######## block 1 ########
### Wiring by layer, block 1

Drawn at 2 px/µm.
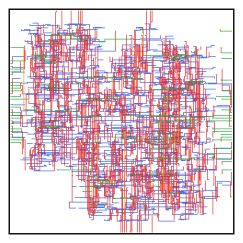
### The metal 3 layer, block 1

Drawn at 2 px/µm. Cells faint in the background.
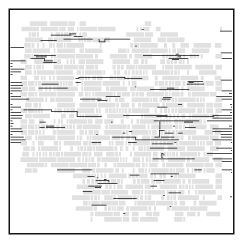
### src/rtl/reg_bcd_converter.sv
// Iterative binary-to-BCD converter (double-dabble, one bit per clock) feeding the
// seven-segment digit driver; results hold steady between conversions.
module reg_bcd_converter #(
   parameter int DIGITS = 8  // displayed digits, 1..10
) (
   input  logic                   clk,
   input  logic                   rst_n,
   input  logic [31:0]            in_value,
   input  logic                   in_valid,
   output logic                   in_ready,
   output logic [DIGITS-1:0][3:0] digits,
   output logic [DIGITS-1:0]      en,
   output logic                   ovf,
   output logic                   out_valid
);

   // Handshake: a value is taken on any rising edge where in_valid && in_ready;
   // in_ready is high only in IDLE, and in_valid at any other time is ignored.
   typedef enum logic [1:0] {IDLE, SHIFT, DONE} state_t;

   state_t      state;
   logic [31:0] bin;
   logic [39:0] scratch;       // ten BCD digits, enough for any 32-bit value
   logic [4:0]  cnt;
   logic [39:0] adjusted;
   logic [3:0]  nib;
   logic        high_nz;
   logic        seen;
   logic [DIGITS-1:0] en_mask;

   assign in_ready = (state == IDLE);

   always_comb begin
      adjusted = '0;
      nib      = '0;
      high_nz  = 1'b0;
      seen     = 1'b0;
      en_mask  = '0;
      // add-3 is nibble-local; a nibble >= 5 never carries into its neighbour
      for (int i = 0; i < 10; i++) begin
         nib = scratch[4*i +: 4];
         adjusted[4*i +: 4] = (nib >= 4'd5) ? nib + 4'd3 : nib;
      end
      for (int i = DIGITS; i < 10; i++) begin
         high_nz = high_nz | (scratch[4*i +: 4] != 4'd0);
      end
      // light every digit from the most significant nonzero one downwards
      for (int i = DIGITS - 1; i >= 0; i--) begin
         seen = seen | (scratch[4*i +: 4] != 4'd0);
         en_mask[i] = seen;
      end
      en_mask[0] = 1'b1;
   end

   always_ff @(posedge clk or negedge rst_n) begin
      if (!rst_n) begin
         state     <= IDLE;
         bin       <= '0;
         scratch   <= '0;
         cnt       <= '0;
         digits    <= '0;
         en        <= DIGITS'(1);
         ovf       <= 1'b0;
         out_valid <= 1'b0;
      end else begin
         out_valid <= 1'b0;
         case (state)
            IDLE: begin
               if (in_valid) begin
                  bin     <= in_value;
                  scratch <= '0;
                  cnt     <= '0;
                  state   <= SHIFT;
               end
            end
            SHIFT: begin
               {scratch, bin} <= {adjusted, bin} << 1;
               cnt <= cnt + 5'd1;
               if (cnt == 5'd31) state <= DONE;
            end
            DONE: begin
               if (high_nz) begin
                  ovf    <= 1'b1;
                  digits <= {DIGITS{4'd9}};
                  en     <= '1;
               end else begin
                  ovf    <= 1'b0;
                  digits <= scratch[4*DIGITS-1:0];
                  en     <= en_mask;
               end
               out_valid <= 1'b1;
               state     <= IDLE;
            end
            default: state <= IDLE;
         endcase
      end
   end

endmodule
### config.mk
export PLATFORM = sky130hd
export DESIGN_NAME = reg_bcd_converter
export DESIGN_NICKNAME = d
export VERILOG_FILES = /design/src/rtl/reg_bcd_converter.sv
export SDC_FILE = /design/constraint.sdc
export NUM_CORES = 1
export LEC_CHECK = 0
export ABC_AREA = 1
export CORE_MARGIN = 5
export CORE_UTILIZATION = 55
export DETAILED_ROUTE_END_ITERATION = 8
export GPL_ROUTABILITY_DRIVEN = 1
export PLACE_DENSITY = 0.85
export SLEW_MARGIN = 15
export SYNTH_ARGS = -nofsm -noshare
export SYNTH_HDL_FRONTEND = slang
export SYNTH_SLANG_ARGS = --single-unit
### constraint.sdc
create_clock -name clk -period 1.8 [get_ports clk]
set_input_delay 0.36 -clock clk [delete_from_list [all_inputs] [get_ports clk]]
set_output_delay 0.36 -clock clk [all_outputs]
set_load 0.005 [all_outputs]
==> run notes <==
run metrics: CTS Buf Count 17, count of nets left with antenna violations after detail routing 0, VDD IR-drop max 899 µV, number of flip-flops under the largest register name about 40, final hold violation count 0, reported max-cap violation count 0, met3 wire length roughly 920 µm, Clock Skew 0.00538 ns, number of inserted diodes 0, register area between 3000 and 4000 µm², final hold slack between 0.2 and 0.3 ns, via count of the first global-routing pass just under 5,000, Routed met2 length approximately 7200 µm, maximum cell stage delay along the critical path 0.51 ns, type of the worst setup path reg2out, mean routed wirelength per cell between 15 and 20 µm, number of sinks handled by clock tree synthesis between 100 and 150, mean area per synthesized cell 9.14 µm², launching element of the worst setup path digits[4], number of distinct library cells after synthesis 31, Synth-to-Final Area Change 28.7%, fraction of the core area occupied by cells at floorplan 55.6%, post-route total power ~13 mW, run status finished, final reports clean, detail-routed via count per cell approximately 5.7, dominant delay contributor by cell family on the critical path buffers and inverters, via total after detailed routing about 5,000, simple-gate area share of the yosys netlist ~14%, Total Wirelength around 14,000 µm, logic gate fraction of the total cell area approximately 31%
Notes on 'Wiring by layer' of block 1 above:
met2 -> red  # wire length 7,190 µm
met4 -> orange  # wire length 278 µm
met3 -> green  # wire length 918 µm
met1 -> blue  # wire length 5,600 µm

Notes on 'The metal 3 layer' of block 1 above:
main direction = horizontal
longest straight run = 28.5 µm
nets with wire on the layer = 112


######## block 2 ########
### The metal 3 layer, block 2

Drawn at 3 px/µm. Cells faint in the background.
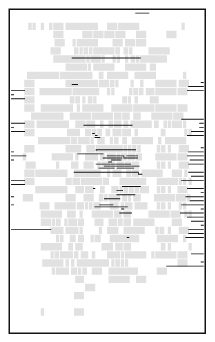
==> config.mk <==
export PLATFORM = sky130hd
export DESIGN_NAME = gpio_bram_loader
export DESIGN_NICKNAME = d
export VERILOG_FILES = /design/src/rtl/gpio_bram_loader.sv
export SDC_FILE = /design/constraint.sdc
export NUM_CORES = 1
export LEC_CHECK = 0
export CAP_MARGIN = 20
export CORE_ASPECT_RATIO = 1.75
export CORE_MARGIN = 4
export CORE_UTILIZATION = 45
export CTS_BUF_LIST = sky130_fd_sc_hd__clkbuf_16
export DETAILED_ROUTE_END_ITERATION = 6
export GPL_ROUTABILITY_DRIVEN = 0
export PLACE_DENSITY = 0.81
export SETUP_SLACK_MARGIN = 0.4
export SLEW_MARGIN = 30
export SYNTH_ARGS = -nofsm -noshare
export SYNTH_HDL_FRONTEND = slang
export SYNTH_SLANG_ARGS = --single-unit
export TNS_END_PERCENT = 20
==> constraint.sdc <==
create_clock -name CLK100MHZ -period 3.4 [get_ports CLK100MHZ]
set_input_delay 0.34 -clock CLK100MHZ [delete_from_list [all_inputs] [get_ports CLK100MHZ]]
set_output_delay 0.34 -clock CLK100MHZ [all_outputs]
set_load 0.1 [all_outputs]
==> src/rtl/gpio_bram_loader.sv <==
// gpio_bram_loader
//   Loads image pixels into one of three BRAM banks under control of a
//   microcontroller talking over a single GPIO word pair. The micro writes a
//   command word and flips its req bit; the block executes the command and
//   answers by flipping the ack bit in the status word.
//
// Ports
//   CLK100MHZ          single clock
//   i_reset            synchronous active-high reset
//   gpio_o_data_tri_o  command word from the micro
//                        [31] req toggle, [30:29] op (00 WRITE, 01 SETADDR,
//                        10 SETBANK, 11 DONE), low bits carry the argument
//   gpio_i_data_tri_i  status word to the micro
//                        [31] ack, [30] busy, [29] error, [28] wrap,
//                        [27] done, [NB_ADDRESS-1:0] current address
//   o_wrEnable         one-hot write strobe for BRAM banks 0..2
//   o_writeAdd         BRAM write address
//   o_data             BRAM write data (pixel zero-extended)
//   o_done             frame load complete, held until reset
module gpio_bram_loader #(
  parameter int BIT_LEN    = 8,
  parameter int RAM_WIDTH  = 13,
  parameter int NB_ADDRESS = 10,
  parameter int GPIO_D     = 32,
  parameter int DEPTH      = 441
) (
  input  logic                  CLK100MHZ,
  input  logic                  i_reset,
  input  logic [GPIO_D-1:0]     gpio_o_data_tri_o,
  output logic [GPIO_D-1:0]     gpio_i_data_tri_i,
  output logic [2:0]            o_wrEnable,
  output logic [NB_ADDRESS-1:0] o_writeAdd,
  output logic [RAM_WIDTH-1:0]  o_data,
  output logic                  o_done
);

  typedef enum logic [1:0] {IDLE, DECODE, WRITE, ACK} state_t;

  localparam logic [1:0] OP_WRITE   = 2'b00;
  localparam logic [1:0] OP_SETADDR = 2'b01;
  localparam logic [1:0] OP_SETBANK = 2'b10;

  localparam logic [NB_ADDRESS-1:0] LAST_ADDR = NB_ADDRESS'(DEPTH - 1);

  function automatic logic [RAM_WIDTH-1:0] zext_pixel(input logic [BIT_LEN-1:0] px);
    zext_pixel = '0;
    zext_pixel[BIT_LEN-1:0] = px;
  endfunction

  state_t                  state;
  logic [GPIO_D-1:0]       cmd_p0;
  logic                    ack;
  logic                    busy;
  logic                    error;
  logic                    wrap;
  logic                    done;
  logic [1:0]              bank;
  logic [NB_ADDRESS-1:0]   addr;

  logic [1:0]              op;
  logic [NB_ADDRESS-1:0]   arg;
  logic                    unused_cmd_bits;

  assign op  = cmd_p0[30:29];
  assign arg = cmd_p0[NB_ADDRESS-1:0];
  assign unused_cmd_bits = ^{cmd_p0[31], cmd_p0[28:NB_ADDRESS]};

  always_ff @(posedge CLK100MHZ) begin
    if (i_reset) begin
      state      <= IDLE;
      busy       <= 1'b0;
      // Adopt the micro's current req so releasing reset is not a command.
      ack        <= gpio_o_data_tri_o[31];
      bank       <= 2'd0;
      addr       <= '0;
      error      <= 1'b0;
      wrap       <= 1'b0;
      done       <= 1'b0;
      o_done     <= 1'b0;
      o_wrEnable <= 3'b000;
      o_writeAdd <= '0;
      o_data     <= '0;
    end else begin
      o_wrEnable <= 3'b000;
      case (state)
        // IDLE -> DECODE: the only place the GPIO word is sampled
        IDLE: begin
          if (gpio_o_data_tri_o[31] != ack) begin
            cmd_p0 <= gpio_o_data_tri_o;
            state  <= DECODE;
            busy   <= 1'b1;
          end
        end
        // DECODE -> WRITE / ACK: strobe is registered here so it is high
        // exactly for the WRITE cycle; ack flips on entry to ACK so the
        // micro sees it during the ACK cycle.
        DECODE: begin
          case (op)
            OP_WRITE: begin
              state <= WRITE;
              if (!done) begin
                o_wrEnable <= 3'b001 << bank;
                o_writeAdd <= addr;
                o_data     <= zext_pixel(cmd_p0[BIT_LEN-1:0]);
              end
            end
            OP_SETADDR: begin
              if (arg <= LAST_ADDR) begin
                addr <= arg;
                wrap <= 1'b0;
              end else begin
                error <= 1'b1;
              end
            end
            OP_SETBANK: begin
              if (cmd_p0[1:0] == 2'd3) error <= 1'b1;
              else                     bank  <= cmd_p0[1:0];
            end
            default: begin
              done   <= 1'b1;
              o_done <= 1'b1;
            end
          endcase
          if (op != OP_WRITE) begin
            state <= ACK;
            ack   <= ~ack;
          end
        end
        // WRITE -> ACK: advance address, wrapping at the last image word
        WRITE: begin
          state <= ACK;
          ack   <= ~ack;
          if (!done) begin
            if (addr == LAST_ADDR) begin
              addr <= '0;
              wrap <= 1'b1;
            end else begin
              addr <= addr + NB_ADDRESS'(1);
            end
          end
        end
        // ACK -> IDLE
        ACK: begin
          state <= IDLE;
          busy  <= 1'b0;
        end
        default: begin
          state <= IDLE;
          busy  <= 1'b0;
        end
      endcase
    end
  end

  always_comb begin
    gpio_i_data_tri_i                   = '0;
    gpio_i_data_tri_i[31]               = ack;
    gpio_i_data_tri_i[30]               = busy;
    gpio_i_data_tri_i[29]               = error;
    gpio_i_data_tri_i[28]               = wrap;
    gpio_i_data_tri_i[27]               = done;
    gpio_i_data_tri_i[NB_ADDRESS-1:0]   = addr;
  end

endmodule

==> run notes <==
run metrics: power per cell area between 700 and 800 nW/µm², clock tree from TritonCTS built, combinational cell fraction of total power between 40% and 50%, Total Wirelength between 5000 and 6000 µm, clk buf depth 2, crit path max-delay cell type clkdlybuf4s50_1, Final period util 68.7%, Post-Place Worst Slack 1.12 ns, class of the worst hold path reg2reg, maximum cell stage delay along the critical path 1.20 ns, final-report setup violation count 0, area of the core region 5540 µm², end of the worst register-to-register path o_wrEnable[2], fmax 428 MHz, clock slew at the register clock pins of the worst setup and hold paths 0.07 ns, met2 global-route usage 30.1%, crit path setup slack, layout approximately 1.1 ns, port bufs around 51, mean routed wirelength per cell roughly 14 µm, fraction of synthesized cell area in xor and xnor cells 1.03%, number of setup buffers added after CTS 0, share of synthesized registers carrying an async set or reset 0%, r2r startpoint state[1], iteration-0 DRC count of the detailed router 99, run status finished, final reports clean, Regs by FF count cmd_p0: 12 flops, addr: 10 flops, o_writeAdd: 10 flops, RSZ-0062 raised after global routing no
## Picture notes: 'The metal 3 layer' of block 2
wire length on this layer = 378 µm
nets with wire on the layer = 65
share of all routed wire = 6.7%


######## block 3 ########
<file path="src/rtl/alu_op_pkg.sv">
// rtl/alu_op_pkg.sv - shared op codes, ALUOp constants, FSM state type and op classifiers
//
// Purpose: common definitions for the ALU operation decoder and sequencer.
// Ports:   none (package).
package alu_op_pkg;

  // ALU operation codes
  localparam logic [4:0] OP_AND    = 5'h00;
  localparam logic [4:0] OP_OR     = 5'h01;
  localparam logic [4:0] OP_XOR    = 5'h02;
  localparam logic [4:0] OP_ADD    = 5'h03;
  localparam logic [4:0] OP_SUB    = 5'h04;
  localparam logic [4:0] OP_SRL    = 5'h05;
  localparam logic [4:0] OP_SRA    = 5'h06;
  localparam logic [4:0] OP_SLL    = 5'h07;
  localparam logic [4:0] OP_EQ     = 5'h08;
  localparam logic [4:0] OP_NE     = 5'h09;
  localparam logic [4:0] OP_LT     = 5'h0A;
  localparam logic [4:0] OP_GE     = 5'h0B;
  localparam logic [4:0] OP_SRCA   = 5'h0C;
  localparam logic [4:0] OP_SRCB   = 5'h0D;
  localparam logic [4:0] OP_LTU    = 5'h0E;
  localparam logic [4:0] OP_GEU    = 5'h0F;
  localparam logic [4:0] OP_MUL    = 5'h10;
  localparam logic [4:0] OP_MULH   = 5'h11;
  localparam logic [4:0] OP_MULHSU = 5'h12;
  localparam logic [4:0] OP_MULHU  = 5'h13;
  localparam logic [4:0] OP_DIV    = 5'h14;
  localparam logic [4:0] OP_DIVU   = 5'h15;
  localparam logic [4:0] OP_REM    = 5'h16;
  localparam logic [4:0] OP_REMU   = 5'h17;

  // ALUOp field values
  localparam logic [1:0] ALUOP_MEM    = 2'b00;
  localparam logic [1:0] ALUOP_BRANCH = 2'b01;
  localparam logic [1:0] ALUOP_ARITH  = 2'b10;
  localparam logic [1:0] ALUOP_UJ     = 2'b11;

  // Funct7 values that select the operation groups
  localparam logic [6:0] F7_BASE   = 7'b0000000;
  localparam logic [6:0] F7_ALT    = 7'b0100000;
  localparam logic [6:0] F7_MULDIV = 7'b0000001;

  typedef enum logic [1:0] {IDLE, ISSUE, BUSY} state_e;

  // MUL class occupies codes 10..13, DIV/REM class 14..17
  function automatic logic is_mul(input logic [4:0] op);
    return op[4:2] == 3'b100;
  endfunction

  function automatic logic is_div(input logic [4:0] op);
    return op[4:2] == 3'b101;
  endfunction

endpackage

</file>
<file path="src/rtl/alu_op_decode.sv">
// rtl/alu_op_decode.sv - combinational ALUOp/Funct3/Funct7 to ALU operation decoder
//
// Purpose: maps decode fields to an operation code, an illegal flag and the
//          number of cycles the operation occupies the ALU.
// Ports:   aluop_i, is_imm_i, funct7_i, funct3_i  - decode fields
//          op_o       - 5-bit operation code (ADD when illegal)
//          illegal_o  - encoding unsupported
//          cycles_o   - occupancy in cycles (1..15)
module alu_op_decode
  import alu_op_pkg::*;
#(
  parameter bit EN_M       = 1'b1,
  parameter int MUL_CYCLES = 2,
  parameter int DIV_CYCLES = 8
) (
  input  logic [1:0] aluop_i,
  input  logic       is_imm_i,
  input  logic [6:0] funct7_i,
  input  logic [2:0] funct3_i,
  output logic [4:0] op_o,
  output logic       illegal_o,
  output logic [3:0] cycles_o
);

  logic [4:0] op;
  logic       ill;

  always_comb begin
    op  = OP_ADD;
    ill = 1'b0;
    case (aluop_i)
      ALUOP_MEM: op = OP_ADD;
      ALUOP_BRANCH: begin
        case (funct3_i)
          3'b000:  op = OP_EQ;
          3'b001:  op = OP_NE;
          3'b100:  op = OP_LT;
          3'b101:  op = OP_GE;
          3'b110:  op = OP_LTU;
          3'b111:  op = OP_GEU;
          default: ill = 1'b1;
        endcase
      end
      ALUOP_ARITH: begin
        // Immediate forms share the base table; Funct7 only matters for shifts,
        // and for register forms it is known to be zero on this path.
        if (is_imm_i || funct7_i == F7_BASE) begin
          case (funct3_i)
            3'b000: op = OP_ADD;
            3'b001: begin
              if (funct7_i == F7_BASE) op = OP_SLL;
              else                     ill = 1'b1;
            end
            3'b010: op = OP_LT;
            3'b011: op = OP_LTU;
            3'b100: op = OP_XOR;
            3'b101: begin
              if (funct7_i == F7_BASE)     op = OP_SRL;
              else if (funct7_i == F7_ALT) op = OP_SRA;
              else                         ill = 1'b1;
            end
            3'b110:  op = OP_OR;
            default: op = OP_AND;
          endcase
        end else if (funct7_i == F7_ALT) begin
          case (funct3_i)
            3'b000:  op = OP_SUB;
            3'b101:  op = OP_SRA;
            default: ill = 1'b1;
          endcase
        end else if (funct7_i == F7_MULDIV && EN_M) begin
          op = {2'b10, funct3_i};
        end else begin
          ill = 1'b1;
        end
      end
      default: op = OP_SRCB;
    endcase
    if (ill) op = OP_ADD;
  end

  assign op_o      = op;
  assign illegal_o = ill;
  assign cycles_o  = is_mul(op) ? 4'(MUL_CYCLES) :
                     is_div(op) ? 4'(DIV_CYCLES) : 4'd1;

endmodule

</file>
<file path="src/rtl/alu_op_sequencer.sv">
// rtl/alu_op_sequencer.sv - registered ALU operation sequencer with multi-cycle M-op occupancy
//
// Purpose: decodes ALU fields, registers the operation and holds it valid for
//          the occupancy window of multi-cycle multiply/divide operations.
// Ports:   clk, reset (sync, active-high), flush - control
//          in_valid / in_ready                  - input handshake
//          ALUOp, IsImm, Funct7, Funct3         - decode fields
//          Operation, op_valid, op_last, illegal - registered outputs
module alu_op_sequencer
  import alu_op_pkg::*;
#(
  parameter int OP_W       = 5,
  parameter bit EN_M       = 1'b1,
  parameter int MUL_CYCLES = 2,
  parameter int DIV_CYCLES = 8
) (
  input  logic            clk,
  input  logic            reset,
  input  logic            flush,
  input  logic            in_valid,
  output logic            in_ready,
  input  logic [1:0]      ALUOp,
  input  logic            IsImm,
  input  logic [6:0]      Funct7,
  input  logic [2:0]      Funct3,
  output logic [OP_W-1:0] Operation,
  output logic            op_valid,
  output logic            op_last,
  output logic            illegal
);

  logic [4:0]      dec_op;
  logic            dec_illegal;
  logic [3:0]      dec_cycles;

  state_e          state_q;
  logic [3:0]      count_q;
  logic [3:0]      count_d;
  logic [OP_W-1:0] operation_q;
  logic            op_valid_q;
  logic            op_last_q;
  logic            illegal_q;

  alu_op_decode #(
    .EN_M       (EN_M),
    .MUL_CYCLES (MUL_CYCLES),
    .DIV_CYCLES (DIV_CYCLES)
  ) u_decode (
    .aluop_i   (ALUOp),
    .is_imm_i  (IsImm),
    .funct7_i  (Funct7),
    .funct3_i  (Funct3),
    .op_o      (dec_op),
    .illegal_o (dec_illegal),
    .cycles_o  (dec_cycles)
  );

  // Saturating decrement
  assign count_d = (count_q == 4'd0) ? 4'd0 : count_q - 4'd1;

  always_ff @(posedge clk) begin
    if (reset) begin
      state_q     <= IDLE;
      count_q     <= '0;
      operation_q <= '0;
      op_valid_q  <= 1'b0;
      op_last_q   <= 1'b0;
      illegal_q   <= 1'b0;
    end else if (flush) begin
      state_q    <= IDLE;
      count_q    <= '0;
      op_valid_q <= 1'b0;
      op_last_q  <= 1'b0;
    end else begin
      case (state_q)
        BUSY: begin
          count_q <= count_d;
          if (count_d == 4'd0) begin
            state_q   <= ISSUE;
            op_last_q <= 1'b1;
          end
        end
        default: begin
          // IDLE and ISSUE both accept, which gives back-to-back issue.
          if (in_valid) begin
            operation_q <= OP_W'(dec_op);
            illegal_q   <= dec_illegal;
            op_valid_q  <= 1'b1;
            if (dec_cycles <= 4'd1) begin
              state_q   <= ISSUE;
              op_last_q <= 1'b1;
              count_q   <= '0;
            end else begin
              state_q   <= BUSY;
              op_last_q <= 1'b0;
              count_q   <= dec_cycles - 4'd1;
            end
          end else begin
            state_q    <= IDLE;
            op_valid_q <= 1'b0;
            op_last_q  <= 1'b0;
          end
        end
      endcase
    end
  end

  assign in_ready  = (state_q != BUSY);
  assign Operation = operation_q;
  assign op_valid  = op_valid_q;
  assign op_last   = op_last_q;
  assign illegal   = illegal_q;

endmodule

</file>
<file path="config.mk">
export PLATFORM = sky130hd
export DESIGN_NAME = alu_op_sequencer
export DESIGN_NICKNAME = d
export VERILOG_FILES = /design/src/rtl/alu_op_pkg.sv /design/src/rtl/alu_op_decode.sv /design/src/rtl/alu_op_sequencer.sv
export SDC_FILE = /design/constraint.sdc
export NUM_CORES = 1
export LEC_CHECK = 0
export ABC_AREA = 1
export CAP_MARGIN = 0
export CORE_AREA = 2 2 50 52
export DETAILED_ROUTE_END_ITERATION = 7
export DIE_AREA = 0 0 52 54
export PLACE_DENSITY = 0.81
export SLEW_MARGIN = 20
export SYNTH_ARGS = -nofsm -noshare
export SYNTH_HDL_FRONTEND = slang
export SYNTH_SLANG_ARGS = --single-unit
</file>
<file path="constraint.sdc">
create_clock -name clk -period 2.2 [get_ports clk]
set_clock_uncertainty 0.1 [all_clocks]
set_input_delay 0.44 -clock clk [delete_from_list [all_inputs] [get_ports clk]]
set_output_delay 0.44 -clock clk [all_outputs]
set_load 0.01 [all_outputs]
</file>
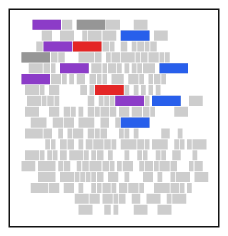
*Sequential cells grouped by signal name, block 3*
Drawn at 4 px/µm. Other sequential cells in the stronger gray, the rest of the logic in the fainter gray.
`Operation` -> purple  # placed flops 5
`count_q` -> blue  # placed flops 4
`state_q` -> red  # placed flops 2
not colored = 2

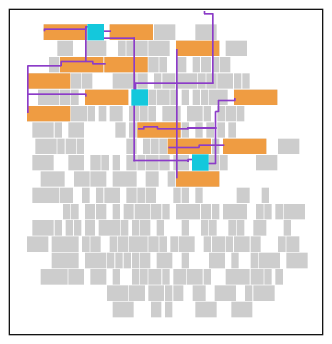
*Routed clock nets over the placement, block 3*
Drawn at 6 px/µm.
clock wires -> purple  # length 178 µm
flip-flops -> orange  # count 13
cells driving clock nets -> cyan  # count 3
routed clock nets = 4

==> run notes <==
run metrics: run status finished, final reports clean, Final period util around 93%, chip area line of the yosys report ~1100 µm², number of sinks handled by clock tree synthesis 13, CTS Buf Count 3, final core utilization 63.6%, multiplexer share of the synthesized area 0%, area of the core region between 2000 and 2500 µm², share of the final layout cell area in sequential cells 17.6%, global route overflow 0, cell with the most instances after synthesis nand2_1, M1 WL between 1000 and 1500 µm, fraction of final layout cells with drive strength greater than 1 18.7%, final cell count without fillers between 200 and 250, clock root buffer clkbuf_4, cts-stage hold buffer count 0, Total Wirelength between 2000 and 3000 µm, wire length of the first global-routing pass about 4200 µm, VDD IR-drop max 421 µV, clock tree from TritonCTS built, maximum cell stage delay along the critical path approximately 0.5 ns, fmax approximately 490 MHz

######## block 4 ########
### The metal 3 layer, block 4

Drawn at 3 px/µm. Cells faint in the background.
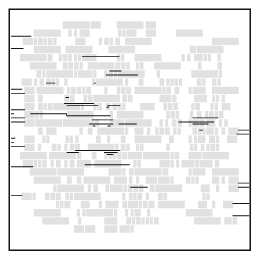
### src/rtl/cab_led_seq.sv
// Cab LED latch sequencer: three buffered 8-bit channels share one data bus and
// are transferred one at a time as setup / latch-strobe / hold phases.
module cab_led_seq #(
    parameter int SETUP_CYC = 4,
    parameter int PULSE_CYC = 8,
    parameter int HOLD_CYC  = 4
) (
    input  logic       CLK_24M,
    input  logic       nRESET,
    input  logic       WR,
    input  logic [1:0] WR_CH,
    input  logic [7:0] DIN,
    output logic [7:0] LED_DATA,
    output logic [2:0] LED_LATCH,
    output logic       BUSY,
    output logic [2:0] PEND
);

    typedef enum logic [1:0] {IDLE, SETUP, STROBE, HOLD} state_t;

    // Counters count down to zero, so each phase loads its length minus one.
    localparam logic [7:0] SETUP_LD = 8'(SETUP_CYC - 1);
    localparam logic [7:0] PULSE_LD = 8'(PULSE_CYC - 1);
    localparam logic [7:0] HOLD_LD  = 8'(HOLD_CYC - 1);

    state_t     state_q, state_d;
    logic [7:0] cnt_q, cnt_d;
    logic [1:0] chan_q, chan_d;
    logic [1:0] rr_q, rr_d;
    logic [2:0] pend_q, pend_d;
    logic [7:0] val_q [3];
    logic [7:0] val_d [3];
    logic [7:0] data_q, data_d;
    logic [2:0] latch_q, latch_d;

    logic       grant_vld;
    logic [1:0] grant_ch;
    logic [1:0] idx;
    logic [7:0] grant_val;

    function automatic logic [1:0] wrap3(input logic [2:0] x);
        return (x >= 3'd3) ? 2'(x - 3'd3) : x[1:0];
    endfunction

    always_comb begin
        grant_vld = 1'b0;
        grant_ch  = 2'd0;
        idx       = 2'd0;
        grant_val = 8'h00;
        // Scan from lowest to highest priority so the offset nearest RR wins.
        for (int i = 2; i >= 0; i--) begin
            idx = wrap3({1'b0, rr_q} + 3'(i));
            if (pend_q[idx]) begin
                grant_vld = 1'b1;
                grant_ch  = idx;
            end
        end
        for (int c = 0; c < 3; c++) begin
            if (grant_ch == 2'(c)) begin
                grant_val = val_q[c];
            end
        end
    end

    always_comb begin
        state_d = state_q;
        cnt_d   = cnt_q;
        chan_d  = chan_q;
        rr_d    = rr_q;
        pend_d  = pend_q;
        val_d   = val_q;
        data_d  = data_q;
        latch_d = latch_q;

        unique case (state_q)
            IDLE: begin
                if (grant_vld) begin
                    state_d = SETUP;
                    data_d  = grant_val;
                    pend_d  = pend_q & ~(3'b001 << grant_ch);
                    chan_d  = grant_ch;
                    rr_d    = wrap3({1'b0, grant_ch} + 3'd1);
                    cnt_d   = SETUP_LD;
                end
            end
            SETUP: begin
                if (cnt_q == 8'd0) begin
                    state_d = STROBE;
                    cnt_d   = PULSE_LD;
                    latch_d = 3'b001 << chan_q;
                end else begin
                    cnt_d = cnt_q - 8'd1;
                end
            end
            STROBE: begin
                if (cnt_q == 8'd0) begin
                    state_d = HOLD;
                    cnt_d   = HOLD_LD;
                    latch_d = 3'b000;
                end else begin
                    cnt_d = cnt_q - 8'd1;
                end
            end
            HOLD: begin
                if (cnt_q == 8'd0) begin
                    state_d = IDLE;
                end else begin
                    cnt_d = cnt_q - 8'd1;
                end
            end
            default: state_d = IDLE;
        endcase

        // Applied after the grant so a same-edge write keeps the channel pending.
        for (int c = 0; c < 3; c++) begin
            if (WR && (WR_CH == 2'(c))) begin
                val_d[c]  = DIN;
                pend_d[c] = 1'b1;
            end
        end
    end

    always_ff @(posedge CLK_24M or negedge nRESET) begin
        if (!nRESET) begin
            state_q <= IDLE;
            cnt_q   <= 8'd0;
            chan_q  <= 2'd0;
            rr_q    <= 2'd0;
            pend_q  <= 3'b000;
            val_q   <= '{default: 8'h00};
            data_q  <= 8'h00;
            latch_q <= 3'b000;
        end else begin
            state_q <= state_d;
            cnt_q   <= cnt_d;
            chan_q  <= chan_d;
            rr_q    <= rr_d;
            pend_q  <= pend_d;
            val_q   <= val_d;
            data_q  <= data_d;
            latch_q <= latch_d;
        end
    end

    assign LED_DATA  = data_q;
    assign LED_LATCH = latch_q;
    assign BUSY      = (state_q != IDLE);
    assign PEND      = pend_q;

endmodule

### config.mk
export PLATFORM = sky130hd
export DESIGN_NAME = cab_led_seq
export DESIGN_NICKNAME = d
export VERILOG_FILES = /design/src/rtl/cab_led_seq.sv
export SDC_FILE = /design/constraint.sdc
export NUM_CORES = 1
export LEC_CHECK = 0
export ABC_AREA = 1
export CAP_MARGIN = 25
export CORE_MARGIN = 3
export CORE_UTILIZATION = 50
export DETAILED_ROUTE_END_ITERATION = 6
export PLACE_DENSITY = 0.72
export SYNTH_ARGS = -nofsm -noshare
export SYNTH_HDL_FRONTEND = slang
export SYNTH_SLANG_ARGS = --single-unit
export TNS_END_PERCENT = 30
### constraint.sdc
create_clock -name CLK_24M -period 6.57 [get_ports CLK_24M]
set_input_delay 0.9855 -clock CLK_24M [delete_from_list [all_inputs] [get_ports CLK_24M]]
set_output_delay 0.9855 -clock CLK_24M [all_outputs]
set_load 0.05 [all_outputs]
==> run notes <==
run metrics: run status finished, final reports clean, leading cell type in the layout, fill and taps excluded nand2_1, placed cell count around 440, mean routed wirelength per cell ~13 µm, post-synthesis instance total between 300 and 400, met2 global-route usage between 30% and 40%, cell type with the largest total area after synthesis dfrtp_1, global route overflow 0, placed wire-length estimate 3960 µm, required time at the worst-slack endpoint around 5.6 ns, port bufs 27, Top power group registers, via count of the first global-routing pass 2,241, Arrival @ worst endpoint between 2 and 2.5 ns, top cell category sequential cells, maximum cell stage delay along the critical path around 0.77 ns, mean area per synthesized cell 7.90 µm², M1 WL approximately 2500 µm, register-to-register setup slack 3.74 ns, number of flip-flops under the largest register name 24
## Picture notes: 'The metal 3 layer' of block 4
main direction = horizontal
nets with wire on the layer = 38
longest straight run = 14.7 µm
wire length on this layer = 247 µm
share of all routed wire = 4.4%


######## block 5 ########
### Routing congestion, block 5

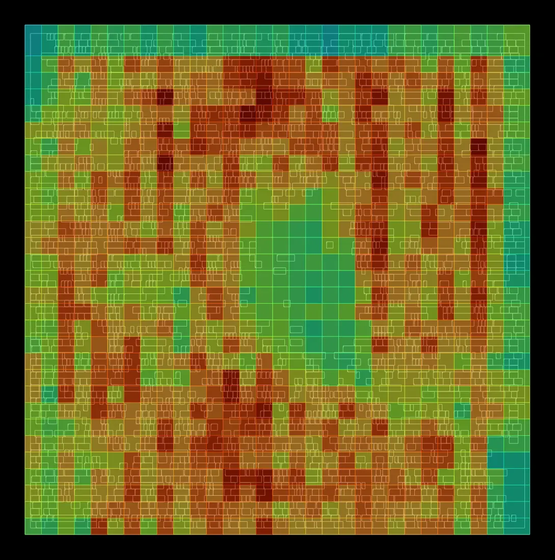
### The metal 3 layer, block 5

Drawn at 1 px/µm. Cells faint in the background.
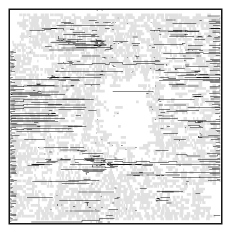
## config.mk

```make
export PLATFORM = sky130hd
export DESIGN_NAME = lsu_ctrl
export DESIGN_NICKNAME = d
export VERILOG_FILES = /design/src/rtl/lsu_ctrl_pkg.sv /design/src/rtl/lsu_align.sv /design/src/rtl/lsu_ctrl.sv
export SDC_FILE = /design/constraint.sdc
export NUM_CORES = 1
export LEC_CHECK = 0
export CAP_MARGIN = 20
export CORE_AREA = 2 2 209 211
export CTS_BUF_LIST = sky130_fd_sc_hd__clkbuf_2 sky130_fd_sc_hd__clkbuf_4 sky130_fd_sc_hd__clkbuf_8
export DETAILED_ROUTE_END_ITERATION = 6
export DIE_AREA = 0 0 211 213
export MAX_ROUTING_LAYER = met4
export PLACE_DENSITY = 0.72
export RECOVER_POWER = 25
export SYNTH_ARGS = -nofsm -noshare
export SYNTH_HDL_FRONTEND = slang
export SYNTH_HIERARCHICAL = 1
export SYNTH_SLANG_ARGS = --single-unit
```

## constraint.sdc

```tcl
create_clock -name clk -period 7.5 [get_ports clk]
set_input_delay 2.25 -clock clk [delete_from_list [all_inputs] [get_ports clk]]
set_output_delay 2.25 -clock clk [all_outputs]
set_load 0.05 [all_outputs]
```

## src/rtl/lsu_ctrl_pkg.sv

```systemverilog
`default_nettype none
// ============================================================================
// Module   : lsu_ctrl_pkg
// Brief    : Shared types, funct3 codes and size-mask helper for the LSU.
// Revision : 1.0 - initial release
// ============================================================================
package lsu_ctrl_pkg;

    typedef enum logic [1:0] {
        S_IDLE  = 2'd0,
        S_ISSUE = 2'd1,
        S_WAIT  = 2'd2,
        S_RESP  = 2'd3
    } e_lsu_state;

    localparam logic [2:0] LSU_B  = 3'b000;
    localparam logic [2:0] LSU_H  = 3'b001;
    localparam logic [2:0] LSU_W  = 3'b010;
    localparam logic [2:0] LSU_D  = 3'b011;
    localparam logic [2:0] LSU_BU = 3'b100;
    localparam logic [2:0] LSU_HU = 3'b101;
    localparam logic [2:0] LSU_WU = 3'b110;

    function automatic logic [7:0] size_mask(input logic [1:0] i_size);
        case (i_size)
            2'd0:    return 8'h01;
            2'd1:    return 8'h03;
            2'd2:    return 8'h0F;
            default: return 8'hFF;
        endcase
    endfunction

endpackage
`default_nettype wire

```

## src/rtl/lsu_align.sv

```systemverilog
`default_nettype none
// ============================================================================
// Module   : lsu_align
// Brief    : Combinational lane steering, load extension and fault detection.
// Revision : 1.0 - initial release
// ============================================================================
module lsu_align
    import lsu_ctrl_pkg::*;
#(
    parameter int XLEN = 64
) (
    input  logic            i_is_store,
    input  logic [2:0]      i_funct3,
    input  logic [2:0]      i_ea_lo,
    input  logic [XLEN-1:0] i_rs2,
    input  logic [XLEN-1:0] i_rdata,
    output logic [7:0]      o_be,
    output logic [XLEN-1:0] o_wdata,
    output logic [XLEN-1:0] o_ldata,
    output logic            o_misaligned,
    output logic            o_illegal
);

    logic [5:0]      w_shamt;
    logic [XLEN-1:0] w_rshift;
    logic            w_mis_raw;

    assign w_shamt = {i_ea_lo, 3'b000};

    always_comb begin
        o_illegal = i_is_store ? i_funct3[2] : (i_funct3 == 3'b111);

        case (i_funct3[1:0])
            2'd0:    w_mis_raw = 1'b0;
            2'd1:    w_mis_raw = i_ea_lo[0];
            2'd2:    w_mis_raw = |i_ea_lo[1:0];
            default: w_mis_raw = |i_ea_lo;
        endcase
        // An illegal encoding is reported alone, never together with misalignment.
        o_misaligned = w_mis_raw & ~o_illegal;

        o_be    = size_mask(i_funct3[1:0]) << i_ea_lo;
        o_wdata = i_rs2 << w_shamt;

        w_rshift = i_rdata >> w_shamt;
        case (i_funct3)
            LSU_B:   o_ldata = {{(XLEN-8){w_rshift[7]}},   w_rshift[7:0]};
            LSU_H:   o_ldata = {{(XLEN-16){w_rshift[15]}}, w_rshift[15:0]};
            LSU_W:   o_ldata = {{(XLEN-32){w_rshift[31]}}, w_rshift[31:0]};
            LSU_D:   o_ldata = w_rshift;
            LSU_BU:  o_ldata = {{(XLEN-8){1'b0}},  w_rshift[7:0]};
            LSU_HU:  o_ldata = {{(XLEN-16){1'b0}}, w_rshift[15:0]};
            LSU_WU:  o_ldata = {{(XLEN-32){1'b0}}, w_rshift[31:0]};
            default: o_ldata = '0;
        endcase
    end

endmodule
`default_nettype wire

```

## src/rtl/lsu_ctrl.sv

```systemverilog
`default_nettype none
// ============================================================================
// Module   : lsu_ctrl
// Brief    : Single-outstanding load/store sequencer, execute -> data memory.
// Revision : 1.0 - initial release
// ============================================================================
module lsu_ctrl
    import lsu_ctrl_pkg::*;
#(
    parameter int ADDR_W = 64,
    parameter int XLEN   = 64
) (
    input  logic              clk,
    input  logic              rst_n,
    input  logic              req_valid,
    output logic              req_ready,
    input  logic              req_is_store,
    input  logic [2:0]        req_funct3,
    input  logic [XLEN-1:0]   req_rs1,
    input  logic [XLEN-1:0]   req_rs2,
    input  logic [XLEN-1:0]   req_imm,
    input  logic [4:0]        req_rd,
    output logic              mem_req,
    input  logic              mem_gnt,
    output logic              mem_we,
    output logic [ADDR_W-1:0] mem_addr,
    output logic [7:0]        mem_be,
    output logic [XLEN-1:0]   mem_wdata,
    input  logic              mem_rvalid,
    input  logic [XLEN-1:0]   mem_rdata,
    output logic              rsp_valid,
    input  logic              rsp_ready,
    output logic [XLEN-1:0]   rsp_data,
    output logic [4:0]        rsp_rd,
    output logic [ADDR_W-1:0] rsp_addr,
    output logic              rsp_misaligned,
    output logic              rsp_illegal
);

    e_lsu_state        r_state;
    e_lsu_state        w_next;

    logic              r_is_store;
    logic [2:0]        r_funct3;
    logic [XLEN-1:0]   r_rs2;
    logic [4:0]        r_rd;
    logic [ADDR_W-1:0] r_ea;
    logic [XLEN-1:0]   r_rsp_data;
    logic              r_misaligned;
    logic              r_illegal;

    logic [XLEN-1:0]   w_ea_full;
    logic [ADDR_W-1:0] w_ea;
    logic              w_idle;
    logic              w_issue;
    logic              w_accept;
    logic              w_al_store;
    logic [2:0]        w_al_funct3;
    logic [2:0]        w_al_ea_lo;
    logic [XLEN-1:0]   w_al_rs2;
    logic [7:0]        w_be;
    logic [XLEN-1:0]   w_wdata;
    logic [XLEN-1:0]   w_ldata;
    logic              w_misaligned;
    logic              w_illegal;
    logic              w_fault;

    assign w_ea_full = req_rs1 + req_imm;
    assign w_ea      = w_ea_full[ADDR_W-1:0];
    assign w_idle    = (r_state == S_IDLE);
    assign w_issue   = (r_state == S_ISSUE);
    assign w_accept  = w_idle & req_valid;

    // In IDLE the aligner judges the incoming op; afterwards it works on the latched op.
    assign w_al_store  = w_idle ? req_is_store : r_is_store;
    assign w_al_funct3 = w_idle ? req_funct3   : r_funct3;
    assign w_al_ea_lo  = w_idle ? w_ea[2:0]    : r_ea[2:0];
    assign w_al_rs2    = w_idle ? req_rs2      : r_rs2;
    assign w_fault     = w_misaligned | w_illegal;

    lsu_align #(
        .XLEN (XLEN)
    ) u_align (
        .i_is_store   (w_al_store),
        .i_funct3     (w_al_funct3),
        .i_ea_lo      (w_al_ea_lo),
        .i_rs2        (w_al_rs2),
        .i_rdata      (mem_rdata),
        .o_be         (w_be),
        .o_wdata      (w_wdata),
        .o_ldata      (w_ldata),
        .o_misaligned (w_misaligned),
        .o_illegal    (w_illegal)
    );

    always_ff @(posedge clk or negedge rst_n) begin
        if (!rst_n) begin
            r_state <= S_IDLE;
        end else begin
            r_state <= w_next;
        end
    end

    always_comb begin
        w_next    = r_state;
        req_ready = 1'b0;
        mem_req   = 1'b0;
        rsp_valid = 1'b0;
        case (r_state)
            S_IDLE: begin
                req_ready = 1'b1;
                if (req_valid) begin
                    w_next = w_fault ? S_RESP : S_ISSUE;
                end
            end
            S_ISSUE: begin
                mem_req = 1'b1;
                if (mem_gnt) begin
                    w_next = r_is_store ? S_RESP : S_WAIT;
                end
            end
            S_WAIT: begin
                if (mem_rvalid) begin
                    w_next = S_RESP;
                end
            end
            S_RESP: begin
                rsp_valid = 1'b1;
                if (rsp_ready) begin
                    w_next = S_IDLE;
                end
            end
            default: w_next = S_IDLE;
        endcase
    end

    always_ff @(posedge clk or negedge rst_n) begin
        if (!rst_n) begin
            r_is_store   <= 1'b0;
            r_funct3     <= 3'b000;
            r_rs2        <= '0;
            r_rd         <= 5'd0;
            r_ea         <= '0;
            r_rsp_data   <= '0;
            r_misaligned <= 1'b0;
            r_illegal    <= 1'b0;
        end else if (w_accept) begin
            r_is_store   <= req_is_store;
            r_funct3     <= req_funct3;
            r_rs2        <= req_rs2;
            r_rd         <= req_rd;
            r_ea         <= w_ea;
            r_rsp_data   <= '0;
            r_misaligned <= w_misaligned;
            r_illegal    <= w_illegal;
        end else if ((r_state == S_WAIT) && mem_rvalid) begin
            r_rsp_data   <= w_ldata;
        end
    end

    // Memory-side fields are quiet outside ISSUE; byte enables only mean something for stores.
    assign mem_we    = w_issue & r_is_store;
    assign mem_addr  = w_issue ? {r_ea[ADDR_W-1:3], 3'b000} : '0;
    assign mem_be    = (w_issue & r_is_store) ? w_be : 8'h00;
    assign mem_wdata = (w_issue & r_is_store) ? w_wdata : '0;

    assign rsp_data       = r_rsp_data;
    assign rsp_rd         = r_rd;
    assign rsp_addr       = r_ea;
    assign rsp_misaligned = r_misaligned;
    assign rsp_illegal    = r_illegal;

endmodule
`default_nettype wire

```

==> run notes <==
run metrics: detail-routed via count per cell slightly below 6, run status complete, but fails checks, clock root buffer clkbuf_8, Post-route DRC 0, Dominant flop cell dfrtp_1, H-tree Lvls 2, reported max-cap violation count 2, Detailed Routing Iterations Pass 1 6, Clock Skew slightly above 0.04 ns, most numerous cell types in the synthesized netlist nand2_1 (448), dfrtp_1 (205), o21ai_0 (143), largest net degree at the start of global routing about 110, Slew Limit Fails 208, maximum fanout along the worst path 8, number of register bits inferred by synthesis 205, violated checks max-capacitance violations, max-slew violations, r2r startpoint r_state[0]
## Picture notes: 'Routing congestion' of block 5
met3 capacity usage during global routing: 7.12%
met2 global-route usage: 52.2%
busiest metal layer after global routing: met2
GR Util met1: 39.8%

## Picture notes: 'The metal 3 layer' of block 5
wire length on this layer = 5,830 µm
share of all routed wire = 8.0%


######## block 6 ########
### Routed clock nets over the placement, block 6

Drawn at 3 px/µm.
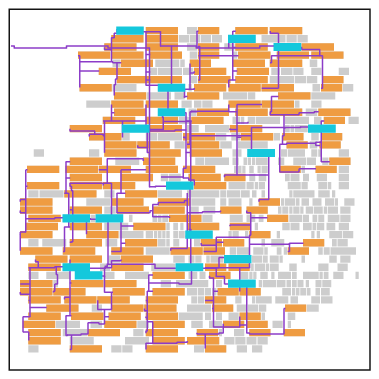
### Routing congestion, block 6

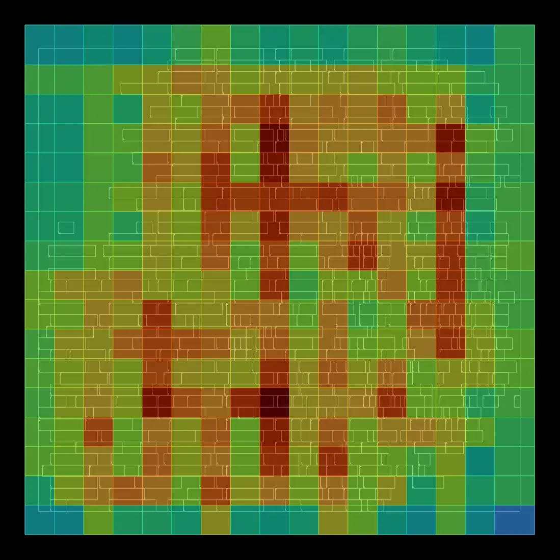
### The metal 3 layer, block 6

Drawn at 2 px/µm. Cells faint in the background.
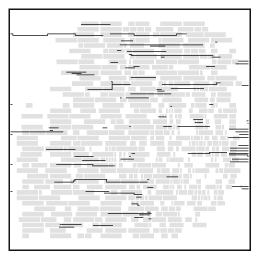
`config.mk`:
```
export PLATFORM = sky130hd
export DESIGN_NAME = ezusb_slave_fifo
export DESIGN_NICKNAME = d
export VERILOG_FILES = /design/src/rtl/ezusb_slave_fifo_pkg.sv /design/src/rtl/sync_byte_fifo.sv /design/src/rtl/ezusb_slave_fifo.sv
export SDC_FILE = /design/constraint.sdc
export NUM_CORES = 1
export LEC_CHECK = 0
export ABC_AREA = 0
export CAP_MARGIN = 20
export CORE_MARGIN = 3
export CORE_UTILIZATION = 55
export DETAILED_ROUTE_END_ITERATION = 10
export GPL_TIMING_DRIVEN = 0
export PLACE_DENSITY = 0.8
export SYNTH_ARGS = -nofsm -noshare
export SYNTH_HDL_FRONTEND = slang
export SYNTH_SLANG_ARGS = --single-unit
```
`constraint.sdc`:
```
create_clock -name clk -period 8.8 [get_ports clk]
set_input_delay 2.2 -clock clk [delete_from_list [all_inputs] [get_ports clk]]
set_output_delay 2.2 -clock clk [all_outputs]
set_load 0.02 [all_outputs]
```
`src/rtl/ezusb_slave_fifo_pkg.sv`:
```
// Shared FX2 slave-FIFO constants: endpoint fifoaddr codes and bus byte width.
package ezusb_slave_fifo_pkg;
   localparam int BYTE_W = 8;
   localparam logic [1:0] EP2_FIFOADDR = 2'b00;
   localparam logic [1:0] EP4_FIFOADDR = 2'b01;
   localparam logic [1:0] EP6_FIFOADDR = 2'b10;
   localparam logic [1:0] EP8_FIFOADDR = 2'b11;
endpackage

```
`src/rtl/sync_byte_fifo.sv`:
```
// Single-clock byte FIFO with a registered head byte (0 when empty) and a post-update count.
module sync_byte_fifo
   import ezusb_slave_fifo_pkg::*;
#(
   parameter int DEPTH = 8,
   parameter int AW    = 3
) (
   input  logic              clk,
   input  logic              rst,
   input  logic              push,
   input  logic [BYTE_W-1:0] din,
   input  logic              pop,
   output logic              full,
   output logic              empty,
   output logic [AW:0]       count_next,
   output logic [BYTE_W-1:0] head
);
   logic [BYTE_W-1:0] mem [DEPTH];
   logic [AW-1:0]     wr_ptr, rd_ptr, rd_next;
   logic [AW:0]       cnt;
   logic              push_ok, pop_ok;
   logic [BYTE_W-1:0] head_next;

   assign full  = (cnt == (AW+1)'(DEPTH));
   assign empty = (cnt == '0);
   // A pop on empty is dropped; a push on full only lands when a pop frees the slot.
   assign pop_ok  = pop & ~empty;
   assign push_ok = push & (~full | pop_ok);
   assign rd_next = rd_ptr + AW'(pop_ok);

   always_comb begin
      count_next = cnt;
      if (push_ok & ~pop_ok)
         count_next = cnt + (AW+1)'(1);
      else if (pop_ok & ~push_ok)
         count_next = cnt - (AW+1)'(1);
   end

   // The incoming byte is forwarded when it becomes the new head in the same edge.
   always_comb begin
      head_next = mem[rd_next];
      if (count_next == '0)
         head_next = '0;
      else if (push_ok && (wr_ptr == rd_next))
         head_next = din;
   end

   always_ff @(posedge clk)
      if (!rst && push_ok)
         mem[wr_ptr] <= din;

   always_ff @(posedge clk) begin
      if (rst) begin
         wr_ptr <= '0;
         rd_ptr <= '0;
         cnt    <= '0;
         head   <= '0;
      end else begin
         wr_ptr <= wr_ptr + AW'(push_ok);
         rd_ptr <= rd_next;
         cnt    <= count_next;
         head   <= head_next;
      end
   end
endmodule

```
`src/rtl/ezusb_slave_fifo.sv`:
```
// EZ-USB FX2 slave-FIFO responder: EP2 OUT (host->master) and EP6 IN (master->host) buffers.
module ezusb_slave_fifo
   import ezusb_slave_fifo_pkg::*;
#(
   parameter int         DEPTH    = 8,
   parameter int         AW       = 3,
   parameter logic [1:0] EP2_ADDR = EP2_FIFOADDR,
   parameter logic [1:0] EP6_ADDR = EP6_FIFOADDR
) (
   input  logic              clk,
   input  logic              rst,
   input  logic [BYTE_W-1:0] data_i,
   input  logic              data_en,
   output logic [BYTE_W-1:0] data_o,
   input  logic              rd_n,
   input  logic              wr_n,
   input  logic              oe_n,
   input  logic [1:0]        fifoaddr,
   output logic              ep2out_emptyp1_n,
   output logic              ep6in_full_n,
   output logic              ep6in_fullm2_n,
   input  logic [BYTE_W-1:0] host_out_data,
   input  logic              host_out_valid,
   output logic              host_out_ready,
   output logic [BYTE_W-1:0] host_in_data,
   output logic              host_in_valid,
   input  logic              host_in_ready,
   output logic              err_underrun,
   output logic              err_overrun
);
   logic          m_rd, m_wr, h_push, h_pop;
   logic          ep2_full, ep2_empty, ep6_full, ep6_empty;
   logic [AW:0]   cnt2_next, cnt6_next;

   // oe_n decides direction, so a cycle with both strobes low resolves to one access.
   assign m_rd   = ~rd_n & ~oe_n & (fifoaddr == EP2_ADDR);
   assign m_wr   = ~wr_n &  oe_n & data_en & (fifoaddr == EP6_ADDR);
   assign h_push = host_out_valid & host_out_ready;
   assign h_pop  = host_in_valid & host_in_ready;

   assign host_out_ready = ~ep2_full;
   assign host_in_valid  = ~ep6_empty;

   sync_byte_fifo #(.DEPTH(DEPTH), .AW(AW)) u_ep2 (
      .clk(clk), .rst(rst), .push(h_push), .din(host_out_data), .pop(m_rd),
      .full(ep2_full), .empty(ep2_empty), .count_next(cnt2_next), .head(data_o)
   );

   sync_byte_fifo #(.DEPTH(DEPTH), .AW(AW)) u_ep6 (
      .clk(clk), .rst(rst), .push(m_wr), .din(data_i), .pop(h_pop),
      .full(ep6_full), .empty(ep6_empty), .count_next(cnt6_next), .head(host_in_data)
   );

   always_ff @(posedge clk) begin
      if (rst) begin
         ep2out_emptyp1_n <= 1'b0;
         ep6in_full_n     <= 1'b1;
         ep6in_fullm2_n   <= 1'b1;
         err_underrun     <= 1'b0;
         err_overrun      <= 1'b0;
      end else begin
         ep2out_emptyp1_n <= (cnt2_next > (AW+1)'(1));
         ep6in_full_n     <= (cnt6_next < (AW+1)'(DEPTH));
         ep6in_fullm2_n   <= (cnt6_next < (AW+1)'(DEPTH-2));
         if (m_rd && ep2_empty)
            err_underrun <= 1'b1;
         if (m_wr && ep6_full && !h_pop)
            err_overrun <= 1'b1;
      end
   end
endmodule

```
==> run notes <==
run metrics: number of sinks handled by clock tree synthesis ~170, number of standard cells reported by yosys 432, cell types with the largest area share after synthesis edfxtp_1 (54%), dfxtp_1 (12%), mux4_2 (10%), total I/O pin count roughly 49, CP Capture Type register, Total Wirelength 14,400 µm, Ys Warns 0, run status finished, final reports clean, Final Wtd Congestion slightly below 0.9, total tool warning count 28, antenna violations before repair 0, maximum cell stage delay along the critical path ~0.66 ns, register-to-register setup slack ~4.6 ns, placed cell count ~650, slew at the pin closest to its max-slew limit between 0.9 and 1 ns, met3 capacity usage during global routing approximately 6.7%, area of the core region 12,300 µm²
About 'Routed clock nets over the placement' of block 6:
cells driving clock nets -> cyan  # count 17
clock wires -> purple  # length 1,740 µm
flip-flops -> orange  # count 169
routed clock nets = 18
flops lie = widely spread

About 'Routing congestion' of block 6:
met2 global-route usage: 34.7%
mean routed wirelength per cell: 21.1 µm

About 'The metal 3 layer' of block 6:
longest straight run = 41.4 µm
share of all routed wire = 5.7%


######## block 7 ########
### Wiring by layer, block 7

Drawn at 1.5 px/µm.
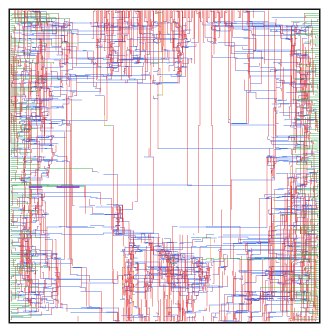
### Routed clock nets over the placement, block 7

Drawn at 2 px/µm.
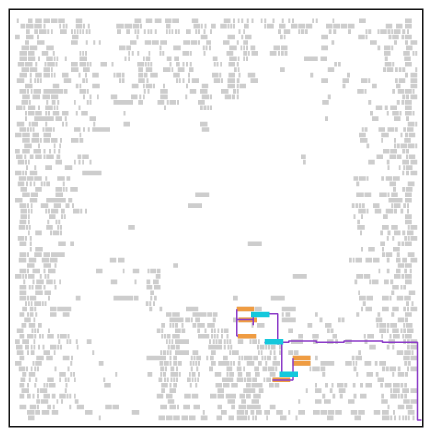
File: config.mk
export PLATFORM = sky130hd
export DESIGN_NAME = mem_req_arb
export DESIGN_NICKNAME = d
export VERILOG_FILES = /design/src/rtl/mem_arb_pkg.sv /design/src/rtl/rr_arb2.sv /design/src/rtl/mem_req_arb.sv
export SDC_FILE = /design/constraint.sdc
export NUM_CORES = 1
export LEC_CHECK = 0
export ABC_AREA = 1
export CORE_AREA = 2 2 204 206
export CTS_CLUSTER_DIAMETER = 80
export DETAILED_ROUTE_END_ITERATION = 10
export DIE_AREA = 0 0 206 208
export PLACE_DENSITY = 0.38
export SLEW_MARGIN = 20
export SYNTH_ARGS = -nofsm -noshare
export SYNTH_HDL_FRONTEND = slang
export SYNTH_SLANG_ARGS = --single-unit
File: constraint.sdc
create_clock -name clock -period 2.65 [get_ports clock]
set_input_delay 0.53 -clock clock [delete_from_list [all_inputs] [get_ports clock]]
set_output_delay 0.53 -clock clock [all_outputs]
set_load 0.02 [all_outputs]
File: src/rtl/mem_arb_pkg.sv
`default_nettype none
// ============================================================================
//  Module : mem_arb_pkg
//  Brief  : Shared widths, port indices and request/response records for the
//           main-memory request arbiter.
//  Rev    : 1.0  initial release
// ============================================================================
package mem_arb_pkg;

  localparam int MEM_ADDR_W = 25;
  localparam int MEM_DATA_W = 64;
  localparam int MEM_MASK_W = MEM_DATA_W / 8;

  // Requester indices
  localparam logic IFETCH = 1'b0;
  localparam logic DATA   = 1'b1;

  typedef struct packed {
    logic                  wen;
    logic [MEM_ADDR_W-1:0] addr;
    logic [MEM_DATA_W-1:0] wdata;
    logic [MEM_MASK_W-1:0] mask;
  } req_t;

  typedef struct packed {
    logic                  valid;
    logic [MEM_DATA_W-1:0] data;
    logic                  err;
  } resp_t;

endpackage
`default_nettype wire

File: src/rtl/rr_arb2.sv
`default_nettype none
// ============================================================================
//  Module : rr_arb2
//  Brief  : Two-way round-robin grant. A lone request is granted at once;
//           on a conflict the preferred port wins and priority moves to the
//           loser.
//  Rev    : 1.0  initial release
// ============================================================================
module rr_arb2 (
  input  logic       clock,
  input  logic       reset,
  input  logic [1:0] req,
  output logic [1:0] gnt
);

  logic prio;      // 0: port 0 preferred, 1: port 1 preferred
  logic conflict;

  assign conflict = &req;

  // Grant decode: pass single requests through, resolve conflicts by prio
  always_comb begin
    gnt = req;
    if (conflict) begin
      gnt = prio ? 2'b10 : 2'b01;
    end
  end

  // Priority bit flips to the loser after every resolved conflict
  always_ff @(posedge clock or posedge reset) begin
    if (reset) begin
      prio <= 1'b0;
    end else if (conflict) begin
      prio <= ~prio;
    end
  end

endmodule
`default_nettype wire

File: src/rtl/mem_req_arb.sv
`default_nettype none
// ============================================================================
//  Module : mem_req_arb
//  Brief  : Ifetch/data requester arbiter in front of the 1R1W main-memory
//           SRAM. Reads and writes are arbitrated separately, reads return
//           one cycle after acceptance, out-of-range accesses are flagged.
//           Request/response records use the package widths, so ADDR_W and
//           DATA_W are expected to stay at the package values.
//  Rev    : 1.0  initial release
// ============================================================================
module mem_req_arb
  import mem_arb_pkg::*;
#(
  parameter int ADDR_W    = MEM_ADDR_W,
  parameter int DATA_W    = MEM_DATA_W,
  parameter int MEM_WORDS = 128
) (
  input  logic                clock,
  input  logic                reset,
  input  logic                p0_req_valid,
  output logic                p0_req_ready,
  input  logic                p0_req_wen,
  input  logic [ADDR_W-1:0]   p0_req_addr,
  input  logic [DATA_W-1:0]   p0_req_wdata,
  input  logic [DATA_W/8-1:0] p0_req_mask,
  output logic                p0_resp_valid,
  output logic [DATA_W-1:0]   p0_resp_data,
  output logic                p0_resp_err,
  input  logic                p1_req_valid,
  output logic                p1_req_ready,
  input  logic                p1_req_wen,
  input  logic [ADDR_W-1:0]   p1_req_addr,
  input  logic [DATA_W-1:0]   p1_req_wdata,
  input  logic [DATA_W/8-1:0] p1_req_mask,
  output logic                p1_resp_valid,
  output logic [DATA_W-1:0]   p1_resp_data,
  output logic                p1_resp_err,
  output logic                wr_err,
  output logic                mem_R0_en,
  output logic [ADDR_W-1:0]   mem_R0_addr,
  input  logic [DATA_W-1:0]   mem_R0_data,
  output logic                mem_W0_en,
  output logic [ADDR_W-1:0]   mem_W0_addr,
  output logic [DATA_W-1:0]   mem_W0_data,
  output logic [DATA_W/8-1:0] mem_W0_mask
);

  localparam logic [ADDR_W:0] LIMIT = (ADDR_W+1)'(MEM_WORDS);

  // Unsigned full-width range check, no truncation
  function automatic logic in_range(input logic [ADDR_W-1:0] a);
    in_range = ({1'b0, a} < LIMIT);
  endfunction

  req_t [1:0] req;
  logic [1:0] valid;
  logic [1:0] rd_req, wr_req, rd_gnt, wr_gnt;
  logic       rd_sel, wr_sel, rd_any, wr_any, rd_ok, wr_ok;
  logic       pend, port, err;
  resp_t      resp, resp0, resp1;

  assign req[0] = '{wen: p0_req_wen, addr: p0_req_addr, wdata: p0_req_wdata, mask: p0_req_mask};
  assign req[1] = '{wen: p1_req_wen, addr: p1_req_addr, wdata: p1_req_wdata, mask: p1_req_mask};
  assign valid  = {p1_req_valid, p0_req_valid};

  // Requests are masked while reset is high so nothing is accepted then
  assign rd_req = valid & ~{req[1].wen, req[0].wen} & {2{~reset}};
  assign wr_req = valid &  {req[1].wen, req[0].wen} & {2{~reset}};

  rr_arb2 u_rd_arb (.clock(clock), .reset(reset), .req(rd_req), .gnt(rd_gnt));
  rr_arb2 u_wr_arb (.clock(clock), .reset(reset), .req(wr_req), .gnt(wr_gnt));

  assign p0_req_ready = rd_gnt[IFETCH] | wr_gnt[IFETCH];
  assign p1_req_ready = rd_gnt[DATA]   | wr_gnt[DATA];

  assign rd_any = |rd_gnt;
  assign wr_any = |wr_gnt;
  assign rd_sel = rd_gnt[DATA] ? DATA : IFETCH;
  assign wr_sel = wr_gnt[DATA] ? DATA : IFETCH;
  assign rd_ok  = rd_any & in_range(req[rd_sel].addr);
  assign wr_ok  = wr_any & in_range(req[wr_sel].addr);

  // SRAM port drive: granted in-range fields pass through, otherwise zeros
  always_comb begin
    mem_W0_en   = 1'b0;
    mem_W0_addr = '0;
    mem_W0_data = '0;
    mem_W0_mask = '0;
    mem_R0_en   = 1'b0;
    mem_R0_addr = '0;
    if (wr_ok) begin
      mem_W0_en   = 1'b1;
      mem_W0_addr = req[wr_sel].addr;
      mem_W0_data = req[wr_sel].wdata;
      mem_W0_mask = req[wr_sel].mask;
    end
    if (rd_ok) begin
      mem_R0_en   = 1'b1;
      mem_R0_addr = req[rd_sel].addr;
    end
  end

  // Read pipeline stage and dropped-write flag, both captured at grant
  always_ff @(posedge clock or posedge reset) begin
    if (reset) begin
      pend   <= 1'b0;
      port   <= IFETCH;
      err    <= 1'b0;
      wr_err <= 1'b0;
    end else begin
      pend   <= rd_any;
      port   <= rd_sel;
      err    <= rd_any & ~rd_ok;
      wr_err <= wr_any & ~wr_ok;
    end
  end

  // Route the one-cycle-late read response to the port that issued it
  always_comb begin
    resp       = '0;
    resp.valid = pend;
    resp.err   = pend & err;
    resp.data  = (pend & ~err) ? mem_R0_data : '0;
    resp0      = (port == IFETCH) ? resp : '0;
    resp1      = (port == DATA)   ? resp : '0;
  end

  assign p0_resp_valid = resp0.valid;
  assign p0_resp_data  = resp0.data;
  assign p0_resp_err   = resp0.err;
  assign p1_resp_valid = resp1.valid;
  assign p1_resp_data  = resp1.data;
  assign p1_resp_err   = resp1.err;

endmodule
`default_nettype wire

==> run notes <==
run metrics: run status complete, but fails checks, violated checks negative setup slack, crit path setup slack, layout -0.263 ns, Power Clock 250 µW, worst path bufs/invs 8, multi-input gate count ~650, most numerous cell types in the synthesized netlist nand2_1 (318), inv_1 (161), nor3_1 (129), met3 capacity usage during global routing 4.26%, final-report setup violation count between 80 and 90, Slew Limit Fails 0, logic gate fraction of the total cell area ~31%, vertical die size roughly 210 µm, Final period util 110%, filler cell count around 4,600, Post-Place Worst Slack -1.22 ns, area share of fa/ha/maj cells after synthesis 0%, P_sw about 740 µW, register share after synthesis under 10%, largest net degree at the start of global routing about 90, required time at the worst-slack endpoint 2.12 ns, Internal Power ~960 µW, Top power group combinational cells, post-synthesis instance total 875, launching element of the worst setup path p0_req_wen, leakage power of the design between 5 and 6 nW, type of the worst setup path in2out, Switching Fraction a little over two fifths, final hold slack about 0.44 ns, P_seq around 150 µW, via count of the first global-routing pass roughly 7,000, Synth-to-Final Area Change 164%, count of nets left with antenna violations after detail routing 0, Post-Route Setup TNS -18.91 ns, VDD IR-drop max 157 µV, Detailed Routing Iterations Pass 1 4, global route overflow 0
About 'Wiring by layer' of block 7:
met2 -> red  # wire length 16,400 µm
met5 -> purple  # wire length 21.2 µm
met3 -> green  # wire length 2,940 µm
met4 -> orange  # wire length 445 µm
met1 -> blue  # wire length 11,400 µm

About 'Routed clock nets over the placement' of block 7:
flip-flops -> orange  # count 6
cells driving clock nets -> cyan  # count 3
clock wires -> purple  # length 221 µm
routed clock nets = 4


######## block 8 ########
<file path="config.mk">
export PLATFORM = sky130hd
export DESIGN_NAME = uart_ctrl
export DESIGN_NICKNAME = d
export VERILOG_FILES = /design/src/rtl/uart_ctrl.sv
export SDC_FILE = /design/constraint.sdc
export NUM_CORES = 1
export LEC_CHECK = 0
export ABC_AREA = 0
export CAP_MARGIN = 10
export CORE_AREA = 2 2 191 156
export DETAILED_ROUTE_END_ITERATION = 8
export DIE_AREA = 0 0 193 158
export MAX_ROUTING_LAYER = met4
export PLACE_DENSITY_LB_ADDON = 0.2
export SLEW_MARGIN = 25
export SYNTH_ARGS = -nofsm -noshare
export SYNTH_HDL_FRONTEND = slang
export SYNTH_SLANG_ARGS = --single-unit
</file>
<file path="constraint.sdc">
create_clock -name clk -period 2.4 [get_ports clk]
set_input_delay 0.48 -clock clk [delete_from_list [all_inputs] [get_ports clk]]
set_output_delay 0.48 -clock clk [all_outputs]
set_load 0.02 [all_outputs]
</file>
<file path="src/rtl/uart_ctrl.sv">
`timescale 1ns/1ps
// uart_ctrl -- Wishbone-slave UART controller (16550-style register subset).
//
// Sits between the CPU data bus and an async_transmitter / async_receiver
// pair. Outgoing bytes are buffered in a TX FIFO and handed to the
// transmitter with a start/busy handshake. Received bytes are drained from
// the receiver's ready/clear handshake into an RX FIFO.
//
// Register map (byte offsets, lane = wb_adr_i[1:0]):
//   0x0 read  RBR  RX FIFO head (pops), 0x00 when empty
//   0x0 write THR  push into TX FIFO (dropped when full)
//   0x1 r/w   IER  bit0 RX-data irq enable, bit1 TX-empty irq enable
//   0x5 read  LSR  bit0 DR, bit1 OE (sticky), bit5 THRE, bit6 TEMT
//
// Ports:
//   clk, rst_n                 clock, asynchronous active-low reset
//   wb_cyc_i/stb_i/we_i        Wishbone classic strobes
//   wb_adr_i[2:0]              register byte offset
//   wb_sel_i[3:0]              byte-lane selects
//   wb_dat_i[31:0]/wb_dat_o    write / read data (read byte replicated x4)
//   wb_ack_o                   registered one-cycle acknowledge
//   tx_start, tx_data, tx_busy transmitter handshake
//   rx_ready, rx_data, rx_clear receiver handshake
//   irq_o                      registered level interrupt
//
// Configuration macro: UART_IRQ_EN. When undefined, IER is removed
// (offset 0x1 reads 0, writes ignored) and irq_o is tied to 0.
module uart_ctrl #(
  parameter int TX_DEPTH = 16,
  parameter int RX_DEPTH = 16
) (
  input  logic        clk,
  input  logic        rst_n,
  input  logic        wb_cyc_i,
  input  logic        wb_stb_i,
  input  logic        wb_we_i,
  input  logic [2:0]  wb_adr_i,
  input  logic [3:0]  wb_sel_i,
  input  logic [31:0] wb_dat_i,
  output logic [31:0] wb_dat_o,
  output logic        wb_ack_o,
  output logic        tx_start,
  output logic [7:0]  tx_data,
  input  logic        tx_busy,
  input  logic        rx_ready,
  input  logic [7:0]  rx_data,
  output logic        rx_clear,
  output logic        irq_o
);

  localparam int TX_AW = $clog2(TX_DEPTH);
  localparam int RX_AW = $clog2(RX_DEPTH);

  // ---------------------------------------------------------------- bus decode
  logic [1:0] lane;
  logic [7:0] wr_byte;
  logic       req;
  logic       wr_en;
  logic       rd_en;
  logic       thr_wr;
  logic       rbr_rd;
  logic       lsr_rd;

  assign lane = wb_adr_i[1:0];

  always_comb begin
    wr_byte = wb_dat_i[7:0];
    case (lane)
      2'd1:    wr_byte = wb_dat_i[15:8];
      2'd2:    wr_byte = wb_dat_i[23:16];
      2'd3:    wr_byte = wb_dat_i[31:24];
      default: wr_byte = wb_dat_i[7:0];
    endcase
  end

  // A transfer is accepted only while ack is low, so each transfer has
  // exactly one accepting edge and side effects happen once.
  assign req    = wb_cyc_i & wb_stb_i & ~wb_ack_o;
  assign wr_en  = req & wb_we_i & wb_sel_i[lane];
  assign rd_en  = req & ~wb_we_i;
  assign thr_wr = wr_en & (wb_adr_i == 3'd0);
  assign rbr_rd = rd_en & (wb_adr_i == 3'd0);
  assign lsr_rd = rd_en & (wb_adr_i == 3'd5);

  // ------------------------------------------------------------------ TX FIFO
  typedef enum logic [1:0] {TX_IDLE, TX_START, TX_WAIT_BUSY, TX_DRAIN} tx_state_t;

  tx_state_t         tx_state;
  tx_state_t         tx_state_next;
  logic [7:0]        tx_mem [TX_DEPTH];
  logic [TX_AW-1:0]  tx_wr_ptr;
  logic [TX_AW-1:0]  tx_rd_ptr;
  logic [TX_AW:0]    tx_count;
  logic              tx_empty;
  logic              tx_full;
  logic              tx_push;
  logic              tx_pop;
  logic              tx_load;

  assign tx_empty = (tx_count == '0);
  // Depth is a power of two, so the count MSB alone flags "full".
  assign tx_full  = tx_count[TX_AW];
  assign tx_push  = thr_wr & ~tx_full;

  always_ff @(posedge clk) begin
    if (tx_push) tx_mem[tx_wr_ptr] <= wr_byte;
  end

  always_ff @(posedge clk or negedge rst_n) begin
    if (!rst_n) begin
      tx_wr_ptr <= '0;
      tx_rd_ptr <= '0;
      tx_count  <= '0;
    end else begin
      if (tx_push) tx_wr_ptr <= tx_wr_ptr + TX_AW'(1);
      if (tx_pop)  tx_rd_ptr <= tx_rd_ptr + TX_AW'(1);
      tx_count <= tx_count + (TX_AW+1)'(tx_push) - (TX_AW+1)'(tx_pop);
    end
  end

  // ------------------------------------------------------------------- TX FSM
  always_ff @(posedge clk or negedge rst_n) begin
    if (!rst_n) begin
      tx_state <= TX_IDLE;
      tx_data  <= 8'h00;
    end else begin
      tx_state <= tx_state_next;
      // Latch the head on entry to START so tx_data is valid with tx_start
      // and then holds until the next START.
      if (tx_load) tx_data <= tx_mem[tx_rd_ptr];
    end
  end

  always_comb begin
    tx_state_next = tx_state;
    tx_start      = 1'b0;
    tx_pop        = 1'b0;
    tx_load       = 1'b0;
    case (tx_state)
      TX_IDLE: begin
        if (!tx_empty && !tx_busy) begin
          tx_state_next = TX_START;
          tx_load       = 1'b1;
        end
      end
      TX_START: begin
        tx_start      = 1'b1;
        tx_pop        = 1'b1;
        tx_state_next = TX_WAIT_BUSY;
      end
      TX_WAIT_BUSY: begin
        if (tx_busy) tx_state_next = TX_DRAIN;
      end
      TX_DRAIN: begin
        if (!tx_busy) tx_state_next = TX_IDLE;
      end
      default: tx_state_next = TX_IDLE;
    endcase
  end

  // ------------------------------------------------------------------ RX FIFO
  typedef enum logic {RX_IDLE, RX_CLEAR} rx_state_t;

  rx_state_t         rx_state;
  rx_state_t         rx_state_next;
  logic [7:0]        rx_mem [RX_DEPTH];
  logic [RX_AW-1:0]  rx_wr_ptr;
  logic [RX_AW-1:0]  rx_rd_ptr;
  logic [RX_AW:0]    rx_count;
  logic              rx_empty;
  logic              rx_full;
  logic              rx_take;
  logic              rx_push;
  logic              rx_pop;
  logic              oe_set;
  logic              oe;

  assign rx_empty = (rx_count == '0);
  assign rx_full  = rx_count[RX_AW];
  assign rx_pop   = rbr_rd & ~rx_empty;
  // A simultaneous RBR pop frees a slot, so a byte arriving on a full FIFO
  // still lands and no overrun is flagged.
  assign rx_push  = rx_take & (~rx_full | rx_pop);
  assign oe_set   = rx_take & rx_full & ~rx_pop;

  always_ff @(posedge clk) begin
    if (rx_push) rx_mem[rx_wr_ptr] <= rx_data;
  end

  always_ff @(posedge clk or negedge rst_n) begin
    if (!rst_n) begin
      rx_wr_ptr <= '0;
      rx_rd_ptr <= '0;
      rx_count  <= '0;
      rx_state  <= RX_IDLE;
      rx_clear  <= 1'b0;
      oe        <= 1'b0;
    end else begin
      if (rx_push) rx_wr_ptr <= rx_wr_ptr + RX_AW'(1);
      if (rx_pop)  rx_rd_ptr <= rx_rd_ptr + RX_AW'(1);
      rx_count <= rx_count + (RX_AW+1)'(rx_push) - (RX_AW+1)'(rx_pop);
      rx_state <= rx_state_next;
      // Registered so the pulse is one cycle even if rx_ready lingers.
      rx_clear <= rx_take;
      // A new overrun wins over a same-cycle LSR read.
      if (oe_set)      oe <= 1'b1;
      else if (lsr_rd) oe <= 1'b0;
    end
  end

  always_comb begin
    rx_state_next = rx_state;
    rx_take       = 1'b0;
    case (rx_state)
      RX_IDLE: begin
        if (rx_ready) begin
          rx_take       = 1'b1;
          rx_state_next = RX_CLEAR;
        end
      end
      RX_CLEAR: begin
        if (!rx_ready) rx_state_next = RX_IDLE;
      end
      default: rx_state_next = RX_IDLE;
    endcase
  end

  // ---------------------------------------------------------------- IER / IRQ
  logic [1:0] ier;

`ifdef UART_IRQ_EN
  logic ier_wr;
  assign ier_wr = wr_en & (wb_adr_i == 3'd1);

  always_ff @(posedge clk or negedge rst_n) begin
    if (!rst_n) begin
      ier   <= 2'b00;
      irq_o <= 1'b0;
    end else begin
      if (ier_wr) ier <= wr_byte[1:0];
      irq_o <= (ier[0] & ~rx_empty) | (ier[1] & tx_empty);
    end
  end
`else
  assign ier   = 2'b00;
  assign irq_o = 1'b0;
`endif

  // ---------------------------------------------------------------- read path
  logic       thre;
  logic       temt;
  logic [7:0] lsr;
  logic [7:0] rd_byte;

  assign thre = ~tx_full;
  assign temt = tx_empty & (tx_state == TX_IDLE) & ~tx_busy;
  // OE reads as set when an overrun lands in the same cycle as the read.
  assign lsr  = {1'b0, temt, thre, 3'b000, oe | oe_set, ~rx_empty};

  always_comb begin
    rd_byte = 8'h00;
    case (wb_adr_i)
      3'd0:    rd_byte = rx_empty ? 8'h00 : rx_mem[rx_rd_ptr];
      3'd1:    rd_byte = {6'b000000, ier};
      3'd5:    rd_byte = lsr;
      default: rd_byte = 8'h00;
    endcase
  end

  always_ff @(posedge clk or negedge rst_n) begin
    if (!rst_n) begin
      wb_ack_o <= 1'b0;
      wb_dat_o <= 32'h0;
    end else begin
      wb_ack_o <= req;
      if (rd_en) wb_dat_o <= {4{rd_byte}};
    end
  end

endmodule

</file>
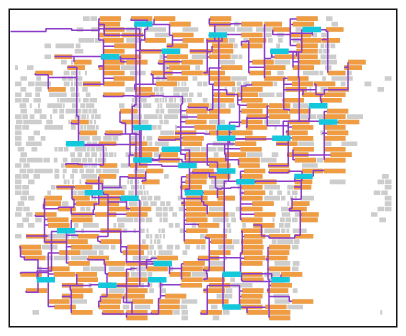
*Routed clock nets over the placement, block 8*
Drawn at 2 px/µm.
flip-flops -> orange  # count 304
cells driving clock nets -> cyan  # count 30
clock wires -> purple  # length 3,330 µm
routed clock nets = 31

==> run notes <==
run metrics: cell type with the largest total area after synthesis edfxtp_1, chain of cells forming the critical path nand3b_1, nor4_4, inv_2, ha_4, inv_2, ha_4, fa_2, a21oi_2, nor2_1, nor2_1, xnor2_1, crit path setup slack, layout -0.00632 ns, number of register bits inferred by synthesis 304, violated checks negative setup slack, run status complete, but fails checks, portion of total power attributed to the clock network 31.1%, leading cell type in the layout, fill and taps excluded edfxtp_1, Top logic family multiplexers, number of sinks handled by clock tree synthesis around 300, fraction of final layout cells with drive strength greater than 1 around 28%, Inverters excl. clock 23, Final Wtd Congestion approximately 0.86, wire length of the first global-routing pass between 40,000 and 50,000 µm, final-report setup violation count 1, number of inserted diodes 1, GR Util met1 approximately 29%

######## block 9 ########
### Routing congestion, block 9

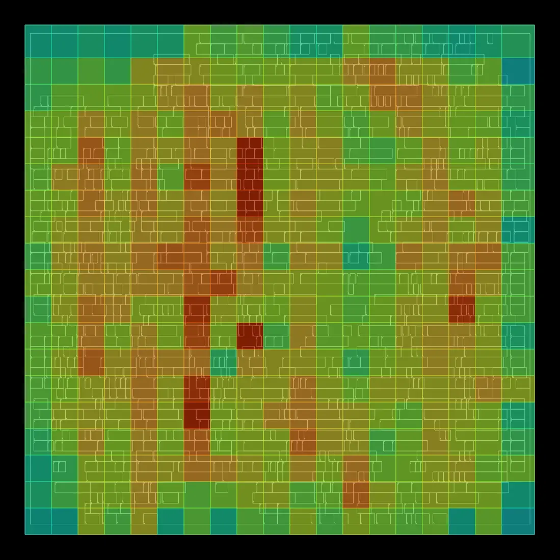
### config.mk
export PLATFORM = sky130hd
export DESIGN_NAME = instruction_fetch_unit_flat
export DESIGN_NICKNAME = d
export VERILOG_FILES = /design/src/rtl/instruction_fetch_unit_if.sv /design/src/rtl/instruction_fetch_unit.sv /design/src/flat_wrapper.sv
export SDC_FILE = /design/constraint.sdc
export NUM_CORES = 1
export LEC_CHECK = 0
export ABC_AREA = 0
export CAP_MARGIN = 40
export CORE_UTILIZATION = 50
export DETAILED_ROUTE_END_ITERATION = 10
export GPL_ROUTABILITY_DRIVEN = 0
export PLACE_DENSITY = 0.78
export SETUP_SLACK_MARGIN = 0.4
export SLEW_MARGIN = 20
export SYNTH_ARGS = -nofsm -noshare
export SYNTH_HDL_FRONTEND = slang
export SYNTH_SLANG_ARGS = --single-unit
### constraint.sdc
create_clock -name Clk -period 3.3 [get_ports Clk]
set_clock_uncertainty 0.15 [all_clocks]
set_input_delay 0.495 -clock Clk [delete_from_list [all_inputs] [get_ports Clk]]
set_output_delay 0.495 -clock Clk [all_outputs]
set_load 0.01 [all_outputs]
### src/rtl/instruction_fetch_unit_if.sv
// Instruction-memory read port used by the fetch stage.
// One word-read request/response channel: the fetch unit (master) raises
// IMemReq with IMemAddr, the memory (slave) accepts with IMemReady and later
// returns the word with a single-cycle IMemValid pulse.
interface instruction_fetch_unit_if;
    logic        IMemReq;
    logic [31:0] IMemAddr;
    logic        IMemReady;
    logic        IMemValid;
    logic [31:0] IMemData;

    modport master (
        output IMemReq,
        output IMemAddr,
        input  IMemReady,
        input  IMemValid,
        input  IMemData
    );

    modport slave (
        input  IMemReq,
        input  IMemAddr,
        output IMemReady,
        output IMemValid,
        output IMemData
    );
endinterface

### src/rtl/instruction_fetch_unit.sv
// Instruction fetch stage.
// Owns the program counter, keeps at most one word read in flight to
// instruction memory, and buffers returned words in a 2-entry FIFO whose head
// feeds the IF/ID register as {PC+4, instruction}. Decode can stall the head
// or redirect the PC; a read that is in flight when a redirect arrives is
// drained and discarded (SQUASH) so wrong-path words never reach the FIFO.
module instruction_fetch_unit #(
    parameter logic [31:0] RESET_PC = 32'h0000_0000
) (
    input  logic                       Clk,
    input  logic                       Rst,
    instruction_fetch_unit_if.master   imem,
    input  logic                       Stall,
    input  logic                       Redirect,
    input  logic [31:0]                RedirectPC,
    output logic [31:0]                PCAdder_out,
    output logic [31:0]                Instruction_out,
    output logic                       FetchValid
);

    typedef enum logic [1:0] {
        S_REQ    = 2'd0,  // may present a request when the FIFO has room
        S_WAIT   = 2'd1,  // one read outstanding, data goes into the FIFO
        S_SQUASH = 2'd2   // one read outstanding, data is wrong-path
    } state_t;

    // Low alignment bits are masked rather than trusted.
    localparam logic [31:0] RESET_PC_ALIGNED = RESET_PC & ~32'h3;

    state_t      r_state;
    state_t      w_state_nxt;
    logic        r_run;        // first edge after reset release enables issue
    logic [31:0] r_pc;         // next address to fetch
    logic [31:0] r_req_pc;     // address of the read in flight
    logic [1:0]  r_count;      // FIFO occupancy, 0..2
    logic [31:0] r_q_pc4   [2];  // entry 0 is always the head
    logic [31:0] r_q_instr [2];

    logic        w_req;
    logic        w_accept;
    logic        w_push;
    logic        w_pop;
    logic [31:0] w_redirect_pc;
    logic [31:0] w_push_pc4;

    // A request is offered only from REQ with a free FIFO slot, which
    // guarantees the eventual push in WAIT always finds room. It depends on
    // registered state only, never on IMemReady.
    assign w_req         = r_run && (r_state == S_REQ) && (r_count != 2'd2);
    assign w_accept      = w_req && imem.IMemReady;

    // Redirect cancels any same-cycle push or pop; the FIFO is flushed instead.
    assign w_push        = (r_state == S_WAIT) && imem.IMemValid && !Redirect;
    assign w_pop         = (r_count != 2'd0) && !Stall && !Redirect;

    assign w_redirect_pc = RedirectPC & ~32'h3;
    assign w_push_pc4    = r_req_pc + 32'd4;   // wraps modulo 2^32

    assign imem.IMemReq  = w_req;
    assign imem.IMemAddr = r_pc;

    // Head is presented straight from the FIFO register; empty reads as a NOP.
    assign FetchValid      = (r_count != 2'd0);
    assign PCAdder_out     = FetchValid ? r_q_pc4[0]   : 32'h0;
    assign Instruction_out = FetchValid ? r_q_instr[0] : 32'h0;

    // Next-state selection for the request/response sequencer.
    always_comb begin
        // NOTE: assigning the default before the case means every path drives
        // w_state_nxt, so no latch can be inferred.
        w_state_nxt = r_state;
        case (r_state)
            S_REQ: begin
                if (Redirect) begin
                    // A request accepted this same edge is already binding:
                    // its data must be drained before fetching the new path.
                    w_state_nxt = w_accept ? S_SQUASH : S_REQ;
                end else if (w_accept) begin
                    w_state_nxt = S_WAIT;
                end
            end
            S_WAIT: begin
                if (Redirect) begin
                    // If the response arrives on the redirect edge it is
                    // simply dropped; nothing is left outstanding.
                    w_state_nxt = imem.IMemValid ? S_REQ : S_SQUASH;
                end else if (imem.IMemValid) begin
                    w_state_nxt = S_REQ;
                end
            end
            S_SQUASH: begin
                // A further redirect changes only the PC; the pending read
                // still has to be drained before a new one may be issued.
                if (imem.IMemValid) begin
                    w_state_nxt = S_REQ;
                end
            end
            default: begin
                w_state_nxt = S_REQ;
            end
        endcase
    end

    // Sequencer state, PC, in-flight address and FIFO occupancy.
    always_ff @(posedge Clk or negedge Rst) begin
        if (!Rst) begin
            r_state  <= S_REQ;
            r_run    <= 1'b0;
            r_pc     <= RESET_PC_ALIGNED;
            r_req_pc <= RESET_PC_ALIGNED;
            r_count  <= 2'd0;
        end else begin
            // NOTE: non-blocking assignments so every register here samples
            // the pre-edge values, independent of statement order.
            r_state <= w_state_nxt;
            r_run   <= 1'b1;

            if (Redirect) begin
                r_pc <= w_redirect_pc;
            end else if (w_accept) begin
                r_pc <= r_pc + 32'd4;
            end

            if (w_accept) begin
                r_req_pc <= r_pc;
            end

            if (Redirect) begin
                r_count <= 2'd0;
            end else begin
                case ({w_push, w_pop})
                    2'b10:   r_count <= r_count + 2'd1;
                    2'b01:   r_count <= r_count - 2'd1;
                    default: r_count <= r_count;
                endcase
            end
        end
    end

    // FIFO payload: shift toward the head on pop, write at the tail on push.
    // NOTE: the payload has no reset; r_count qualifies it and the outputs
    // are forced to zero while the FIFO is empty.
    always_ff @(posedge Clk) begin
        if (w_push && !w_pop) begin
            if (r_count == 2'd0) begin
                r_q_pc4[0]   <= w_push_pc4;
                r_q_instr[0] <= imem.IMemData;
            end else begin
                r_q_pc4[1]   <= w_push_pc4;
                r_q_instr[1] <= imem.IMemData;
            end
        end else if (!w_push && w_pop) begin
            r_q_pc4[0]   <= r_q_pc4[1];
            r_q_instr[0] <= r_q_instr[1];
        end else if (w_push && w_pop) begin
            if (r_count == 2'd1) begin
                r_q_pc4[0]   <= w_push_pc4;
                r_q_instr[0] <= imem.IMemData;
            end else begin
                r_q_pc4[0]   <= r_q_pc4[1];
                r_q_instr[0] <= r_q_instr[1];
                r_q_pc4[1]   <= w_push_pc4;
                r_q_instr[1] <= imem.IMemData;
            end
        end
    end

endmodule

### src/flat_wrapper.sv
// flat-port wrapper written by rule: the top's interface ports become plain ports
module instruction_fetch_unit_flat 
#(
    parameter logic [31:0] RESET_PC = 32'h0000_0000
)
  (Clk, Rst, Stall, Redirect, RedirectPC, PCAdder_out, Instruction_out, FetchValid, imem_IMemReq, imem_IMemAddr, imem_IMemReady, imem_IMemValid, imem_IMemData);
  instruction_fetch_unit_if imem_i ();
  input  logic Clk;
  input  logic Rst;
  input  logic Stall;
  input  logic Redirect;
  input  logic [31:0] RedirectPC;
  output logic [31:0] PCAdder_out;
  output logic [31:0] Instruction_out;
  output logic FetchValid;
  output wire logic [$bits(imem_i.IMemReq)-1:0] imem_IMemReq;
  output wire logic [$bits(imem_i.IMemAddr)-1:0] imem_IMemAddr;
  input wire logic [$bits(imem_i.IMemReady)-1:0] imem_IMemReady;
  input wire logic [$bits(imem_i.IMemValid)-1:0] imem_IMemValid;
  input wire logic [$bits(imem_i.IMemData)-1:0] imem_IMemData;
  assign imem_IMemReq = imem_i.IMemReq;
  assign imem_IMemAddr = imem_i.IMemAddr;
  assign imem_i.IMemReady = imem_IMemReady;
  assign imem_i.IMemValid = imem_IMemValid;
  assign imem_i.IMemData = imem_IMemData;
  instruction_fetch_unit #(.RESET_PC(RESET_PC)) u_core (.Clk(Clk), .Rst(Rst), .imem(imem_i), .Stall(Stall), .Redirect(Redirect), .RedirectPC(RedirectPC), .PCAdder_out(PCAdder_out), .Instruction_out(Instruction_out), .FetchValid(FetchValid));
endmodule
==> run notes <==
run metrics: count of nets left with antenna violations after detail routing 0, chip area line of the yosys report roughly 8500 µm², Inverters excl. clock 10, multiplexer share of the synthesized area 6.94%, number of signal-net buffers in the layout about 180, Final period util 82.4%, placed wire-length estimate ~12,000 µm, final hold slack 0.191 ns, register share after synthesis a little over three fifths, M1 WL ~8100 µm, cts-stage hold buffer count 1, filler cell count between 1,000 and 1,500, final design area excluding fillers approximately 11,000 µm², Ys Warns 0, fraction of final layout cells with drive strength greater than 1 between 10% and 20%, class of the worst hold path in2reg, share of synthesized registers carrying an async set or reset between 30% and 40%, number of flip-flops and latches about 190, final-report setup violation count 0, Compound Share, Synth about 2.5%, post-route total power about 7.3 mW, combinational cell fraction of total power ~28%, slew at the pin closest to its max-slew limit just over 0.7 ns, launching element of the worst setup path u_core.r_count[0], Arrival @ worst endpoint 2.07 ns, Post-Route Setup TNS 0 ns, antenna violations before repair 0, worst path bufs/invs 3, Row Count roughly 47, Hold Crit Depth 2, vertical die size roughly 130 µm, register-to-register setup slack 0.73 ns, chain of cells forming the critical path inv_1, ha_2, buf_12, nor2b_1, clkdlybuf4s50_1, area of the core region 16,600 µm², total tool warning count 30, top cell category sequential cells, run status finished, final reports clean, number of enable flip-flop cells 124, Regs by FF count u_core.r_q_instr: 64 flops, u_core.r_q_pc4: 60 flops
Notes on 'Routing congestion' of block 9 above:
final core utilization: 66.2%
met3 capacity usage during global routing: 3.56%
met2 global-route usage: 31.5%
mean routed wirelength per cell: 15.2 µm
combined global-route utilization of all metal layers: 20.4%


######## block 10 ########
## config.mk

```make
export PLATFORM = sky130hd
export DESIGN_NAME = pwm_robot
export DESIGN_NICKNAME = d
export VERILOG_FILES = /design/src/rtl/pwm_robot.sv
export SDC_FILE = /design/constraint.sdc
export NUM_CORES = 1
export LEC_CHECK = 0
export ABC_AREA = 1
export CAP_MARGIN = 5
export CORE_ASPECT_RATIO = 0.75
export CORE_MARGIN = 2
export CORE_UTILIZATION = 57
export CTS_BUF_LIST = sky130_fd_sc_hd__clkbuf_8 sky130_fd_sc_hd__clkbuf_16
export DETAILED_ROUTE_END_ITERATION = 8
export PLACE_DENSITY_LB_ADDON = 0.3
export SLEW_MARGIN = 20
export SYNTH_ARGS = -nofsm -noshare
export SYNTH_HDL_FRONTEND = slang
export SYNTH_SLANG_ARGS = --single-unit
export TNS_END_PERCENT = 100
```

## constraint.sdc

```tcl
create_clock -name clk -period 5.1 [get_ports clk]
set_input_delay 0.765 -clock clk [delete_from_list [all_inputs] [get_ports clk]]
set_output_delay 0.765 -clock clk [all_outputs]
set_load 0.02 [all_outputs]
```

## src/rtl/pwm_robot.sv

```systemverilog
// Four-channel PWM generator fed by the robot I/O PWM register word.
// Duty bytes are double-buffered and take effect only at a period boundary.
module pwm_robot #(
    parameter int PRESCALE = 4
) (
    input  logic        clk,
    input  logic        nrst,
    input  logic        en,
    input  logic [31:0] pwm_duty,
    output logic [3:0]  pwm_out,
    output logic        period_start
);

    localparam int PRE_W = (PRESCALE > 1) ? $clog2(PRESCALE) : 1;
    localparam logic [PRE_W-1:0] PRE_MAX  = PRE_W'(PRESCALE - 1);
    localparam logic [PRE_W-1:0] PRE_ZERO = PRE_W'(0);
    localparam logic [PRE_W-1:0] PRE_ONE  = PRE_W'(1);

    logic [PRE_W-1:0] pre_r;
    logic [7:0]       cnt_r;
    logic [3:0][7:0]  shadow_r;
    logic             tick_s;
    logic             load_s;
    logic [3:0][7:0]  eff_s;
    logic [3:0]       cmp_s;

    // Period bookkeeping and per-channel compare against the effective duty.
    always_comb begin
        tick_s = (pre_r == PRE_MAX);
        load_s = en & (pre_r == PRE_ZERO) & (cnt_r == 8'd0);
        eff_s  = shadow_r;
        cmp_s  = 4'b0000;
        for (int i = 0; i < 4; i++) begin
            // The load clock compares against the incoming byte so the new duty governs its own period.
            if (load_s) begin
                eff_s[i] = pwm_duty[8*i +: 8];
            end else begin
                eff_s[i] = shadow_r[i];
            end
            cmp_s[i] = (cnt_r < eff_s[i]);
        end
    end

    // Counters, duty shadow and registered outputs; disable parks everything but the shadow.
    always_ff @(posedge clk) begin
        if (!nrst) begin
            pre_r        <= PRE_ZERO;
            cnt_r        <= 8'd0;
            shadow_r     <= '0;
            pwm_out      <= 4'b0000;
            period_start <= 1'b0;
        end else if (!en) begin
            pre_r        <= PRE_ZERO;
            cnt_r        <= 8'd0;
            pwm_out      <= 4'b0000;
            period_start <= 1'b0;
        end else begin
            if (tick_s) begin
                pre_r <= PRE_ZERO;
                cnt_r <= cnt_r + 8'd1;
            end else begin
                pre_r <= pre_r + PRE_ONE;
            end
            if (load_s) begin
                shadow_r <= pwm_duty;
            end
            pwm_out      <= cmp_s;
            period_start <= load_s;
        end
    end

endmodule
```

==> run notes <==
run metrics: run status finished, final reports clean, busiest metal layer after global routing met2, area share of fa/ha/maj cells after synthesis 15.9%, most used cell, CP a21oi_1, Post-Route Setup TNS 0 ns, largest net degree at the start of global routing 33, Top power group registers, filler cell count approximately 340, via count of the first global-routing pass roughly 1,900, horizontal die size ~81 µm, number of flip-flops under the largest register name 32, vertical die size ~62 µm, VDD IR-drop max just under 200 µV, global route overflow 0, Total Wirelength approximately 5000 µm, Slew Limit Fails 0, cell types with the largest area share after synthesis dfxtp_1 (37%), ha_1 (16%), mux2i_2 (11%)
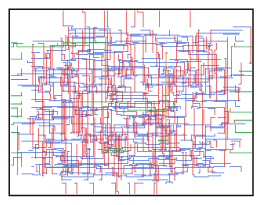
*Wiring by layer, block 10*
Drawn at 3 px/µm.
met3 -> green  # wire length 190 µm
met2 -> red  # wire length 2,320 µm
met4 -> orange  # wire length 71.4 µm
met1 -> blue  # wire length 2,420 µm


######## block 11 ########
### The metal 3 layer, block 11

Drawn at 4 px/µm. Cells faint in the background.
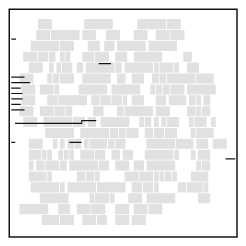
### Routed clock nets over the placement, block 11

Drawn at 6 px/µm.
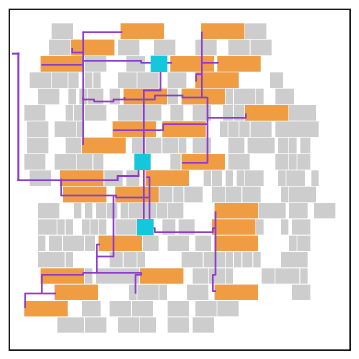
### src/rtl/booth_mult_core_if.sv
// Handshake and operand bundle between the BIST tester (or functional
// source) and the sequential Booth multiplier core.
interface booth_mult_core_if #(
  parameter int WIDTH = 4
);
  logic                 start;
  logic                 test_mode;
  logic [2*WIDTH-1:0]   pattern;
  logic [WIDTH-1:0]     a;
  logic [WIDTH-1:0]     b;
  logic [2*WIDTH-1:0]   prod;
  logic                 busy;
  logic                 done;

  // Tester / operand source side
  modport master (
    output start, test_mode, pattern, a, b,
    input  prod, busy, done
  );

  // Multiplier core side
  modport slave (
    input  start, test_mode, pattern, a, b,
    output prod, busy, done
  );
endinterface

### src/rtl/booth_mult_core.sv
// Sequential radix-2 Booth signed multiplier. One Booth step per clock,
// WIDTH steps per product. The accumulator carries one extra bit so that
// subtracting the most negative multiplicand cannot overflow.
module booth_mult_core #(
  parameter int WIDTH = 4
) (
  input  logic              clk,
  input  logic              reset,
  booth_mult_core_if.slave  bus
);

  localparam int CNT_W = $clog2(WIDTH + 1);

  typedef enum logic {IDLE, RUN} state_t;

  state_t                  state, state_nxt;
  logic signed [WIDTH:0]   acc, acc_nxt;
  logic signed [WIDTH:0]   m, m_nxt;
  logic [WIDTH-1:0]        q, q_nxt;
  logic                    q_m1, q_m1_nxt;
  logic [CNT_W-1:0]        cnt, cnt_nxt;
  logic [2*WIDTH-1:0]      prod, prod_nxt;
  logic                    busy, busy_nxt;
  logic                    done, done_nxt;

  logic signed [WIDTH-1:0] mcand;
  logic [WIDTH-1:0]        mplier;
  logic signed [WIDTH:0]   acc_sum;

  // Booth recoding of the {Q0, Q-1} pair: add, subtract or keep, mod 2^(WIDTH+1)
  function automatic logic signed [WIDTH:0] booth_add(
    input logic signed [WIDTH:0] acc_in,
    input logic signed [WIDTH:0] m_in,
    input logic [1:0]            pair
  );
    case (pair)
      2'b01:   return acc_in + m_in;
      2'b10:   return acc_in - m_in;
      default: return acc_in;
    endcase
  endfunction

  // Operand source select; only meaningful on the accepting start edge
  always_comb begin
    mcand  = bus.test_mode ? bus.pattern[2*WIDTH-1:WIDTH] : bus.a;
    mplier = bus.test_mode ? bus.pattern[WIDTH-1:0]       : bus.b;
  end

  // Accumulator after the add/subtract, before the arithmetic shift
  always_comb begin
    acc_sum = booth_add(acc, m, {q[0], q_m1});
  end

  // Next-state and datapath update; start is ignored while in RUN
  always_comb begin
    state_nxt = state;
    acc_nxt   = acc;
    m_nxt     = m;
    q_nxt     = q;
    q_m1_nxt  = q_m1;
    cnt_nxt   = cnt;
    prod_nxt  = prod;
    busy_nxt  = busy;
    done_nxt  = 1'b0;
    case (state)
      IDLE: begin
        busy_nxt = 1'b0;
        if (bus.start) begin
          m_nxt     = {mcand[WIDTH-1], mcand};
          q_nxt     = mplier;
          acc_nxt   = '0;
          q_m1_nxt  = 1'b0;
          cnt_nxt   = CNT_W'(WIDTH);
          state_nxt = RUN;
          busy_nxt  = 1'b1;
        end
      end
      RUN: begin
        // Arithmetic right shift of {ACC, Q, Q-1}: ACC sign is replicated
        acc_nxt  = {acc_sum[WIDTH], acc_sum[WIDTH:1]};
        q_nxt    = {acc_sum[0], q[WIDTH-1:1]};
        q_m1_nxt = q[0];
        cnt_nxt  = cnt - CNT_W'(1);
        if (cnt == CNT_W'(1)) begin
          // Low 2*WIDTH bits of the shifted {ACC, Q}
          prod_nxt  = {acc_sum, q[WIDTH-1:1]};
          busy_nxt  = 1'b0;
          done_nxt  = 1'b1;
          state_nxt = IDLE;
        end
      end
      default: begin
        state_nxt = IDLE;
        busy_nxt  = 1'b0;
      end
    endcase
  end

  // State register; reset aborts any operation and clears the product
  always_ff @(posedge clk) begin
    if (reset) begin
      state <= IDLE;
      acc   <= '0;
      m     <= '0;
      q     <= '0;
      q_m1  <= 1'b0;
      cnt   <= '0;
      prod  <= '0;
      busy  <= 1'b0;
      done  <= 1'b0;
    end else begin
      state <= state_nxt;
      acc   <= acc_nxt;
      m     <= m_nxt;
      q     <= q_nxt;
      q_m1  <= q_m1_nxt;
      cnt   <= cnt_nxt;
      prod  <= prod_nxt;
      busy  <= busy_nxt;
      done  <= done_nxt;
    end
  end

  assign bus.prod = prod;
  assign bus.busy = busy;
  assign bus.done = done;

endmodule

### src/flat_wrapper.sv
// flat-port wrapper written by rule: the top's interface ports become plain ports
module booth_mult_core_flat 
#(
  parameter int WIDTH = 4
)
  (clk, reset, bus_start, bus_test_mode, bus_pattern, bus_a, bus_b, bus_prod, bus_busy, bus_done);
  booth_mult_core_if #(.WIDTH(WIDTH)) bus_i ();
  input  logic clk;
  input  logic reset;
  input wire logic [$bits(bus_i.start)-1:0] bus_start;
  input wire logic [$bits(bus_i.test_mode)-1:0] bus_test_mode;
  input wire logic [$bits(bus_i.pattern)-1:0] bus_pattern;
  input wire logic [$bits(bus_i.a)-1:0] bus_a;
  input wire logic [$bits(bus_i.b)-1:0] bus_b;
  output wire logic [$bits(bus_i.prod)-1:0] bus_prod;
  output wire logic [$bits(bus_i.busy)-1:0] bus_busy;
  output wire logic [$bits(bus_i.done)-1:0] bus_done;
  assign bus_i.start = bus_start;
  assign bus_i.test_mode = bus_test_mode;
  assign bus_i.pattern = bus_pattern;
  assign bus_i.a = bus_a;
  assign bus_i.b = bus_b;
  assign bus_prod = bus_i.prod;
  assign bus_busy = bus_i.busy;
  assign bus_done = bus_i.done;
  booth_mult_core #(.WIDTH(WIDTH)) u_core (.clk(clk), .reset(reset), .bus(bus_i));
endmodule
### config.mk
export PLATFORM = sky130hd
export DESIGN_NAME = booth_mult_core_flat
export DESIGN_NICKNAME = d
export VERILOG_FILES = /design/src/rtl/booth_mult_core_if.sv /design/src/rtl/booth_mult_core.sv /design/src/flat_wrapper.sv
export SDC_FILE = /design/constraint.sdc
export NUM_CORES = 1
export LEC_CHECK = 0
export CAP_MARGIN = 25
export CORE_MARGIN = 2
export CORE_UTILIZATION = 53
export DETAILED_ROUTE_END_ITERATION = 8
export PLACE_DENSITY = 0.82
export SLEW_MARGIN = 20
export SYNTH_ARGS = -nofsm -noshare
export SYNTH_HDL_FRONTEND = slang
export SYNTH_SLANG_ARGS = --single-unit
### constraint.sdc
create_clock -name clk -period 6.9 [get_ports clk]
set_input_delay 1.035 -clock clk [delete_from_list [all_inputs] [get_ports clk]]
set_output_delay 1.035 -clock clk [all_outputs]
set_load 0.01 [all_outputs]
==> run notes <==
run metrics: run status finished, final reports clean, mean area per synthesized cell 8.93 µm², highest-count cells in the layout ignoring fill and taps clkdlybuf4s50_1 (29), dfxtp_1 (27), nor2_1 (26), wire length of the first global-routing pass about 5400 µm, Row Count 19, r2r startpoint u_core.m[0], Power Clock between 60 and 70 µW, final core utilization 65.9%, P_seq around 170 µW, highest layer used for signal routing met4, Dominant flop cell dfxtp_1, post-synthesis instance total roughly 160, final hold slack around 0.50 ns, number of enable flip-flop cells 0, simple-gate area share of the yosys netlist 20.4%, cts-stage hold buffer count 0, crit path setup slack, layout about 4.3 ns, top area contributor share approximately 37%
Notes on 'The metal 3 layer' of block 11 above:
longest straight run = 16.6 µm
wire length on this layer = 49.5 µm
main direction = horizontal

Notes on 'Routed clock nets over the placement' of block 11 above:
flip-flops -> orange  # count 27
clock wires -> purple  # length 306 µm
cells driving clock nets -> cyan  # count 3
routed clock nets = 4


######## block 12 ########
### Wiring by layer, block 12

Drawn at 2 px/µm.
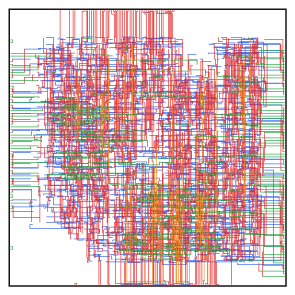
[config.mk]
export PLATFORM = sky130hd
export DESIGN_NAME = mem_dbus_access_flat
export DESIGN_NICKNAME = d
export VERILOG_FILES = /design/src/rtl/mem_dbus_access_pkg.sv /design/src/rtl/mem_dbus_access_if.sv /design/src/rtl/mem_lsu_fmt.sv /design/src/rtl/mem_dbus_access.sv /design/src/flat_wrapper.sv
export SDC_FILE = /design/constraint.sdc
export NUM_CORES = 1
export LEC_CHECK = 0
export ABC_AREA = 1
export CAP_MARGIN = 40
export CORE_MARGIN = 10
export CORE_UTILIZATION = 43
export DETAILED_ROUTE_END_ITERATION = 10
export PLACE_DENSITY = 0.81
export SETUP_SLACK_MARGIN = 0.4
export SYNTH_ARGS = -nofsm -noshare
export SYNTH_HDL_FRONTEND = slang
export SYNTH_HIERARCHICAL = 1
export SYNTH_SLANG_ARGS = --single-unit
[constraint.sdc]
create_clock -name clk -period 2.6 [get_ports clk]
set_clock_uncertainty 0.05 [all_clocks]
set_input_delay 0.52 -clock clk [delete_from_list [all_inputs] [get_ports clk]]
set_output_delay 0.52 -clock clk [all_outputs]
set_load 0.03 [all_outputs]
[src/rtl/mem_dbus_access_pkg.sv]
// Shared types and load/store operation codes for the MEM-stage data-bus access unit.
// Pure declarations; no timing or flow-control behaviour lives here.
package mem_dbus_access_pkg;

  localparam int DBUS_SEL_W = 4;

  typedef logic [7:0]            aluop_t;
  typedef logic [DBUS_SEL_W-1:0] dbus_sel_t;

  localparam aluop_t EXE_LB_OP  = 8'b1110_0000;
  localparam aluop_t EXE_LH_OP  = 8'b1110_0001;
  localparam aluop_t EXE_LW_OP  = 8'b1110_0011;
  localparam aluop_t EXE_LBU_OP = 8'b1110_0100;
  localparam aluop_t EXE_LHU_OP = 8'b1110_0101;
  localparam aluop_t EXE_SB_OP  = 8'b1110_1000;
  localparam aluop_t EXE_SH_OP  = 8'b1110_1001;
  localparam aluop_t EXE_SW_OP  = 8'b1110_1011;

endpackage

[src/rtl/mem_dbus_access_if.sv]
// Data-bus request/ack bundle between the MEM-stage access unit (master) and memory (slave).
// Request is held until ack; rdata is valid in the ack cycle.
interface mem_dbus_access_if;
  import mem_dbus_access_pkg::*;

  logic        dbus_req;
  logic        dbus_we;
  logic [31:0] dbus_addr;
  dbus_sel_t   dbus_sel;
  logic [31:0] dbus_wdata;
  logic        dbus_ack;
  logic [31:0] dbus_rdata;

  modport master (
    output dbus_req, dbus_we, dbus_addr, dbus_sel, dbus_wdata,
    input  dbus_ack, dbus_rdata
  );

  modport slave (
    input  dbus_req, dbus_we, dbus_addr, dbus_sel, dbus_wdata,
    output dbus_ack, dbus_rdata
  );

endinterface

[src/rtl/mem_lsu_fmt.sv]
// Combinational lane select, store replication and load extract/extend keyed on aluop and byte offset.
// Zero latency, no flow control.
module mem_lsu_fmt
  import mem_dbus_access_pkg::*;
(
  input  aluop_t      aluop,
  input  logic [1:0]  offset,
  input  logic [31:0] reg2,
  input  logic [31:0] rdata,
  output logic        is_mem,
  output logic        is_load,
  output logic        misaligned,
  output dbus_sel_t   sel,
  output logic [31:0] wdata,
  output logic [31:0] ldata
);

  logic [7:0]  rbyte;
  logic [15:0] rhalf;
  dbus_sel_t   byte_sel;
  dbus_sel_t   half_sel;

  // Big-endian lanes: offset 0 is the most significant byte.
  always_comb begin
    rbyte    = 8'h00;
    byte_sel = 4'b0000;
    case (offset)
      2'd0: begin rbyte = rdata[31:24]; byte_sel = 4'b1000; end
      2'd1: begin rbyte = rdata[23:16]; byte_sel = 4'b0100; end
      2'd2: begin rbyte = rdata[15:8];  byte_sel = 4'b0010; end
      default: begin rbyte = rdata[7:0]; byte_sel = 4'b0001; end
    endcase
    rhalf    = offset[1] ? rdata[15:0] : rdata[31:16];
    half_sel = offset[1] ? 4'b0011 : 4'b1100;
  end

  always_comb begin
    is_mem     = 1'b0;
    is_load    = 1'b0;
    misaligned = 1'b0;
    sel        = 4'b0000;
    wdata      = 32'h0;
    ldata      = 32'h0;
    case (aluop)
      EXE_LB_OP: begin
        is_mem = 1'b1; is_load = 1'b1; sel = byte_sel;
        ldata  = {{24{rbyte[7]}}, rbyte};
      end
      EXE_LBU_OP: begin
        is_mem = 1'b1; is_load = 1'b1; sel = byte_sel;
        ldata  = {24'h0, rbyte};
      end
      EXE_LH_OP: begin
        is_mem = 1'b1; is_load = 1'b1; sel = half_sel;
        misaligned = offset[0];
        ldata  = {{16{rhalf[15]}}, rhalf};
      end
      EXE_LHU_OP: begin
        is_mem = 1'b1; is_load = 1'b1; sel = half_sel;
        misaligned = offset[0];
        ldata  = {16'h0, rhalf};
      end
      EXE_LW_OP: begin
        is_mem = 1'b1; is_load = 1'b1; sel = 4'b1111;
        misaligned = |offset;
        ldata  = rdata;
      end
      EXE_SB_OP: begin
        is_mem = 1'b1; sel = byte_sel;
        wdata  = {4{reg2[7:0]}};
      end
      EXE_SH_OP: begin
        is_mem = 1'b1; sel = half_sel;
        misaligned = offset[0];
        wdata  = {2{reg2[15:0]}};
      end
      EXE_SW_OP: begin
        is_mem = 1'b1; sel = 4'b1111;
        misaligned = |offset;
        wdata  = reg2;
      end
      default: ;
    endcase
  end

endmodule

[src/rtl/mem_dbus_access.sv]
// MEM-stage load/store unit: runs one data-bus transaction per memory op and formats write-back.
// Best case 3 cycles per memory op (+1 per extra wait cycle); stallreq holds the pipeline meanwhile.
module mem_dbus_access
  import mem_dbus_access_pkg::*;
#(
  parameter int TIMEOUT_CYCLES = 16
) (
  input  logic               clk,
  input  logic               clr_n,
  input  logic [4:0]         mem_wd,
  input  logic               mem_wreg,
  input  logic [31:0]        mem_wdata,
  input  aluop_t             mem_aluop,
  input  logic [31:0]        mem_mem_addr,
  input  logic [31:0]        mem_reg2,
  output logic [4:0]         wb_wd,
  output logic               wb_wreg,
  output logic [31:0]        wb_wdata,
  mem_dbus_access_if.master  dbus,
  output logic               stallreq,
  output logic               addr_err,
  output logic               bus_err
);

  localparam int CNT_W = (TIMEOUT_CYCLES > 1) ? $clog2(TIMEOUT_CYCLES) : 1;
  localparam logic [CNT_W-1:0] CNT_LAST = CNT_W'(TIMEOUT_CYCLES - 1);

  typedef enum logic [1:0] {
    S_IDLE = 2'd0,
    S_REQ  = 2'd1,
    S_DONE = 2'd2
  } state_t;

  state_t           state_q, state_d;
  logic             req_q, req_d;
  logic             we_q, we_d;
  logic [31:0]      addr_q, addr_d;
  dbus_sel_t        sel_q, sel_d;
  logic [31:0]      wdata_q, wdata_d;
  logic [31:0]      cap_q, cap_d;
  logic [CNT_W-1:0] cnt_q, cnt_d;
  logic             err_q, err_d;

  logic        is_mem;
  logic        is_load;
  logic        misaligned;
  dbus_sel_t   fmt_sel;
  logic [31:0] fmt_wdata;
  logic [31:0] fmt_ldata;

  mem_lsu_fmt u_fmt (
    .aluop      (mem_aluop),
    .offset     (mem_mem_addr[1:0]),
    .reg2       (mem_reg2),
    .rdata      (dbus.dbus_rdata),
    .is_mem     (is_mem),
    .is_load    (is_load),
    .misaligned (misaligned),
    .sel        (fmt_sel),
    .wdata      (fmt_wdata),
    .ldata      (fmt_ldata)
  );

  always_ff @(posedge clk) begin
    if (!clr_n) begin
      state_q <= S_IDLE;
      req_q   <= 1'b0;
      we_q    <= 1'b0;
      addr_q  <= 32'h0;
      sel_q   <= '0;
      wdata_q <= 32'h0;
      cap_q   <= 32'h0;
      cnt_q   <= '0;
      err_q   <= 1'b0;
    end else begin
      state_q <= state_d;
      req_q   <= req_d;
      we_q    <= we_d;
      addr_q  <= addr_d;
      sel_q   <= sel_d;
      wdata_q <= wdata_d;
      cap_q   <= cap_d;
      cnt_q   <= cnt_d;
      err_q   <= err_d;
    end
  end

  always_comb begin
    state_d  = state_q;
    req_d    = req_q;
    we_d     = we_q;
    addr_d   = addr_q;
    sel_d    = sel_q;
    wdata_d  = wdata_q;
    cap_d    = cap_q;
    cnt_d    = cnt_q;
    err_d    = err_q;
    stallreq = 1'b0;
    addr_err = 1'b0;
    bus_err  = 1'b0;
    wb_wd    = mem_wd;
    wb_wreg  = mem_wreg;
    wb_wdata = mem_wdata;

    case (state_q)
      S_IDLE: begin
        if (is_mem) begin
          wb_wreg = 1'b0;
          if (misaligned) begin
            addr_err = 1'b1;
          end else begin
            stallreq = 1'b1;
            req_d    = 1'b1;
            we_d     = ~is_load;
            addr_d   = {mem_mem_addr[31:2], 2'b00};
            sel_d    = fmt_sel;
            wdata_d  = fmt_wdata;
            cap_d    = 32'h0;
            cnt_d    = '0;
            err_d    = 1'b0;
            state_d  = S_REQ;
          end
        end
      end

      S_REQ: begin
        stallreq = 1'b1;
        wb_wreg  = 1'b0;
        if (dbus.dbus_ack) begin
          req_d   = 1'b0;
          cap_d   = fmt_ldata;
          state_d = S_DONE;
        end else if (cnt_q == CNT_LAST) begin
          req_d   = 1'b0;
          err_d   = 1'b1;
          state_d = S_DONE;
        end else begin
          cnt_d = cnt_q + 1'b1;
        end
      end

      S_DONE: begin
        // EX/MEM is still frozen here, so mem_aluop/mem_wreg describe the finished op.
        wb_wdata = cap_q;
        wb_wreg  = is_load & ~err_q & mem_wreg;
        bus_err  = err_q;
        state_d  = S_IDLE;
      end

      default: state_d = S_IDLE;
    endcase
  end

  assign dbus.dbus_req   = req_q;
  assign dbus.dbus_we    = we_q;
  assign dbus.dbus_addr  = addr_q;
  assign dbus.dbus_sel   = sel_q;
  assign dbus.dbus_wdata = wdata_q;

endmodule

[src/flat_wrapper.sv]
// flat-port wrapper written by rule: the top's interface ports become plain ports
module mem_dbus_access_flat import mem_dbus_access_pkg::*;
#(
  parameter int TIMEOUT_CYCLES = 16
)
  (clk, clr_n, mem_wd, mem_wreg, mem_wdata, mem_aluop, mem_mem_addr, mem_reg2, wb_wd, wb_wreg, wb_wdata, stallreq, addr_err, bus_err, dbus_dbus_req, dbus_dbus_we, dbus_dbus_addr, dbus_dbus_sel, dbus_dbus_wdata, dbus_dbus_ack, dbus_dbus_rdata);
  mem_dbus_access_if dbus_i ();
  input  logic clk;
  input  logic clr_n;
  input  logic [4:0] mem_wd;
  input  logic mem_wreg;
  input  logic [31:0] mem_wdata;
  input  aluop_t mem_aluop;
  input  logic [31:0] mem_mem_addr;
  input  logic [31:0] mem_reg2;
  output logic [4:0] wb_wd;
  output logic wb_wreg;
  output logic [31:0] wb_wdata;
  output logic stallreq;
  output logic addr_err;
  output logic bus_err;
  output wire logic [$bits(dbus_i.dbus_req)-1:0] dbus_dbus_req;
  output wire logic [$bits(dbus_i.dbus_we)-1:0] dbus_dbus_we;
  output wire logic [$bits(dbus_i.dbus_addr)-1:0] dbus_dbus_addr;
  output wire logic [$bits(dbus_i.dbus_sel)-1:0] dbus_dbus_sel;
  output wire logic [$bits(dbus_i.dbus_wdata)-1:0] dbus_dbus_wdata;
  input wire logic [$bits(dbus_i.dbus_ack)-1:0] dbus_dbus_ack;
  input wire logic [$bits(dbus_i.dbus_rdata)-1:0] dbus_dbus_rdata;
  assign dbus_dbus_req = dbus_i.dbus_req;
  assign dbus_dbus_we = dbus_i.dbus_we;
  assign dbus_dbus_addr = dbus_i.dbus_addr;
  assign dbus_dbus_sel = dbus_i.dbus_sel;
  assign dbus_dbus_wdata = dbus_i.dbus_wdata;
  assign dbus_i.dbus_ack = dbus_dbus_ack;
  assign dbus_i.dbus_rdata = dbus_dbus_rdata;
  mem_dbus_access #(.TIMEOUT_CYCLES(TIMEOUT_CYCLES)) u_core (.clk(clk), .clr_n(clr_n), .mem_wd(mem_wd), .mem_wreg(mem_wreg), .mem_wdata(mem_wdata), .mem_aluop(mem_aluop), .mem_mem_addr(mem_mem_addr), .mem_reg2(mem_reg2), .wb_wd(wb_wd), .wb_wreg(wb_wreg), .wb_wdata(wb_wdata), .dbus(dbus_i), .stallreq(stallreq), .addr_err(addr_err), .bus_err(bus_err));
endmodule
==> run notes <==
run metrics: post-synthesis instance total roughly 890, Detailed Routing Iterations Pass 1 6, via count of the first global-routing pass slightly below 7,000, Synth-to-Final Area Change 87.0%, top cell category multi-input combinational cells, share of synthesized registers carrying an async set or reset 0%, vertical die size around 140 µm, met3 wire length approximately 3800 µm, sequential group share of total power between 40% and 50%, die outline area 19,000 µm², horizontal die size approximately 140 µm, Post-Place Worst Slack -0.586 ns, register share after synthesis 36.0%, hold worst-path end u_core/cap_q[13], Row Count about 42, run status finished, final reports clean, count of nets left with antenna violations after detail routing 0, CP Capture Type output pin, via total after detailed routing slightly above 8,000, Slew Limit Fails 0, logic area between 4000 and 5000 µm², leading cell type in the layout, fill and taps excluded clkdlybuf4s50_1, H-tree Lvls 3, P_sw ~1.3 mW, area share of fa/ha/maj cells after synthesis 0.210%, number of signal-net buffers in the layout between 300 and 400, GR Util met1 between 20 and 30%, Min Clock Period, post-route approximately 2.6 ns, clock root buffer clkbuf_16
About 'Wiring by layer' of block 12:
met2 -> red  # wire length 15,200 µm
met4 -> orange  # wire length 1,990 µm
met3 -> green  # wire length 3,760 µm
met1 -> blue  # wire length 10,800 µm


######## block 13 ########
===== src/rtl/instruction_encoder.sv =====
// Instruction encoder: turns a (type index, field) request into a 32-bit MIPS
// machine word tagged with a sequential word address. Registered output stage
// backed by a one-entry skid buffer so in_ready never depends on out_ready.
module instruction_encoder #(
  parameter int          ADDR_W    = 10,
  parameter int unsigned BASE_ADDR = 0
) (
  input  logic              clk,
  input  logic              rst_n,
  input  logic              clear,
  input  logic              in_valid,
  output logic              in_ready,
  input  logic [4:0]        in_type,
  input  logic [4:0]        in_rs,
  input  logic [4:0]        in_rt,
  input  logic [4:0]        in_rd,
  input  logic [4:0]        in_shamt,
  input  logic [25:0]       in_imm,
  output logic              out_valid,
  input  logic              out_ready,
  output logic [31:0]       out_instr,
  output logic [ADDR_W-1:0] out_addr,
  output logic [ADDR_W:0]   count,
  output logic              err
);

  localparam logic [ADDR_W-1:0] BASE = ADDR_W'(BASE_ADDR);

  typedef enum logic [1:0] {FMT_R, FMT_I, FMT_J} fmt_t;

  fmt_t              fmt;
  logic [5:0]        op;
  logic [5:0]        funct;
  logic [4:0]        f_rs;
  logic [4:0]        f_rt;
  logic [4:0]        f_rd;
  logic [4:0]        f_sh;
  logic              enc_legal;
  logic [31:0]       enc_word;

  logic              skid_valid;
  logic [31:0]       skid_instr;
  logic [ADDR_W-1:0] skid_addr;
  logic [ADDR_W-1:0] addr_cnt;

  logic              accept;
  logic              take;
  logic              out_free;
  logic              load_skid;

  // Decode the type index into opcode/funct and mask fields the format ignores.
  // NOTE: every output gets a default first so no path leaves a value unassigned (no latch).
  always_comb begin
    fmt       = FMT_R;
    op        = 6'h00;
    funct     = 6'h00;
    f_rs      = in_rs;
    f_rt      = in_rt;
    f_rd      = in_rd;
    f_sh      = 5'd0;
    enc_legal = 1'b1;
    case (in_type)
      5'd0:  funct = 6'h20;                        // add
      5'd3:  funct = 6'h21;                        // addu
      5'd4:  funct = 6'h24;                        // and
      5'd9:  funct = 6'h22;                        // sub
      5'd10: funct = 6'h25;                        // or
      5'd12: funct = 6'h27;                        // nor
      5'd17: funct = 6'h2A;                        // slt
      5'd19: funct = 6'h2B;                        // sltu
      5'd6:  begin funct = 6'h00; f_rs = '0; f_sh = in_shamt; end  // sll
      5'd7:  begin funct = 6'h03; f_rs = '0; f_sh = in_shamt; end  // sra
      5'd8:  begin funct = 6'h02; f_rs = '0; f_sh = in_shamt; end  // srl
      5'd22: begin funct = 6'h08; f_rt = '0; f_rd = '0; end        // jr
      5'd23: begin funct = 6'h0C; f_rs = '0; f_rt = '0; f_rd = '0; end  // syscall
      5'd24: begin funct = 6'h1B; f_rd = '0; end                   // divu
      5'd25: begin funct = 6'h12; f_rs = '0; f_rt = '0; end        // mflo
      5'd1:  begin fmt = FMT_I; op = 6'h08; end    // addi
      5'd2:  begin fmt = FMT_I; op = 6'h09; end    // addiu
      5'd5:  begin fmt = FMT_I; op = 6'h0C; end    // andi
      5'd11: begin fmt = FMT_I; op = 6'h0D; end    // ori
      5'd13: begin fmt = FMT_I; op = 6'h23; end    // lw
      5'd14: begin fmt = FMT_I; op = 6'h2B; end    // sw
      5'd15: begin fmt = FMT_I; op = 6'h04; end    // beq
      5'd16: begin fmt = FMT_I; op = 6'h05; end    // bne
      5'd18: begin fmt = FMT_I; op = 6'h0A; end    // slti
      5'd26: begin fmt = FMT_I; op = 6'h20; end    // lb
      5'd27: begin fmt = FMT_I; op = 6'h07; f_rt = '0; end  // bgtz
      5'd20: begin fmt = FMT_J; op = 6'h02; end    // j
      5'd21: begin fmt = FMT_J; op = 6'h03; end    // jal
      default: enc_legal = 1'b0;
    endcase
  end

  // Assemble the machine word from the masked fields.
  always_comb begin
    enc_word = '0;
    case (fmt)
      FMT_R:   enc_word = {op, f_rs, f_rt, f_rd, f_sh, funct};
      FMT_I:   enc_word = {op, f_rs, f_rt, in_imm[15:0]};
      FMT_J:   enc_word = {op, in_imm};
      default: enc_word = '0;
    endcase
  end

  assign in_ready  = !skid_valid;
  assign accept    = in_valid && in_ready;
  assign take      = accept && enc_legal && !clear;
  assign out_free  = !out_valid || out_ready;
  assign load_skid = take && !out_free;

  // Control state: output stage, skid occupancy, address counter, count, error.
  // NOTE: sequential state uses non-blocking assignments so every flop samples pre-edge values.
  always_ff @(posedge clk or negedge rst_n) begin
    if (!rst_n) begin
      out_valid  <= 1'b0;
      out_instr  <= '0;
      out_addr   <= BASE;
      skid_valid <= 1'b0;
      addr_cnt   <= BASE;
      count      <= '0;
      err        <= 1'b0;
    end else if (clear) begin
      out_valid  <= 1'b0;
      out_instr  <= '0;
      out_addr   <= BASE;
      skid_valid <= 1'b0;
      addr_cnt   <= BASE;
      count      <= '0;
      err        <= 1'b0;
    end else begin
      if (out_valid && out_ready) count    <= count + 1'b1;
      if (accept && !enc_legal)   err      <= 1'b1;
      if (take)                   addr_cnt <= addr_cnt + 1'b1;
      if (out_free) begin
        // Skid entry is older than anything arriving now, so it drains first.
        if (skid_valid) begin
          out_valid  <= 1'b1;
          out_instr  <= skid_instr;
          out_addr   <= skid_addr;
          skid_valid <= 1'b0;
        end else if (take) begin
          out_valid <= 1'b1;
          out_instr <= enc_word;
          out_addr  <= addr_cnt;
        end else begin
          out_valid <= 1'b0;
        end
      end else if (take) begin
        skid_valid <= 1'b1;
      end
    end
  end

  // Skid payload capture.
  // NOTE: payload registers carry no reset; skid_valid alone qualifies them.
  always_ff @(posedge clk) begin
    if (load_skid) begin
      skid_instr <= enc_word;
      skid_addr  <= addr_cnt;
    end
  end

endmodule

===== config.mk =====
export PLATFORM = sky130hd
export DESIGN_NAME = instruction_encoder
export DESIGN_NICKNAME = d
export VERILOG_FILES = /design/src/rtl/instruction_encoder.sv
export SDC_FILE = /design/constraint.sdc
export NUM_CORES = 1
export LEC_CHECK = 0
export ABC_AREA = 1
export CAP_MARGIN = 20
export CORE_ASPECT_RATIO = 0.6
export CORE_UTILIZATION = 52
export CTS_CLUSTER_SIZE = 28
export DETAILED_ROUTE_END_ITERATION = 7
export PLACE_DENSITY = 0.77
export SLEW_MARGIN = 20
export SYNTH_ARGS = -nofsm -noshare
export SYNTH_HDL_FRONTEND = slang
export SYNTH_SLANG_ARGS = --single-unit

===== constraint.sdc =====
create_clock -name clk -period 3.9 [get_ports clk]
set_input_delay 0.39 -clock clk [delete_from_list [all_inputs] [get_ports clk]]
set_output_delay 0.39 -clock clk [all_outputs]
set_load 0.005 [all_outputs]

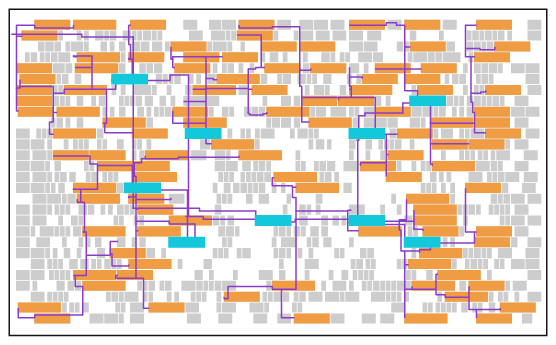
*Routed clock nets over the placement, block 13*
Drawn at 4 px/µm.
cells driving clock nets -> cyan  # count 9
flip-flops -> orange  # count 106
clock wires -> purple  # length 1,260 µm
routed clock nets = 10
flops lie = widely spread

==> run notes <==
run metrics: run status finished, final reports clean, chip area line of the yosys report approximately 5400 µm², Ys Warns 0, M1 WL roughly 6800 µm, post-route total power approximately 2.6 mW, top area contributor share 29.9%, H-tree Lvls 3, register-to-register setup slack between 1.5 and 2 ns, clock insertion delay at the later pin of the skew report between 0.3 and 0.4 ns, highest-count cells in the layout ignoring fill and taps nand2_1 (275), clkdlybuf4s50_1 (109), nand3_1 (72), busiest metal layer after global routing met2, relative max-transition margin about two fifths, placed cell count 915, class of the worst hold path in2async, net count of the finished layout approximately 850, leading cell type in the layout, fill and taps excluded nand2_1, Levels on crit path 14, most numerous cell types in the synthesized netlist nand2_1 (275), nand3_1 (72), dfrtp_1 (65), wire length of the first global-routing pass about 24,000 µm, final core utilization between 60 and 70%, sequential group share of total power between 40% and 50%, RSZ-0062 raised after global routing no, share of the final layout cell area in sequential cells between 40 and 50%, vertical die size between 80 and 90 µm, multiplexer share of the synthesized area 0%, post-detailed-placement cell area 6660 µm², r2r startpoint skid_valid, fraction of the core area occupied by cells at floorplan a little over half
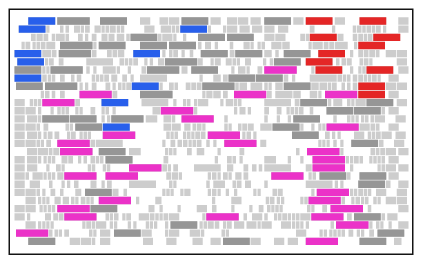
*Sequential cells grouped by signal name, block 13*
Drawn at 3 px/µm. Other sequential cells in the stronger gray, the rest of the logic in the fainter gray.
`addr_cnt` -> blue  # placed flops 10, where upper left
`count` -> red  # placed flops 11, where upper right
`skid_instr` -> magenta  # placed flops 31


######## block 14 ########
### The metal 3 layer, block 14

Drawn at 4 px/µm. Cells faint in the background.
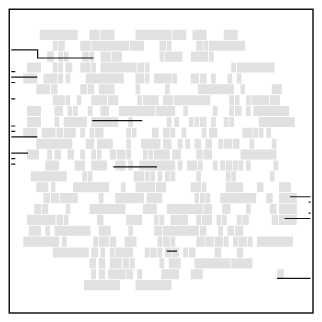
### Wiring by layer, block 14

Drawn at 4 px/µm.
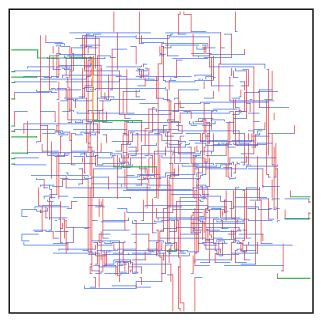
===== src/rtl/lbm_pkg.sv =====
// Shared types and fixed-point helpers for the D2Q9 lattice-Boltzmann datapath.
// Phase codes are visible on the sequencer's phase output.
package lbm_pkg;

  typedef enum logic [2:0] {
    PhIdle     = 3'd0,
    PhMacro    = 3'd1,
    PhCollide  = 3'd2,
    PhStream   = 3'd3,
    PhBoundary = 3'd4,
    PhDone     = 3'd5,
    PhHold     = 3'd6
  } phase_t;

  localparam int unsigned DATA_WIDTH      = 32;
  localparam int unsigned FRACTIONAL_BITS = 24;

  typedef logic signed [DATA_WIDTH-1:0] q_t;

  function automatic q_t q_from_int(input int value);
    q_t r;
    r = q_t'(value);
    return r <<< FRACTIONAL_BITS;
  endfunction

  function automatic int q_to_int(input q_t value);
    return int'(value >>> FRACTIONAL_BITS);
  endfunction

  // Full-width product, then drop the extra fraction bits.
  function automatic q_t q_mul(input q_t a, input q_t b);
    logic signed [2*DATA_WIDTH-1:0] p;
    p = (2*DATA_WIDTH)'(a) * (2*DATA_WIDTH)'(b);
    return p[FRACTIONAL_BITS +: DATA_WIDTH];
  endfunction

endpackage


===== src/rtl/lbm_perim_addr_gen.sv =====
// Perimeter address walker for the BOUNDARY sweep: row 0 left to right, then
// col 0 and col W-1 of each middle row, then the last row left to right.
module lbm_perim_addr_gen #(
  parameter int unsigned GridW     = 16,
  parameter int unsigned AddrWidth = $clog2(GridW * GridW)
) (
  input  logic                 clk_i,
  input  logic                 rst_ni,
  input  logic                 load_i,
  input  logic                 advance_i,
  output logic [AddrWidth-1:0] addr_o,
  output logic                 last_o
);

  localparam int unsigned IdxWidth = (GridW > 1) ? $clog2(GridW) : 1;
  localparam logic [IdxWidth-1:0] IdxMax = IdxWidth'(GridW - 1);

  logic [IdxWidth-1:0] row_q, row_d;
  logic [IdxWidth-1:0] col_q, col_d;
  logic                edge_row;

  assign edge_row = (row_q == '0) || (row_q == IdxMax);
  assign last_o   = (row_q == IdxMax) && (col_q == IdxMax);
  assign addr_o   = AddrWidth'(row_q) * AddrWidth'(GridW) + AddrWidth'(col_q);

  always_comb begin
    row_d = row_q;
    col_d = col_q;
    if (load_i) begin
      row_d = '0;
      col_d = '0;
    end else if (advance_i && !last_o) begin
      if (edge_row) begin
        if (col_q == IdxMax) begin
          row_d = row_q + IdxWidth'(1);
          col_d = '0;
        end else begin
          col_d = col_q + IdxWidth'(1);
        end
      end else if (col_q == '0) begin
        // Middle rows only visit the two side columns.
        col_d = IdxMax;
      end else begin
        row_d = row_q + IdxWidth'(1);
        col_d = '0;
      end
    end
  end

  always_ff @(posedge clk_i or negedge rst_ni) begin
    if (!rst_ni) begin
      row_q <= '0;
      col_q <= '0;
    end else begin
      row_q <= row_d;
      col_q <= col_d;
    end
  end

endmodule


===== src/rtl/lbm_step_sequencer.sv =====
// Time-step scheduler for the D2Q9 datapath: MACRO, COLLIDE, STREAM, BOUNDARY per step.
// Optional LBM_SEQ_SINGLE_STEP_EN adds a step input and a HOLD state between steps.
module lbm_step_sequencer
  import lbm_pkg::*;
#(
  parameter int unsigned GRID_W           = 16,
  parameter int unsigned GRID_DIM         = GRID_W * GRID_W,
  parameter int unsigned ADDRESS_WIDTH    = $clog2(GRID_DIM),
  parameter int unsigned MAX_TIME         = 8,
  parameter int unsigned TIME_COUNT_WIDTH = $clog2(MAX_TIME),
  parameter int unsigned MAX_OUTSTANDING  = 4
) (
  input  logic                        CLOCK_50,
  input  logic                        RESET,
  input  logic                        start,
`ifdef LBM_SEQ_SINGLE_STEP_EN
  input  logic                        step,
`endif
  output logic                        busy,
  output logic                        done,
  output logic                        err,
  output logic [2:0]                  phase,
  output logic [ADDRESS_WIDTH-1:0]    cell_addr,
  output logic                        cell_valid,
  input  logic                        cell_ready,
  output logic                        cell_last,
  input  logic                        cmpl,
  output logic [TIME_COUNT_WIDTH-1:0] time_step,
  output logic                        buf_sel
);

  localparam int unsigned OutWidth = $clog2(MAX_OUTSTANDING + 1);
  localparam logic [ADDRESS_WIDTH-1:0]    LastAddr = ADDRESS_WIDTH'(GRID_DIM - 1);
  localparam logic [TIME_COUNT_WIDTH-1:0] LastStep = TIME_COUNT_WIDTH'(MAX_TIME - 1);
  localparam logic [OutWidth-1:0]         OutMax   = OutWidth'(MAX_OUTSTANDING);

  phase_t                        phase_q, phase_d;
  logic [ADDRESS_WIDTH-1:0]      addr_q, addr_d;
  logic                          exhausted_q, exhausted_d;
  logic [OutWidth-1:0]           out_q, out_d;
  logic [TIME_COUNT_WIDTH-1:0]   ts_q, ts_d;
  logic                          buf_sel_q, buf_sel_d;
  logic                          err_q, err_d;

  logic                          sweep_phase;
  logic                          accept;
  logic                          retire;
  logic                          exit_ok;
  logic                          perim_load;
  logic                          perim_adv;
  logic [ADDRESS_WIDTH-1:0]      perim_addr;
  logic                          perim_last;

  lbm_perim_addr_gen #(
    .GridW     (GRID_W),
    .AddrWidth (ADDRESS_WIDTH)
  ) u_perim (
    .clk_i     (CLOCK_50),
    .rst_ni    (RESET),
    .load_i    (perim_load),
    .advance_i (perim_adv),
    .addr_o    (perim_addr),
    .last_o    (perim_last)
  );

  assign sweep_phase = phase_q inside {PhMacro, PhCollide, PhStream, PhBoundary};
  assign cell_valid  = sweep_phase && !exhausted_q && (out_q < OutMax);
  assign cell_addr   = (phase_q == PhBoundary) ? perim_addr : addr_q;
  assign cell_last   = cell_valid && ((phase_q == PhBoundary) ? perim_last : (addr_q == LastAddr));
  assign accept      = cell_valid && cell_ready;
  // A completion with nothing outstanding is an error, never a decrement.
  assign retire      = cmpl && (out_q != '0);
  assign exit_ok     = exhausted_q && (out_q == '0) && !cmpl;

  assign busy      = sweep_phase || (phase_q == PhHold);
  assign done      = (phase_q == PhDone);
  assign err       = err_q;
  assign phase     = phase_q;
  assign time_step = ts_q;
  assign buf_sel   = buf_sel_q;

  always_comb begin
    phase_d     = phase_q;
    addr_d      = addr_q;
    exhausted_d = exhausted_q;
    out_d       = out_q;
    ts_d        = ts_q;
    buf_sel_d   = buf_sel_q;
    err_d       = err_q;
    perim_load  = 1'b0;
    perim_adv   = 1'b0;

    unique case ({accept, retire})
      2'b10:   out_d = out_q + OutWidth'(1);
      2'b01:   out_d = out_q - OutWidth'(1);
      default: out_d = out_q;
    endcase

    if (accept) begin
      if (cell_last) begin
        exhausted_d = 1'b1;
      end else if (phase_q == PhBoundary) begin
        perim_adv = 1'b1;
      end else begin
        addr_d = addr_q + ADDRESS_WIDTH'(1);
      end
    end

    if (sweep_phase && exit_ok) begin
      exhausted_d = 1'b0;
      addr_d      = '0;
    end

    unique case (phase_q)
      PhIdle, PhDone: begin
        if (start) begin
          phase_d   = PhMacro;
          ts_d      = '0;
          buf_sel_d = 1'b0;
          err_d     = 1'b0;
          addr_d    = '0;
        end
      end
      PhMacro: begin
        if (exit_ok) phase_d = PhCollide;
      end
      PhCollide: begin
        if (exit_ok) phase_d = PhStream;
      end
      PhStream: begin
        if (exit_ok) begin
          phase_d    = PhBoundary;
          perim_load = 1'b1;
        end
      end
      PhBoundary: begin
        if (exit_ok) begin
          buf_sel_d = ~buf_sel_q;
          if (ts_q != LastStep) begin
            ts_d = ts_q + TIME_COUNT_WIDTH'(1);
`ifdef LBM_SEQ_SINGLE_STEP_EN
            phase_d = PhHold;
`else
            phase_d = PhMacro;
`endif
          end else begin
            phase_d = PhDone;
          end
        end
      end
`ifdef LBM_SEQ_SINGLE_STEP_EN
      PhHold: begin
        if (step) phase_d = PhMacro;
      end
`endif
      default: phase_d = PhIdle;
    endcase

    if (cmpl && (out_q == '0)) err_d = 1'b1;
  end

  always_ff @(posedge CLOCK_50 or negedge RESET) begin
    if (!RESET) begin
      phase_q     <= PhIdle;
      addr_q      <= '0;
      exhausted_q <= 1'b0;
      out_q       <= '0;
      ts_q        <= '0;
      buf_sel_q   <= 1'b0;
      err_q       <= 1'b0;
    end else begin
      phase_q     <= phase_d;
      addr_q      <= addr_d;
      exhausted_q <= exhausted_d;
      out_q       <= out_d;
      ts_q        <= ts_d;
      buf_sel_q   <= buf_sel_d;
      err_q       <= err_d;
    end
  end

endmodule


===== config.mk =====
export PLATFORM = sky130hd
export DESIGN_NAME = lbm_step_sequencer
export DESIGN_NICKNAME = d
export VERILOG_FILES = /design/src/rtl/lbm_pkg.sv /design/src/rtl/lbm_perim_addr_gen.sv /design/src/rtl/lbm_step_sequencer.sv
export SDC_FILE = /design/constraint.sdc
export NUM_CORES = 1
export LEC_CHECK = 0
export ABC_AREA = 1
export CORE_MARGIN = 3
export CORE_UTILIZATION = 40
export CTS_CLUSTER_DIAMETER = 120
export DETAILED_ROUTE_END_ITERATION = 8
export GPL_TIMING_DRIVEN = 0
export SLEW_MARGIN = 5
export SYNTH_ARGS = -nofsm -noshare
export SYNTH_HDL_FRONTEND = slang
export SYNTH_SLANG_ARGS = --single-unit

===== constraint.sdc =====
create_clock -name CLOCK_50 -period 2.4 [get_ports CLOCK_50]
set_input_delay 0.48 -clock CLOCK_50 [delete_from_list [all_inputs] [get_ports CLOCK_50]]
set_output_delay 0.48 -clock CLOCK_50 [all_outputs]
set_load 0.005 [all_outputs]

==> run notes <==
run metrics: portion of total power attributed to the clock network between 10 and 15%, Slew Limit Fails 0, P_sw just over 900 µW, run status finished, final reports clean, iteration-0 DRC count of the detailed router 120, number of standard cells reported by yosys 260, number of sinks handled by clock tree synthesis 28, Final period util between 90% and 100%, r2r startpoint phase[0], mean routed wirelength per cell 12.4 µm, P_seq between 700 and 800 µW, logic gate fraction of the total cell area between 40 and 50%, post-route total power roughly 2.2 mW, CTS Buf Count 3, RSZ-0062 raised after global routing no, final design area excluding fillers ~2400 µm²
## Picture notes: 'The metal 3 layer' of block 14
nets with wire on the layer = 18
wire length on this layer = 88.1 µm
main direction = horizontal
longest straight run = 13.8 µm
share of all routed wire = 2.0%

## Picture notes: 'Wiring by layer' of block 14
met1 -> blue  # wire length 2,310 µm
met2 -> red  # wire length 1,910 µm
met3 -> green  # wire length 88.1 µm
met4 -> orange  # wire length 15.6 µm


######## block 15 ########
### The metal 3 layer, block 15

Drawn at 4 px/µm. Cells faint in the background.
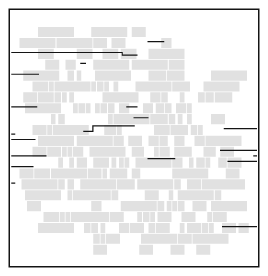
### Wiring by layer, block 15

Drawn at 4 px/µm.
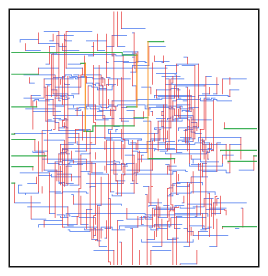
--- src/rtl/spi_master_if.sv ---
// Control- and bus-side signals of the mode-0 SPI master.
// The master modport is the engine; the slave modport is whatever drives it.
interface spi_master_if #(
   parameter int DATA_W = 8
);
   logic [DATA_W-1:0] toXmit;
   logic              strobe;
   logic [1:0]        ss_sel;
   logic [DATA_W-1:0] Rcvd;
   logic              Ready;
   logic              mosi;
   logic              sck;
   logic [1:0]        ss;
   logic              miso;

   modport master (
      input  toXmit, strobe, ss_sel, miso,
      output Rcvd, Ready, mosi, sck, ss
   );

   modport slave (
      output toXmit, strobe, ss_sel, miso,
      input  Rcvd, Ready, mosi, sck, ss
   );
endinterface

--- src/rtl/spi_master.sv ---
// Mode-0 (CPOL=0, CPHA=0) SPI master: one full-duplex DATA_W-bit transfer per
// accepted strobe, MSB first, with SETUP and HOLD guard intervals around SHIFT.
module spi_master #(
   parameter int DATA_W  = 8,
   parameter int CLK_DIV = 4
) (
   input  logic          clk,
   input  logic          n_rst,
   spi_master_if.master  bus
);
   localparam int CNT_W = (CLK_DIV > 1) ? $clog2(CLK_DIV) : 1;
   localparam int BIT_W = $clog2(DATA_W + 1);

   typedef enum logic [1:0] {IDLE, SETUP, SHIFT, HOLD} state_t;

   state_t            state_q, state_d;
   logic [CNT_W-1:0]  cnt_q;
   logic [BIT_W-1:0]  bit_cnt_q;
   logic [DATA_W-1:0] tx_q, rx_q, rcvd_q;
   logic              sck_q, mosi_q, ready_q;
   logic [1:0]        ss_q;
   logic              tick, accept, rise, fall, finish;

   assign tick = (cnt_q == CNT_W'(CLK_DIV - 1));

   always_ff @(posedge clk or negedge n_rst) begin
      if (!n_rst) state_q <= IDLE;
      else        state_q <= state_d;
   end

   always_comb begin
      state_d = state_q;
      accept  = 1'b0;
      rise    = 1'b0;
      fall    = 1'b0;
      finish  = 1'b0;
      case (state_q)
         IDLE:  if (bus.strobe) begin accept = 1'b1; state_d = SETUP; end
         SETUP: if (tick) begin rise = 1'b1; state_d = SHIFT; end
         SHIFT: if (tick) begin
            if (sck_q)                              fall = 1'b1;
            // Final low half-period has elapsed once all bits were clocked
            else if (bit_cnt_q == BIT_W'(DATA_W))   state_d = HOLD;
            else                                    rise = 1'b1;
         end
         HOLD:  if (tick) begin finish = 1'b1; state_d = IDLE; end
         default: state_d = IDLE;
      endcase
   end

   always_ff @(posedge clk or negedge n_rst) begin
      if (!n_rst)                cnt_q <= '0;
      else if (state_q == IDLE)  cnt_q <= '0;
      else if (tick)             cnt_q <= '0;
      else                       cnt_q <= cnt_q + 1'b1;
   end

   always_ff @(posedge clk or negedge n_rst) begin
      if (!n_rst) begin
         tx_q      <= '0;
         rx_q      <= '0;
         rcvd_q    <= '0;
         bit_cnt_q <= '0;
         sck_q     <= 1'b0;
         mosi_q    <= 1'b0;
         ready_q   <= 1'b0;
         ss_q      <= 2'b11;
      end else begin
         if (accept) begin
            tx_q      <= bus.toXmit;
            rx_q      <= '0;
            bit_cnt_q <= '0;
            mosi_q    <= bus.toXmit[DATA_W-1];
            ready_q   <= 1'b0;
            case (bus.ss_sel)
               2'd0:    ss_q <= 2'b10;
               2'd1:    ss_q <= 2'b01;
               default: ss_q <= 2'b11;
            endcase
         end
         if (rise) begin
            sck_q     <= 1'b1;
            rx_q      <= {rx_q[DATA_W-2:0], bus.miso};
            bit_cnt_q <= bit_cnt_q + 1'b1;
         end
         if (fall) begin
            sck_q <= 1'b0;
            if (bit_cnt_q != BIT_W'(DATA_W)) begin
               tx_q   <= {tx_q[DATA_W-2:0], 1'b0};
               mosi_q <= tx_q[DATA_W-2];
            end
         end
         if (finish) begin
            ss_q    <= 2'b11;
            rcvd_q  <= rx_q;
            ready_q <= 1'b1;
            mosi_q  <= 1'b0;
         end
      end
   end

   assign bus.sck   = sck_q;
   assign bus.mosi  = mosi_q;
   assign bus.ss    = ss_q;
   assign bus.Rcvd  = rcvd_q;
   assign bus.Ready = ready_q;
endmodule

--- src/flat_wrapper.sv ---
// flat-port wrapper written by rule: the top's interface ports become plain ports
module spi_master_flat 
#(
   parameter int DATA_W  = 8,
   parameter int CLK_DIV = 4
)
  (clk, n_rst, bus_toXmit, bus_strobe, bus_ss_sel, bus_miso, bus_Rcvd, bus_Ready, bus_mosi, bus_sck, bus_ss);
  spi_master_if #(.DATA_W(DATA_W)) bus_i ();
  input  logic clk;
  input  logic n_rst;
  input wire logic [$bits(bus_i.toXmit)-1:0] bus_toXmit;
  input wire logic [$bits(bus_i.strobe)-1:0] bus_strobe;
  input wire logic [$bits(bus_i.ss_sel)-1:0] bus_ss_sel;
  input wire logic [$bits(bus_i.miso)-1:0] bus_miso;
  output wire logic [$bits(bus_i.Rcvd)-1:0] bus_Rcvd;
  output wire logic [$bits(bus_i.Ready)-1:0] bus_Ready;
  output wire logic [$bits(bus_i.mosi)-1:0] bus_mosi;
  output wire logic [$bits(bus_i.sck)-1:0] bus_sck;
  output wire logic [$bits(bus_i.ss)-1:0] bus_ss;
  assign bus_i.toXmit = bus_toXmit;
  assign bus_i.strobe = bus_strobe;
  assign bus_i.ss_sel = bus_ss_sel;
  assign bus_i.miso = bus_miso;
  assign bus_Rcvd = bus_i.Rcvd;
  assign bus_Ready = bus_i.Ready;
  assign bus_mosi = bus_i.mosi;
  assign bus_sck = bus_i.sck;
  assign bus_ss = bus_i.ss;
  spi_master #(.DATA_W(DATA_W), .CLK_DIV(CLK_DIV)) u_core (.clk(clk), .n_rst(n_rst), .bus(bus_i));
endmodule
--- config.mk ---
export PLATFORM = sky130hd
export DESIGN_NAME = spi_master_flat
export DESIGN_NICKNAME = d
export VERILOG_FILES = /design/src/rtl/spi_master_if.sv /design/src/rtl/spi_master.sv /design/src/flat_wrapper.sv
export SDC_FILE = /design/constraint.sdc
export NUM_CORES = 1
export LEC_CHECK = 0
export CORE_AREA = 2 2 60 62
export DETAILED_ROUTE_END_ITERATION = 7
export DIE_AREA = 0 0 62 64
export GPL_ROUTABILITY_DRIVEN = 0
export PLACE_DENSITY = 0.75
export SYNTH_ARGS = -nofsm -noshare
export SYNTH_HDL_FRONTEND = slang
export SYNTH_SLANG_ARGS = --single-unit
--- constraint.sdc ---
create_clock -name clk -period 2.1 [get_ports clk]
set_input_delay 0.21 -clock clk [delete_from_list [all_inputs] [get_ports clk]]
set_output_delay 0.21 -clock clk [all_outputs]
set_load 0.02 [all_outputs]
==> run notes <==
run metrics: Ys Warns 0, r2r startpoint u_core.state_q[0], mean routed wirelength per cell ~14 µm, Switching Fraction roughly a third, met2 global-route usage between 20 and 30%, kind of launch point of the worst setup path register, highest layer used for signal routing met4, multiplexer share of the synthesized area around 11%, cell types with the largest area share after synthesis dfrtp_1 (52%), nand2_1 (7.3%), mux2_2 (6.2%), share of the final layout cell area in sequential cells between 40% and 50%, Arrival @ worst endpoint 2.17 ns, number of signal-net buffers in the layout 30, comb pwr between 1 and 1.5 mW, maximum cell stage delay along the critical path around 0.4 ns, run status finished, final reports clean, Levels on crit path 6, clock slew at the register clock pins of the worst setup and hold paths between 0.1 and 0.15 ns, placed wire-length estimate 2170 µm, area share of fa/ha/maj cells after synthesis a little over 6%, Synth-to-Final Area Change 24.1%, final cell count without fillers roughly 230
## Picture notes: 'The metal 3 layer' of block 15
longest straight run = 27.6 µm
main direction = horizontal
nets with wire on the layer = 14
share of all routed wire = 4.1%
wire length on this layer = 130 µm

## Picture notes: 'Wiring by layer' of block 15
met1 -> blue  # wire length 1,430 µm
met2 -> red  # wire length 1,540 µm
met3 -> green  # wire length 130 µm
met4 -> orange  # wire length 59.2 µm


######## block 16 ########
### Routed clock nets over the placement, block 16

Drawn at 6 px/µm.
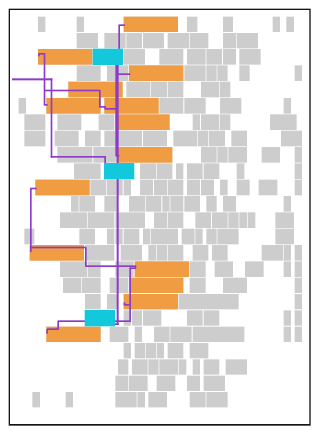
### The metal 3 layer, block 16

Drawn at 4 px/µm. Cells faint in the background.
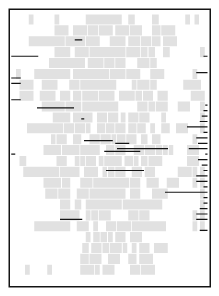
### Sequential cells grouped by signal name, block 16

Drawn at 4 px/µm. Other sequential cells in the stronger gray, the rest of the logic in the fainter gray.
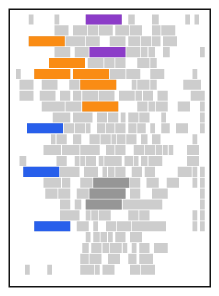
==> src/rtl/alu_ctrl_pkg.sv <==
// Shared types and codes for the alu_system hardwired control unit.
package alu_ctrl_pkg;

  localparam int unsigned OPW    = 6;
  localparam int unsigned STEP_W = 3;

  typedef enum logic [2:0] {
    CLR_PC  = 3'd0,
    FETCH_L = 3'd1,
    FETCH_H = 3'd2,
    DECODE  = 3'd3,
    EXEC    = 3'd4,
    HALT    = 3'd5
  } state_t;

  localparam logic [STEP_W-1:0] T0 = STEP_W'(0);
  localparam logic [STEP_W-1:0] T1 = STEP_W'(1);

  localparam logic [OPW-1:0] OP_BRA  = 6'h00;
  localparam logic [OPW-1:0] OP_BNE  = 6'h01;
  localparam logic [OPW-1:0] OP_LDIM = 6'h02;
  localparam logic [OPW-1:0] OP_INC  = 6'h03;
  localparam logic [OPW-1:0] OP_ADD  = 6'h04;
  localparam logic [OPW-1:0] OP_STR  = 6'h05;
  localparam logic [OPW-1:0] OP_HLT  = 6'h3F;

  localparam logic [2:0] FS3_DEC  = 3'd0;
  localparam logic [2:0] FS3_INC  = 3'd1;
  localparam logic [2:0] FS3_LOAD = 3'd2;
  localparam logic [2:0] FS3_CLR  = 3'd3;

  localparam logic [1:0] FS2_DEC  = 2'd0;
  localparam logic [1:0] FS2_INC  = 2'd1;
  localparam logic [1:0] FS2_LOAD = 2'd2;
  localparam logic [1:0] FS2_CLR  = 2'd3;

  localparam logic [4:0] FS5_PASS_A = 5'h00;
  localparam logic [4:0] FS5_ADD    = 5'h04;

  localparam logic [1:0] MUXA_ALU = 2'd0;
  localparam logic [1:0] MUXA_SCR = 2'd1;
  localparam logic [1:0] MUXA_IR  = 2'd2;
  localparam logic [1:0] MUXA_ARF = 2'd3;

  localparam logic [1:0] MUXB_ALU = 2'd0;
  localparam logic [1:0] MUXB_MEM = 2'd1;
  localparam logic [1:0] MUXB_IR  = 2'd2;
  localparam logic [1:0] MUXB_ARF = 2'd3;

  // ARF port selects and active-low {PC,AR,SP} enables
  localparam logic [1:0] ARF_PC    = 2'd0;
  localparam logic [1:0] ARF_SP    = 2'd1;
  localparam logic [1:0] ARF_AR    = 2'd2;
  localparam logic [2:0] ARF_EN_PC = 3'b011;
  localparam logic [2:0] ARF_EN_AR = 3'b101;

  // RF port codes 0-3 are R[0..3], 4-7 are scratch S1..S4
  localparam logic [2:0] OUT_S1    = 3'b100;
  localparam logic [3:0] SCR_EN_S1 = 4'b1110;

  typedef struct packed {
    logic [3:0] regsel_rf;
    logic [3:0] scrsel;
    logic [2:0] funsel3;
    logic [2:0] outasel;
    logic [2:0] outbsel;
    logic       muxdsel;
    logic [4:0] funsel5;
    logic [1:0] muxcsel;
    logic       lh;
    logic       write;
    logic       e;
    logic [1:0] funsel2_dr;
    logic [1:0] muxasel;
    logic [1:0] muxbsel;
    logic [1:0] funsel2_arf;
    logic [2:0] regsel_arf;
    logic [1:0] outcsel;
    logic [1:0] outdsel;
    logic       wr;
    logic       cs;
    logic       halted;
    logic       illegal;
  } ctrl_t;

  localparam ctrl_t CTRL_IDLE = '{regsel_rf: 4'hF, scrsel: 4'hF, regsel_arf: 3'h7,
                                  cs: 1'b1, default: '0};

  // Active-low one-hot enable for RF register sel
  function automatic logic [3:0] rf_en(input logic [1:0] sel);
    return ~(4'b0001 << sel);
  endfunction

endpackage

==> src/rtl/alu_ctrl_decode.sv <==
// Combinational decode of (state, T, opcode, rsel, flags) into the datapath control bundle.
module alu_ctrl_decode
  import alu_ctrl_pkg::*;
(
  input  state_t            state,
  input  logic [STEP_W-1:0] t,
  input  logic [OPW-1:0]    opcode,
  input  logic [1:0]        rsel,
  input  logic [3:0]        flags,
  output ctrl_t             ctrl
);

  // C, N and O are not used by any sequenced instruction
  logic unused_flags;
  assign unused_flags = ^flags[2:0];

  // Moore decode: idle vector first, then per-state overrides
  always_comb begin
    ctrl = CTRL_IDLE;
    case (state)
      CLR_PC: begin
        ctrl.regsel_arf  = ARF_EN_PC;
        ctrl.funsel2_arf = FS2_CLR;
      end
      FETCH_L, FETCH_H: begin
        ctrl.outdsel     = ARF_PC;
        ctrl.cs          = 1'b0;
        ctrl.wr          = 1'b0;
        ctrl.lh          = (state == FETCH_H);
        ctrl.write       = 1'b1;
        ctrl.regsel_arf  = ARF_EN_PC;
        ctrl.funsel2_arf = FS2_INC;
      end
      EXEC: begin
        case (opcode)
          OP_BRA, OP_BNE: begin
            if (t == T0 && (opcode == OP_BRA || !flags[3])) begin
              ctrl.muxbsel     = MUXB_IR;
              ctrl.regsel_arf  = ARF_EN_PC;
              ctrl.funsel2_arf = FS2_LOAD;
            end
          end
          OP_LDIM: begin
            if (t <= T1) begin
              ctrl.muxasel   = MUXA_IR;
              ctrl.regsel_rf = rf_en(rsel);
              ctrl.funsel3   = (t == T0) ? FS3_CLR : FS3_LOAD;
            end
          end
          OP_INC: begin
            if (t == T0) begin
              ctrl.regsel_rf = rf_en(rsel);
              ctrl.funsel3   = FS3_INC;
            end
          end
          OP_ADD: begin
            if (t == T0) begin
              ctrl.outasel = {1'b0, rsel};
              ctrl.funsel5 = FS5_PASS_A;
              ctrl.muxasel = MUXA_ALU;
              ctrl.scrsel  = SCR_EN_S1;
              ctrl.funsel3 = FS3_LOAD;
            end else if (t == T1) begin
              ctrl.outasel   = {1'b0, rsel};
              ctrl.outbsel   = OUT_S1;
              ctrl.funsel5   = FS5_ADD;
              ctrl.muxasel   = MUXA_ALU;
              ctrl.regsel_rf = rf_en(rsel);
              ctrl.funsel3   = FS3_LOAD;
            end
          end
          OP_STR: begin
            if (t == T0) begin
              ctrl.muxbsel     = MUXB_IR;
              ctrl.regsel_arf  = ARF_EN_AR;
              ctrl.funsel2_arf = FS2_LOAD;
            end else if (t == T1) begin
              ctrl.outdsel = ARF_AR;
              ctrl.outasel = {1'b0, rsel};
              ctrl.funsel5 = FS5_PASS_A;
              ctrl.muxcsel = 2'd0;
              ctrl.cs      = 1'b0;
              ctrl.wr      = 1'b1;
            end
          end
          OP_HLT: ;
          default: ctrl.illegal = (t == T0);
        endcase
      end
      HALT:    ctrl.halted = 1'b1;
      default: ;
    endcase
  end

endmodule

==> src/rtl/alu_system_ctrl.sv <==
// Hardwired multi-cycle sequencer for the alu_system datapath.
// Optional feature: define ALU_CTRL_SINGLE_STEP_EN to add a `step` input that gates FETCH_L.
module alu_system_ctrl
  import alu_ctrl_pkg::*;
(
  input  logic        clock,
  input  logic        reset,
  input  logic [15:0] ir,
  input  logic [3:0]  flags,
`ifdef ALU_CTRL_SINGLE_STEP_EN
  input  logic        step,
`endif
  output logic [3:0]  RegSel_rf,
  output logic [3:0]  ScrSel,
  output logic [2:0]  FunSel3,
  output logic [2:0]  OutASel,
  output logic [2:0]  OutBSel,
  output logic        MuxDSel,
  output logic [4:0]  FunSel5,
  output logic [1:0]  MuxCSel,
  output logic        LH,
  output logic        write,
  output logic        E,
  output logic [1:0]  FunSel2_dr,
  output logic [1:0]  MuxASel,
  output logic [1:0]  MuxBSel,
  output logic [1:0]  FunSel2_arf,
  output logic [2:0]  RegSel_arf,
  output logic [1:0]  OutCSel,
  output logic [1:0]  OutDSel,
  output logic        WR,
  output logic        CS,
  output logic        halted,
  output logic        illegal
);

  state_t            state, state_nx;
  logic [STEP_W-1:0] t, t_nx, last_t;
  logic [OPW-1:0]    opcode;
  logic [1:0]        rsel;
  logic              hold;
  ctrl_t             dec_ctrl, ctrl;

  // The immediate byte reaches the datapath straight from the IR
  logic unused_imm;
  assign unused_imm = ^ir[7:0];

`ifdef ALU_CTRL_SINGLE_STEP_EN
  logic step_q;

  // Previous step level for rising-edge detection
  always_ff @(posedge clock or posedge reset) begin
    if (reset) step_q <= 1'b0;
    else       step_q <= step;
  end

  assign hold = (state == FETCH_L) && !(step && !step_q);
`else
  assign hold = 1'b0;
`endif

  // State, step counter and latched IR fields
  always_ff @(posedge clock or posedge reset) begin
    if (reset) begin
      state  <= CLR_PC;
      t      <= '0;
      opcode <= '0;
      rsel   <= '0;
    end else begin
      state <= state_nx;
      t     <= t_nx;
      if (state == DECODE) begin
        opcode <= ir[15:10];
        rsel   <= ir[9:8];
      end
    end
  end

  // Next state and step count; two-step ops end at T1, everything else at T0
  always_comb begin
    state_nx = state;
    t_nx     = t;
    last_t   = (opcode == OP_LDIM || opcode == OP_ADD || opcode == OP_STR) ? T1 : T0;
    case (state)
      CLR_PC:  state_nx = FETCH_L;
      FETCH_L: if (!hold) state_nx = FETCH_H;
      FETCH_H: state_nx = DECODE;
      DECODE: begin
        state_nx = EXEC;
        t_nx     = T0;
      end
      EXEC: begin
        if (t > T1) begin
          state_nx = FETCH_L;
          t_nx     = T0;
        end else if (opcode == OP_HLT) begin
          state_nx = HALT;
          t_nx     = T0;
        end else if (t == last_t) begin
          state_nx = FETCH_L;
          t_nx     = T0;
        end else begin
          t_nx = t + STEP_W'(1);
        end
      end
      HALT:    state_nx = HALT;
      default: state_nx = CLR_PC;
    endcase
  end

  alu_ctrl_decode u_decode (
    .state  (state),
    .t      (t),
    .opcode (opcode),
    .rsel   (rsel),
    .flags  (flags),
    .ctrl   (dec_ctrl)
  );

  // Reset and a held fetch both present the idle vector
  assign ctrl = (reset || hold) ? CTRL_IDLE : dec_ctrl;

  assign RegSel_rf   = ctrl.regsel_rf;
  assign ScrSel      = ctrl.scrsel;
  assign FunSel3     = ctrl.funsel3;
  assign OutASel     = ctrl.outasel;
  assign OutBSel     = ctrl.outbsel;
  assign MuxDSel     = ctrl.muxdsel;
  assign FunSel5     = ctrl.funsel5;
  assign MuxCSel     = ctrl.muxcsel;
  assign LH          = ctrl.lh;
  assign write       = ctrl.write;
  assign E           = ctrl.e;
  assign FunSel2_dr  = ctrl.funsel2_dr;
  assign MuxASel     = ctrl.muxasel;
  assign MuxBSel     = ctrl.muxbsel;
  assign FunSel2_arf = ctrl.funsel2_arf;
  assign RegSel_arf  = ctrl.regsel_arf;
  assign OutCSel     = ctrl.outcsel;
  assign OutDSel     = ctrl.outdsel;
  assign WR          = ctrl.wr;
  assign CS          = ctrl.cs;
  assign halted      = ctrl.halted;
  assign illegal     = ctrl.illegal;

endmodule

==> config.mk <==
export PLATFORM = sky130hd
export DESIGN_NAME = alu_system_ctrl
export DESIGN_NICKNAME = d
export VERILOG_FILES = /design/src/rtl/alu_ctrl_pkg.sv /design/src/rtl/alu_ctrl_decode.sv /design/src/rtl/alu_system_ctrl.sv
export SDC_FILE = /design/constraint.sdc
export NUM_CORES = 1
export LEC_CHECK = 0
export CORE_ASPECT_RATIO = 1.4
export CORE_UTILIZATION = 39
export CTS_CLUSTER_SIZE = 28
export DETAILED_ROUTE_END_ITERATION = 8
export MAX_ROUTING_LAYER = met4
export PLACE_DENSITY = 0.85
export SLEW_MARGIN = 10
export SYNTH_ARGS = -nofsm -noshare
export SYNTH_HDL_FRONTEND = slang
export SYNTH_SLANG_ARGS = --single-unit
==> constraint.sdc <==
create_clock -name clock -period 2.75 [get_ports clock]
set_clock_uncertainty 0.15 [all_clocks]
set_input_delay 0.55 -clock clock [delete_from_list [all_inputs] [get_ports clock]]
set_output_delay 0.55 -clock clock [all_outputs]
set_load 0.01 [all_outputs]
==> run notes <==
run metrics: post-route total power approximately 1.4 mW, fraction of synthesized cell area in xor and xnor cells 1.40%, Final Wtd Congestion between 0.9 and 1, number of flip-flops and latches 14, combined global-route utilization of all metal layers about a fifth, port bufs 34, CTS Buf Count 3, reported max-cap violation count 0, RSZ-0062 raised after global routing yes, crit path setup slack, layout -0.0000111 ns, final design area excluding fillers approximately 1800 µm², Routed met2 length ~1700 µm, Post-route DRC 0, slew at the pin closest to its max-slew limit approximately 0.5 ns, total tool warning count 41, Regs by FF count opcode: 6 flops, state: 3 flops, t: 3 flops, violated checks negative setup slack, share of synthesized registers carrying an async set or reset 100%, number of flip-flops under the largest register name 6, clock insertion delay at the later pin of the skew report between 0.2 and 0.3 ns, clock root buffer clkbuf_8, Slew Limit Fails 0, clock slew at the register clock pins of the worst setup and hold paths approximately 0.05 ns, top area contributor share about 28%, mean area per synthesized cell ~8.5 µm², final-report setup violation count 1, run status complete, but fails checks, number of standard cells reported by yosys roughly 150, dominant delay contributor by cell family on the critical path simple AND/OR/NAND/NOR gates, kind of launch point of the worst setup path register, maximum fanout along the worst path 4
Notes on 'Routed clock nets over the placement' of block 16 above:
clock wires -> purple  # length 199 µm
cells driving clock nets -> cyan  # count 3
flip-flops -> orange  # count 14
routed clock nets = 4

Notes on 'The metal 3 layer' of block 16 above:
main direction = horizontal
longest straight run = 12.4 µm
wire length on this layer = 121 µm
nets with wire on the layer = 36
share of all routed wire = 3.9%

Notes on 'Sequential cells grouped by signal name' of block 16 above:
`t` -> blue  # placed flops 3
`rsel` -> purple  # placed flops 2
`opcode` -> orange  # placed flops 6


######## block 17 ########
==> src/rtl/adder_arbiter_pkg.sv <==
// Shared types and constants for the adder arbiter slice.
// The block time-shares one external 32-bit adder among several requesters.
package adder_arbiter_pkg;

    localparam int DEF_DATA_W  = 32;
    localparam int DEF_NUM_REQ = 3;

    typedef enum logic [1:0] {
        ST_IDLE = 2'd0,
        ST_EXEC = 2'd1,
        ST_RESP = 2'd2
    } state_t;

    // Index width; a single-bit index is kept even for degenerate counts.
    function automatic int idx_w(input int n);
        return (n > 1) ? $clog2(n) : 1;
    endfunction

    localparam int DEF_IDX_W = idx_w(DEF_NUM_REQ);

endpackage

==> src/rtl/adder_arbiter_rr_pick.sv <==
// Combinational round-robin selector.
// Scans req starting at ptr with wrap-around and reports the first hit.
module adder_arbiter_rr_pick
    import adder_arbiter_pkg::*;
#(
    parameter int NUM_REQ = DEF_NUM_REQ,
    parameter int IDX_W   = idx_w(NUM_REQ)
) (
    input  logic [NUM_REQ-1:0] req,
    input  logic [IDX_W-1:0]   ptr,
    output logic               any,
    output logic [IDX_W-1:0]   winner
);

    int j;

    // Walk offsets from high to low so the smallest offset wins last.
    always_comb begin
        any    = 1'b0;
        winner = '0;
        j      = 0;
        for (int i = NUM_REQ - 1; i >= 0; i--) begin
            j = int'(ptr) + i;
            if (j >= NUM_REQ) begin
                j = j - NUM_REQ;
            end
            if (req[j]) begin
                any    = 1'b1;
                winner = j[IDX_W-1:0];
            end
        end
    end

endmodule

==> src/rtl/adder_arbiter.sv <==
// Round-robin arbiter sharing one external adder among NUM_REQ requesters.
// One addition in flight: IDLE picks, EXEC lets the adder settle, RESP pulses done.
module adder_arbiter
    import adder_arbiter_pkg::*;
#(
    parameter int NUM_REQ = DEF_NUM_REQ,
    parameter int DATA_W  = DEF_DATA_W
) (
    input  logic                      clk,
    input  logic                      rst,
    input  logic [NUM_REQ-1:0]        req,
    input  logic [NUM_REQ*DATA_W-1:0] op_a,
    input  logic [NUM_REQ*DATA_W-1:0] op_b,
    output logic [NUM_REQ-1:0]        gnt,
    output logic [NUM_REQ-1:0]        done,
    output logic [DATA_W-1:0]         result,
    output logic                      ovf,
    output logic [DATA_W-1:0]         add_in1,
    output logic [DATA_W-1:0]         add_in2,
    input  logic [DATA_W-1:0]         add_out
);

    localparam int IDX_W = idx_w(NUM_REQ);
    localparam int MSB   = DATA_W - 1;

    state_t             state_q, state_d;
    logic [IDX_W-1:0]   ptr_q, ptr_d;
    logic [IDX_W-1:0]   win_q, win_d;
    logic [NUM_REQ-1:0] gnt_d, done_d;
    logic [DATA_W-1:0]  result_d;
    logic               ovf_d;
    logic [DATA_W-1:0]  in1_d, in2_d;

    logic               pick_any;
    logic [IDX_W-1:0]   pick_idx;

    adder_arbiter_rr_pick #(
        .NUM_REQ (NUM_REQ),
        .IDX_W   (IDX_W)
    ) u_pick (
        .req    (req),
        .ptr    (ptr_q),
        .any    (pick_any),
        .winner (pick_idx)
    );

    always_ff @(posedge clk) begin
        if (rst) begin
            state_q <= ST_IDLE;
            ptr_q   <= '0;
            win_q   <= '0;
            gnt     <= '0;
            done    <= '0;
            result  <= '0;
            ovf     <= 1'b0;
            add_in1 <= '0;
            add_in2 <= '0;
        end else begin
            state_q <= state_d;
            ptr_q   <= ptr_d;
            win_q   <= win_d;
            gnt     <= gnt_d;
            done    <= done_d;
            result  <= result_d;
            ovf     <= ovf_d;
            add_in1 <= in1_d;
            add_in2 <= in2_d;
        end
    end

    always_comb begin
        state_d  = state_q;
        ptr_d    = ptr_q;
        win_d    = win_q;
        gnt_d    = gnt;
        done_d   = done;
        result_d = result;
        ovf_d    = ovf;
        in1_d    = add_in1;
        in2_d    = add_in2;

        unique case (state_q)
            ST_IDLE: begin
                done_d = '0;
                gnt_d  = '0;
                if (pick_any) begin
                    in1_d   = op_a[int'(pick_idx)*DATA_W +: DATA_W];
                    in2_d   = op_b[int'(pick_idx)*DATA_W +: DATA_W];
                    gnt_d   = NUM_REQ'(1) << pick_idx;
                    win_d   = pick_idx;
                    state_d = ST_EXEC;
                end
            end
            ST_EXEC: begin
                result_d = add_out;
                ovf_d    = (add_in1[MSB] == add_in2[MSB]) &&
                           (add_out[MSB] != add_in1[MSB]);
                done_d   = NUM_REQ'(1) << win_q;
                gnt_d    = '0;
                if (int'(win_q) == NUM_REQ - 1) begin
                    ptr_d = '0;
                end else begin
                    ptr_d = win_q + IDX_W'(1);
                end
                state_d = ST_RESP;
            end
            ST_RESP: begin
                done_d  = '0;
                state_d = ST_IDLE;
            end
            default: begin
                gnt_d   = '0;
                done_d  = '0;
                state_d = ST_IDLE;
            end
        endcase
    end

endmodule

==> config.mk <==
export PLATFORM = sky130hd
export DESIGN_NAME = adder_arbiter
export DESIGN_NICKNAME = d
export VERILOG_FILES = /design/src/rtl/adder_arbiter_pkg.sv /design/src/rtl/adder_arbiter_rr_pick.sv /design/src/rtl/adder_arbiter.sv
export SDC_FILE = /design/constraint.sdc
export NUM_CORES = 1
export LEC_CHECK = 0
export ABC_AREA = 1
export CORE_ASPECT_RATIO = 1.2
export CORE_MARGIN = 8
export CORE_UTILIZATION = 38
export DETAILED_ROUTE_END_ITERATION = 10
export GPL_TIMING_DRIVEN = 0
export PLACE_DENSITY = 0.82
export SYNTH_ARGS = -nofsm -noshare
export SYNTH_HDL_FRONTEND = slang
export SYNTH_SLANG_ARGS = --single-unit
==> constraint.sdc <==
create_clock -name clk -period 2.7 [get_ports clk]
set_clock_uncertainty 0.2 [all_clocks]
set_input_delay 0.54 -clock clk [delete_from_list [all_inputs] [get_ports clk]]
set_output_delay 0.54 -clock clk [all_outputs]
set_load 0.02 [all_outputs]
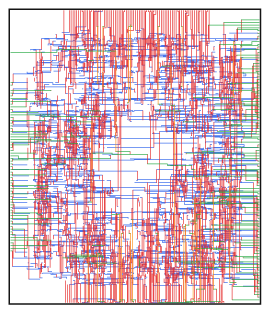
*Wiring by layer, block 17*
Drawn at 2 px/µm.
met2 -> red  # wire length 12,100 µm
met1 -> blue  # wire length 9,150 µm
met4 -> orange  # wire length 1,010 µm
met3 -> green  # wire length 2,040 µm

==> run notes <==
run metrics: run status finished, final reports clean, simple-gate area share of the yosys netlist 36.1%, final cell count without fillers about 1,300, number of distinct library cells after synthesis 28, Hold Crit Depth 2, number of flip-flops and latches approximately 110, Switching Fraction 45.2%, wire length of the first global-routing pass 36,700 µm, VDD IR-drop max just under 500 µV, Top logic family simple AND/OR/NAND/NOR gates, number of setup buffers added after CTS 0, portion of total power attributed to the clock network roughly 14%, Slew Limit Fails 0, via total after detailed routing ~6,600, top area contributor share roughly two fifths, Row Count roughly 47, share of the final layout cell area in sequential cells 23.6%, Final Wtd Congestion 0.904, register-to-register setup slack 0.22 ns, multi-input gate count 527, M1 WL slightly above 9000 µm, class of the worst hold path reg2reg, Synth-to-Final Area Change 70.7%, final design area excluding fillers slightly above 9000 µm², mean area per synthesized cell ~7 µm², final-report setup violation count 0, placed wire-length estimate 19,400 µm, cts-stage hold buffer count 0, Arrival @ worst endpoint roughly 2.6 ns, Detailed Routing Iterations Pass 1 7, Clock Buffer Count 9, met3 wire length ~2000 µm, Compound Share, Synth between 10% and 20%, fraction of synthesized cell area in xor and xnor cells 0%, CTS Buf Count 9, Total Wirelength around 24,000 µm, share of synthesized registers carrying an async set or reset 0%, Ys Warns 0, fmax a little over 400 MHz, end of the worst register-to-register path add_in1[9], type of the worst setup path reg2reg, busiest metal layer after global routing met2, slew at the pin closest to its max-slew limit between 0.6 and 0.7 ns, post-route total power between 9 and 10 mW, r2r startpoint ptr_q[0]

######## block 18 ########
### Wire density map, block 18

Drawn at 6 px/µm. The die is cut into 14 by 14 equal tiles; dark purple is low, yellow is high, scaled to the fullest tile. Values are wire area over tile area, all layers added.
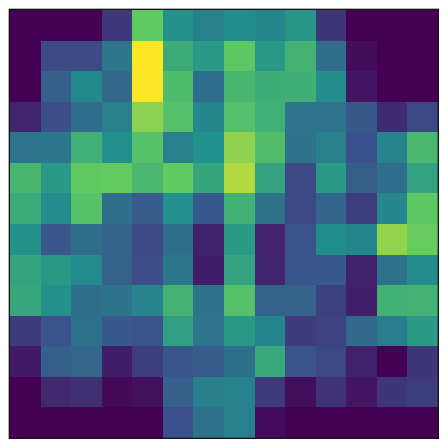
--- src/rtl/instruction_register_pkg.sv ---
// Shared ISA definitions: instruction field positions
// and opcode constants used by decode and control.
package instruction_register_pkg;

   localparam int INST_W = 32;

   // Field bit positions inside the instruction word.
   // R/I/J/S fields overlap on purpose, so several
   // ranges cover the same bits.
   localparam int OP_HI   = 31;
   localparam int OP_LO   = 26;
   localparam int RD_HI   = 25;
   localparam int RD_LO   = 22;
   localparam int RS1_HI  = 21;
   localparam int RS1_LO  = 18;
   localparam int RS2_HI  = 17;
   localparam int RS2_LO  = 14;
   localparam int IMM_HI  = 17;
   localparam int IMM_LO  = 2;
   localparam int MODE_HI = 1;
   localparam int MODE_LO = 0;
   localparam int JOFF_HI = 25;
   localparam int JOFF_LO = 0;

   // Field widths derived from the positions above.
   localparam int OP_W   = OP_HI - OP_LO + 1;
   localparam int REG_W  = RD_HI - RD_LO + 1;
   localparam int IMM_W  = IMM_HI - IMM_LO + 1;
   localparam int MODE_W = MODE_HI - MODE_LO + 1;
   localparam int JOFF_W = JOFF_HI - JOFF_LO + 1;

   // Opcodes recognised by decode/control downstream.
   // This register does not check them.
   typedef enum logic [OP_W-1:0] {
      OP_AND   = 6'd0,
      OP_ADD   = 6'd1,
      OP_SUB   = 6'd2,
      OP_ANDI  = 6'd3,
      OP_JMP   = 6'd12,
      OP_STORE = 6'd15
   } opcode_e;

endpackage

--- src/rtl/instruction_register.sv ---
// Instruction register: latches the fetched word each
// cycle and exposes every decode field as a raw slice.
module instruction_register
   import instruction_register_pkg::*;
(
   input  logic              clk,
   input  logic              rst,
   input  logic [INST_W-1:0] inst,
   output logic [OP_W-1:0]   op_code,
   output logic [REG_W-1:0]  inst_rd,
   output logic [REG_W-1:0]  inst_rs1,
   output logic [REG_W-1:0]  inst_rs2,
   output logic [IMM_W-1:0]  imm_16,
   output logic [JOFF_W-1:0] jump_offset,
   output logic [MODE_W-1:0] Mode
);

   logic [INST_W-1:0] ir;

   // Load the fetched word every edge; reset wins.
   always_ff @(posedge clk) begin
      if (rst) begin
         ir <= '0;
      end else begin
         ir <= inst;
      end
   end

   // Fields come from the register only, so they hold
   // steady while inst moves between edges.
   assign op_code     = ir[OP_HI:OP_LO];
   assign inst_rd     = ir[RD_HI:RD_LO];
   assign inst_rs1    = ir[RS1_HI:RS1_LO];
   assign inst_rs2    = ir[RS2_HI:RS2_LO];
   assign imm_16      = ir[IMM_HI:IMM_LO];
   assign jump_offset = ir[JOFF_HI:JOFF_LO];
   assign Mode        = ir[MODE_HI:MODE_LO];

endmodule

--- config.mk ---
export PLATFORM = sky130hd
export DESIGN_NAME = instruction_register
export DESIGN_NICKNAME = d
export VERILOG_FILES = /design/src/rtl/instruction_register_pkg.sv /design/src/rtl/instruction_register.sv
export SDC_FILE = /design/constraint.sdc
export NUM_CORES = 1
export LEC_CHECK = 0
export CORE_MARGIN = 5
export CORE_UTILIZATION = 29
export CTS_BUF_LIST = sky130_fd_sc_hd__clkbuf_8
export CTS_CLUSTER_DIAMETER = 50
export DETAILED_ROUTE_END_ITERATION = 16
export HOLD_SLACK_MARGIN = 0.08
export PLACE_DENSITY = 0.81
export SETUP_SLACK_MARGIN = 0.5
export SYNTH_ARGS = -nofsm -noshare
export SYNTH_HDL_FRONTEND = slang
export SYNTH_SLANG_ARGS = --single-unit
--- constraint.sdc ---
create_clock -name clk -period 0.8 [get_ports clk]
set_input_delay 0.12 -clock clk [delete_from_list [all_inputs] [get_ports clk]]
set_output_delay 0.12 -clock clk [all_outputs]
set_load 0.05 [all_outputs]
==> run notes <==
run metrics: Final period util 118%, fraction of the core area occupied by cells at floorplan between 20% and 30%, number of standard cells reported by yosys just under 100, number of sinks handled by clock tree synthesis 32, wire length of the first global-routing pass roughly 5600 µm, share of synthesized registers carrying an async set or reset 0%, final cell count without fillers 218, Row Count 22, hold worst-path end ir[20], run status complete, but fails checks, total I/O pin count about 96, Post-Synthesis Cell Area 1090 µm², area share of fa/ha/maj cells after synthesis 0%, P_seq around 1.8 mW, filler cell count between 200 and 250, horizontal die size slightly above 70 µm, fraction of synthesized cell area in xor and xnor cells 0%, combinational cell fraction of total power 35.3%, detail-routed via count per cell 4.02, port bufs ~95, clk buf depth 2, top cell category non-clock buffers, final-report setup violation count between 60 and 70, comb pwr around 1.6 mW, global route overflow 0, violated checks negative setup slack, crit path max-delay cell type dfxtp_4, H-tree Lvls 2, logic gate fraction of the total cell area about a tenth, top area contributor share around three fifths, number of setup buffers added after CTS 0, power per cell area about 1600 nW/µm², multiplexer share of the synthesized area 0%, maximum cell stage delay along the critical path about 0.40 ns, maximum fanout along the worst path 3, clock slew at the register clock pins of the worst setup and hold paths roughly 0.060 ns, final hold violation count 0, cell type with the largest total area after synthesis dfxtp_1, fmax between 1000 and 1500 MHz, startpoint of the tightest hold check path inst[20], crit path setup slack, layout -0.141 ns, iteration-0 DRC count of the detailed router 0
About 'Wire density map' of block 18:
densest ninth of the die = top center
fullest tile = 0.34
tiles over half the peak = 28%
mean over tiles = 0.12
nearly empty tiles = 12%


######## block 19 ########
### Routed clock nets over the placement, block 19

Drawn at 3 px/µm.
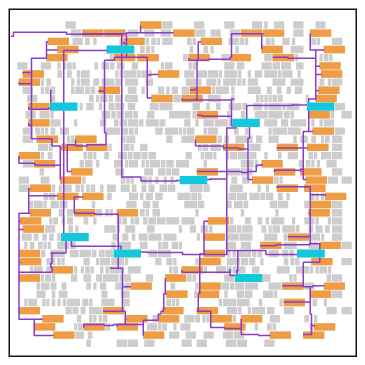
### Routing congestion, block 19

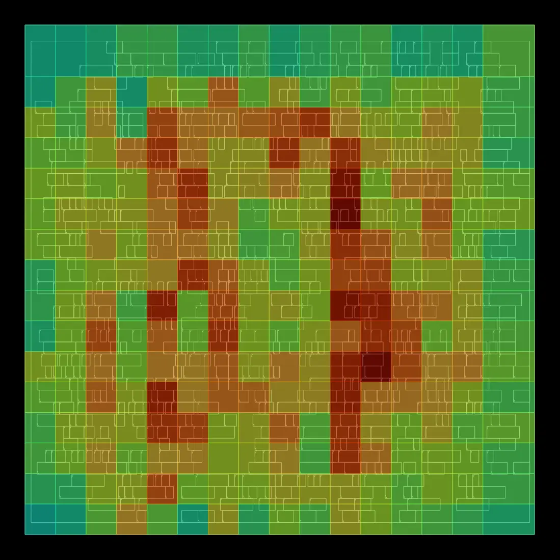
### src/rtl/amplitude_window_detector_pkg.sv
// Shared types and helpers for the amplitude window detector: FSM state encoding,
// default widths and the widened signed difference used for peak-to-peak.
package amplitude_window_detector_pkg;

    typedef enum logic [1:0] {
        SETTLE  = 2'd0,
        MEASURE = 2'd1,
        REPORT  = 2'd2
    } state_e;

    localparam int DEFAULT_DATA_WIDTH  = 17;
    localparam int DEFAULT_COUNT_WIDTH = 16;

    // Callers sign-extend into 64 bits and cast the result down to DATA_WIDTH+1,
    // where the difference of two DATA_WIDTH signed values always fits.
    function automatic logic signed [63:0] signed_diff(input logic signed [63:0] a,
                                                       input logic signed [63:0] b);
        return a - b;
    endfunction

endpackage

### src/rtl/amplitude_window_detector_min_max.sv
// Running signed max/min registers; load seeds both from one sample, clear discards them.
// next_max/next_min expose the post-update values so the final sample of a window can be reported.
module min_max_tracker
    import amplitude_window_detector_pkg::*;
#(
    parameter int DATA_WIDTH = DEFAULT_DATA_WIDTH
) (
    input  logic                         clock,
    input  logic                         reset,
    input  logic                         clear,
    input  logic                         load,
    input  logic signed [DATA_WIDTH-1:0] sample,
    input  logic                         valid,
    output logic signed [DATA_WIDTH-1:0] running_max,
    output logic signed [DATA_WIDTH-1:0] running_min,
    output logic signed [DATA_WIDTH-1:0] next_max,
    output logic signed [DATA_WIDTH-1:0] next_min
);

    logic signed [DATA_WIDTH-1:0] max_q, min_q;

    always_comb begin
        next_max = max_q;
        next_min = min_q;
        if (clear) begin
            next_max = '0;
            next_min = '0;
        end else if (valid) begin
            if (load) begin
                next_max = sample;
                next_min = sample;
            end else begin
                if (sample > max_q) next_max = sample;
                if (sample < min_q) next_min = sample;
            end
        end
    end

    always_ff @(posedge clock) begin
        if (reset) begin
            max_q <= '0;
            min_q <= '0;
        end else begin
            max_q <= next_max;
            min_q <= next_min;
        end
    end

    assign running_max = max_q;
    assign running_min = min_q;

endmodule

### src/rtl/amplitude_window_detector.sv
// Windowed signed max/min/peak-to-peak of a sample stream; result strobes one cycle after the last
// window sample is accepted, no backpressure. AMPLITUDE_WINDOW_DETECTOR_THRESHOLD_EN adds a p2p threshold flag.
module amplitude_window_detector
    import amplitude_window_detector_pkg::*;
#(
    parameter int DATA_WIDTH    = DEFAULT_DATA_WIDTH,
    parameter int WINDOW_LENGTH = 400,
    parameter int SETTLE_LENGTH = 64,
    parameter int COUNT_WIDTH   = DEFAULT_COUNT_WIDTH
) (
    input  logic                         clock,
    input  logic                         reset,
    input  logic signed [DATA_WIDTH-1:0] data,
    input  logic                         data_valid,
    input  logic                         restart,
`ifdef AMPLITUDE_WINDOW_DETECTOR_THRESHOLD_EN
    input  logic        [DATA_WIDTH:0]   threshold,
    output logic                         above_threshold,
`endif
    output logic signed [DATA_WIDTH-1:0] maximum,
    output logic signed [DATA_WIDTH-1:0] minimum,
    output logic        [DATA_WIDTH:0]   peak_to_peak,
    output logic                         measurement_valid,
    output logic                         busy
);

    if (WINDOW_LENGTH < 2 || SETTLE_LENGTH < 0 ||
        WINDOW_LENGTH >= (1 << COUNT_WIDTH) || SETTLE_LENGTH >= (1 << COUNT_WIDTH)) begin : g_param_check
        $error("amplitude_window_detector: WINDOW_LENGTH/SETTLE_LENGTH out of range for COUNT_WIDTH");
    end

    localparam state_e START_STATE = (SETTLE_LENGTH == 0) ? MEASURE : SETTLE;
    localparam logic [COUNT_WIDTH-1:0] SETTLE_LAST =
        COUNT_WIDTH'((SETTLE_LENGTH > 0) ? SETTLE_LENGTH - 1 : 0);
    localparam logic [COUNT_WIDTH-1:0] WINDOW_LAST = COUNT_WIDTH'(WINDOW_LENGTH - 1);

    state_e                       state_q, state_d;
    logic [COUNT_WIDTH-1:0]       count_q, count_d;
    logic                         trk_clear, trk_load, trk_valid, report;
    logic signed [DATA_WIDTH-1:0] run_max, run_min, next_max, next_min;
    logic signed [DATA_WIDTH-1:0] maximum_q, minimum_q;
    logic        [DATA_WIDTH:0]   p2p_q, p2p_d;
    logic                         meas_vld_q, busy_q;

    min_max_tracker #(.DATA_WIDTH(DATA_WIDTH)) u_tracker (
        .clock       (clock),
        .reset       (reset),
        .clear       (trk_clear),
        .load        (trk_load),
        .sample      (data),
        .valid       (trk_valid),
        .running_max (run_max),
        .running_min (run_min),
        .next_max    (next_max),
        .next_min    (next_min)
    );

    always_comb begin
        state_d   = state_q;
        count_d   = count_q;
        trk_clear = 1'b0;
        trk_load  = 1'b0;
        trk_valid = 1'b0;
        report    = 1'b0;
        if (restart) begin
            state_d   = START_STATE;
            count_d   = '0;
            trk_clear = 1'b1;
        end else begin
            case (state_q)
                SETTLE: begin
                    if (data_valid) begin
                        if (count_q == SETTLE_LAST) begin
                            state_d = MEASURE;
                            count_d = '0;
                        end else begin
                            count_d = count_q + COUNT_WIDTH'(1);
                        end
                    end
                end
                MEASURE: begin
                    if (data_valid) begin
                        trk_valid = 1'b1;
                        trk_load  = (count_q == '0);
                        if (count_q == WINDOW_LAST) begin
                            state_d = REPORT;
                            report  = 1'b1;
                            count_d = '0;
                        end else begin
                            count_d = count_q + COUNT_WIDTH'(1);
                        end
                    end
                end
                REPORT: begin
                    // A sample arriving while the result is presented opens the next window.
                    state_d = MEASURE;
                    count_d = '0;
                    if (data_valid) begin
                        trk_valid = 1'b1;
                        trk_load  = 1'b1;
                        count_d   = COUNT_WIDTH'(1);
                    end
                end
                default: begin
                    state_d = START_STATE;
                    count_d = '0;
                end
            endcase
        end
    end

    assign p2p_d = (DATA_WIDTH+1)'(signed_diff(64'(next_max), 64'(next_min)));

    always_ff @(posedge clock) begin
        if (reset) begin
            state_q    <= START_STATE;
            count_q    <= '0;
            maximum_q  <= '0;
            minimum_q  <= '0;
            p2p_q      <= '0;
            meas_vld_q <= 1'b0;
            busy_q     <= 1'b0;
        end else begin
            state_q    <= state_d;
            count_q    <= count_d;
            meas_vld_q <= report;
            busy_q     <= (state_d != REPORT);
            if (report) begin
                maximum_q <= next_max;
                minimum_q <= next_min;
                p2p_q     <= p2p_d;
            end
        end
    end

`ifdef AMPLITUDE_WINDOW_DETECTOR_THRESHOLD_EN
    logic above_q;

    always_ff @(posedge clock) begin
        if (reset) begin
            above_q <= 1'b0;
        end else if (report) begin
            above_q <= (p2p_d >= threshold);
        end
    end

    assign above_threshold = above_q;
`endif

    assign maximum           = maximum_q;
    assign minimum           = minimum_q;
    assign peak_to_peak      = p2p_q;
    assign measurement_valid = meas_vld_q;
    assign busy              = busy_q;

    // Running values are only consumed through next_max/next_min.
    logic unused_run;
    assign unused_run = ^{run_max, run_min};

endmodule
### config.mk
export PLATFORM = sky130hd
export DESIGN_NAME = amplitude_window_detector
export DESIGN_NICKNAME = d
export VERILOG_FILES = /design/src/rtl/amplitude_window_detector_pkg.sv /design/src/rtl/amplitude_window_detector_min_max.sv /design/src/rtl/amplitude_window_detector.sv
export SDC_FILE = /design/constraint.sdc
export NUM_CORES = 1
export LEC_CHECK = 0
export CAP_MARGIN = 20
export CORE_UTILIZATION = 45
export DETAILED_ROUTE_END_ITERATION = 8
export PLACE_DENSITY_LB_ADDON = 0.05
export SLEW_MARGIN = 20
export SYNTH_ARGS = -nofsm -noshare
export SYNTH_HDL_FRONTEND = slang
export SYNTH_SLANG_ARGS = --single-unit
### constraint.sdc
create_clock -name clock -period 5.2 [get_ports clock]
set_input_delay 0.78 -clock clock [delete_from_list [all_inputs] [get_ports clock]]
set_output_delay 0.78 -clock clock [all_outputs]
set_load 0.01 [all_outputs]
==> run notes <==
run metrics: run status finished, final reports clean, hold worst-path end maximum[12], post-detailed-placement cell area between 6000 and 7000 µm², register area 2120 µm², Post-Route Setup TNS 0 ns, number of signal-net buffers in the layout 118, H-tree Lvls 3, Post-Synthesis Net Count about 770, top cell category multi-input combinational cells, placed wire-length estimate about 11,000 µm, relative max-transition margin roughly two fifths, global route overflow 0, clk buf depth 2, share of the final layout cell area in sequential cells roughly 30%, cell types with the largest area share after synthesis dfxtp_1 (37%), ha_1 (12%), mux2i_1 (6.3%), Final period util around 94%, kind of launch point of the worst setup path input port, final core utilization around three fifths, placed cell count roughly 950, maximum fanout along the worst path 7, leakage power of the design about 2.7 nW, filler cell count around 1,200, number of sinks handled by clock tree synthesis about 110, crit path max-delay cell type clkdlybuf4s50_1
## Picture notes: 'Routed clock nets over the placement' of block 19
cells driving clock nets -> cyan  # count 9
clock wires -> purple  # length 1,370 µm
flip-flops -> orange  # count 106
routed clock nets = 10
flops lie = widely spread

## Picture notes: 'Routing congestion' of block 19
met2 global-route usage: 39.7%
busiest metal layer after global routing: met2
combined global-route utilization of all metal layers: 24.3%
met3 capacity usage during global routing: 6.75%


######## block 20 ########
### Sequential cells grouped by signal name, block 20

Drawn at 3 px/µm. Other sequential cells in the stronger gray, the rest of the logic in the fainter gray.
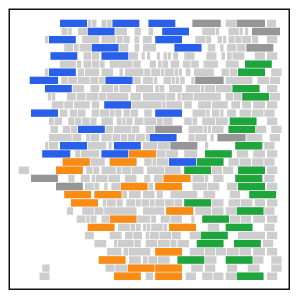
### The metal 3 layer, block 20

Drawn at 3 px/µm. Cells faint in the background.
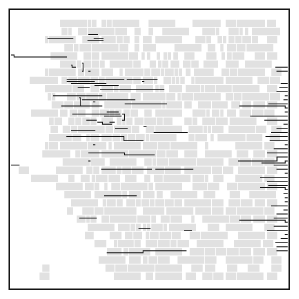
**src/rtl/bullet_fire_ctrl_if.sv**
```systemverilog
// Bullet FIFO write-port bundle.
//   fire_wr   : write strobe, one cycle per record (master -> slave)
//   fire_data : {x[10:0], y[10:0], orientation[1:0]} record (master -> slave)
//   fifo_full : FIFO full flag (slave -> master)
// Handshake: a record transfers in every cycle where fire_wr is high. The
// master raises fire_wr only while fifo_full is low, so a write is never
// offered into a full FIFO. fire_data is stable whenever fire_wr is high.
interface bullet_fire_ctrl_if #(
  parameter int DATA_WIDTH = 24
);
  logic                  fire_wr;
  logic [DATA_WIDTH-1:0] fire_data;
  logic                  fifo_full;

  modport master (
    output fire_wr,
    output fire_data,
    input  fifo_full
  );

  modport slave (
    input  fire_wr,
    input  fire_data,
    output fifo_full
  );
endinterface

```
**src/rtl/bullet_fire_ctrl.sv**
```systemverilog
// Bullet fire controller: turns the raw fire button into single,
// rate-limited, ammo-limited launch records pushed into the bullet FIFO.
// Ports:
//   clk, reset      : clock, asynchronous active-low reset
//   btn_fire        : raw asynchronous bouncy fire button (active-high)
//   orientation     : player facing, captured on a press
//   sprite_x/y      : player position, captured on a press
//   reload          : single-cycle pulse, refills the magazine
//   fifo            : bullet FIFO write port (master side)
//   ammo            : rounds remaining
//   busy            : high whenever the FSM is not idle
//   dry_fire        : one-cycle pulse on a press with an empty magazine
//   dbg_state_o     : current FSM state for observation
module bullet_fire_ctrl #(
  parameter int DEBOUNCE_CYCLES = 1_000_000,
  parameter int COOLDOWN_CYCLES = 25_000_000,
  parameter int MAX_AMMO        = 8,
  parameter int DATA_WIDTH      = 24,
  localparam int AW = $clog2(MAX_AMMO + 1)
) (
  input  logic                   clk,
  input  logic                   reset,
  input  logic                   btn_fire,
  input  logic [1:0]             orientation,
  input  logic [10:0]            sprite_x,
  input  logic [10:0]            sprite_y,
  input  logic                   reload,
  bullet_fire_ctrl_if.master     fifo,
  output logic [AW-1:0]          ammo,
  output logic                   busy,
  output logic                   dry_fire,
  output logic [1:0]             dbg_state_o
);

  localparam int DW = (DEBOUNCE_CYCLES < 2) ? 1 : $clog2(DEBOUNCE_CYCLES + 1);
  localparam int CW = (COOLDOWN_CYCLES < 2) ? 1 : $clog2(COOLDOWN_CYCLES + 1);
  localparam logic [DW-1:0] DB_LAST   = DW'((DEBOUNCE_CYCLES > 0) ? DEBOUNCE_CYCLES - 1 : 0);
  localparam logic [CW-1:0] COOL_LOAD = CW'((COOLDOWN_CYCLES > 0) ? COOLDOWN_CYCLES - 1 : 0);
  localparam logic [AW-1:0] AMMO_FULL = AW'(MAX_AMMO);

  typedef enum logic [1:0] {
    S_IDLE     = 2'd0,
    S_ISSUE    = 2'd1,
    S_COOLDOWN = 2'd2
  } state_t;

  state_t                state_q;
  logic                  sync1_q, sync2_q;
  logic                  btn_db_q, btn_db_prev_q;
  logic [DW-1:0]         db_cnt_q;
  logic [CW-1:0]         cool_cnt_q;
  logic [AW-1:0]         ammo_q;
  logic [DATA_WIDTH-1:0] data_q;
  logic                  press;
  logic                  wr;

  // Two-flop synchronizer followed by a stability counter. The counter only
  // advances while the synchronized input disagrees with the debounced level,
  // so any return to agreement restarts the whole qualification window.
  always_ff @(posedge clk or negedge reset) begin
    if (!reset) begin
      sync1_q       <= 1'b0;
      sync2_q       <= 1'b0;
      btn_db_q      <= 1'b0;
      btn_db_prev_q <= 1'b0;
      db_cnt_q      <= '0;
    end else begin
      sync1_q       <= btn_fire;
      sync2_q       <= sync1_q;
      btn_db_prev_q <= btn_db_q;
      if (sync2_q == btn_db_q) begin
        db_cnt_q <= '0;
      end else if (db_cnt_q >= DB_LAST) begin
        btn_db_q <= sync2_q;
        db_cnt_q <= '0;
      end else begin
        db_cnt_q <= db_cnt_q + 1'b1;
      end
    end
  end

  // Rising edge of the debounced level only; releases never fire.
  assign press = btn_db_q & ~btn_db_prev_q;

  // The write strobe is a pure decode of the ISSUE state gated by the full
  // flag, so it can never be offered into a full FIFO.
  assign wr = (state_q == S_ISSUE) & ~fifo.fifo_full;

  always_ff @(posedge clk or negedge reset) begin
    if (!reset) begin
      state_q    <= S_IDLE;
      cool_cnt_q <= '0;
      ammo_q     <= AMMO_FULL;
      data_q     <= '0;
    end else begin
      case (state_q)
        S_IDLE: begin
          if (press && ammo_q != '0) begin
            data_q  <= DATA_WIDTH'({sprite_x, sprite_y, orientation});
            state_q <= S_ISSUE;
          end
        end
        S_ISSUE: begin
          if (wr) begin
            cool_cnt_q <= COOL_LOAD;
            // Cooldown lengths of 0 or 1 skip the countdown entirely.
            state_q    <= (COOLDOWN_CYCLES <= 1) ? S_IDLE : S_COOLDOWN;
          end
        end
        S_COOLDOWN: begin
          if (cool_cnt_q == '0) begin
            state_q <= S_IDLE;
          end else begin
            cool_cnt_q <= cool_cnt_q - 1'b1;
          end
        end
        default: state_q <= S_IDLE;
      endcase

      // Reload has priority over a same-cycle decrement.
      if (reload) begin
        ammo_q <= AMMO_FULL;
      end else if (wr && ammo_q != '0) begin
        ammo_q <= ammo_q - 1'b1;
      end
    end
  end

  assign fifo.fire_wr   = wr;
  assign fifo.fire_data = data_q;
  assign ammo           = ammo_q;
  assign busy           = (state_q != S_IDLE);
  assign dry_fire       = (state_q == S_IDLE) & press & (ammo_q == '0);
  assign dbg_state_o    = state_q;

endmodule

```
**src/flat_wrapper.sv**
```systemverilog
// flat-port wrapper written by rule: the top's interface ports become plain ports
module bullet_fire_ctrl_flat 
#(
  parameter int DEBOUNCE_CYCLES = 1_000_000,
  parameter int COOLDOWN_CYCLES = 25_000_000,
  parameter int MAX_AMMO        = 8,
  parameter int DATA_WIDTH      = 24,
  localparam int AW = $clog2(MAX_AMMO + 1)
)
  (clk, reset, btn_fire, orientation, sprite_x, sprite_y, reload, ammo, busy, dry_fire, dbg_state_o, fifo_fire_wr, fifo_fire_data, fifo_fifo_full);
  bullet_fire_ctrl_if #(.DATA_WIDTH(DATA_WIDTH)) fifo_i ();
  input  logic clk;
  input  logic reset;
  input  logic btn_fire;
  input  logic [1:0] orientation;
  input  logic [10:0] sprite_x;
  input  logic [10:0] sprite_y;
  input  logic reload;
  output logic [AW-1:0] ammo;
  output logic busy;
  output logic dry_fire;
  output logic [1:0] dbg_state_o;
  output wire logic [$bits(fifo_i.fire_wr)-1:0] fifo_fire_wr;
  output wire logic [$bits(fifo_i.fire_data)-1:0] fifo_fire_data;
  input wire logic [$bits(fifo_i.fifo_full)-1:0] fifo_fifo_full;
  assign fifo_fire_wr = fifo_i.fire_wr;
  assign fifo_fire_data = fifo_i.fire_data;
  assign fifo_i.fifo_full = fifo_fifo_full;
  bullet_fire_ctrl #(.DEBOUNCE_CYCLES(DEBOUNCE_CYCLES), .COOLDOWN_CYCLES(COOLDOWN_CYCLES), .MAX_AMMO(MAX_AMMO), .DATA_WIDTH(DATA_WIDTH)) u_core (.clk(clk), .reset(reset), .btn_fire(btn_fire), .orientation(orientation), .sprite_x(sprite_x), .sprite_y(sprite_y), .reload(reload), .fifo(fifo_i), .ammo(ammo), .busy(busy), .dry_fire(dry_fire), .dbg_state_o(dbg_state_o));
endmodule
```
**config.mk**
```make
export PLATFORM = sky130hd
export DESIGN_NAME = bullet_fire_ctrl_flat
export DESIGN_NICKNAME = d
export VERILOG_FILES = /design/src/rtl/bullet_fire_ctrl_if.sv /design/src/rtl/bullet_fire_ctrl.sv /design/src/flat_wrapper.sv
export SDC_FILE = /design/constraint.sdc
export NUM_CORES = 1
export LEC_CHECK = 0
export CORE_MARGIN = 2
export CORE_UTILIZATION = 48
export DETAILED_ROUTE_END_ITERATION = 16
export GPL_TIMING_DRIVEN = 0
export HOLD_SLACK_MARGIN = 0.03
export MAX_ROUTING_LAYER = met4
export PLACE_DENSITY = 0.76
export SYNTH_ARGS = -nofsm -noshare
export SYNTH_HDL_FRONTEND = slang
export SYNTH_SLANG_ARGS = --single-unit
```
**constraint.sdc**
```tcl
create_clock -name clk -period 2.1 [get_ports clk]
set_clock_uncertainty 0.15 [all_clocks]
set_input_delay 0.315 -clock clk [delete_from_list [all_inputs] [get_ports clk]]
set_output_delay 0.315 -clock clk [all_outputs]
set_load 0.05 [all_outputs]
```
==> run notes <==
run metrics: mean area per synthesized cell roughly 11 µm², chain of cells forming the critical path or4_4, or3_4, o31ai_4, nand3_2, mux2_4, final-report setup violation count 27, Post-Route Setup TNS -2.86 ns, run status complete, but fails checks, fraction of the core area occupied by cells at floorplan between 40% and 50%, number of signal-net buffers in the layout approximately 110, share of synthesized registers carrying an async set or reset 100%, crit path setup slack, layout -0.188 ns, comb pwr approximately 150 µW, M1 WL 3820 µm, count of nets left with antenna violations after detail routing 0, Post-Place Worst Slack -0.407 ns, clock insertion delay at the later pin of the skew report 0.35 ns, top cell category multi-input combinational cells, GR Util met1 approximately a quarter, largest net degree at the start of global routing 42, violated checks negative setup slack, fraction of final layout cells with drive strength greater than 1 between 30% and 40%, H-tree Lvls 3, Top power group registers
Notes on 'Sequential cells grouped by signal name' of block 20 above:
`u_core.cool_cnt_q` -> blue  # placed flops 25
`u_core.fifo.fire_data` -> green  # placed flops 24
`u_core.db_cnt_q` -> orange  # placed flops 20
not colored = 10

Notes on 'The metal 3 layer' of block 20 above:
nets with wire on the layer = 74
wire length on this layer = 602 µm
main direction = horizontal
longest straight run = 21.2 µm


######## block 21 ########
### Routed clock nets over the placement, block 21

Drawn at 2 px/µm.
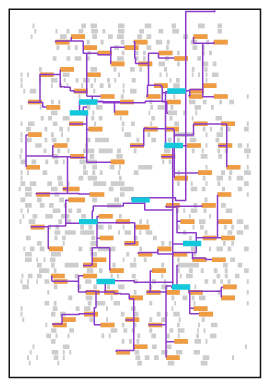
**src/rtl/fetch_ctrl.sv**
```systemverilog
// fetch_ctrl: fetch sequencer for a 2^ADDR_W-word instruction memory.
//
// Generates the word-index fetch address, absorbs the memory's one-cycle
// registered read latency, and hands instructions plus their word PC to
// decode over a valid/ready handshake. Handles branch/jump redirects, which
// flush stale fetches, and a halt request that stops new fetches.
//
// Ports:
//   clk             system clock, all state updates on posedge
//   rst             synchronous active-high reset
//   mem_addr        word index to instruction memory ({zeros, fetch_pc})
//   mem_inst        memory data, valid the cycle after mem_addr was sampled
//   redirect_valid  one-cycle pulse: branch/jump taken
//   redirect_pc     target word index (only [ADDR_W-1:0] used)
//   halt_req        level: stop issuing new fetches
//   inst_valid      inst_out/inst_pc hold a valid instruction
//   inst_ready      decode accepts (transfer on inst_valid & inst_ready)
//   inst_out        instruction word
//   inst_pc         word index of inst_out, zero-extended
//   halted          halt_req asserted and no fetch in flight (1-cycle lag)
//   fetch_count     transfer counter (only when FETCH_CNT_EN is defined)
//
// Optional feature macro: FETCH_CNT_EN adds the fetch_count output.

module fetch_ctrl #(
    parameter int unsigned ADDR_W   = 7,
    parameter int unsigned RESET_PC = 0
) (
    input  logic        clk,
    input  logic        rst,
    output logic [31:0] mem_addr,
    input  logic [31:0] mem_inst,
    input  logic        redirect_valid,
    input  logic [31:0] redirect_pc,
    input  logic        halt_req,
    output logic        inst_valid,
    input  logic        inst_ready,
    output logic [31:0] inst_out,
    output logic [31:0] inst_pc,
    output logic        halted
`ifdef FETCH_CNT_EN
    ,
    output logic [31:0] fetch_count
`endif
);

    localparam logic [ADDR_W-1:0] RESET_IDX = ADDR_W'(RESET_PC);

    logic [ADDR_W-1:0] fetch_pc;
    logic [ADDR_W-1:0] pend_pc;
    logic              pending;

    logic              skid_full;
    logic [31:0]       skid_inst;
    logic [ADDR_W-1:0] skid_pc;

    logic [ADDR_W-1:0] out_pc;

    logic              issue;
    logic              out_free;
    logic              xfer;

    // Upper target bits are ignored by design.
    logic              unused_redirect_hi;
    assign unused_redirect_hi = ^redirect_pc[31:ADDR_W];

    assign mem_addr = 32'(fetch_pc);
    assign inst_pc  = 32'(out_pc);

    // Output register can take new data when empty or being drained now.
    assign out_free = ~inst_valid | inst_ready;
    assign xfer     = inst_valid & inst_ready;

    // Holding off issue while the output is stalled with a response landing
    // guarantees the single skid entry is never overrun.
    assign issue = ~halt_req & ~redirect_valid & ~skid_full &
                   ~(pending & inst_valid & ~inst_ready);

    always_ff @(posedge clk) begin
        if (rst) begin
            fetch_pc   <= RESET_IDX;
            pending    <= 1'b0;
            pend_pc    <= '0;
            skid_full  <= 1'b0;
            skid_inst  <= '0;
            skid_pc    <= '0;
            inst_valid <= 1'b0;
            inst_out   <= '0;
            out_pc     <= '0;
            halted     <= 1'b0;
        end else begin
            halted <= halt_req & ~pending;

            if (redirect_valid) begin
                // Flush everything in flight; any pending response is dropped.
                fetch_pc   <= redirect_pc[ADDR_W-1:0];
                pending    <= 1'b0;
                skid_full  <= 1'b0;
                inst_valid <= 1'b0;
            end else begin
                pending <= issue;
                if (issue) begin
                    pend_pc  <= fetch_pc;
                    fetch_pc <= fetch_pc + ADDR_W'(1);
                end

                // Skid is always older than any new response, so it goes first.
                // While the skid is full no fetch is pending (issue is blocked).
                if (skid_full && out_free) begin
                    inst_valid <= 1'b1;
                    inst_out   <= skid_inst;
                    out_pc     <= skid_pc;
                    skid_full  <= 1'b0;
                end else if (pending && out_free) begin
                    inst_valid <= 1'b1;
                    inst_out   <= mem_inst;
                    out_pc     <= pend_pc;
                end else if (pending) begin
                    skid_full  <= 1'b1;
                    skid_inst  <= mem_inst;
                    skid_pc    <= pend_pc;
                end else if (out_free) begin
                    inst_valid <= 1'b0;
                end
            end
        end
    end

`ifdef FETCH_CNT_EN
    always_ff @(posedge clk) begin
        if (rst) begin
            fetch_count <= '0;
        end else if (xfer) begin
            fetch_count <= fetch_count + 32'd1;
        end
    end
`else
    logic unused_xfer;
    assign unused_xfer = xfer;
`endif

endmodule

```
**config.mk**
```make
export PLATFORM = sky130hd
export DESIGN_NAME = fetch_ctrl
export DESIGN_NICKNAME = d
export VERILOG_FILES = /design/src/rtl/fetch_ctrl.sv
export SDC_FILE = /design/constraint.sdc
export NUM_CORES = 1
export LEC_CHECK = 0
export CAP_MARGIN = 5
export CELL_PAD_IN_SITES_DETAIL_PLACEMENT = 2
export CELL_PAD_IN_SITES_GLOBAL_PLACEMENT = 2
export CORE_ASPECT_RATIO = 1.5
export CORE_MARGIN = 4
export CORE_UTILIZATION = 22
export DETAILED_ROUTE_END_ITERATION = 12
export PLACE_DENSITY_LB_ADDON = 0.1
export SYNTH_ARGS = -nofsm -noshare
export SYNTH_HDL_FRONTEND = slang
export SYNTH_SLANG_ARGS = --single-unit
```
**constraint.sdc**
```tcl
create_clock -name clk -period 1.8 [get_ports clk]
set_input_delay 0.36 -clock clk [delete_from_list [all_inputs] [get_ports clk]]
set_output_delay 0.36 -clock clk [all_outputs]
set_load 0.05 [all_outputs]
```
==> run notes <==
run metrics: chip area line of the yosys report 4510 µm², number of signal-net buffers in the layout roughly 130, Total Wirelength 14,100 µm, top area contributor share around 43%, number of enable flip-flop cells 0, final core utilization 30.3%, VDD IR-drop max about 380 µV, portion of total power attributed to the clock network between 40 and 50%, Routed met2 length between 7000 and 8000 µm, Tap Cells ~260, Post-Synthesis Cell Area 4510 µm², number of inserted diodes 0, mean area per synthesized cell approximately 8.4 µm², launching element of the worst setup path fetch_pc[1], die outline area between 20,000 and 25,000 µm², Inverters excl. clock 2, cts-stage hold buffer count 0, crit path max-delay cell type or4_1, number of standard cells reported by yosys between 500 and 600, run status finished, final reports clean, startpoint of the tightest hold check path skid_inst[24], share of synthesized registers carrying an async set or reset 0%, H-tree Lvls 3, most numerous cell types in the synthesized netlist dfxtp_1 (96), nand2_1 (79), a21oi_1 (78), hold worst-path end skid_inst[24], dominant delay contributor by cell family on the critical path simple AND/OR/NAND/NOR gates, net count of the finished layout 701, clk buf depth 2, horizontal die size 125 µm, port bufs 91
## Picture notes: 'Routed clock nets over the placement' of block 21
cells driving clock nets -> cyan  # count 9
clock wires -> purple  # length 1,560 µm
flip-flops -> orange  # count 96
flops lie = widely spread
routed clock nets = 10


######## block 22 ########
## src/rtl/inst_fetch_if.sv

```systemverilog
`default_nettype none
// inst_fetch_if: instruction-memory bus plus decode handshake of the fetch stage.
// Rev 1.0
interface inst_fetch_if;
  logic [31:0] imem_address;
  logic        imem_read;
  logic        imem_waitrequest;
  logic        imem_readvalid;
  logic [31:0] imem_readdata;
  logic [31:0] instr_out;
  logic [31:0] pc4_out;
  logic        instr_valid;
  logic        instr_ready;

  modport master (
    output imem_address, imem_read,
    input  imem_waitrequest, imem_readvalid, imem_readdata,
    output instr_out, pc4_out, instr_valid,
    input  instr_ready
  );

  modport slave (
    input  imem_address, imem_read,
    output imem_waitrequest, imem_readvalid, imem_readdata,
    input  instr_out, pc4_out, instr_valid,
    output instr_ready
  );
endinterface
`default_nettype wire

```

## src/rtl/inst_fetch.sv

```systemverilog
`default_nettype none
// inst_fetch: fetch PC, credit-limited imem requests, in-order {instr, pc4} queue to decode.
// Rev 1.0
module inst_fetch #(
  parameter logic [31:0] RESET_VECTOR = 32'hBFC00000,
  parameter int          DEPTH        = 2
) (
  input  wire logic        clk,
  input  wire logic        reset,
  input  wire logic        clk_enable,
  input  wire logic        redirect,
  input  wire logic [31:0] redirect_pc,
  inst_fetch_if.master     bus
);
  localparam int ADDR_W = $clog2(DEPTH);
  localparam int CNT_W  = $clog2(DEPTH + 1);
  localparam logic [ADDR_W-1:0] PTR_ONE   = ADDR_W'(1);
  localparam logic [CNT_W-1:0]  CNT_ONE   = CNT_W'(1);
  localparam logic [CNT_W:0]    DEPTH_EXT = (CNT_W + 1)'(DEPTH);

  logic [31:0]       r_fetch_pc;
  logic [31:0]       r_addr_fifo [DEPTH];
  logic [ADDR_W-1:0] r_af_wr, r_af_rd;
  logic [31:0]       r_q_instr [DEPTH];
  logic [31:0]       r_q_pc4   [DEPTH];
  logic [ADDR_W-1:0] r_q_wr, r_q_rd;
  logic [CNT_W-1:0]  r_q_count, r_outstanding, r_drop;

  logic              w_nonempty, w_pop, w_credit, w_read, w_accept, w_resp, w_push;
  logic [CNT_W:0]    w_inflight;
  logic [31:0]       w_resp_pc4;

  assign w_nonempty = (r_q_count != '0);
  assign w_pop      = w_nonempty & bus.instr_ready & clk_enable & ~redirect;
  // A slot freed by this cycle's pop is reusable at once; this sustains one fetch per cycle.
  assign w_inflight = {1'b0, r_outstanding} + {1'b0, r_q_count} - (CNT_W + 1)'(w_pop);
  assign w_credit   = (w_inflight < DEPTH_EXT);
  assign w_read     = ~reset & clk_enable & ~redirect & w_credit;
  assign w_accept   = w_read & ~bus.imem_waitrequest;
  assign w_resp     = bus.imem_readvalid & (r_outstanding != '0);
  assign w_push     = w_resp & (r_drop == '0) & ~redirect;
  assign w_resp_pc4 = r_addr_fifo[r_af_rd] + 32'd4;

  always_ff @(posedge clk or posedge reset) begin
    if (reset) begin
      r_fetch_pc    <= RESET_VECTOR;
      r_af_wr       <= '0;
      r_af_rd       <= '0;
      r_q_wr        <= '0;
      r_q_rd        <= '0;
      r_q_count     <= '0;
      r_outstanding <= '0;
      r_drop        <= '0;
    end else begin
      if (w_accept) r_af_wr <= r_af_wr + PTR_ONE;
      if (w_resp)   r_af_rd <= r_af_rd + PTR_ONE;

      if (redirect)      r_fetch_pc <= redirect_pc & 32'hFFFF_FFFC;
      else if (w_accept) r_fetch_pc <= r_fetch_pc + 32'd4;

      case ({w_accept, w_resp})
        2'b10:   r_outstanding <= r_outstanding + CNT_ONE;
        2'b01:   r_outstanding <= r_outstanding - CNT_ONE;
        default: r_outstanding <= r_outstanding;
      endcase

      // Every request still in flight after this cycle belongs to the old stream.
      if (redirect)                     r_drop <= r_outstanding - (w_resp ? CNT_ONE : '0);
      else if (w_resp && r_drop != '0)  r_drop <= r_drop - CNT_ONE;

      if (redirect) begin
        r_q_wr    <= '0;
        r_q_rd    <= '0;
        r_q_count <= '0;
      end else begin
        if (w_push) r_q_wr <= r_q_wr + PTR_ONE;
        if (w_pop)  r_q_rd <= r_q_rd + PTR_ONE;
        case ({w_push, w_pop})
          2'b10:   r_q_count <= r_q_count + CNT_ONE;
          2'b01:   r_q_count <= r_q_count - CNT_ONE;
          default: r_q_count <= r_q_count;
        endcase
      end
    end
  end

  always_ff @(posedge clk) begin
    if (w_accept) r_addr_fifo[r_af_wr] <= r_fetch_pc;
    if (w_push) begin
      r_q_instr[r_q_wr] <= bus.imem_readdata;
      r_q_pc4[r_q_wr]   <= w_resp_pc4;
    end
  end

  assign bus.imem_address = r_fetch_pc;
  assign bus.imem_read    = w_read;
  assign bus.instr_valid  = w_nonempty;
  assign bus.instr_out    = w_nonempty ? r_q_instr[r_q_rd] : 32'h0;
  assign bus.pc4_out      = w_nonempty ? r_q_pc4[r_q_rd]   : 32'h0;
endmodule
`default_nettype wire

```

## src/flat_wrapper.sv

```systemverilog
// flat-port wrapper written by rule: the top's interface ports become plain ports
module inst_fetch_flat 
#(
  parameter logic [31:0] RESET_VECTOR = 32'hBFC00000,
  parameter int          DEPTH        = 2
)
  (clk, reset, clk_enable, redirect, redirect_pc, bus_imem_address, bus_imem_read, bus_imem_waitrequest, bus_imem_readvalid, bus_imem_readdata, bus_instr_out, bus_pc4_out, bus_instr_valid, bus_instr_ready);
  inst_fetch_if bus_i ();
  input  wire logic clk;
  input  wire logic reset;
  input  wire logic clk_enable;
  input  wire logic redirect;
  input  wire logic [31:0] redirect_pc;
  output wire logic [$bits(bus_i.imem_address)-1:0] bus_imem_address;
  output wire logic [$bits(bus_i.imem_read)-1:0] bus_imem_read;
  input wire logic [$bits(bus_i.imem_waitrequest)-1:0] bus_imem_waitrequest;
  input wire logic [$bits(bus_i.imem_readvalid)-1:0] bus_imem_readvalid;
  input wire logic [$bits(bus_i.imem_readdata)-1:0] bus_imem_readdata;
  output wire logic [$bits(bus_i.instr_out)-1:0] bus_instr_out;
  output wire logic [$bits(bus_i.pc4_out)-1:0] bus_pc4_out;
  output wire logic [$bits(bus_i.instr_valid)-1:0] bus_instr_valid;
  input wire logic [$bits(bus_i.instr_ready)-1:0] bus_instr_ready;
  assign bus_imem_address = bus_i.imem_address;
  assign bus_imem_read = bus_i.imem_read;
  assign bus_i.imem_waitrequest = bus_imem_waitrequest;
  assign bus_i.imem_readvalid = bus_imem_readvalid;
  assign bus_i.imem_readdata = bus_imem_readdata;
  assign bus_instr_out = bus_i.instr_out;
  assign bus_pc4_out = bus_i.pc4_out;
  assign bus_instr_valid = bus_i.instr_valid;
  assign bus_i.instr_ready = bus_instr_ready;
  inst_fetch #(.RESET_VECTOR(RESET_VECTOR), .DEPTH(DEPTH)) u_core (.clk(clk), .reset(reset), .clk_enable(clk_enable), .redirect(redirect), .redirect_pc(redirect_pc), .bus(bus_i));
endmodule
```

## config.mk

```make
export PLATFORM = sky130hd
export DESIGN_NAME = inst_fetch_flat
export DESIGN_NICKNAME = d
export VERILOG_FILES = /design/src/rtl/inst_fetch_if.sv /design/src/rtl/inst_fetch.sv /design/src/flat_wrapper.sv
export SDC_FILE = /design/constraint.sdc
export NUM_CORES = 1
export LEC_CHECK = 0
export CAP_MARGIN = 20
export CELL_PAD_IN_SITES_DETAIL_PLACEMENT = 0
export CELL_PAD_IN_SITES_GLOBAL_PLACEMENT = 1
export CORE_UTILIZATION = 30
export CTS_CLUSTER_SIZE = 30
export DETAILED_ROUTE_END_ITERATION = 16
export GPL_TIMING_DRIVEN = 0
export MAX_ROUTING_LAYER = met4
export PLACE_DENSITY = 0.72
export SLEW_MARGIN = 15
export SYNTH_ARGS = -nofsm -noshare
export SYNTH_HDL_FRONTEND = slang
export SYNTH_SLANG_ARGS = --single-unit
export TNS_END_PERCENT = 50
```

## constraint.sdc

```tcl
create_clock -name clk -period 5.35 [get_ports clk]
set_input_delay 1.07 -clock clk [delete_from_list [all_inputs] [get_ports clk]]
set_output_delay 1.07 -clock clk [all_outputs]
set_load 0.05 [all_outputs]
```

==> run notes <==
run metrics: leakage power of the design 4.46 nW, via count of the first global-routing pass 6,663, number of signal-net buffers in the layout about 210, total I/O pin count 169, Clock Buffer Count 30, CP Capture Type output pin, dominant delay contributor by cell family on the critical path buffers and inverters, number of setup buffers added after CTS 0, final hold violation count 0, run status finished, final reports clean, net count of the finished layout 1,057, Internal Power 3.93 mW, relative max-transition margin slightly above 30%, clock tree from TritonCTS built, vertical die size 185 µm, Final period util 98.5%
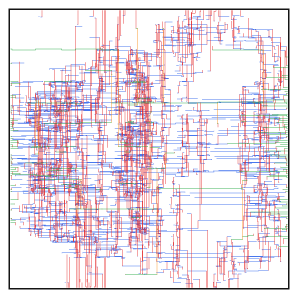
*Wiring by layer, block 22*
Drawn at 1.5 px/µm.
met4 -> orange  # wire length 518 µm
met2 -> red  # wire length 11,200 µm
met3 -> green  # wire length 1,460 µm
met1 -> blue  # wire length 10,900 µm

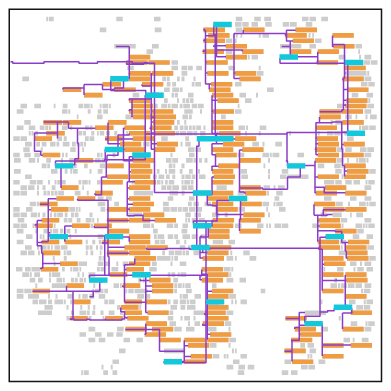
*Routed clock nets over the placement, block 22*
Drawn at 2 px/µm.
flip-flops -> orange  # count 224
clock wires -> purple  # length 2,700 µm
cells driving clock nets -> cyan  # count 25
routed clock nets = 26

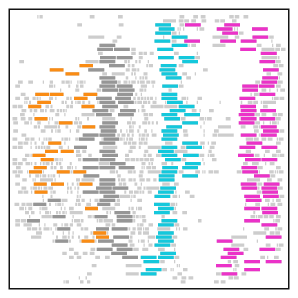
*Sequential cells grouped by signal name, block 22*
Drawn at 1.5 px/µm. Other sequential cells in the stronger gray, the rest of the logic in the fainter gray.
`u_core.r_q_pc4` -> cyan  # placed flops 60, where a column down the middle
`u_core.bus.imem_address` -> orange  # placed flops 30, where middle left
`u_core.r_q_instr` -> magenta  # placed flops 64, where a column on the right
not colored = 70


######## block 23 ########
### Routed clock nets over the placement, block 23

Drawn at 4 px/µm.
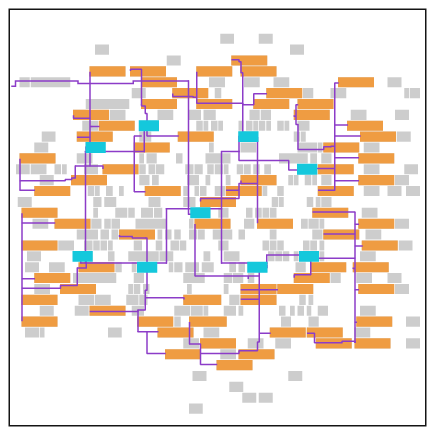
### Sequential cells grouped by signal name, block 23

Drawn at 3 px/µm. Other sequential cells in the stronger gray, the rest of the logic in the fainter gray.
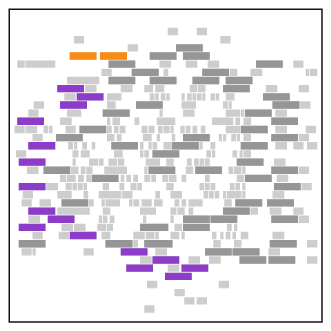
<file path="src/rtl/clkdiv_pkg.sv">
// Shared definitions for the divided-clock measurement block: FSM state encoding
// and default parameter values.
package clkdiv_pkg;

    localparam int DEFAULT_W    = 16;
    localparam int DEFAULT_SYNC = 2;

    typedef enum logic [0:0] {
        ST_IDLE = 1'b0,
        ST_MEAS = 1'b1
    } state_e;

endpackage

</file>
<file path="src/rtl/clkdiv_meas_sync_edge.sv">
// Reusable SYNC-stage synchronizer followed by one delay flop; produces single-cycle
// rise/fall pulses of the synchronized level.
module sync_edge #(
    parameter int SYNC = 2
) (
    input  logic clk,
    input  logic rst_n,
    input  logic d_in,
    output logic rise,
    output logic fall
);

    logic [SYNC-1:0] sync_q;
    logic [SYNC-1:0] sync_d;
    logic            dly_q;
    logic            dly_d;

    // Next-state of the synchronizer chain and delay flop.
    always_comb begin
        sync_d = {sync_q[SYNC-2:0], d_in};
        dly_d  = sync_q[SYNC-1];
    end

    // Synchronizer and delay registers.
    always_ff @(posedge clk or negedge rst_n) begin
        if (!rst_n) begin
            sync_q <= {SYNC{1'b0}};
            dly_q  <= 1'b0;
        end else begin
            sync_q <= sync_d;
            dly_q  <= dly_d;
        end
    end

    assign rise = sync_q[SYNC-1] & ~dly_q;
    assign fall = ~sync_q[SYNC-1] & dly_q;

endmodule

</file>
<file path="src/rtl/clkdiv_meas.sv">
// Measures period and high time of a slow asynchronous input in clk cycles.
// Optional feature macro: CLKDIV_MEAS_STABLE_EN (stable = last two periods identical).
module clkdiv_meas
    import clkdiv_pkg::*;
#(
    parameter int W    = DEFAULT_W,
    parameter int SYNC = DEFAULT_SYNC
) (
    input  logic         clk,
    input  logic         rst_n,
    input  logic         in,
    output logic [W-1:0] period,
    output logic [W-1:0] high,
    output logic         valid,
    output logic         busy,
    output logic         timeout,
    output logic         stable
);

    localparam logic [W-1:0] CNT_MAX  = {W{1'b1}};
    localparam logic [W-1:0] CNT_ONE  = {{(W-1){1'b0}}, 1'b1};
    localparam logic [W-1:0] CNT_ZERO = {W{1'b0}};

    logic         rise_s;
    logic         fall_s;
    logic         stable_cmp_s;
    state_e       state_q,   state_d;
    logic [W-1:0] cnt_q,     cnt_d;
    logic [W-1:0] high_r_q,  high_r_d;
    logic [W-1:0] period_q,  period_d;
    logic [W-1:0] high_q,    high_d;
    logic         valid_q,   valid_d;
    logic         busy_q,    busy_d;
    logic         timeout_q, timeout_d;
    logic         stable_q,  stable_d;

    sync_edge #(.SYNC(SYNC)) u_sync_edge (
        .clk   (clk),
        .rst_n (rst_n),
        .d_in  (in),
        .rise  (rise_s),
        .fall  (fall_s)
    );

`ifdef CLKDIV_MEAS_STABLE_EN
    logic have_prev_q, have_prev_d;

    // Tracks whether a period has been published since the last IDLE.
    always_comb begin
        if ((state_q == ST_MEAS) && rise_s) begin
            have_prev_d = 1'b1;
        end else if ((state_q == ST_MEAS) && (cnt_q == CNT_MAX)) begin
            have_prev_d = 1'b0;
        end else begin
            have_prev_d = have_prev_q;
        end
    end

    // Previous-publication flag register.
    always_ff @(posedge clk or negedge rst_n) begin
        if (!rst_n) begin
            have_prev_q <= 1'b0;
        end else begin
            have_prev_q <= have_prev_d;
        end
    end

    assign stable_cmp_s = have_prev_q && (cnt_q == period_q) && (high_r_q == high_q);
`else
    assign stable_cmp_s = 1'b0;
`endif

    // Counter, FSM transitions and output next-state.
    always_comb begin
        state_d   = state_q;
        high_r_d  = high_r_q;
        period_d  = period_q;
        high_d    = high_q;
        valid_d   = 1'b0;
        timeout_d = timeout_q;
        stable_d  = stable_q;

        if (rise_s) begin
            cnt_d = CNT_ONE;
        end else if (cnt_q == CNT_MAX) begin
            cnt_d = cnt_q;
        end else begin
            cnt_d = cnt_q + CNT_ONE;
        end

        case (state_q)
            ST_IDLE: begin
                if (rise_s) begin
                    state_d   = ST_MEAS;
                    timeout_d = 1'b0;
                    high_r_d  = CNT_ZERO;
                end else begin
                    state_d   = ST_IDLE;
                end
            end
            ST_MEAS: begin
                // high_r is cleared on every rise so a missing fall publishes zero.
                if (rise_s) begin
                    period_d = cnt_q;
                    high_d   = high_r_q;
                    valid_d  = 1'b1;
                    high_r_d = CNT_ZERO;
                    stable_d = stable_cmp_s;
                end else if (cnt_q == CNT_MAX) begin
                    state_d   = ST_IDLE;
                    timeout_d = 1'b1;
                    stable_d  = 1'b0;
                end else if (fall_s) begin
                    high_r_d = cnt_q;
                end else begin
                    high_r_d = high_r_q;
                end
            end
            default: begin
                state_d = ST_IDLE;
            end
        endcase

        busy_d = (state_d == ST_MEAS);
    end

    // State, counter and output registers.
    always_ff @(posedge clk or negedge rst_n) begin
        if (!rst_n) begin
            state_q   <= ST_IDLE;
            cnt_q     <= CNT_ZERO;
            high_r_q  <= CNT_ZERO;
            period_q  <= CNT_ZERO;
            high_q    <= CNT_ZERO;
            valid_q   <= 1'b0;
            busy_q    <= 1'b0;
            timeout_q <= 1'b0;
            stable_q  <= 1'b0;
        end else begin
            state_q   <= state_d;
            cnt_q     <= cnt_d;
            high_r_q  <= high_r_d;
            period_q  <= period_d;
            high_q    <= high_d;
            valid_q   <= valid_d;
            busy_q    <= busy_d;
            timeout_q <= timeout_d;
            stable_q  <= stable_d;
        end
    end

    assign period  = period_q;
    assign high    = high_q;
    assign valid   = valid_q;
    assign busy    = busy_q;
    assign timeout = timeout_q;
    assign stable  = stable_q;

endmodule
</file>
<file path="config.mk">
export PLATFORM = sky130hd
export DESIGN_NAME = clkdiv_meas
export DESIGN_NICKNAME = d
export VERILOG_FILES = /design/src/rtl/clkdiv_pkg.sv /design/src/rtl/clkdiv_meas_sync_edge.sv /design/src/rtl/clkdiv_meas.sv
export SDC_FILE = /design/constraint.sdc
export NUM_CORES = 1
export LEC_CHECK = 0
export CORE_MARGIN = 1
export CORE_UTILIZATION = 30
export DETAILED_ROUTE_END_ITERATION = 8
export GPL_TIMING_DRIVEN = 0
export PLACE_DENSITY = 0.56
export SYNTH_ARGS = -nofsm -noshare
export SYNTH_HDL_FRONTEND = slang
export SYNTH_SLANG_ARGS = --single-unit
</file>
<file path="constraint.sdc">
create_clock -name clk -period 2.03 [get_ports clk]
set_input_delay 0.5075 -clock clk [delete_from_list [all_inputs] [get_ports clk]]
set_output_delay 0.5075 -clock clk [all_outputs]
set_load 0.01 [all_outputs]
</file>
==> run notes <==
run metrics: Final Wtd Congestion between 0.8 and 0.9, run status finished, final reports clean, antenna violations before repair 0, total I/O pin count 39, P_sw 843 µW, Synth-to-Final Area Change 26.2%, number of sinks handled by clock tree synthesis about 70, CP Capture Type register, CTS Buf Count 9, Power Clock between 1 and 1.5 mW, class of the worst hold path in2async, worst path bufs/invs 2, top cell category sequential cells, comb pwr roughly 460 µW, sequential group share of total power 48.5%, Detailed Routing Iterations Pass 1 4, non-clock buffer contribution to total cell area a little over an eighth, final core utilization 39.6%, highest layer used for signal routing met4, count of nets left with antenna violations after detail routing 0, H-tree Lvls 3, cell type with the largest total area after synthesis dfrtp_1, VDD IR-drop max about 450 µV, Min Clock Period, post-route 1.95 ns, chain of cells forming the critical path ha_2, nand4_1, nor4_4, buf_4, buf_4, or4_2, nand2_1, Compound Share, Synth 12.8%, die outline area 10,800 µm², final hold violation count 0, P_seq between 1.5 and 2 mW, number of setup buffers added after CTS 0, multi-input gate count approximately 180, Post-route DRC 0, mean area per synthesized cell around 12 µm², met3 capacity usage during global routing ~3.8%, kind of launch point of the worst setup path register, crit path setup slack, layout around 0.079 ns, top area contributor share approximately 56%, via total after detailed routing between 2,000 and 2,500
## Picture notes: 'Routed clock nets over the placement' of block 23
cells driving clock nets -> cyan  # count 9
clock wires -> purple  # length 915 µm
flip-flops -> orange  # count 70
routed clock nets = 10

## Picture notes: 'Sequential cells grouped by signal name' of block 23
`u_sync_edge.sync_q` -> orange  # placed flops 2
`period` -> purple  # placed flops 16


######## block 24 ########
$ cat config.mk
export PLATFORM = sky130hd
export DESIGN_NAME = dense_streamer
export DESIGN_NICKNAME = d
export VERILOG_FILES = /design/src/rtl/dense_streamer.sv
export SDC_FILE = /design/constraint.sdc
export NUM_CORES = 1
export LEC_CHECK = 0
export CAP_MARGIN = 20
export CORE_MARGIN = 3
export CORE_UTILIZATION = 40
export CTS_CLUSTER_DIAMETER = 60
export DETAILED_ROUTE_END_ITERATION = 10
export GPL_TIMING_DRIVEN = 1
export SLEW_MARGIN = 30
export SYNTH_ARGS = -nofsm -noshare
export SYNTH_HDL_FRONTEND = slang
export SYNTH_SLANG_ARGS = --single-unit
$ cat constraint.sdc
create_clock -name clk -period 15.7 [get_ports clk]
set_input_delay 4.71 -clock clk [delete_from_list [all_inputs] [get_ports clk]]
set_output_delay 4.71 -clock clk [all_outputs]
set_load 0.01 [all_outputs]
$ cat src/rtl/dense_streamer.sv
// dense_streamer: transmit-side sequencer for the dense-layer accelerator.
// For each output neuron it clears the accelerator and streams a header
// word, then (activation, weight) pairs, then the bias. After the stream
// drains, it writes the accelerator's Q8.24 result to the result memory.
// Every output is a flop. Control outputs are loaded from the next-state
// value, so each one lines up with the state that owns it.
module dense_streamer #(
  parameter int ADDR_W = 16
) (
  input  logic              clk,
  input  logic              reset,
  input  logic              start,
  input  logic [31:0]       length,
  input  logic [15:0]       num_out,
  input  logic [ADDR_W-1:0] act_base,
  input  logic [ADDR_W-1:0] w_base,
  input  logic [ADDR_W-1:0] b_base,
  input  logic [ADDR_W-1:0] r_base,
  output logic [ADDR_W-1:0] mem_addr,
  output logic              mem_read,
  input  logic [31:0]       mem_rdata,
  output logic [ADDR_W-1:0] res_addr,
  output logic [31:0]       res_wdata,
  output logic              res_write,
  output logic              acc_reset_n,
  output logic [31:0]       acc_data,
  output logic              acc_valid,
  output logic [31:0]       acc_length,
  input  logic [31:0]       acc_result,
  output logic              busy,
  output logic              done,
  output logic              err
);

  localparam logic [2:0] IDLE   = 3'd0;
  localparam logic [2:0] CLR    = 3'd1;
  localparam logic [2:0] STREAM = 3'd2;
  localparam logic [2:0] DRAIN  = 3'd3;
  localparam logic [2:0] WRITE  = 3'd4;
  localparam logic [2:0] FIN    = 3'd5;

  logic [2:0]        state;
  logic [2:0]        next_state;

  // Command registers, captured when a start is accepted in IDLE.
  logic [15:0]       num_r;
  logic [ADDR_W-1:0] act_base_r;
  logic [ADDR_W-1:0] b_base_r;
  logic [ADDR_W-1:0] r_base_r;

  // Read sequencing. cnt is the index of the read issued this cycle
  // (0..2N) in STREAM, and the cycle index in DRAIN.
  logic [15:0]       neuron;
  logic [32:0]       cnt;
  logic [32:0]       last_idx;
  logic [ADDR_W-1:0] act_ptr;
  logic [ADDR_W-1:0] w_ptr;
  logic              rd_valid;

  logic              cmd_bad;
  logic              stream_last;
  logic              drain_last;
  logic              neuron_last;

  assign last_idx    = {acc_length, 1'b0};
  assign cmd_bad     = (length == 32'd0) || (num_out == 16'd0);
  assign stream_last = (cnt == last_idx);
  assign drain_last  = cnt[0];
  assign neuron_last = (neuron == (num_r - 16'd1));

  // Next-state decode for the per-neuron sequence.
  always_comb begin
    next_state = state;
    case (state)
      IDLE: begin
        if (start) begin
          next_state = cmd_bad ? FIN : CLR;
        end
      end
      CLR:    next_state = STREAM;
      STREAM: begin
        if (stream_last) begin
          next_state = DRAIN;
        end
      end
      DRAIN: begin
        if (drain_last) begin
          next_state = WRITE;
        end
      end
      WRITE:  next_state = neuron_last ? FIN : CLR;
      FIN:    next_state = IDLE;
      default: next_state = IDLE;
    endcase
  end

  // State register plus control outputs, loaded from the next state.
  // Loading them this way keeps the outputs registered and aligned.
  always_ff @(posedge clk or posedge reset) begin
    if (reset) begin
      state       <= IDLE;
      acc_reset_n <= 1'b0;
      mem_read    <= 1'b0;
      res_write   <= 1'b0;
      busy        <= 1'b0;
      done        <= 1'b0;
    end else begin
      state       <= next_state;
      acc_reset_n <= (next_state != CLR);
      mem_read    <= (next_state == STREAM);
      res_write   <= (next_state == WRITE);
      busy        <= (next_state == CLR) || (next_state == STREAM) ||
                     (next_state == DRAIN) || (next_state == WRITE);
      done        <= (next_state == FIN);
    end
  end

  // Error flag: the verdict on a start command, held until the next start.
  always_ff @(posedge clk or posedge reset) begin
    if (reset) begin
      err <= 1'b0;
    end else if (state == IDLE && start) begin
      err <= cmd_bad;
    end
  end

  // Capture the command. Then step the neuron index after each WRITE.
  always_ff @(posedge clk or posedge reset) begin
    if (reset) begin
      num_r      <= '0;
      act_base_r <= '0;
      b_base_r   <= '0;
      r_base_r   <= '0;
      acc_length <= '0;
      neuron     <= '0;
    end else if (state == IDLE) begin
      if (start) begin
        num_r      <= num_out;
        act_base_r <= act_base;
        b_base_r   <= b_base;
        r_base_r   <= r_base;
        acc_length <= length;
        neuron     <= '0;
      end
    end else if (state == WRITE && !neuron_last) begin
      neuron <= neuron + 16'd1;
    end
  end

  // Read address generator. Each stream read alternates between an
  // activation and a weight, and the last read is the bias.
  // w_ptr is never rewound between neurons. After a neuron's N weight
  // reads, it already points at the next row.
  always_ff @(posedge clk or posedge reset) begin
    if (reset) begin
      mem_addr <= '0;
      act_ptr  <= '0;
      w_ptr    <= '0;
      cnt      <= '0;
    end else begin
      case (state)
        IDLE: begin
          if (start) begin
            w_ptr <= w_base;
          end
        end
        CLR: begin
          cnt      <= '0;
          mem_addr <= act_base_r;
          act_ptr  <= act_base_r + ADDR_W'(1);
        end
        STREAM: begin
          if (stream_last) begin
            cnt <= '0;
          end else begin
            cnt <= cnt + 33'd1;
            if ((cnt + 33'd1) == last_idx) begin
              mem_addr <= b_base_r + ADDR_W'(neuron);
            end else if (!cnt[0]) begin
              mem_addr <= w_ptr;
              w_ptr    <= w_ptr + ADDR_W'(1);
            end else begin
              mem_addr <= act_ptr;
              act_ptr  <= act_ptr + ADDR_W'(1);
            end
          end
        end
        DRAIN: begin
          cnt <= cnt + 33'd1;
        end
        default: begin
        end
      endcase
    end
  end

  // Stream stage. The header word goes out on the cycle after the first
  // read issues. Read data is re-registered, so the stream has no gaps.
  always_ff @(posedge clk or posedge reset) begin
    if (reset) begin
      rd_valid  <= 1'b0;
      acc_valid <= 1'b0;
      acc_data  <= '0;
    end else begin
      rd_valid  <= mem_read;
      acc_valid <= rd_valid || (state == STREAM && cnt == 33'd0);
      acc_data  <= rd_valid ? mem_rdata : 32'd0;
    end
  end

  // Result write. Capture the accelerator result at the end of the drain.
  always_ff @(posedge clk or posedge reset) begin
    if (reset) begin
      res_addr  <= '0;
      res_wdata <= '0;
    end else if (state == DRAIN && drain_last) begin
      res_addr  <= r_base_r + ADDR_W'(neuron);
      res_wdata <= acc_result;
    end
  end

endmodule

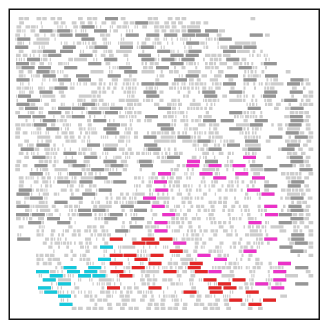
*Sequential cells grouped by signal name, block 24*
Drawn at 1.5 px/µm. Other sequential cells in the stronger gray, the rest of the logic in the fainter gray.
`acc_length` -> red  # placed flops 32, where bottom center
`num_r` -> cyan  # placed flops 16, where lower left
`cnt` -> magenta  # placed flops 33

==> run notes <==
run metrics: cell types with the largest area share after synthesis dfrtp_1 (45%), nand2_1 (12%), xor2_1 (3.4%), maximum cell stage delay along the critical path ~0.66 ns, via count of the first global-routing pass 14,000, Top logic family simple AND/OR/NAND/NOR gates, chain of cells forming the critical path clkdlybuf4s50_1, nor3b_2, buf_4, buf_4, o211ai_1, or3_1, a21oi_1, sequential group share of total power around a third, logic gate fraction of the total cell area 40.2%, final hold slack roughly 0.38 ns, number of flip-flops under the largest register name 33, clock slew at the register clock pins of the worst setup and hold paths around 0.050 ns, fraction of final layout cells with drive strength greater than 1 under 10%, leakage power of the design 9.13 nW, number of setup buffers added after CTS 0, clock insertion delay at the later pin of the skew report 0.54 ns, Inverters excl. clock 25, top area contributor share between 40% and 50%, startpoint of the tightest hold check path mem_read, run status finished, final reports clean, Min Clock Period, post-route just over 7 ns, launching element of the worst setup path start, number of sinks handled by clock tree synthesis 284, most used cell, CP buf_4, Internal Power between 2 and 2.5 mW
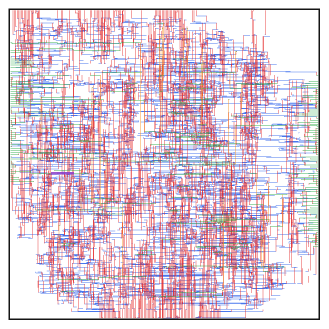
*Wiring by layer, block 24*
Drawn at 1.5 px/µm.
met5 -> purple  # wire length 13.8 µm
met4 -> orange  # wire length 1,120 µm
met3 -> green  # wire length 3,310 µm
met2 -> red  # wire length 24.0 mm
met1 -> blue  # wire length 22.8 mm


######## block 25 ########
### Routed clock nets over the placement, block 25

Drawn at 2 px/µm.
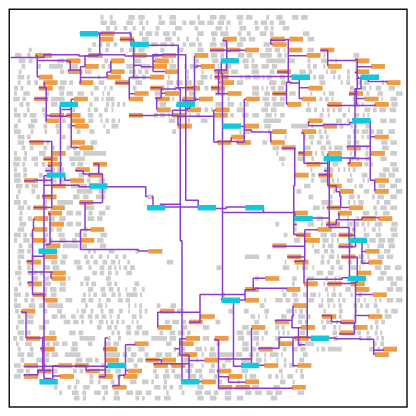
### The metal 3 layer, block 25

Drawn at 1.5 px/µm. Cells faint in the background.
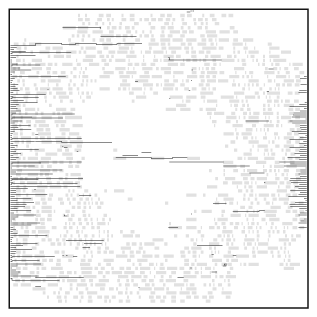
### Wiring by layer, block 25

Drawn at 1.5 px/µm.
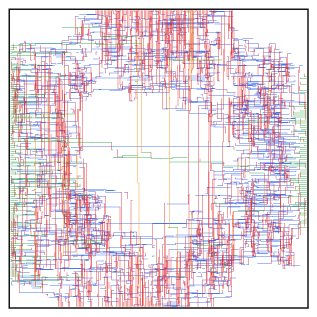
<file path="config.mk">
export PLATFORM = sky130hd
export DESIGN_NAME = sbp_lookup_stage_v2
export DESIGN_NICKNAME = d
export VERILOG_FILES = /design/src/rtl/sbp_lookup_stage_v2.sv
export SDC_FILE = /design/constraint.sdc
export NUM_CORES = 1
export LEC_CHECK = 0
export CAP_MARGIN = 25
export CELL_PAD_IN_SITES_DETAIL_PLACEMENT = 1
export CELL_PAD_IN_SITES_GLOBAL_PLACEMENT = 2
export CORE_UTILIZATION = 23
export DETAILED_ROUTE_END_ITERATION = 8
export PLACE_DENSITY = 0.77
export SLEW_MARGIN = 20
export SYNTH_ARGS = -nofsm -noshare
export SYNTH_HDL_FRONTEND = slang
export SYNTH_SLANG_ARGS = --single-unit
</file>
<file path="constraint.sdc">
create_clock -name clk -period 3.1 [get_ports clk]
set_input_delay 0.62 -clock clk [delete_from_list [all_inputs] [get_ports clk]]
set_output_delay 0.62 -clock clk [all_outputs]
set_load 0.02 [all_outputs]
</file>
<file path="src/rtl/sbp_lookup_stage_v2.sv">
// ---------------------------------------------------------------------------
// sbp_lookup_stage_v2
//
// One stage of a pipelined binary-trie longest-prefix-match lookup. Each
// instance owns one node memory (external, one-cycle read latency). A beat
// addressed to this stage either writes a node (update beat) or reads the
// node at location_i and walks one step down the trie (lookup beat). Beats
// for other stages pass through untouched. Latency is fixed at two cycles.
//
// Memory word layout, MSB first, no padding:
//   {prefix[KEY_BITS], prefix_len[PLEN_BITS], child_stage[STAGE_ID_BITS],
//    child_location[LOCATION_BITS], has_left, has_right}
//
// Ports
//   clk, rst            clock, synchronous active-high reset
//   valid_i .. result_i input beat (valid, update flag, key, bit position or
//                       prefix length, target stage, target location,
//                       best match so far or child pointer)
//   valid_o .. result_o the same beat two cycles later, updated by this stage
//   wr_en_o, rd_en_o    node memory write / read enables
//   addr_o, data_o      node memory address / write data
//   data_i              node memory read data, one cycle after rd_en_o
//   stat_clr_i          clear both statistics counters
//   lookup_cnt_o        saturating count of lookups served by this stage
//   hit_cnt_o           saturating count of those lookups that matched
//
// Flow control: a beat is transferred on every clock edge where valid_i is
// high; there is no ready signal and the stage never stalls, so the
// upstream stage may present one beat per cycle and valid_o marks the beat
// exactly two cycles later.
// ---------------------------------------------------------------------------
module sbp_lookup_stage_v2 #(
   parameter int STAGE_ID      = 1,
   parameter int STAGE_ID_BITS = 6,
   parameter int LOCATION_BITS = 11,
   parameter int KEY_BITS      = 32,
   parameter int CNT_BITS      = 32,
   parameter int PLEN_BITS     = $clog2(KEY_BITS) + 1,
   parameter int RESULT_BITS   = STAGE_ID_BITS + LOCATION_BITS,
   parameter int DATA_BITS     = KEY_BITS + PLEN_BITS + STAGE_ID_BITS + LOCATION_BITS + 2
) (
   input  logic                     clk,
   input  logic                     rst,
   input  logic                     valid_i,
   input  logic                     update_i,
   input  logic [KEY_BITS-1:0]      key_i,
   input  logic [PLEN_BITS-1:0]     bit_pos_i,
   input  logic [STAGE_ID_BITS-1:0] stage_id_i,
   input  logic [LOCATION_BITS-1:0] location_i,
   input  logic [RESULT_BITS-1:0]   result_i,
   output logic                     valid_o,
   output logic                     update_o,
   output logic [KEY_BITS-1:0]      key_o,
   output logic [PLEN_BITS-1:0]     bit_pos_o,
   output logic [STAGE_ID_BITS-1:0] stage_id_o,
   output logic [LOCATION_BITS-1:0] location_o,
   output logic [RESULT_BITS-1:0]   result_o,
   output logic                     wr_en_o,
   output logic                     rd_en_o,
   output logic [LOCATION_BITS-1:0] addr_o,
   output logic [DATA_BITS-1:0]     data_o,
   input  logic [DATA_BITS-1:0]     data_i,
   input  logic                     stat_clr_i,
   output logic [CNT_BITS-1:0]      lookup_cnt_o,
   output logic [CNT_BITS-1:0]      hit_cnt_o
);

   // Only IPv4 and IPv6 key widths are meaningful for this trie.
   generate
      if (KEY_BITS != 32 && KEY_BITS != 128) begin : g_bad_key_bits
         $error("sbp_lookup_stage_v2: KEY_BITS must be 32 or 128");
      end
   endgenerate

   localparam logic [STAGE_ID_BITS-1:0] MY_STAGE   = STAGE_ID_BITS'(STAGE_ID);
   localparam logic [PLEN_BITS-1:0]     KEY_BITS_P = PLEN_BITS'(KEY_BITS);

   // Word field offsets (LSB positions).
   localparam int OFS_LOC    = 2;
   localparam int OFS_STAGE  = OFS_LOC + LOCATION_BITS;
   localparam int OFS_PLEN   = OFS_STAGE + STAGE_ID_BITS;
   localparam int OFS_PREFIX = OFS_PLEN + PLEN_BITS;

   // ------------------------------------------------------------------
   // Cycle N: select and issue the memory access.
   // ------------------------------------------------------------------
   logic sel;
   assign sel = valid_i && (stage_id_i == MY_STAGE);

   // Memory-side outputs are held at zero while reset is asserted so that
   // no stray write can land in the node table during reset.
   assign wr_en_o = sel && update_i && !rst;
   assign rd_en_o = sel && !update_i && !rst;
   assign addr_o  = rst ? '0 : location_i;
   // A written node always gets both child flags set; the child pointer is
   // carried in result_i.
   assign data_o  = wr_en_o ? {key_i, bit_pos_i, result_i, 2'b11} : '0;

   // ------------------------------------------------------------------
   // Stage 1 register: holds the beat while the memory read completes.
   // ------------------------------------------------------------------
   logic                     s1_valid;
   logic                     s1_update;
   logic                     s1_lookup;   // selected lookup: data_i is valid for it
   logic [KEY_BITS-1:0]      s1_key;
   logic [PLEN_BITS-1:0]     s1_bit_pos;
   logic [STAGE_ID_BITS-1:0] s1_stage_id;
   logic [LOCATION_BITS-1:0] s1_location;
   logic [RESULT_BITS-1:0]   s1_result;

   always_ff @(posedge clk) begin
      if (rst) begin
         s1_valid    <= 1'b0;
         s1_update   <= 1'b0;
         s1_lookup   <= 1'b0;
         s1_key      <= '0;
         s1_bit_pos  <= '0;
         s1_stage_id <= '0;
         s1_location <= '0;
         s1_result   <= '0;
      end else begin
         s1_valid    <= valid_i;
         s1_update   <= update_i;
         s1_lookup   <= sel && !update_i;
         s1_key      <= key_i;
         s1_bit_pos  <= bit_pos_i;
         s1_stage_id <= stage_id_i;
         s1_location <= location_i;
         s1_result   <= result_i;
      end
   end

   // ------------------------------------------------------------------
   // Cycle N+1: decode the node and take one trie step.
   // ------------------------------------------------------------------
   logic [KEY_BITS-1:0]      mem_prefix;
   logic [PLEN_BITS-1:0]     mem_plen;
   logic [STAGE_ID_BITS-1:0] mem_child_stage;
   logic [LOCATION_BITS-1:0] mem_child_loc;
   logic                     mem_has_left;
   logic                     mem_has_right;

   assign mem_prefix      = data_i[OFS_PREFIX +: KEY_BITS];
   assign mem_plen        = data_i[OFS_PLEN   +: PLEN_BITS];
   assign mem_child_stage = data_i[OFS_STAGE  +: STAGE_ID_BITS];
   assign mem_child_loc   = data_i[OFS_LOC    +: LOCATION_BITS];
   assign mem_has_left    = data_i[1];
   assign mem_has_right   = data_i[0];

   // Mask with the top prefix_len bits set. A right shift by KEY_BITS or
   // more clears the all-ones vector, so len >= KEY_BITS gives a full mask
   // and len 0 an empty one (always matches).
   logic [KEY_BITS-1:0] plen_mask;
   logic                match;
   assign plen_mask = ~({KEY_BITS{1'b1}} >> mem_plen);
   assign match     = (mem_plen <= KEY_BITS_P) &&
                      (((s1_key ^ mem_prefix) & plen_mask) == '0);

   // Branch bit counted from the MSB. Positions past the key select left.
   logic [KEY_BITS-1:0] key_shifted;
   logic                right_sel;
   assign key_shifted = s1_key << s1_bit_pos;
   assign right_sel   = (s1_bit_pos < KEY_BITS_P) ? key_shifted[KEY_BITS-1] : 1'b0;

   logic                     child_exists;
   logic [PLEN_BITS-1:0]     next_bit_pos;
   logic [LOCATION_BITS-1:0] next_location;
   assign child_exists  = right_sel ? mem_has_right : mem_has_left;
   assign next_bit_pos  = (&s1_bit_pos) ? s1_bit_pos : s1_bit_pos + PLEN_BITS'(1);
   assign next_location = mem_child_loc + LOCATION_BITS'(right_sel);

   // ------------------------------------------------------------------
   // Output register (cycle N+2) and statistics.
   // ------------------------------------------------------------------
   always_ff @(posedge clk) begin
      if (rst) begin
         valid_o    <= 1'b0;
         update_o   <= 1'b0;
         key_o      <= '0;
         bit_pos_o  <= '0;
         stage_id_o <= '0;
         location_o <= '0;
         result_o   <= '0;
      end else begin
         valid_o  <= s1_valid;
         update_o <= s1_update;
         key_o    <= s1_key;
         if (s1_lookup) begin
            bit_pos_o  <= next_bit_pos;
            location_o <= next_location;
            stage_id_o <= child_exists ? mem_child_stage : s1_stage_id;
            result_o   <= match ? {MY_STAGE, s1_location} : s1_result;
         end else begin
            bit_pos_o  <= s1_bit_pos;
            location_o <= s1_location;
            stage_id_o <= s1_stage_id;
            result_o   <= s1_result;
         end
      end
   end

   // Counters step together with the output register; clear wins over a
   // same-cycle increment, and both stick at all-ones.
   always_ff @(posedge clk) begin
      if (rst || stat_clr_i) begin
         lookup_cnt_o <= '0;
         hit_cnt_o    <= '0;
      end else begin
         if (s1_lookup && !(&lookup_cnt_o)) begin
            lookup_cnt_o <= lookup_cnt_o + CNT_BITS'(1);
         end
         if (s1_lookup && match && !(&hit_cnt_o)) begin
            hit_cnt_o <= hit_cnt_o + CNT_BITS'(1);
         end
      end
   end

endmodule

</file>
==> run notes <==
run metrics: run status finished, final reports clean, combined global-route utilization of all metal layers between 15 and 20%, die outline area 39,300 µm², number of signal-net buffers in the layout between 400 and 500, GR Util met1 between 10% and 20%, startpoint of the tightest hold check path rst, placed wire-length estimate roughly 24,000 µm, end of the worst register-to-register path location_o[10], comb pwr roughly 730 µW, number of standard cells reported by yosys ~960, Switching Fraction about a quarter, mean area per synthesized cell 9.23 µm², Final period util between 90% and 100%, register-to-register setup slack roughly 0.050 ns, logic gate fraction of the total cell area a little under a third, Post-Place Worst Slack -0.417 ns, P_sw around 1.6 mW, clock tree from TritonCTS built, Detailed Routing Iterations Pass 1 4, area share of fa/ha/maj cells after synthesis 0.707%
Notes on 'Routed clock nets over the placement' of block 25 above:
clock wires -> purple  # length 3,360 µm
cells driving clock nets -> cyan  # count 25
flip-flops -> orange  # count 213
routed clock nets = 26
flops lie = widely spread

Notes on 'The metal 3 layer' of block 25 above:
main direction = horizontal
longest straight run = 48.1 µm
wire length on this layer = 2,200 µm
nets with wire on the layer = 200

Notes on 'Wiring by layer' of block 25 above:
met4 -> orange  # wire length 1,040 µm
met3 -> green  # wire length 2,200 µm
met1 -> blue  # wire length 12,900 µm
met2 -> red  # wire length 15,200 µm


######## block 26 ########
### Routing congestion, block 26

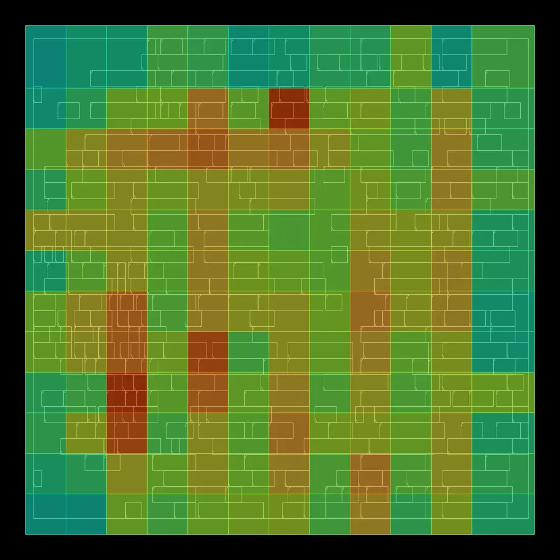
### Routed clock nets over the placement, block 26

Drawn at 4 px/µm.
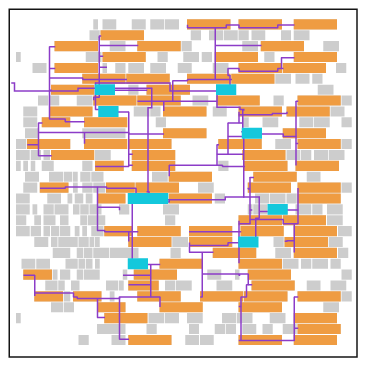
==> src/rtl/fetch_ctrl_if.sv <==
// rtl/fetch_ctrl_if.sv - ROM, redirect and decode-side signals of the fetch sequencer
interface fetch_ctrl_if #(
  parameter int ADDRESS_WIDTH     = 8,
  parameter int INSTRUCTION_WIDTH = 32
);
  logic [ADDRESS_WIDTH-1:0]     imem_addr;
  logic [INSTRUCTION_WIDTH-1:0] imem_rd;
  logic                         redirect_valid;
  logic [ADDRESS_WIDTH-1:0]     redirect_pc;
  logic                         halt;
  logic                         out_valid;
  logic                         out_ready;
  logic [INSTRUCTION_WIDTH-1:0] out_instr;
  logic [ADDRESS_WIDTH-1:0]     out_pc;
  logic                         misalign_err;

  // Fetch controller side
  modport master (
    output imem_addr,
    input  imem_rd,
    input  redirect_valid,
    input  redirect_pc,
    input  halt,
    output out_valid,
    input  out_ready,
    output out_instr,
    output out_pc,
    output misalign_err
  );

  // ROM / PC path / decode side
  modport slave (
    input  imem_addr,
    output imem_rd,
    output redirect_valid,
    output redirect_pc,
    output halt,
    input  out_valid,
    output out_ready,
    input  out_instr,
    input  out_pc,
    input  misalign_err
  );
endinterface

==> src/rtl/fetch_ctrl.sv <==
// rtl/fetch_ctrl.sv - instruction fetch sequencer with prefetch queue; optional FETCH_ALIGN_CHECK_EN
module fetch_ctrl #(
  parameter int                     ADDRESS_WIDTH     = 8,
  parameter int                     INSTRUCTION_WIDTH = 32,
  parameter logic [ADDRESS_WIDTH-1:0] RESET_PC        = '0,
  parameter int                     QUEUE_DEPTH       = 2
) (
  input  logic          clk,
  input  logic          rst,
  fetch_ctrl_if.master  bus
);

  localparam int PTR_W = $clog2(QUEUE_DEPTH);
  localparam int CNT_W = PTR_W + 1;
  localparam logic [CNT_W-1:0] DEPTH_C = CNT_W'(QUEUE_DEPTH);

  logic [ADDRESS_WIDTH-1:0]     pc_q, pc_d;
  logic [CNT_W-1:0]             count_q, count_d;
  logic [PTR_W-1:0]             rd_ptr_q, rd_ptr_d;
  logic [PTR_W-1:0]             wr_ptr_q, wr_ptr_d;
  logic [INSTRUCTION_WIDTH-1:0] instr_mem [QUEUE_DEPTH];
  logic [ADDRESS_WIDTH-1:0]     pc_mem    [QUEUE_DEPTH];
  logic                         push;
  logic                         pop;
  logic                         room;

`ifdef FETCH_ALIGN_CHECK_EN
  logic err_q, err_d;
  assign bus.misalign_err = err_q;
`else
  assign bus.misalign_err = 1'b0;
`endif

  assign bus.imem_addr = pc_q;
  // Valid comes from registered occupancy only, so no combinational path from ready/redirect.
  assign bus.out_valid = (count_q != '0);
  assign bus.out_instr = instr_mem[rd_ptr_q];
  assign bus.out_pc    = pc_mem[rd_ptr_q];

  // Handshake decode and next-state for PC, pointers, occupancy and error flag
  always_comb begin
    pc_d     = pc_q;
    count_d  = count_q;
    rd_ptr_d = rd_ptr_q;
    wr_ptr_d = wr_ptr_q;
`ifdef FETCH_ALIGN_CHECK_EN
    err_d    = err_q;
`endif
    pop  = (count_q != '0) && bus.out_ready;
    room = (count_q < DEPTH_C) || pop;
    push = !bus.redirect_valid && !bus.halt && room
`ifdef FETCH_ALIGN_CHECK_EN
           && !err_q
`endif
           ;

    if (bus.redirect_valid) begin
      // Flush wins over everything; a same-cycle pop is still taken by decode.
      count_d  = '0;
      rd_ptr_d = '0;
      wr_ptr_d = '0;
`ifdef FETCH_ALIGN_CHECK_EN
      pc_d = bus.redirect_pc;
      if (bus.redirect_pc[1:0] != 2'b00) begin
        err_d = 1'b1;
      end
`else
      pc_d = bus.redirect_pc & ~ADDRESS_WIDTH'(3);
`endif
    end else begin
      if (pop) begin
        rd_ptr_d = rd_ptr_q + PTR_W'(1);
      end
      if (push) begin
        wr_ptr_d = wr_ptr_q + PTR_W'(1);
        pc_d     = pc_q + ADDRESS_WIDTH'(4);
      end
      case ({push, pop})
        2'b10:   count_d = count_q + CNT_W'(1);
        2'b01:   count_d = count_q - CNT_W'(1);
        default: count_d = count_q;
      endcase
    end
  end

  // Control state register with synchronous reset
  always_ff @(posedge clk) begin
    if (rst) begin
      pc_q     <= RESET_PC;
      count_q  <= '0;
      rd_ptr_q <= '0;
      wr_ptr_q <= '0;
`ifdef FETCH_ALIGN_CHECK_EN
      err_q    <= 1'b0;
`endif
    end else begin
      pc_q     <= pc_d;
      count_q  <= count_d;
      rd_ptr_q <= rd_ptr_d;
      wr_ptr_q <= wr_ptr_d;
`ifdef FETCH_ALIGN_CHECK_EN
      err_q    <= err_d;
`endif
    end
  end

  // Queue storage: capture ROM word and its address at the tail on push
  always_ff @(posedge clk) begin
    if (push) begin
      instr_mem[wr_ptr_q] <= bus.imem_rd;
      pc_mem[wr_ptr_q]    <= pc_q;
    end
  end

endmodule

==> src/flat_wrapper.sv <==
// flat-port wrapper written by rule: the top's interface ports become plain ports
module fetch_ctrl_flat 
#(
  parameter int                     ADDRESS_WIDTH     = 8,
  parameter int                     INSTRUCTION_WIDTH = 32,
  parameter logic [ADDRESS_WIDTH-1:0] RESET_PC        = '0,
  parameter int                     QUEUE_DEPTH       = 2
)
  (clk, rst, bus_imem_addr, bus_imem_rd, bus_redirect_valid, bus_redirect_pc, bus_halt, bus_out_valid, bus_out_ready, bus_out_instr, bus_out_pc, bus_misalign_err);
  fetch_ctrl_if #(.ADDRESS_WIDTH(ADDRESS_WIDTH), .INSTRUCTION_WIDTH(INSTRUCTION_WIDTH)) bus_i ();
  input  logic clk;
  input  logic rst;
  output wire logic [$bits(bus_i.imem_addr)-1:0] bus_imem_addr;
  input wire logic [$bits(bus_i.imem_rd)-1:0] bus_imem_rd;
  input wire logic [$bits(bus_i.redirect_valid)-1:0] bus_redirect_valid;
  input wire logic [$bits(bus_i.redirect_pc)-1:0] bus_redirect_pc;
  input wire logic [$bits(bus_i.halt)-1:0] bus_halt;
  output wire logic [$bits(bus_i.out_valid)-1:0] bus_out_valid;
  input wire logic [$bits(bus_i.out_ready)-1:0] bus_out_ready;
  output wire logic [$bits(bus_i.out_instr)-1:0] bus_out_instr;
  output wire logic [$bits(bus_i.out_pc)-1:0] bus_out_pc;
  output wire logic [$bits(bus_i.misalign_err)-1:0] bus_misalign_err;
  assign bus_imem_addr = bus_i.imem_addr;
  assign bus_i.imem_rd = bus_imem_rd;
  assign bus_i.redirect_valid = bus_redirect_valid;
  assign bus_i.redirect_pc = bus_redirect_pc;
  assign bus_i.halt = bus_halt;
  assign bus_out_valid = bus_i.out_valid;
  assign bus_i.out_ready = bus_out_ready;
  assign bus_out_instr = bus_i.out_instr;
  assign bus_out_pc = bus_i.out_pc;
  assign bus_misalign_err = bus_i.misalign_err;
  fetch_ctrl #(.ADDRESS_WIDTH(ADDRESS_WIDTH), .INSTRUCTION_WIDTH(INSTRUCTION_WIDTH), .RESET_PC(RESET_PC), .QUEUE_DEPTH(QUEUE_DEPTH)) u_core (.clk(clk), .rst(rst), .bus(bus_i));
endmodule
==> config.mk <==
export PLATFORM = sky130hd
export DESIGN_NAME = fetch_ctrl_flat
export DESIGN_NICKNAME = d
export VERILOG_FILES = /design/src/rtl/fetch_ctrl_if.sv /design/src/rtl/fetch_ctrl.sv /design/src/flat_wrapper.sv
export SDC_FILE = /design/constraint.sdc
export NUM_CORES = 1
export LEC_CHECK = 0
export CAP_MARGIN = 25
export CORE_UTILIZATION = 47
export CTS_CLUSTER_DIAMETER = 40
export DETAILED_ROUTE_END_ITERATION = 6
export PLACE_DENSITY = 0.81
export SYNTH_ARGS = -nofsm -noshare
export SYNTH_HDL_FRONTEND = slang
export SYNTH_SLANG_ARGS = --single-unit
==> constraint.sdc <==
create_clock -name clk -period 3.4 [get_ports clk]
set_input_delay 0.68 -clock clk [delete_from_list [all_inputs] [get_ports clk]]
set_output_delay 0.68 -clock clk [all_outputs]
set_load 0.1 [all_outputs]
==> run notes <==
run metrics: run status finished, final reports clean, clock tree from TritonCTS built, number of flip-flops and latches a little under 90, final core utilization between 60 and 70%, Post-route DRC 0, fraction of synthesized cell area in xor and xnor cells less than 1%, reported max-cap violation count 0, cell types with the largest area share after synthesis edfxtp_1 (68%), mux2_2 (13%), dfxtp_1 (6.6%), number of setup buffers added after CTS 0, power per cell area between 500 and 600 nW/µm², sequential group share of total power a little over half, total I/O pin count ~95, H-tree Lvls 3, largest net degree at the start of global routing 39, total tool warning count 28, Total Wirelength roughly 5800 µm, GR Util met1 between 20% and 30%, Ys Warns 0, final cell count without fillers a little under 400, global route overflow 0, combinational cell fraction of total power approximately 18%, relative max-transition margin around 62%, detail-routed via count per cell slightly below 5, most used cell, CP buf_4, Clock Buffer Count 12
About 'Routing congestion' of block 26:
busiest metal layer after global routing: met2
combined global-route utilization of all metal layers: 16.4%
met3 capacity usage during global routing: 5.24%

About 'Routed clock nets over the placement' of block 26:
clock wires -> purple  # length 921 µm
flip-flops -> orange  # count 87
cells driving clock nets -> cyan  # count 9
routed clock nets = 10
flops lie = widely spread


######## block 27 ########
### Routed clock nets over the placement, block 27

Drawn at 3 px/µm.
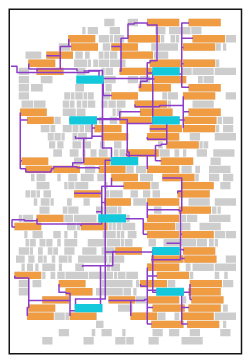
### Sequential cells grouped by signal name, block 27

Drawn at 2 px/µm. Other sequential cells in the stronger gray, the rest of the logic in the fainter gray.
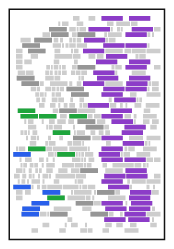
### The metal 3 layer, block 27

Drawn at 2 px/µm. Cells faint in the background.
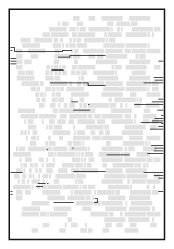
[src/rtl/fc_weight_stream_ctrl_pkg.sv]
// rtl/fc_weight_stream_ctrl_pkg.sv - shared FSM state type and output FIFO sizing for the weight streamer
package fc_weight_stream_ctrl_pkg;

    typedef enum logic [1:0] {
        IDLE  = 2'd0,
        ISSUE = 2'd1,
        DRAIN = 2'd2
    } state_t;

    // One slot per read that can be in the ROM pipe, plus one so a full pipe never stalls the stream.
    function automatic int fifo_depth(input int rom_latency);
        return rom_latency + 1;
    endfunction

endpackage

[src/rtl/fc_weight_stream_ctrl_if.sv]
// rtl/fc_weight_stream_ctrl_if.sv - valid/ready weight stream bundle (data_out_last present with WEIGHT_STREAM_LAST_EN)
interface fc_weight_stream_ctrl_if #(
    parameter int DATA_WIDTH = 16
);
    logic [DATA_WIDTH-1:0] data_out;
    logic                  data_out_valid;
    logic                  data_out_ready;
`ifdef WEIGHT_STREAM_LAST_EN
    logic                  data_out_last;
`endif

    modport master (
        output data_out,
        output data_out_valid,
`ifdef WEIGHT_STREAM_LAST_EN
        output data_out_last,
`endif
        input  data_out_ready
    );

    modport slave (
        input  data_out,
        input  data_out_valid,
`ifdef WEIGHT_STREAM_LAST_EN
        input  data_out_last,
`endif
        output data_out_ready
    );
endinterface

[src/rtl/weight_stream_fifo.sv]
// rtl/weight_stream_fifo.sv - small synchronous FIFO buffering ROM words ahead of the output stream
module weight_stream_fifo #(
    parameter int WIDTH = 16,
    parameter int DEPTH = 3
) (
    input  logic                           clk,
    input  logic                           rst,
    input  logic                           wr_en,
    input  logic [WIDTH-1:0]               wr_data,
    input  logic                           rd_en,
    output logic [WIDTH-1:0]               rd_data,
    output logic                           full,
    output logic                           empty,
    output logic [$clog2(DEPTH+1)-1:0]     count
);
    localparam int PW = (DEPTH > 1) ? $clog2(DEPTH) : 1;
    localparam int CW = $clog2(DEPTH+1);

    logic [WIDTH-1:0] mem [DEPTH];
    logic [PW-1:0]    wr_ptr;
    logic [PW-1:0]    rd_ptr;
    logic             do_wr;
    logic             do_rd;

    assign full    = (count == CW'(DEPTH));
    assign empty   = (count == '0);
    assign do_wr   = wr_en && !full;
    assign do_rd   = rd_en && !empty;
    assign rd_data = mem[rd_ptr];

    always_ff @(posedge clk) begin
        if (do_wr) begin
            mem[wr_ptr] <= wr_data;
        end
    end

    always_ff @(posedge clk or posedge rst) begin
        if (rst) begin
            wr_ptr <= '0;
            rd_ptr <= '0;
            count  <= '0;
        end else begin
            if (do_wr) begin
                wr_ptr <= (wr_ptr == PW'(DEPTH-1)) ? '0 : wr_ptr + PW'(1);
            end
            if (do_rd) begin
                rd_ptr <= (rd_ptr == PW'(DEPTH-1)) ? '0 : rd_ptr + PW'(1);
            end
            case ({do_wr, do_rd})
                2'b10:   count <= count + CW'(1);
                2'b01:   count <= count - CW'(1);
                default: count <= count;
            endcase
        end
    end
endmodule

[src/rtl/fc_weight_stream_ctrl.sv]
// rtl/fc_weight_stream_ctrl.sv - sweeps a weight ROM num_passes times into a valid/ready stream; WEIGHT_STREAM_LAST_EN adds data_out_last
module fc_weight_stream_ctrl
    import fc_weight_stream_ctrl_pkg::*;
#(
    parameter int DATA_WIDTH  = 16,
    parameter int DEPTH       = 32,
    parameter int ROM_LATENCY = 2,
    parameter int PASS_WIDTH  = 8
) (
    input  logic                         clk,
    input  logic                         rst,
    input  logic                         start,
    input  logic [PASS_WIDTH-1:0]        num_passes,
    output logic                         busy,
    output logic                         done,
    output logic [$clog2(DEPTH+1)-1:0]   rom_addr,
    output logic                         rom_ce,
    input  logic [DATA_WIDTH-1:0]        rom_q,
    fc_weight_stream_ctrl_if.master      stream
);
    localparam int AW         = $clog2(DEPTH+1);
    localparam int FIFO_DEPTH = fifo_depth(ROM_LATENCY);
    localparam int CW         = $clog2(FIFO_DEPTH+1);
`ifdef WEIGHT_STREAM_LAST_EN
    localparam int FW = DATA_WIDTH + 1;
`else
    localparam int FW = DATA_WIDTH;
`endif

    state_t                  state;
    state_t                  state_next;
    logic [PASS_WIDTH-1:0]   passes_q;
    logic [PASS_WIDTH-1:0]   pass_cnt;
    logic [ROM_LATENCY-1:0]  tags;
    logic [CW-1:0]           inflight;
    logic [CW-1:0]           fifo_count;
    logic [CW:0]             outstanding;
    logic                    fifo_full;
    logic                    fifo_empty;
    logic [FW-1:0]           fifo_wr_data;
    logic [FW-1:0]           fifo_rd_data;
    logic                    pop;
    logic                    issue;
    logic                    issue_ok;
    logic                    last_addr;
    logic                    last_pass;
    logic                    final_beat;
    logic                    launch;
    logic                    done_next;

    assign busy      = (state != IDLE);
    assign launch    = (state == IDLE) && start && (num_passes != '0);
    assign last_addr = (rom_addr == AW'(DEPTH-1));
    assign last_pass = (pass_cnt == passes_q - PASS_WIDTH'(1));

    assign stream.data_out_valid = !fifo_empty;
    assign stream.data_out       = fifo_rd_data[DATA_WIDTH-1:0];
    assign pop                   = stream.data_out_valid && stream.data_out_ready;

    always_comb begin
        inflight = '0;
        for (int i = 0; i < ROM_LATENCY; i++) begin
            inflight = inflight + CW'(tags[i]);
        end
    end

    // A word leaving the FIFO this cycle frees its slot for a read issued in the same cycle.
    assign outstanding = {1'b0, inflight} + {1'b0, fifo_count} - (CW+1)'(pop);
    assign issue_ok    = !fifo_full && (outstanding < (CW+1)'(FIFO_DEPTH));
    assign final_beat  = pop && (inflight == '0) && (fifo_count == CW'(1));

    always_comb begin
        state_next = state;
        issue      = 1'b0;
        done_next  = 1'b0;
        case (state)
            IDLE: begin
                if (start) begin
                    if (num_passes != '0) state_next = ISSUE;
                    else                  done_next  = 1'b1;
                end
            end
            ISSUE: begin
                issue = issue_ok;
                if (issue && last_addr && last_pass) state_next = DRAIN;
            end
            DRAIN: begin
                if (final_beat) begin
                    state_next = IDLE;
                    done_next  = 1'b1;
                end
            end
            default: state_next = IDLE;
        endcase
    end

    always_ff @(posedge clk or posedge rst) begin
        if (rst) begin
            state    <= IDLE;
            done     <= 1'b0;
            rom_ce   <= 1'b0;
            rom_addr <= '0;
            passes_q <= '0;
            pass_cnt <= '0;
            tags     <= '0;
        end else begin
            state  <= state_next;
            done   <= done_next;
            rom_ce <= 1'b1;
            tags   <= (tags << 1) | ROM_LATENCY'(issue);
            if (launch) begin
                passes_q <= num_passes;
                pass_cnt <= '0;
                rom_addr <= '0;
            end else if (issue) begin
                if (last_addr) begin
                    rom_addr <= '0;
                    pass_cnt <= pass_cnt + PASS_WIDTH'(1);
                end else begin
                    rom_addr <= rom_addr + AW'(1);
                end
            end
        end
    end

`ifdef WEIGHT_STREAM_LAST_EN
    // The last-of-pass flag rides the same latency pipe as its read so it lands beside its word.
    logic [ROM_LATENCY-1:0] last_tags;

    always_ff @(posedge clk or posedge rst) begin
        if (rst) last_tags <= '0;
        else     last_tags <= (last_tags << 1) | ROM_LATENCY'(issue && last_addr);
    end

    assign fifo_wr_data         = {last_tags[ROM_LATENCY-1], rom_q};
    assign stream.data_out_last = fifo_rd_data[DATA_WIDTH];
`else
    assign fifo_wr_data = rom_q;
`endif

    weight_stream_fifo #(
        .WIDTH (FW),
        .DEPTH (FIFO_DEPTH)
    ) u_fifo (
        .clk     (clk),
        .rst     (rst),
        .wr_en   (tags[ROM_LATENCY-1]),
        .wr_data (fifo_wr_data),
        .rd_en   (pop),
        .rd_data (fifo_rd_data),
        .full    (fifo_full),
        .empty   (fifo_empty),
        .count   (fifo_count)
    );
endmodule

[src/flat_wrapper.sv]
// flat-port wrapper written by rule: the top's interface ports become plain ports
module fc_weight_stream_ctrl_flat import fc_weight_stream_ctrl_pkg::*;
#(
    parameter int DATA_WIDTH  = 16,
    parameter int DEPTH       = 32,
    parameter int ROM_LATENCY = 2,
    parameter int PASS_WIDTH  = 8
)
  (clk, rst, start, num_passes, busy, done, rom_addr, rom_ce, rom_q, stream_data_out, stream_data_out_valid, stream_data_out_ready);
  fc_weight_stream_ctrl_if #(.DATA_WIDTH(DATA_WIDTH)) stream_i ();
  input  logic clk;
  input  logic rst;
  input  logic start;
  input  logic [PASS_WIDTH-1:0] num_passes;
  output logic busy;
  output logic done;
  output logic [$clog2(DEPTH+1)-1:0] rom_addr;
  output logic rom_ce;
  input  logic [DATA_WIDTH-1:0] rom_q;
  output wire logic [$bits(stream_i.data_out)-1:0] stream_data_out;
  output wire logic [$bits(stream_i.data_out_valid)-1:0] stream_data_out_valid;
  input wire logic [$bits(stream_i.data_out_ready)-1:0] stream_data_out_ready;
  assign stream_data_out = stream_i.data_out;
  assign stream_data_out_valid = stream_i.data_out_valid;
  assign stream_i.data_out_ready = stream_data_out_ready;
  fc_weight_stream_ctrl #(.DATA_WIDTH(DATA_WIDTH), .DEPTH(DEPTH), .ROM_LATENCY(ROM_LATENCY), .PASS_WIDTH(PASS_WIDTH)) u_core (.clk(clk), .rst(rst), .start(start), .num_passes(num_passes), .busy(busy), .done(done), .rom_addr(rom_addr), .rom_ce(rom_ce), .rom_q(rom_q), .stream(stream_i));
endmodule
[config.mk]
export PLATFORM = sky130hd
export DESIGN_NAME = fc_weight_stream_ctrl_flat
export DESIGN_NICKNAME = d
export VERILOG_FILES = /design/src/rtl/fc_weight_stream_ctrl_pkg.sv /design/src/rtl/fc_weight_stream_ctrl_if.sv /design/src/rtl/weight_stream_fifo.sv /design/src/rtl/fc_weight_stream_ctrl.sv /design/src/flat_wrapper.sv
export SDC_FILE = /design/constraint.sdc
export NUM_CORES = 1
export LEC_CHECK = 0
export CORE_ASPECT_RATIO = 1.5
export CORE_UTILIZATION = 45
export CTS_CLUSTER_DIAMETER = 120
export DETAILED_ROUTE_END_ITERATION = 12
export PLACE_DENSITY = 0.67
export SLEW_MARGIN = 20
export SYNTH_ARGS = -nofsm -noshare
export SYNTH_HDL_FRONTEND = slang
export SYNTH_SLANG_ARGS = --single-unit
[constraint.sdc]
create_clock -name clk -period 2.8 [get_ports clk]
set_input_delay 0.84 -clock clk [delete_from_list [all_inputs] [get_ports clk]]
set_output_delay 0.84 -clock clk [all_outputs]
set_load 0.05 [all_outputs]
==> run notes <==
run metrics: maximum cell stage delay along the critical path between 0.5 and 0.6 ns, leakage power of the design between 1.5 and 2 nW, GR Util met1 roughly a fifth, M1 WL about 2800 µm, via count of the first global-routing pass about 2,600, portion of total power attributed to the clock network approximately a fifth, largest net degree at the start of global routing 35, register area between 2000 and 2500 µm², clock insertion delay at the later pin of the skew report 0.33 ns, register-to-register setup slack around 0.14 ns, Top power group combinational cells, final core utilization a little under two thirds, detail-routed via count per cell 5.20, Ys Warns 0, Tap Cells approximately 110, Hold Crit Depth 0, CTS Buf Count 9, P_sw around 2.4 mW, crit path setup slack, layout 0.0955 ns, number of standard cells reported by yosys around 310, total I/O pin count 54, post-detailed-placement cell area ~4700 µm², end of the worst register-to-register path u_core.rom_addr[4], register share after synthesis 60.6%, Power Clock roughly 1.1 mW, fraction of synthesized cell area in xor and xnor cells about 5%, VDD IR-drop max 632 µV, fraction of final layout cells with drive strength greater than 1 about 22%, Internal Power ~3.6 mW, multi-input gate count ~200, final-report setup violation count 0, run status finished, final reports clean, power per cell area 1170 nW/µm², number of signal-net buffers in the layout around 70, final hold violation count 0, H-tree Lvls 3, number of distinct library cells after synthesis 45, area of the core region ~8100 µm², Levels on crit path 13
## Picture notes: 'Routed clock nets over the placement' of block 27
flip-flops -> orange  # count 82
clock wires -> purple  # length 907 µm
cells driving clock nets -> cyan  # count 9
flops lie = widely spread
routed clock nets = 10

## Picture notes: 'Sequential cells grouped by signal name' of block 27
`u_core.pass_cnt` -> green  # placed flops 8
`u_core.u_fifo.mem` -> purple  # placed flops 48
`u_core.rom_addr` -> blue  # placed flops 6, where lower left
not colored = 20

## Picture notes: 'The metal 3 layer' of block 27
share of all routed wire = 4.1%
wire length on this layer = 289 µm
nets with wire on the layer = 38
longest straight run = 23.9 µm
main direction = horizontal



## Gallery

Routed clock nets over the placement.
panel A
Drawn at 4 px/µm.
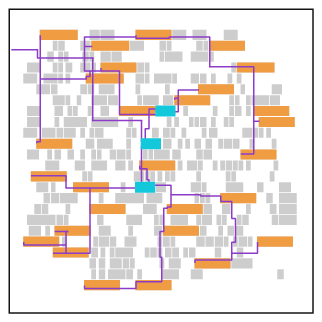
panel B
Drawn at 6 px/µm.
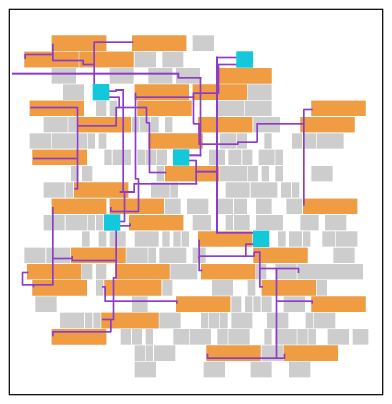
panel C
Drawn at 4 px/µm.
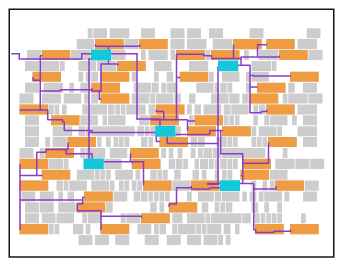
panel D
Drawn at 2 px/µm.
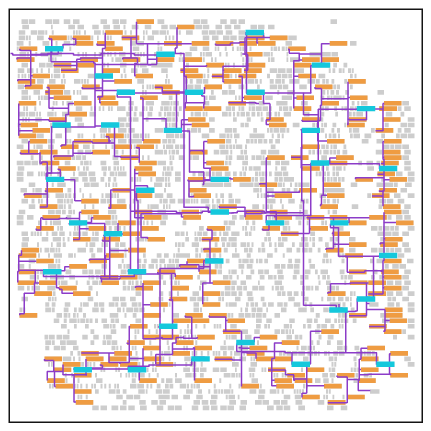
panel E
Drawn at 3 px/µm.
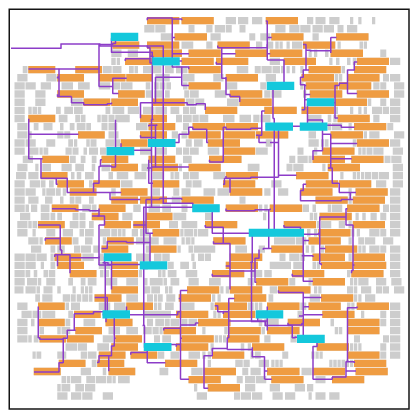
panel F
Drawn at 6 px/µm.
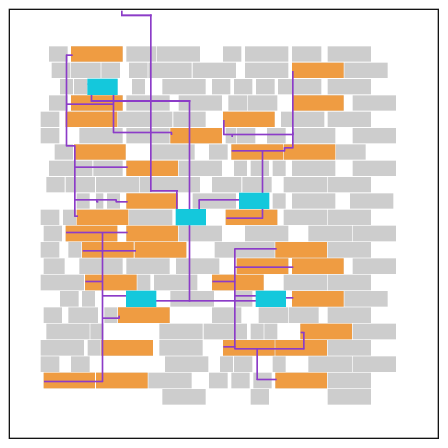
panel A -> block 14
panel E -> block 9
panel B -> block 15
panel D -> block 24
panel F -> block 18
panel C -> block 10
- smallest die: panel B
- most sequential cells: panel D

Key to panel A:
cells driving clock nets -> cyan  # count 3
flip-flops -> orange  # count 28
clock wires -> purple  # length 453 µm
routed clock nets = 4
flops lie = widely spread


==> notes/layouts.md <==
Pictures saved along the way, in no particular order.

The metal 3 layer.
(a)
Drawn at 3 px/µm. Cells faint in the background.
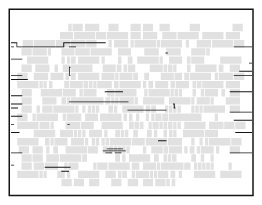
(b)
Drawn at 1.5 px/µm. Cells faint in the background.
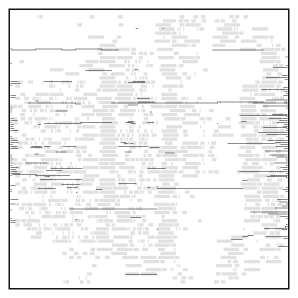
(c)
Drawn at 2 px/µm. Cells faint in the background.
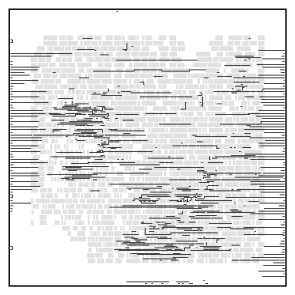
(d)
Drawn at 4 px/µm. Cells faint in the background.
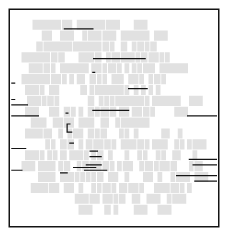
(e)
Drawn at 1.5 px/µm. Cells faint in the background.
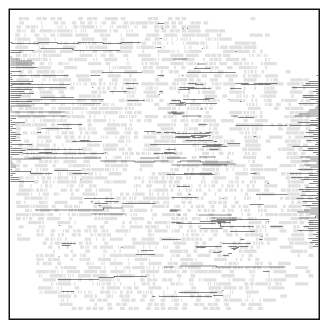
(f)
Drawn at 2 px/µm. Cells faint in the background.
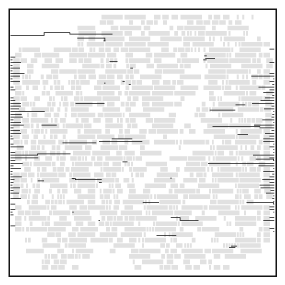
(e) -> block 24
(b) -> block 22
(d) -> block 3
(c) -> block 12
(a) -> block 10
(f) -> block 9

Power figures rest on the tool's default switching activity, not on a simulated workload.
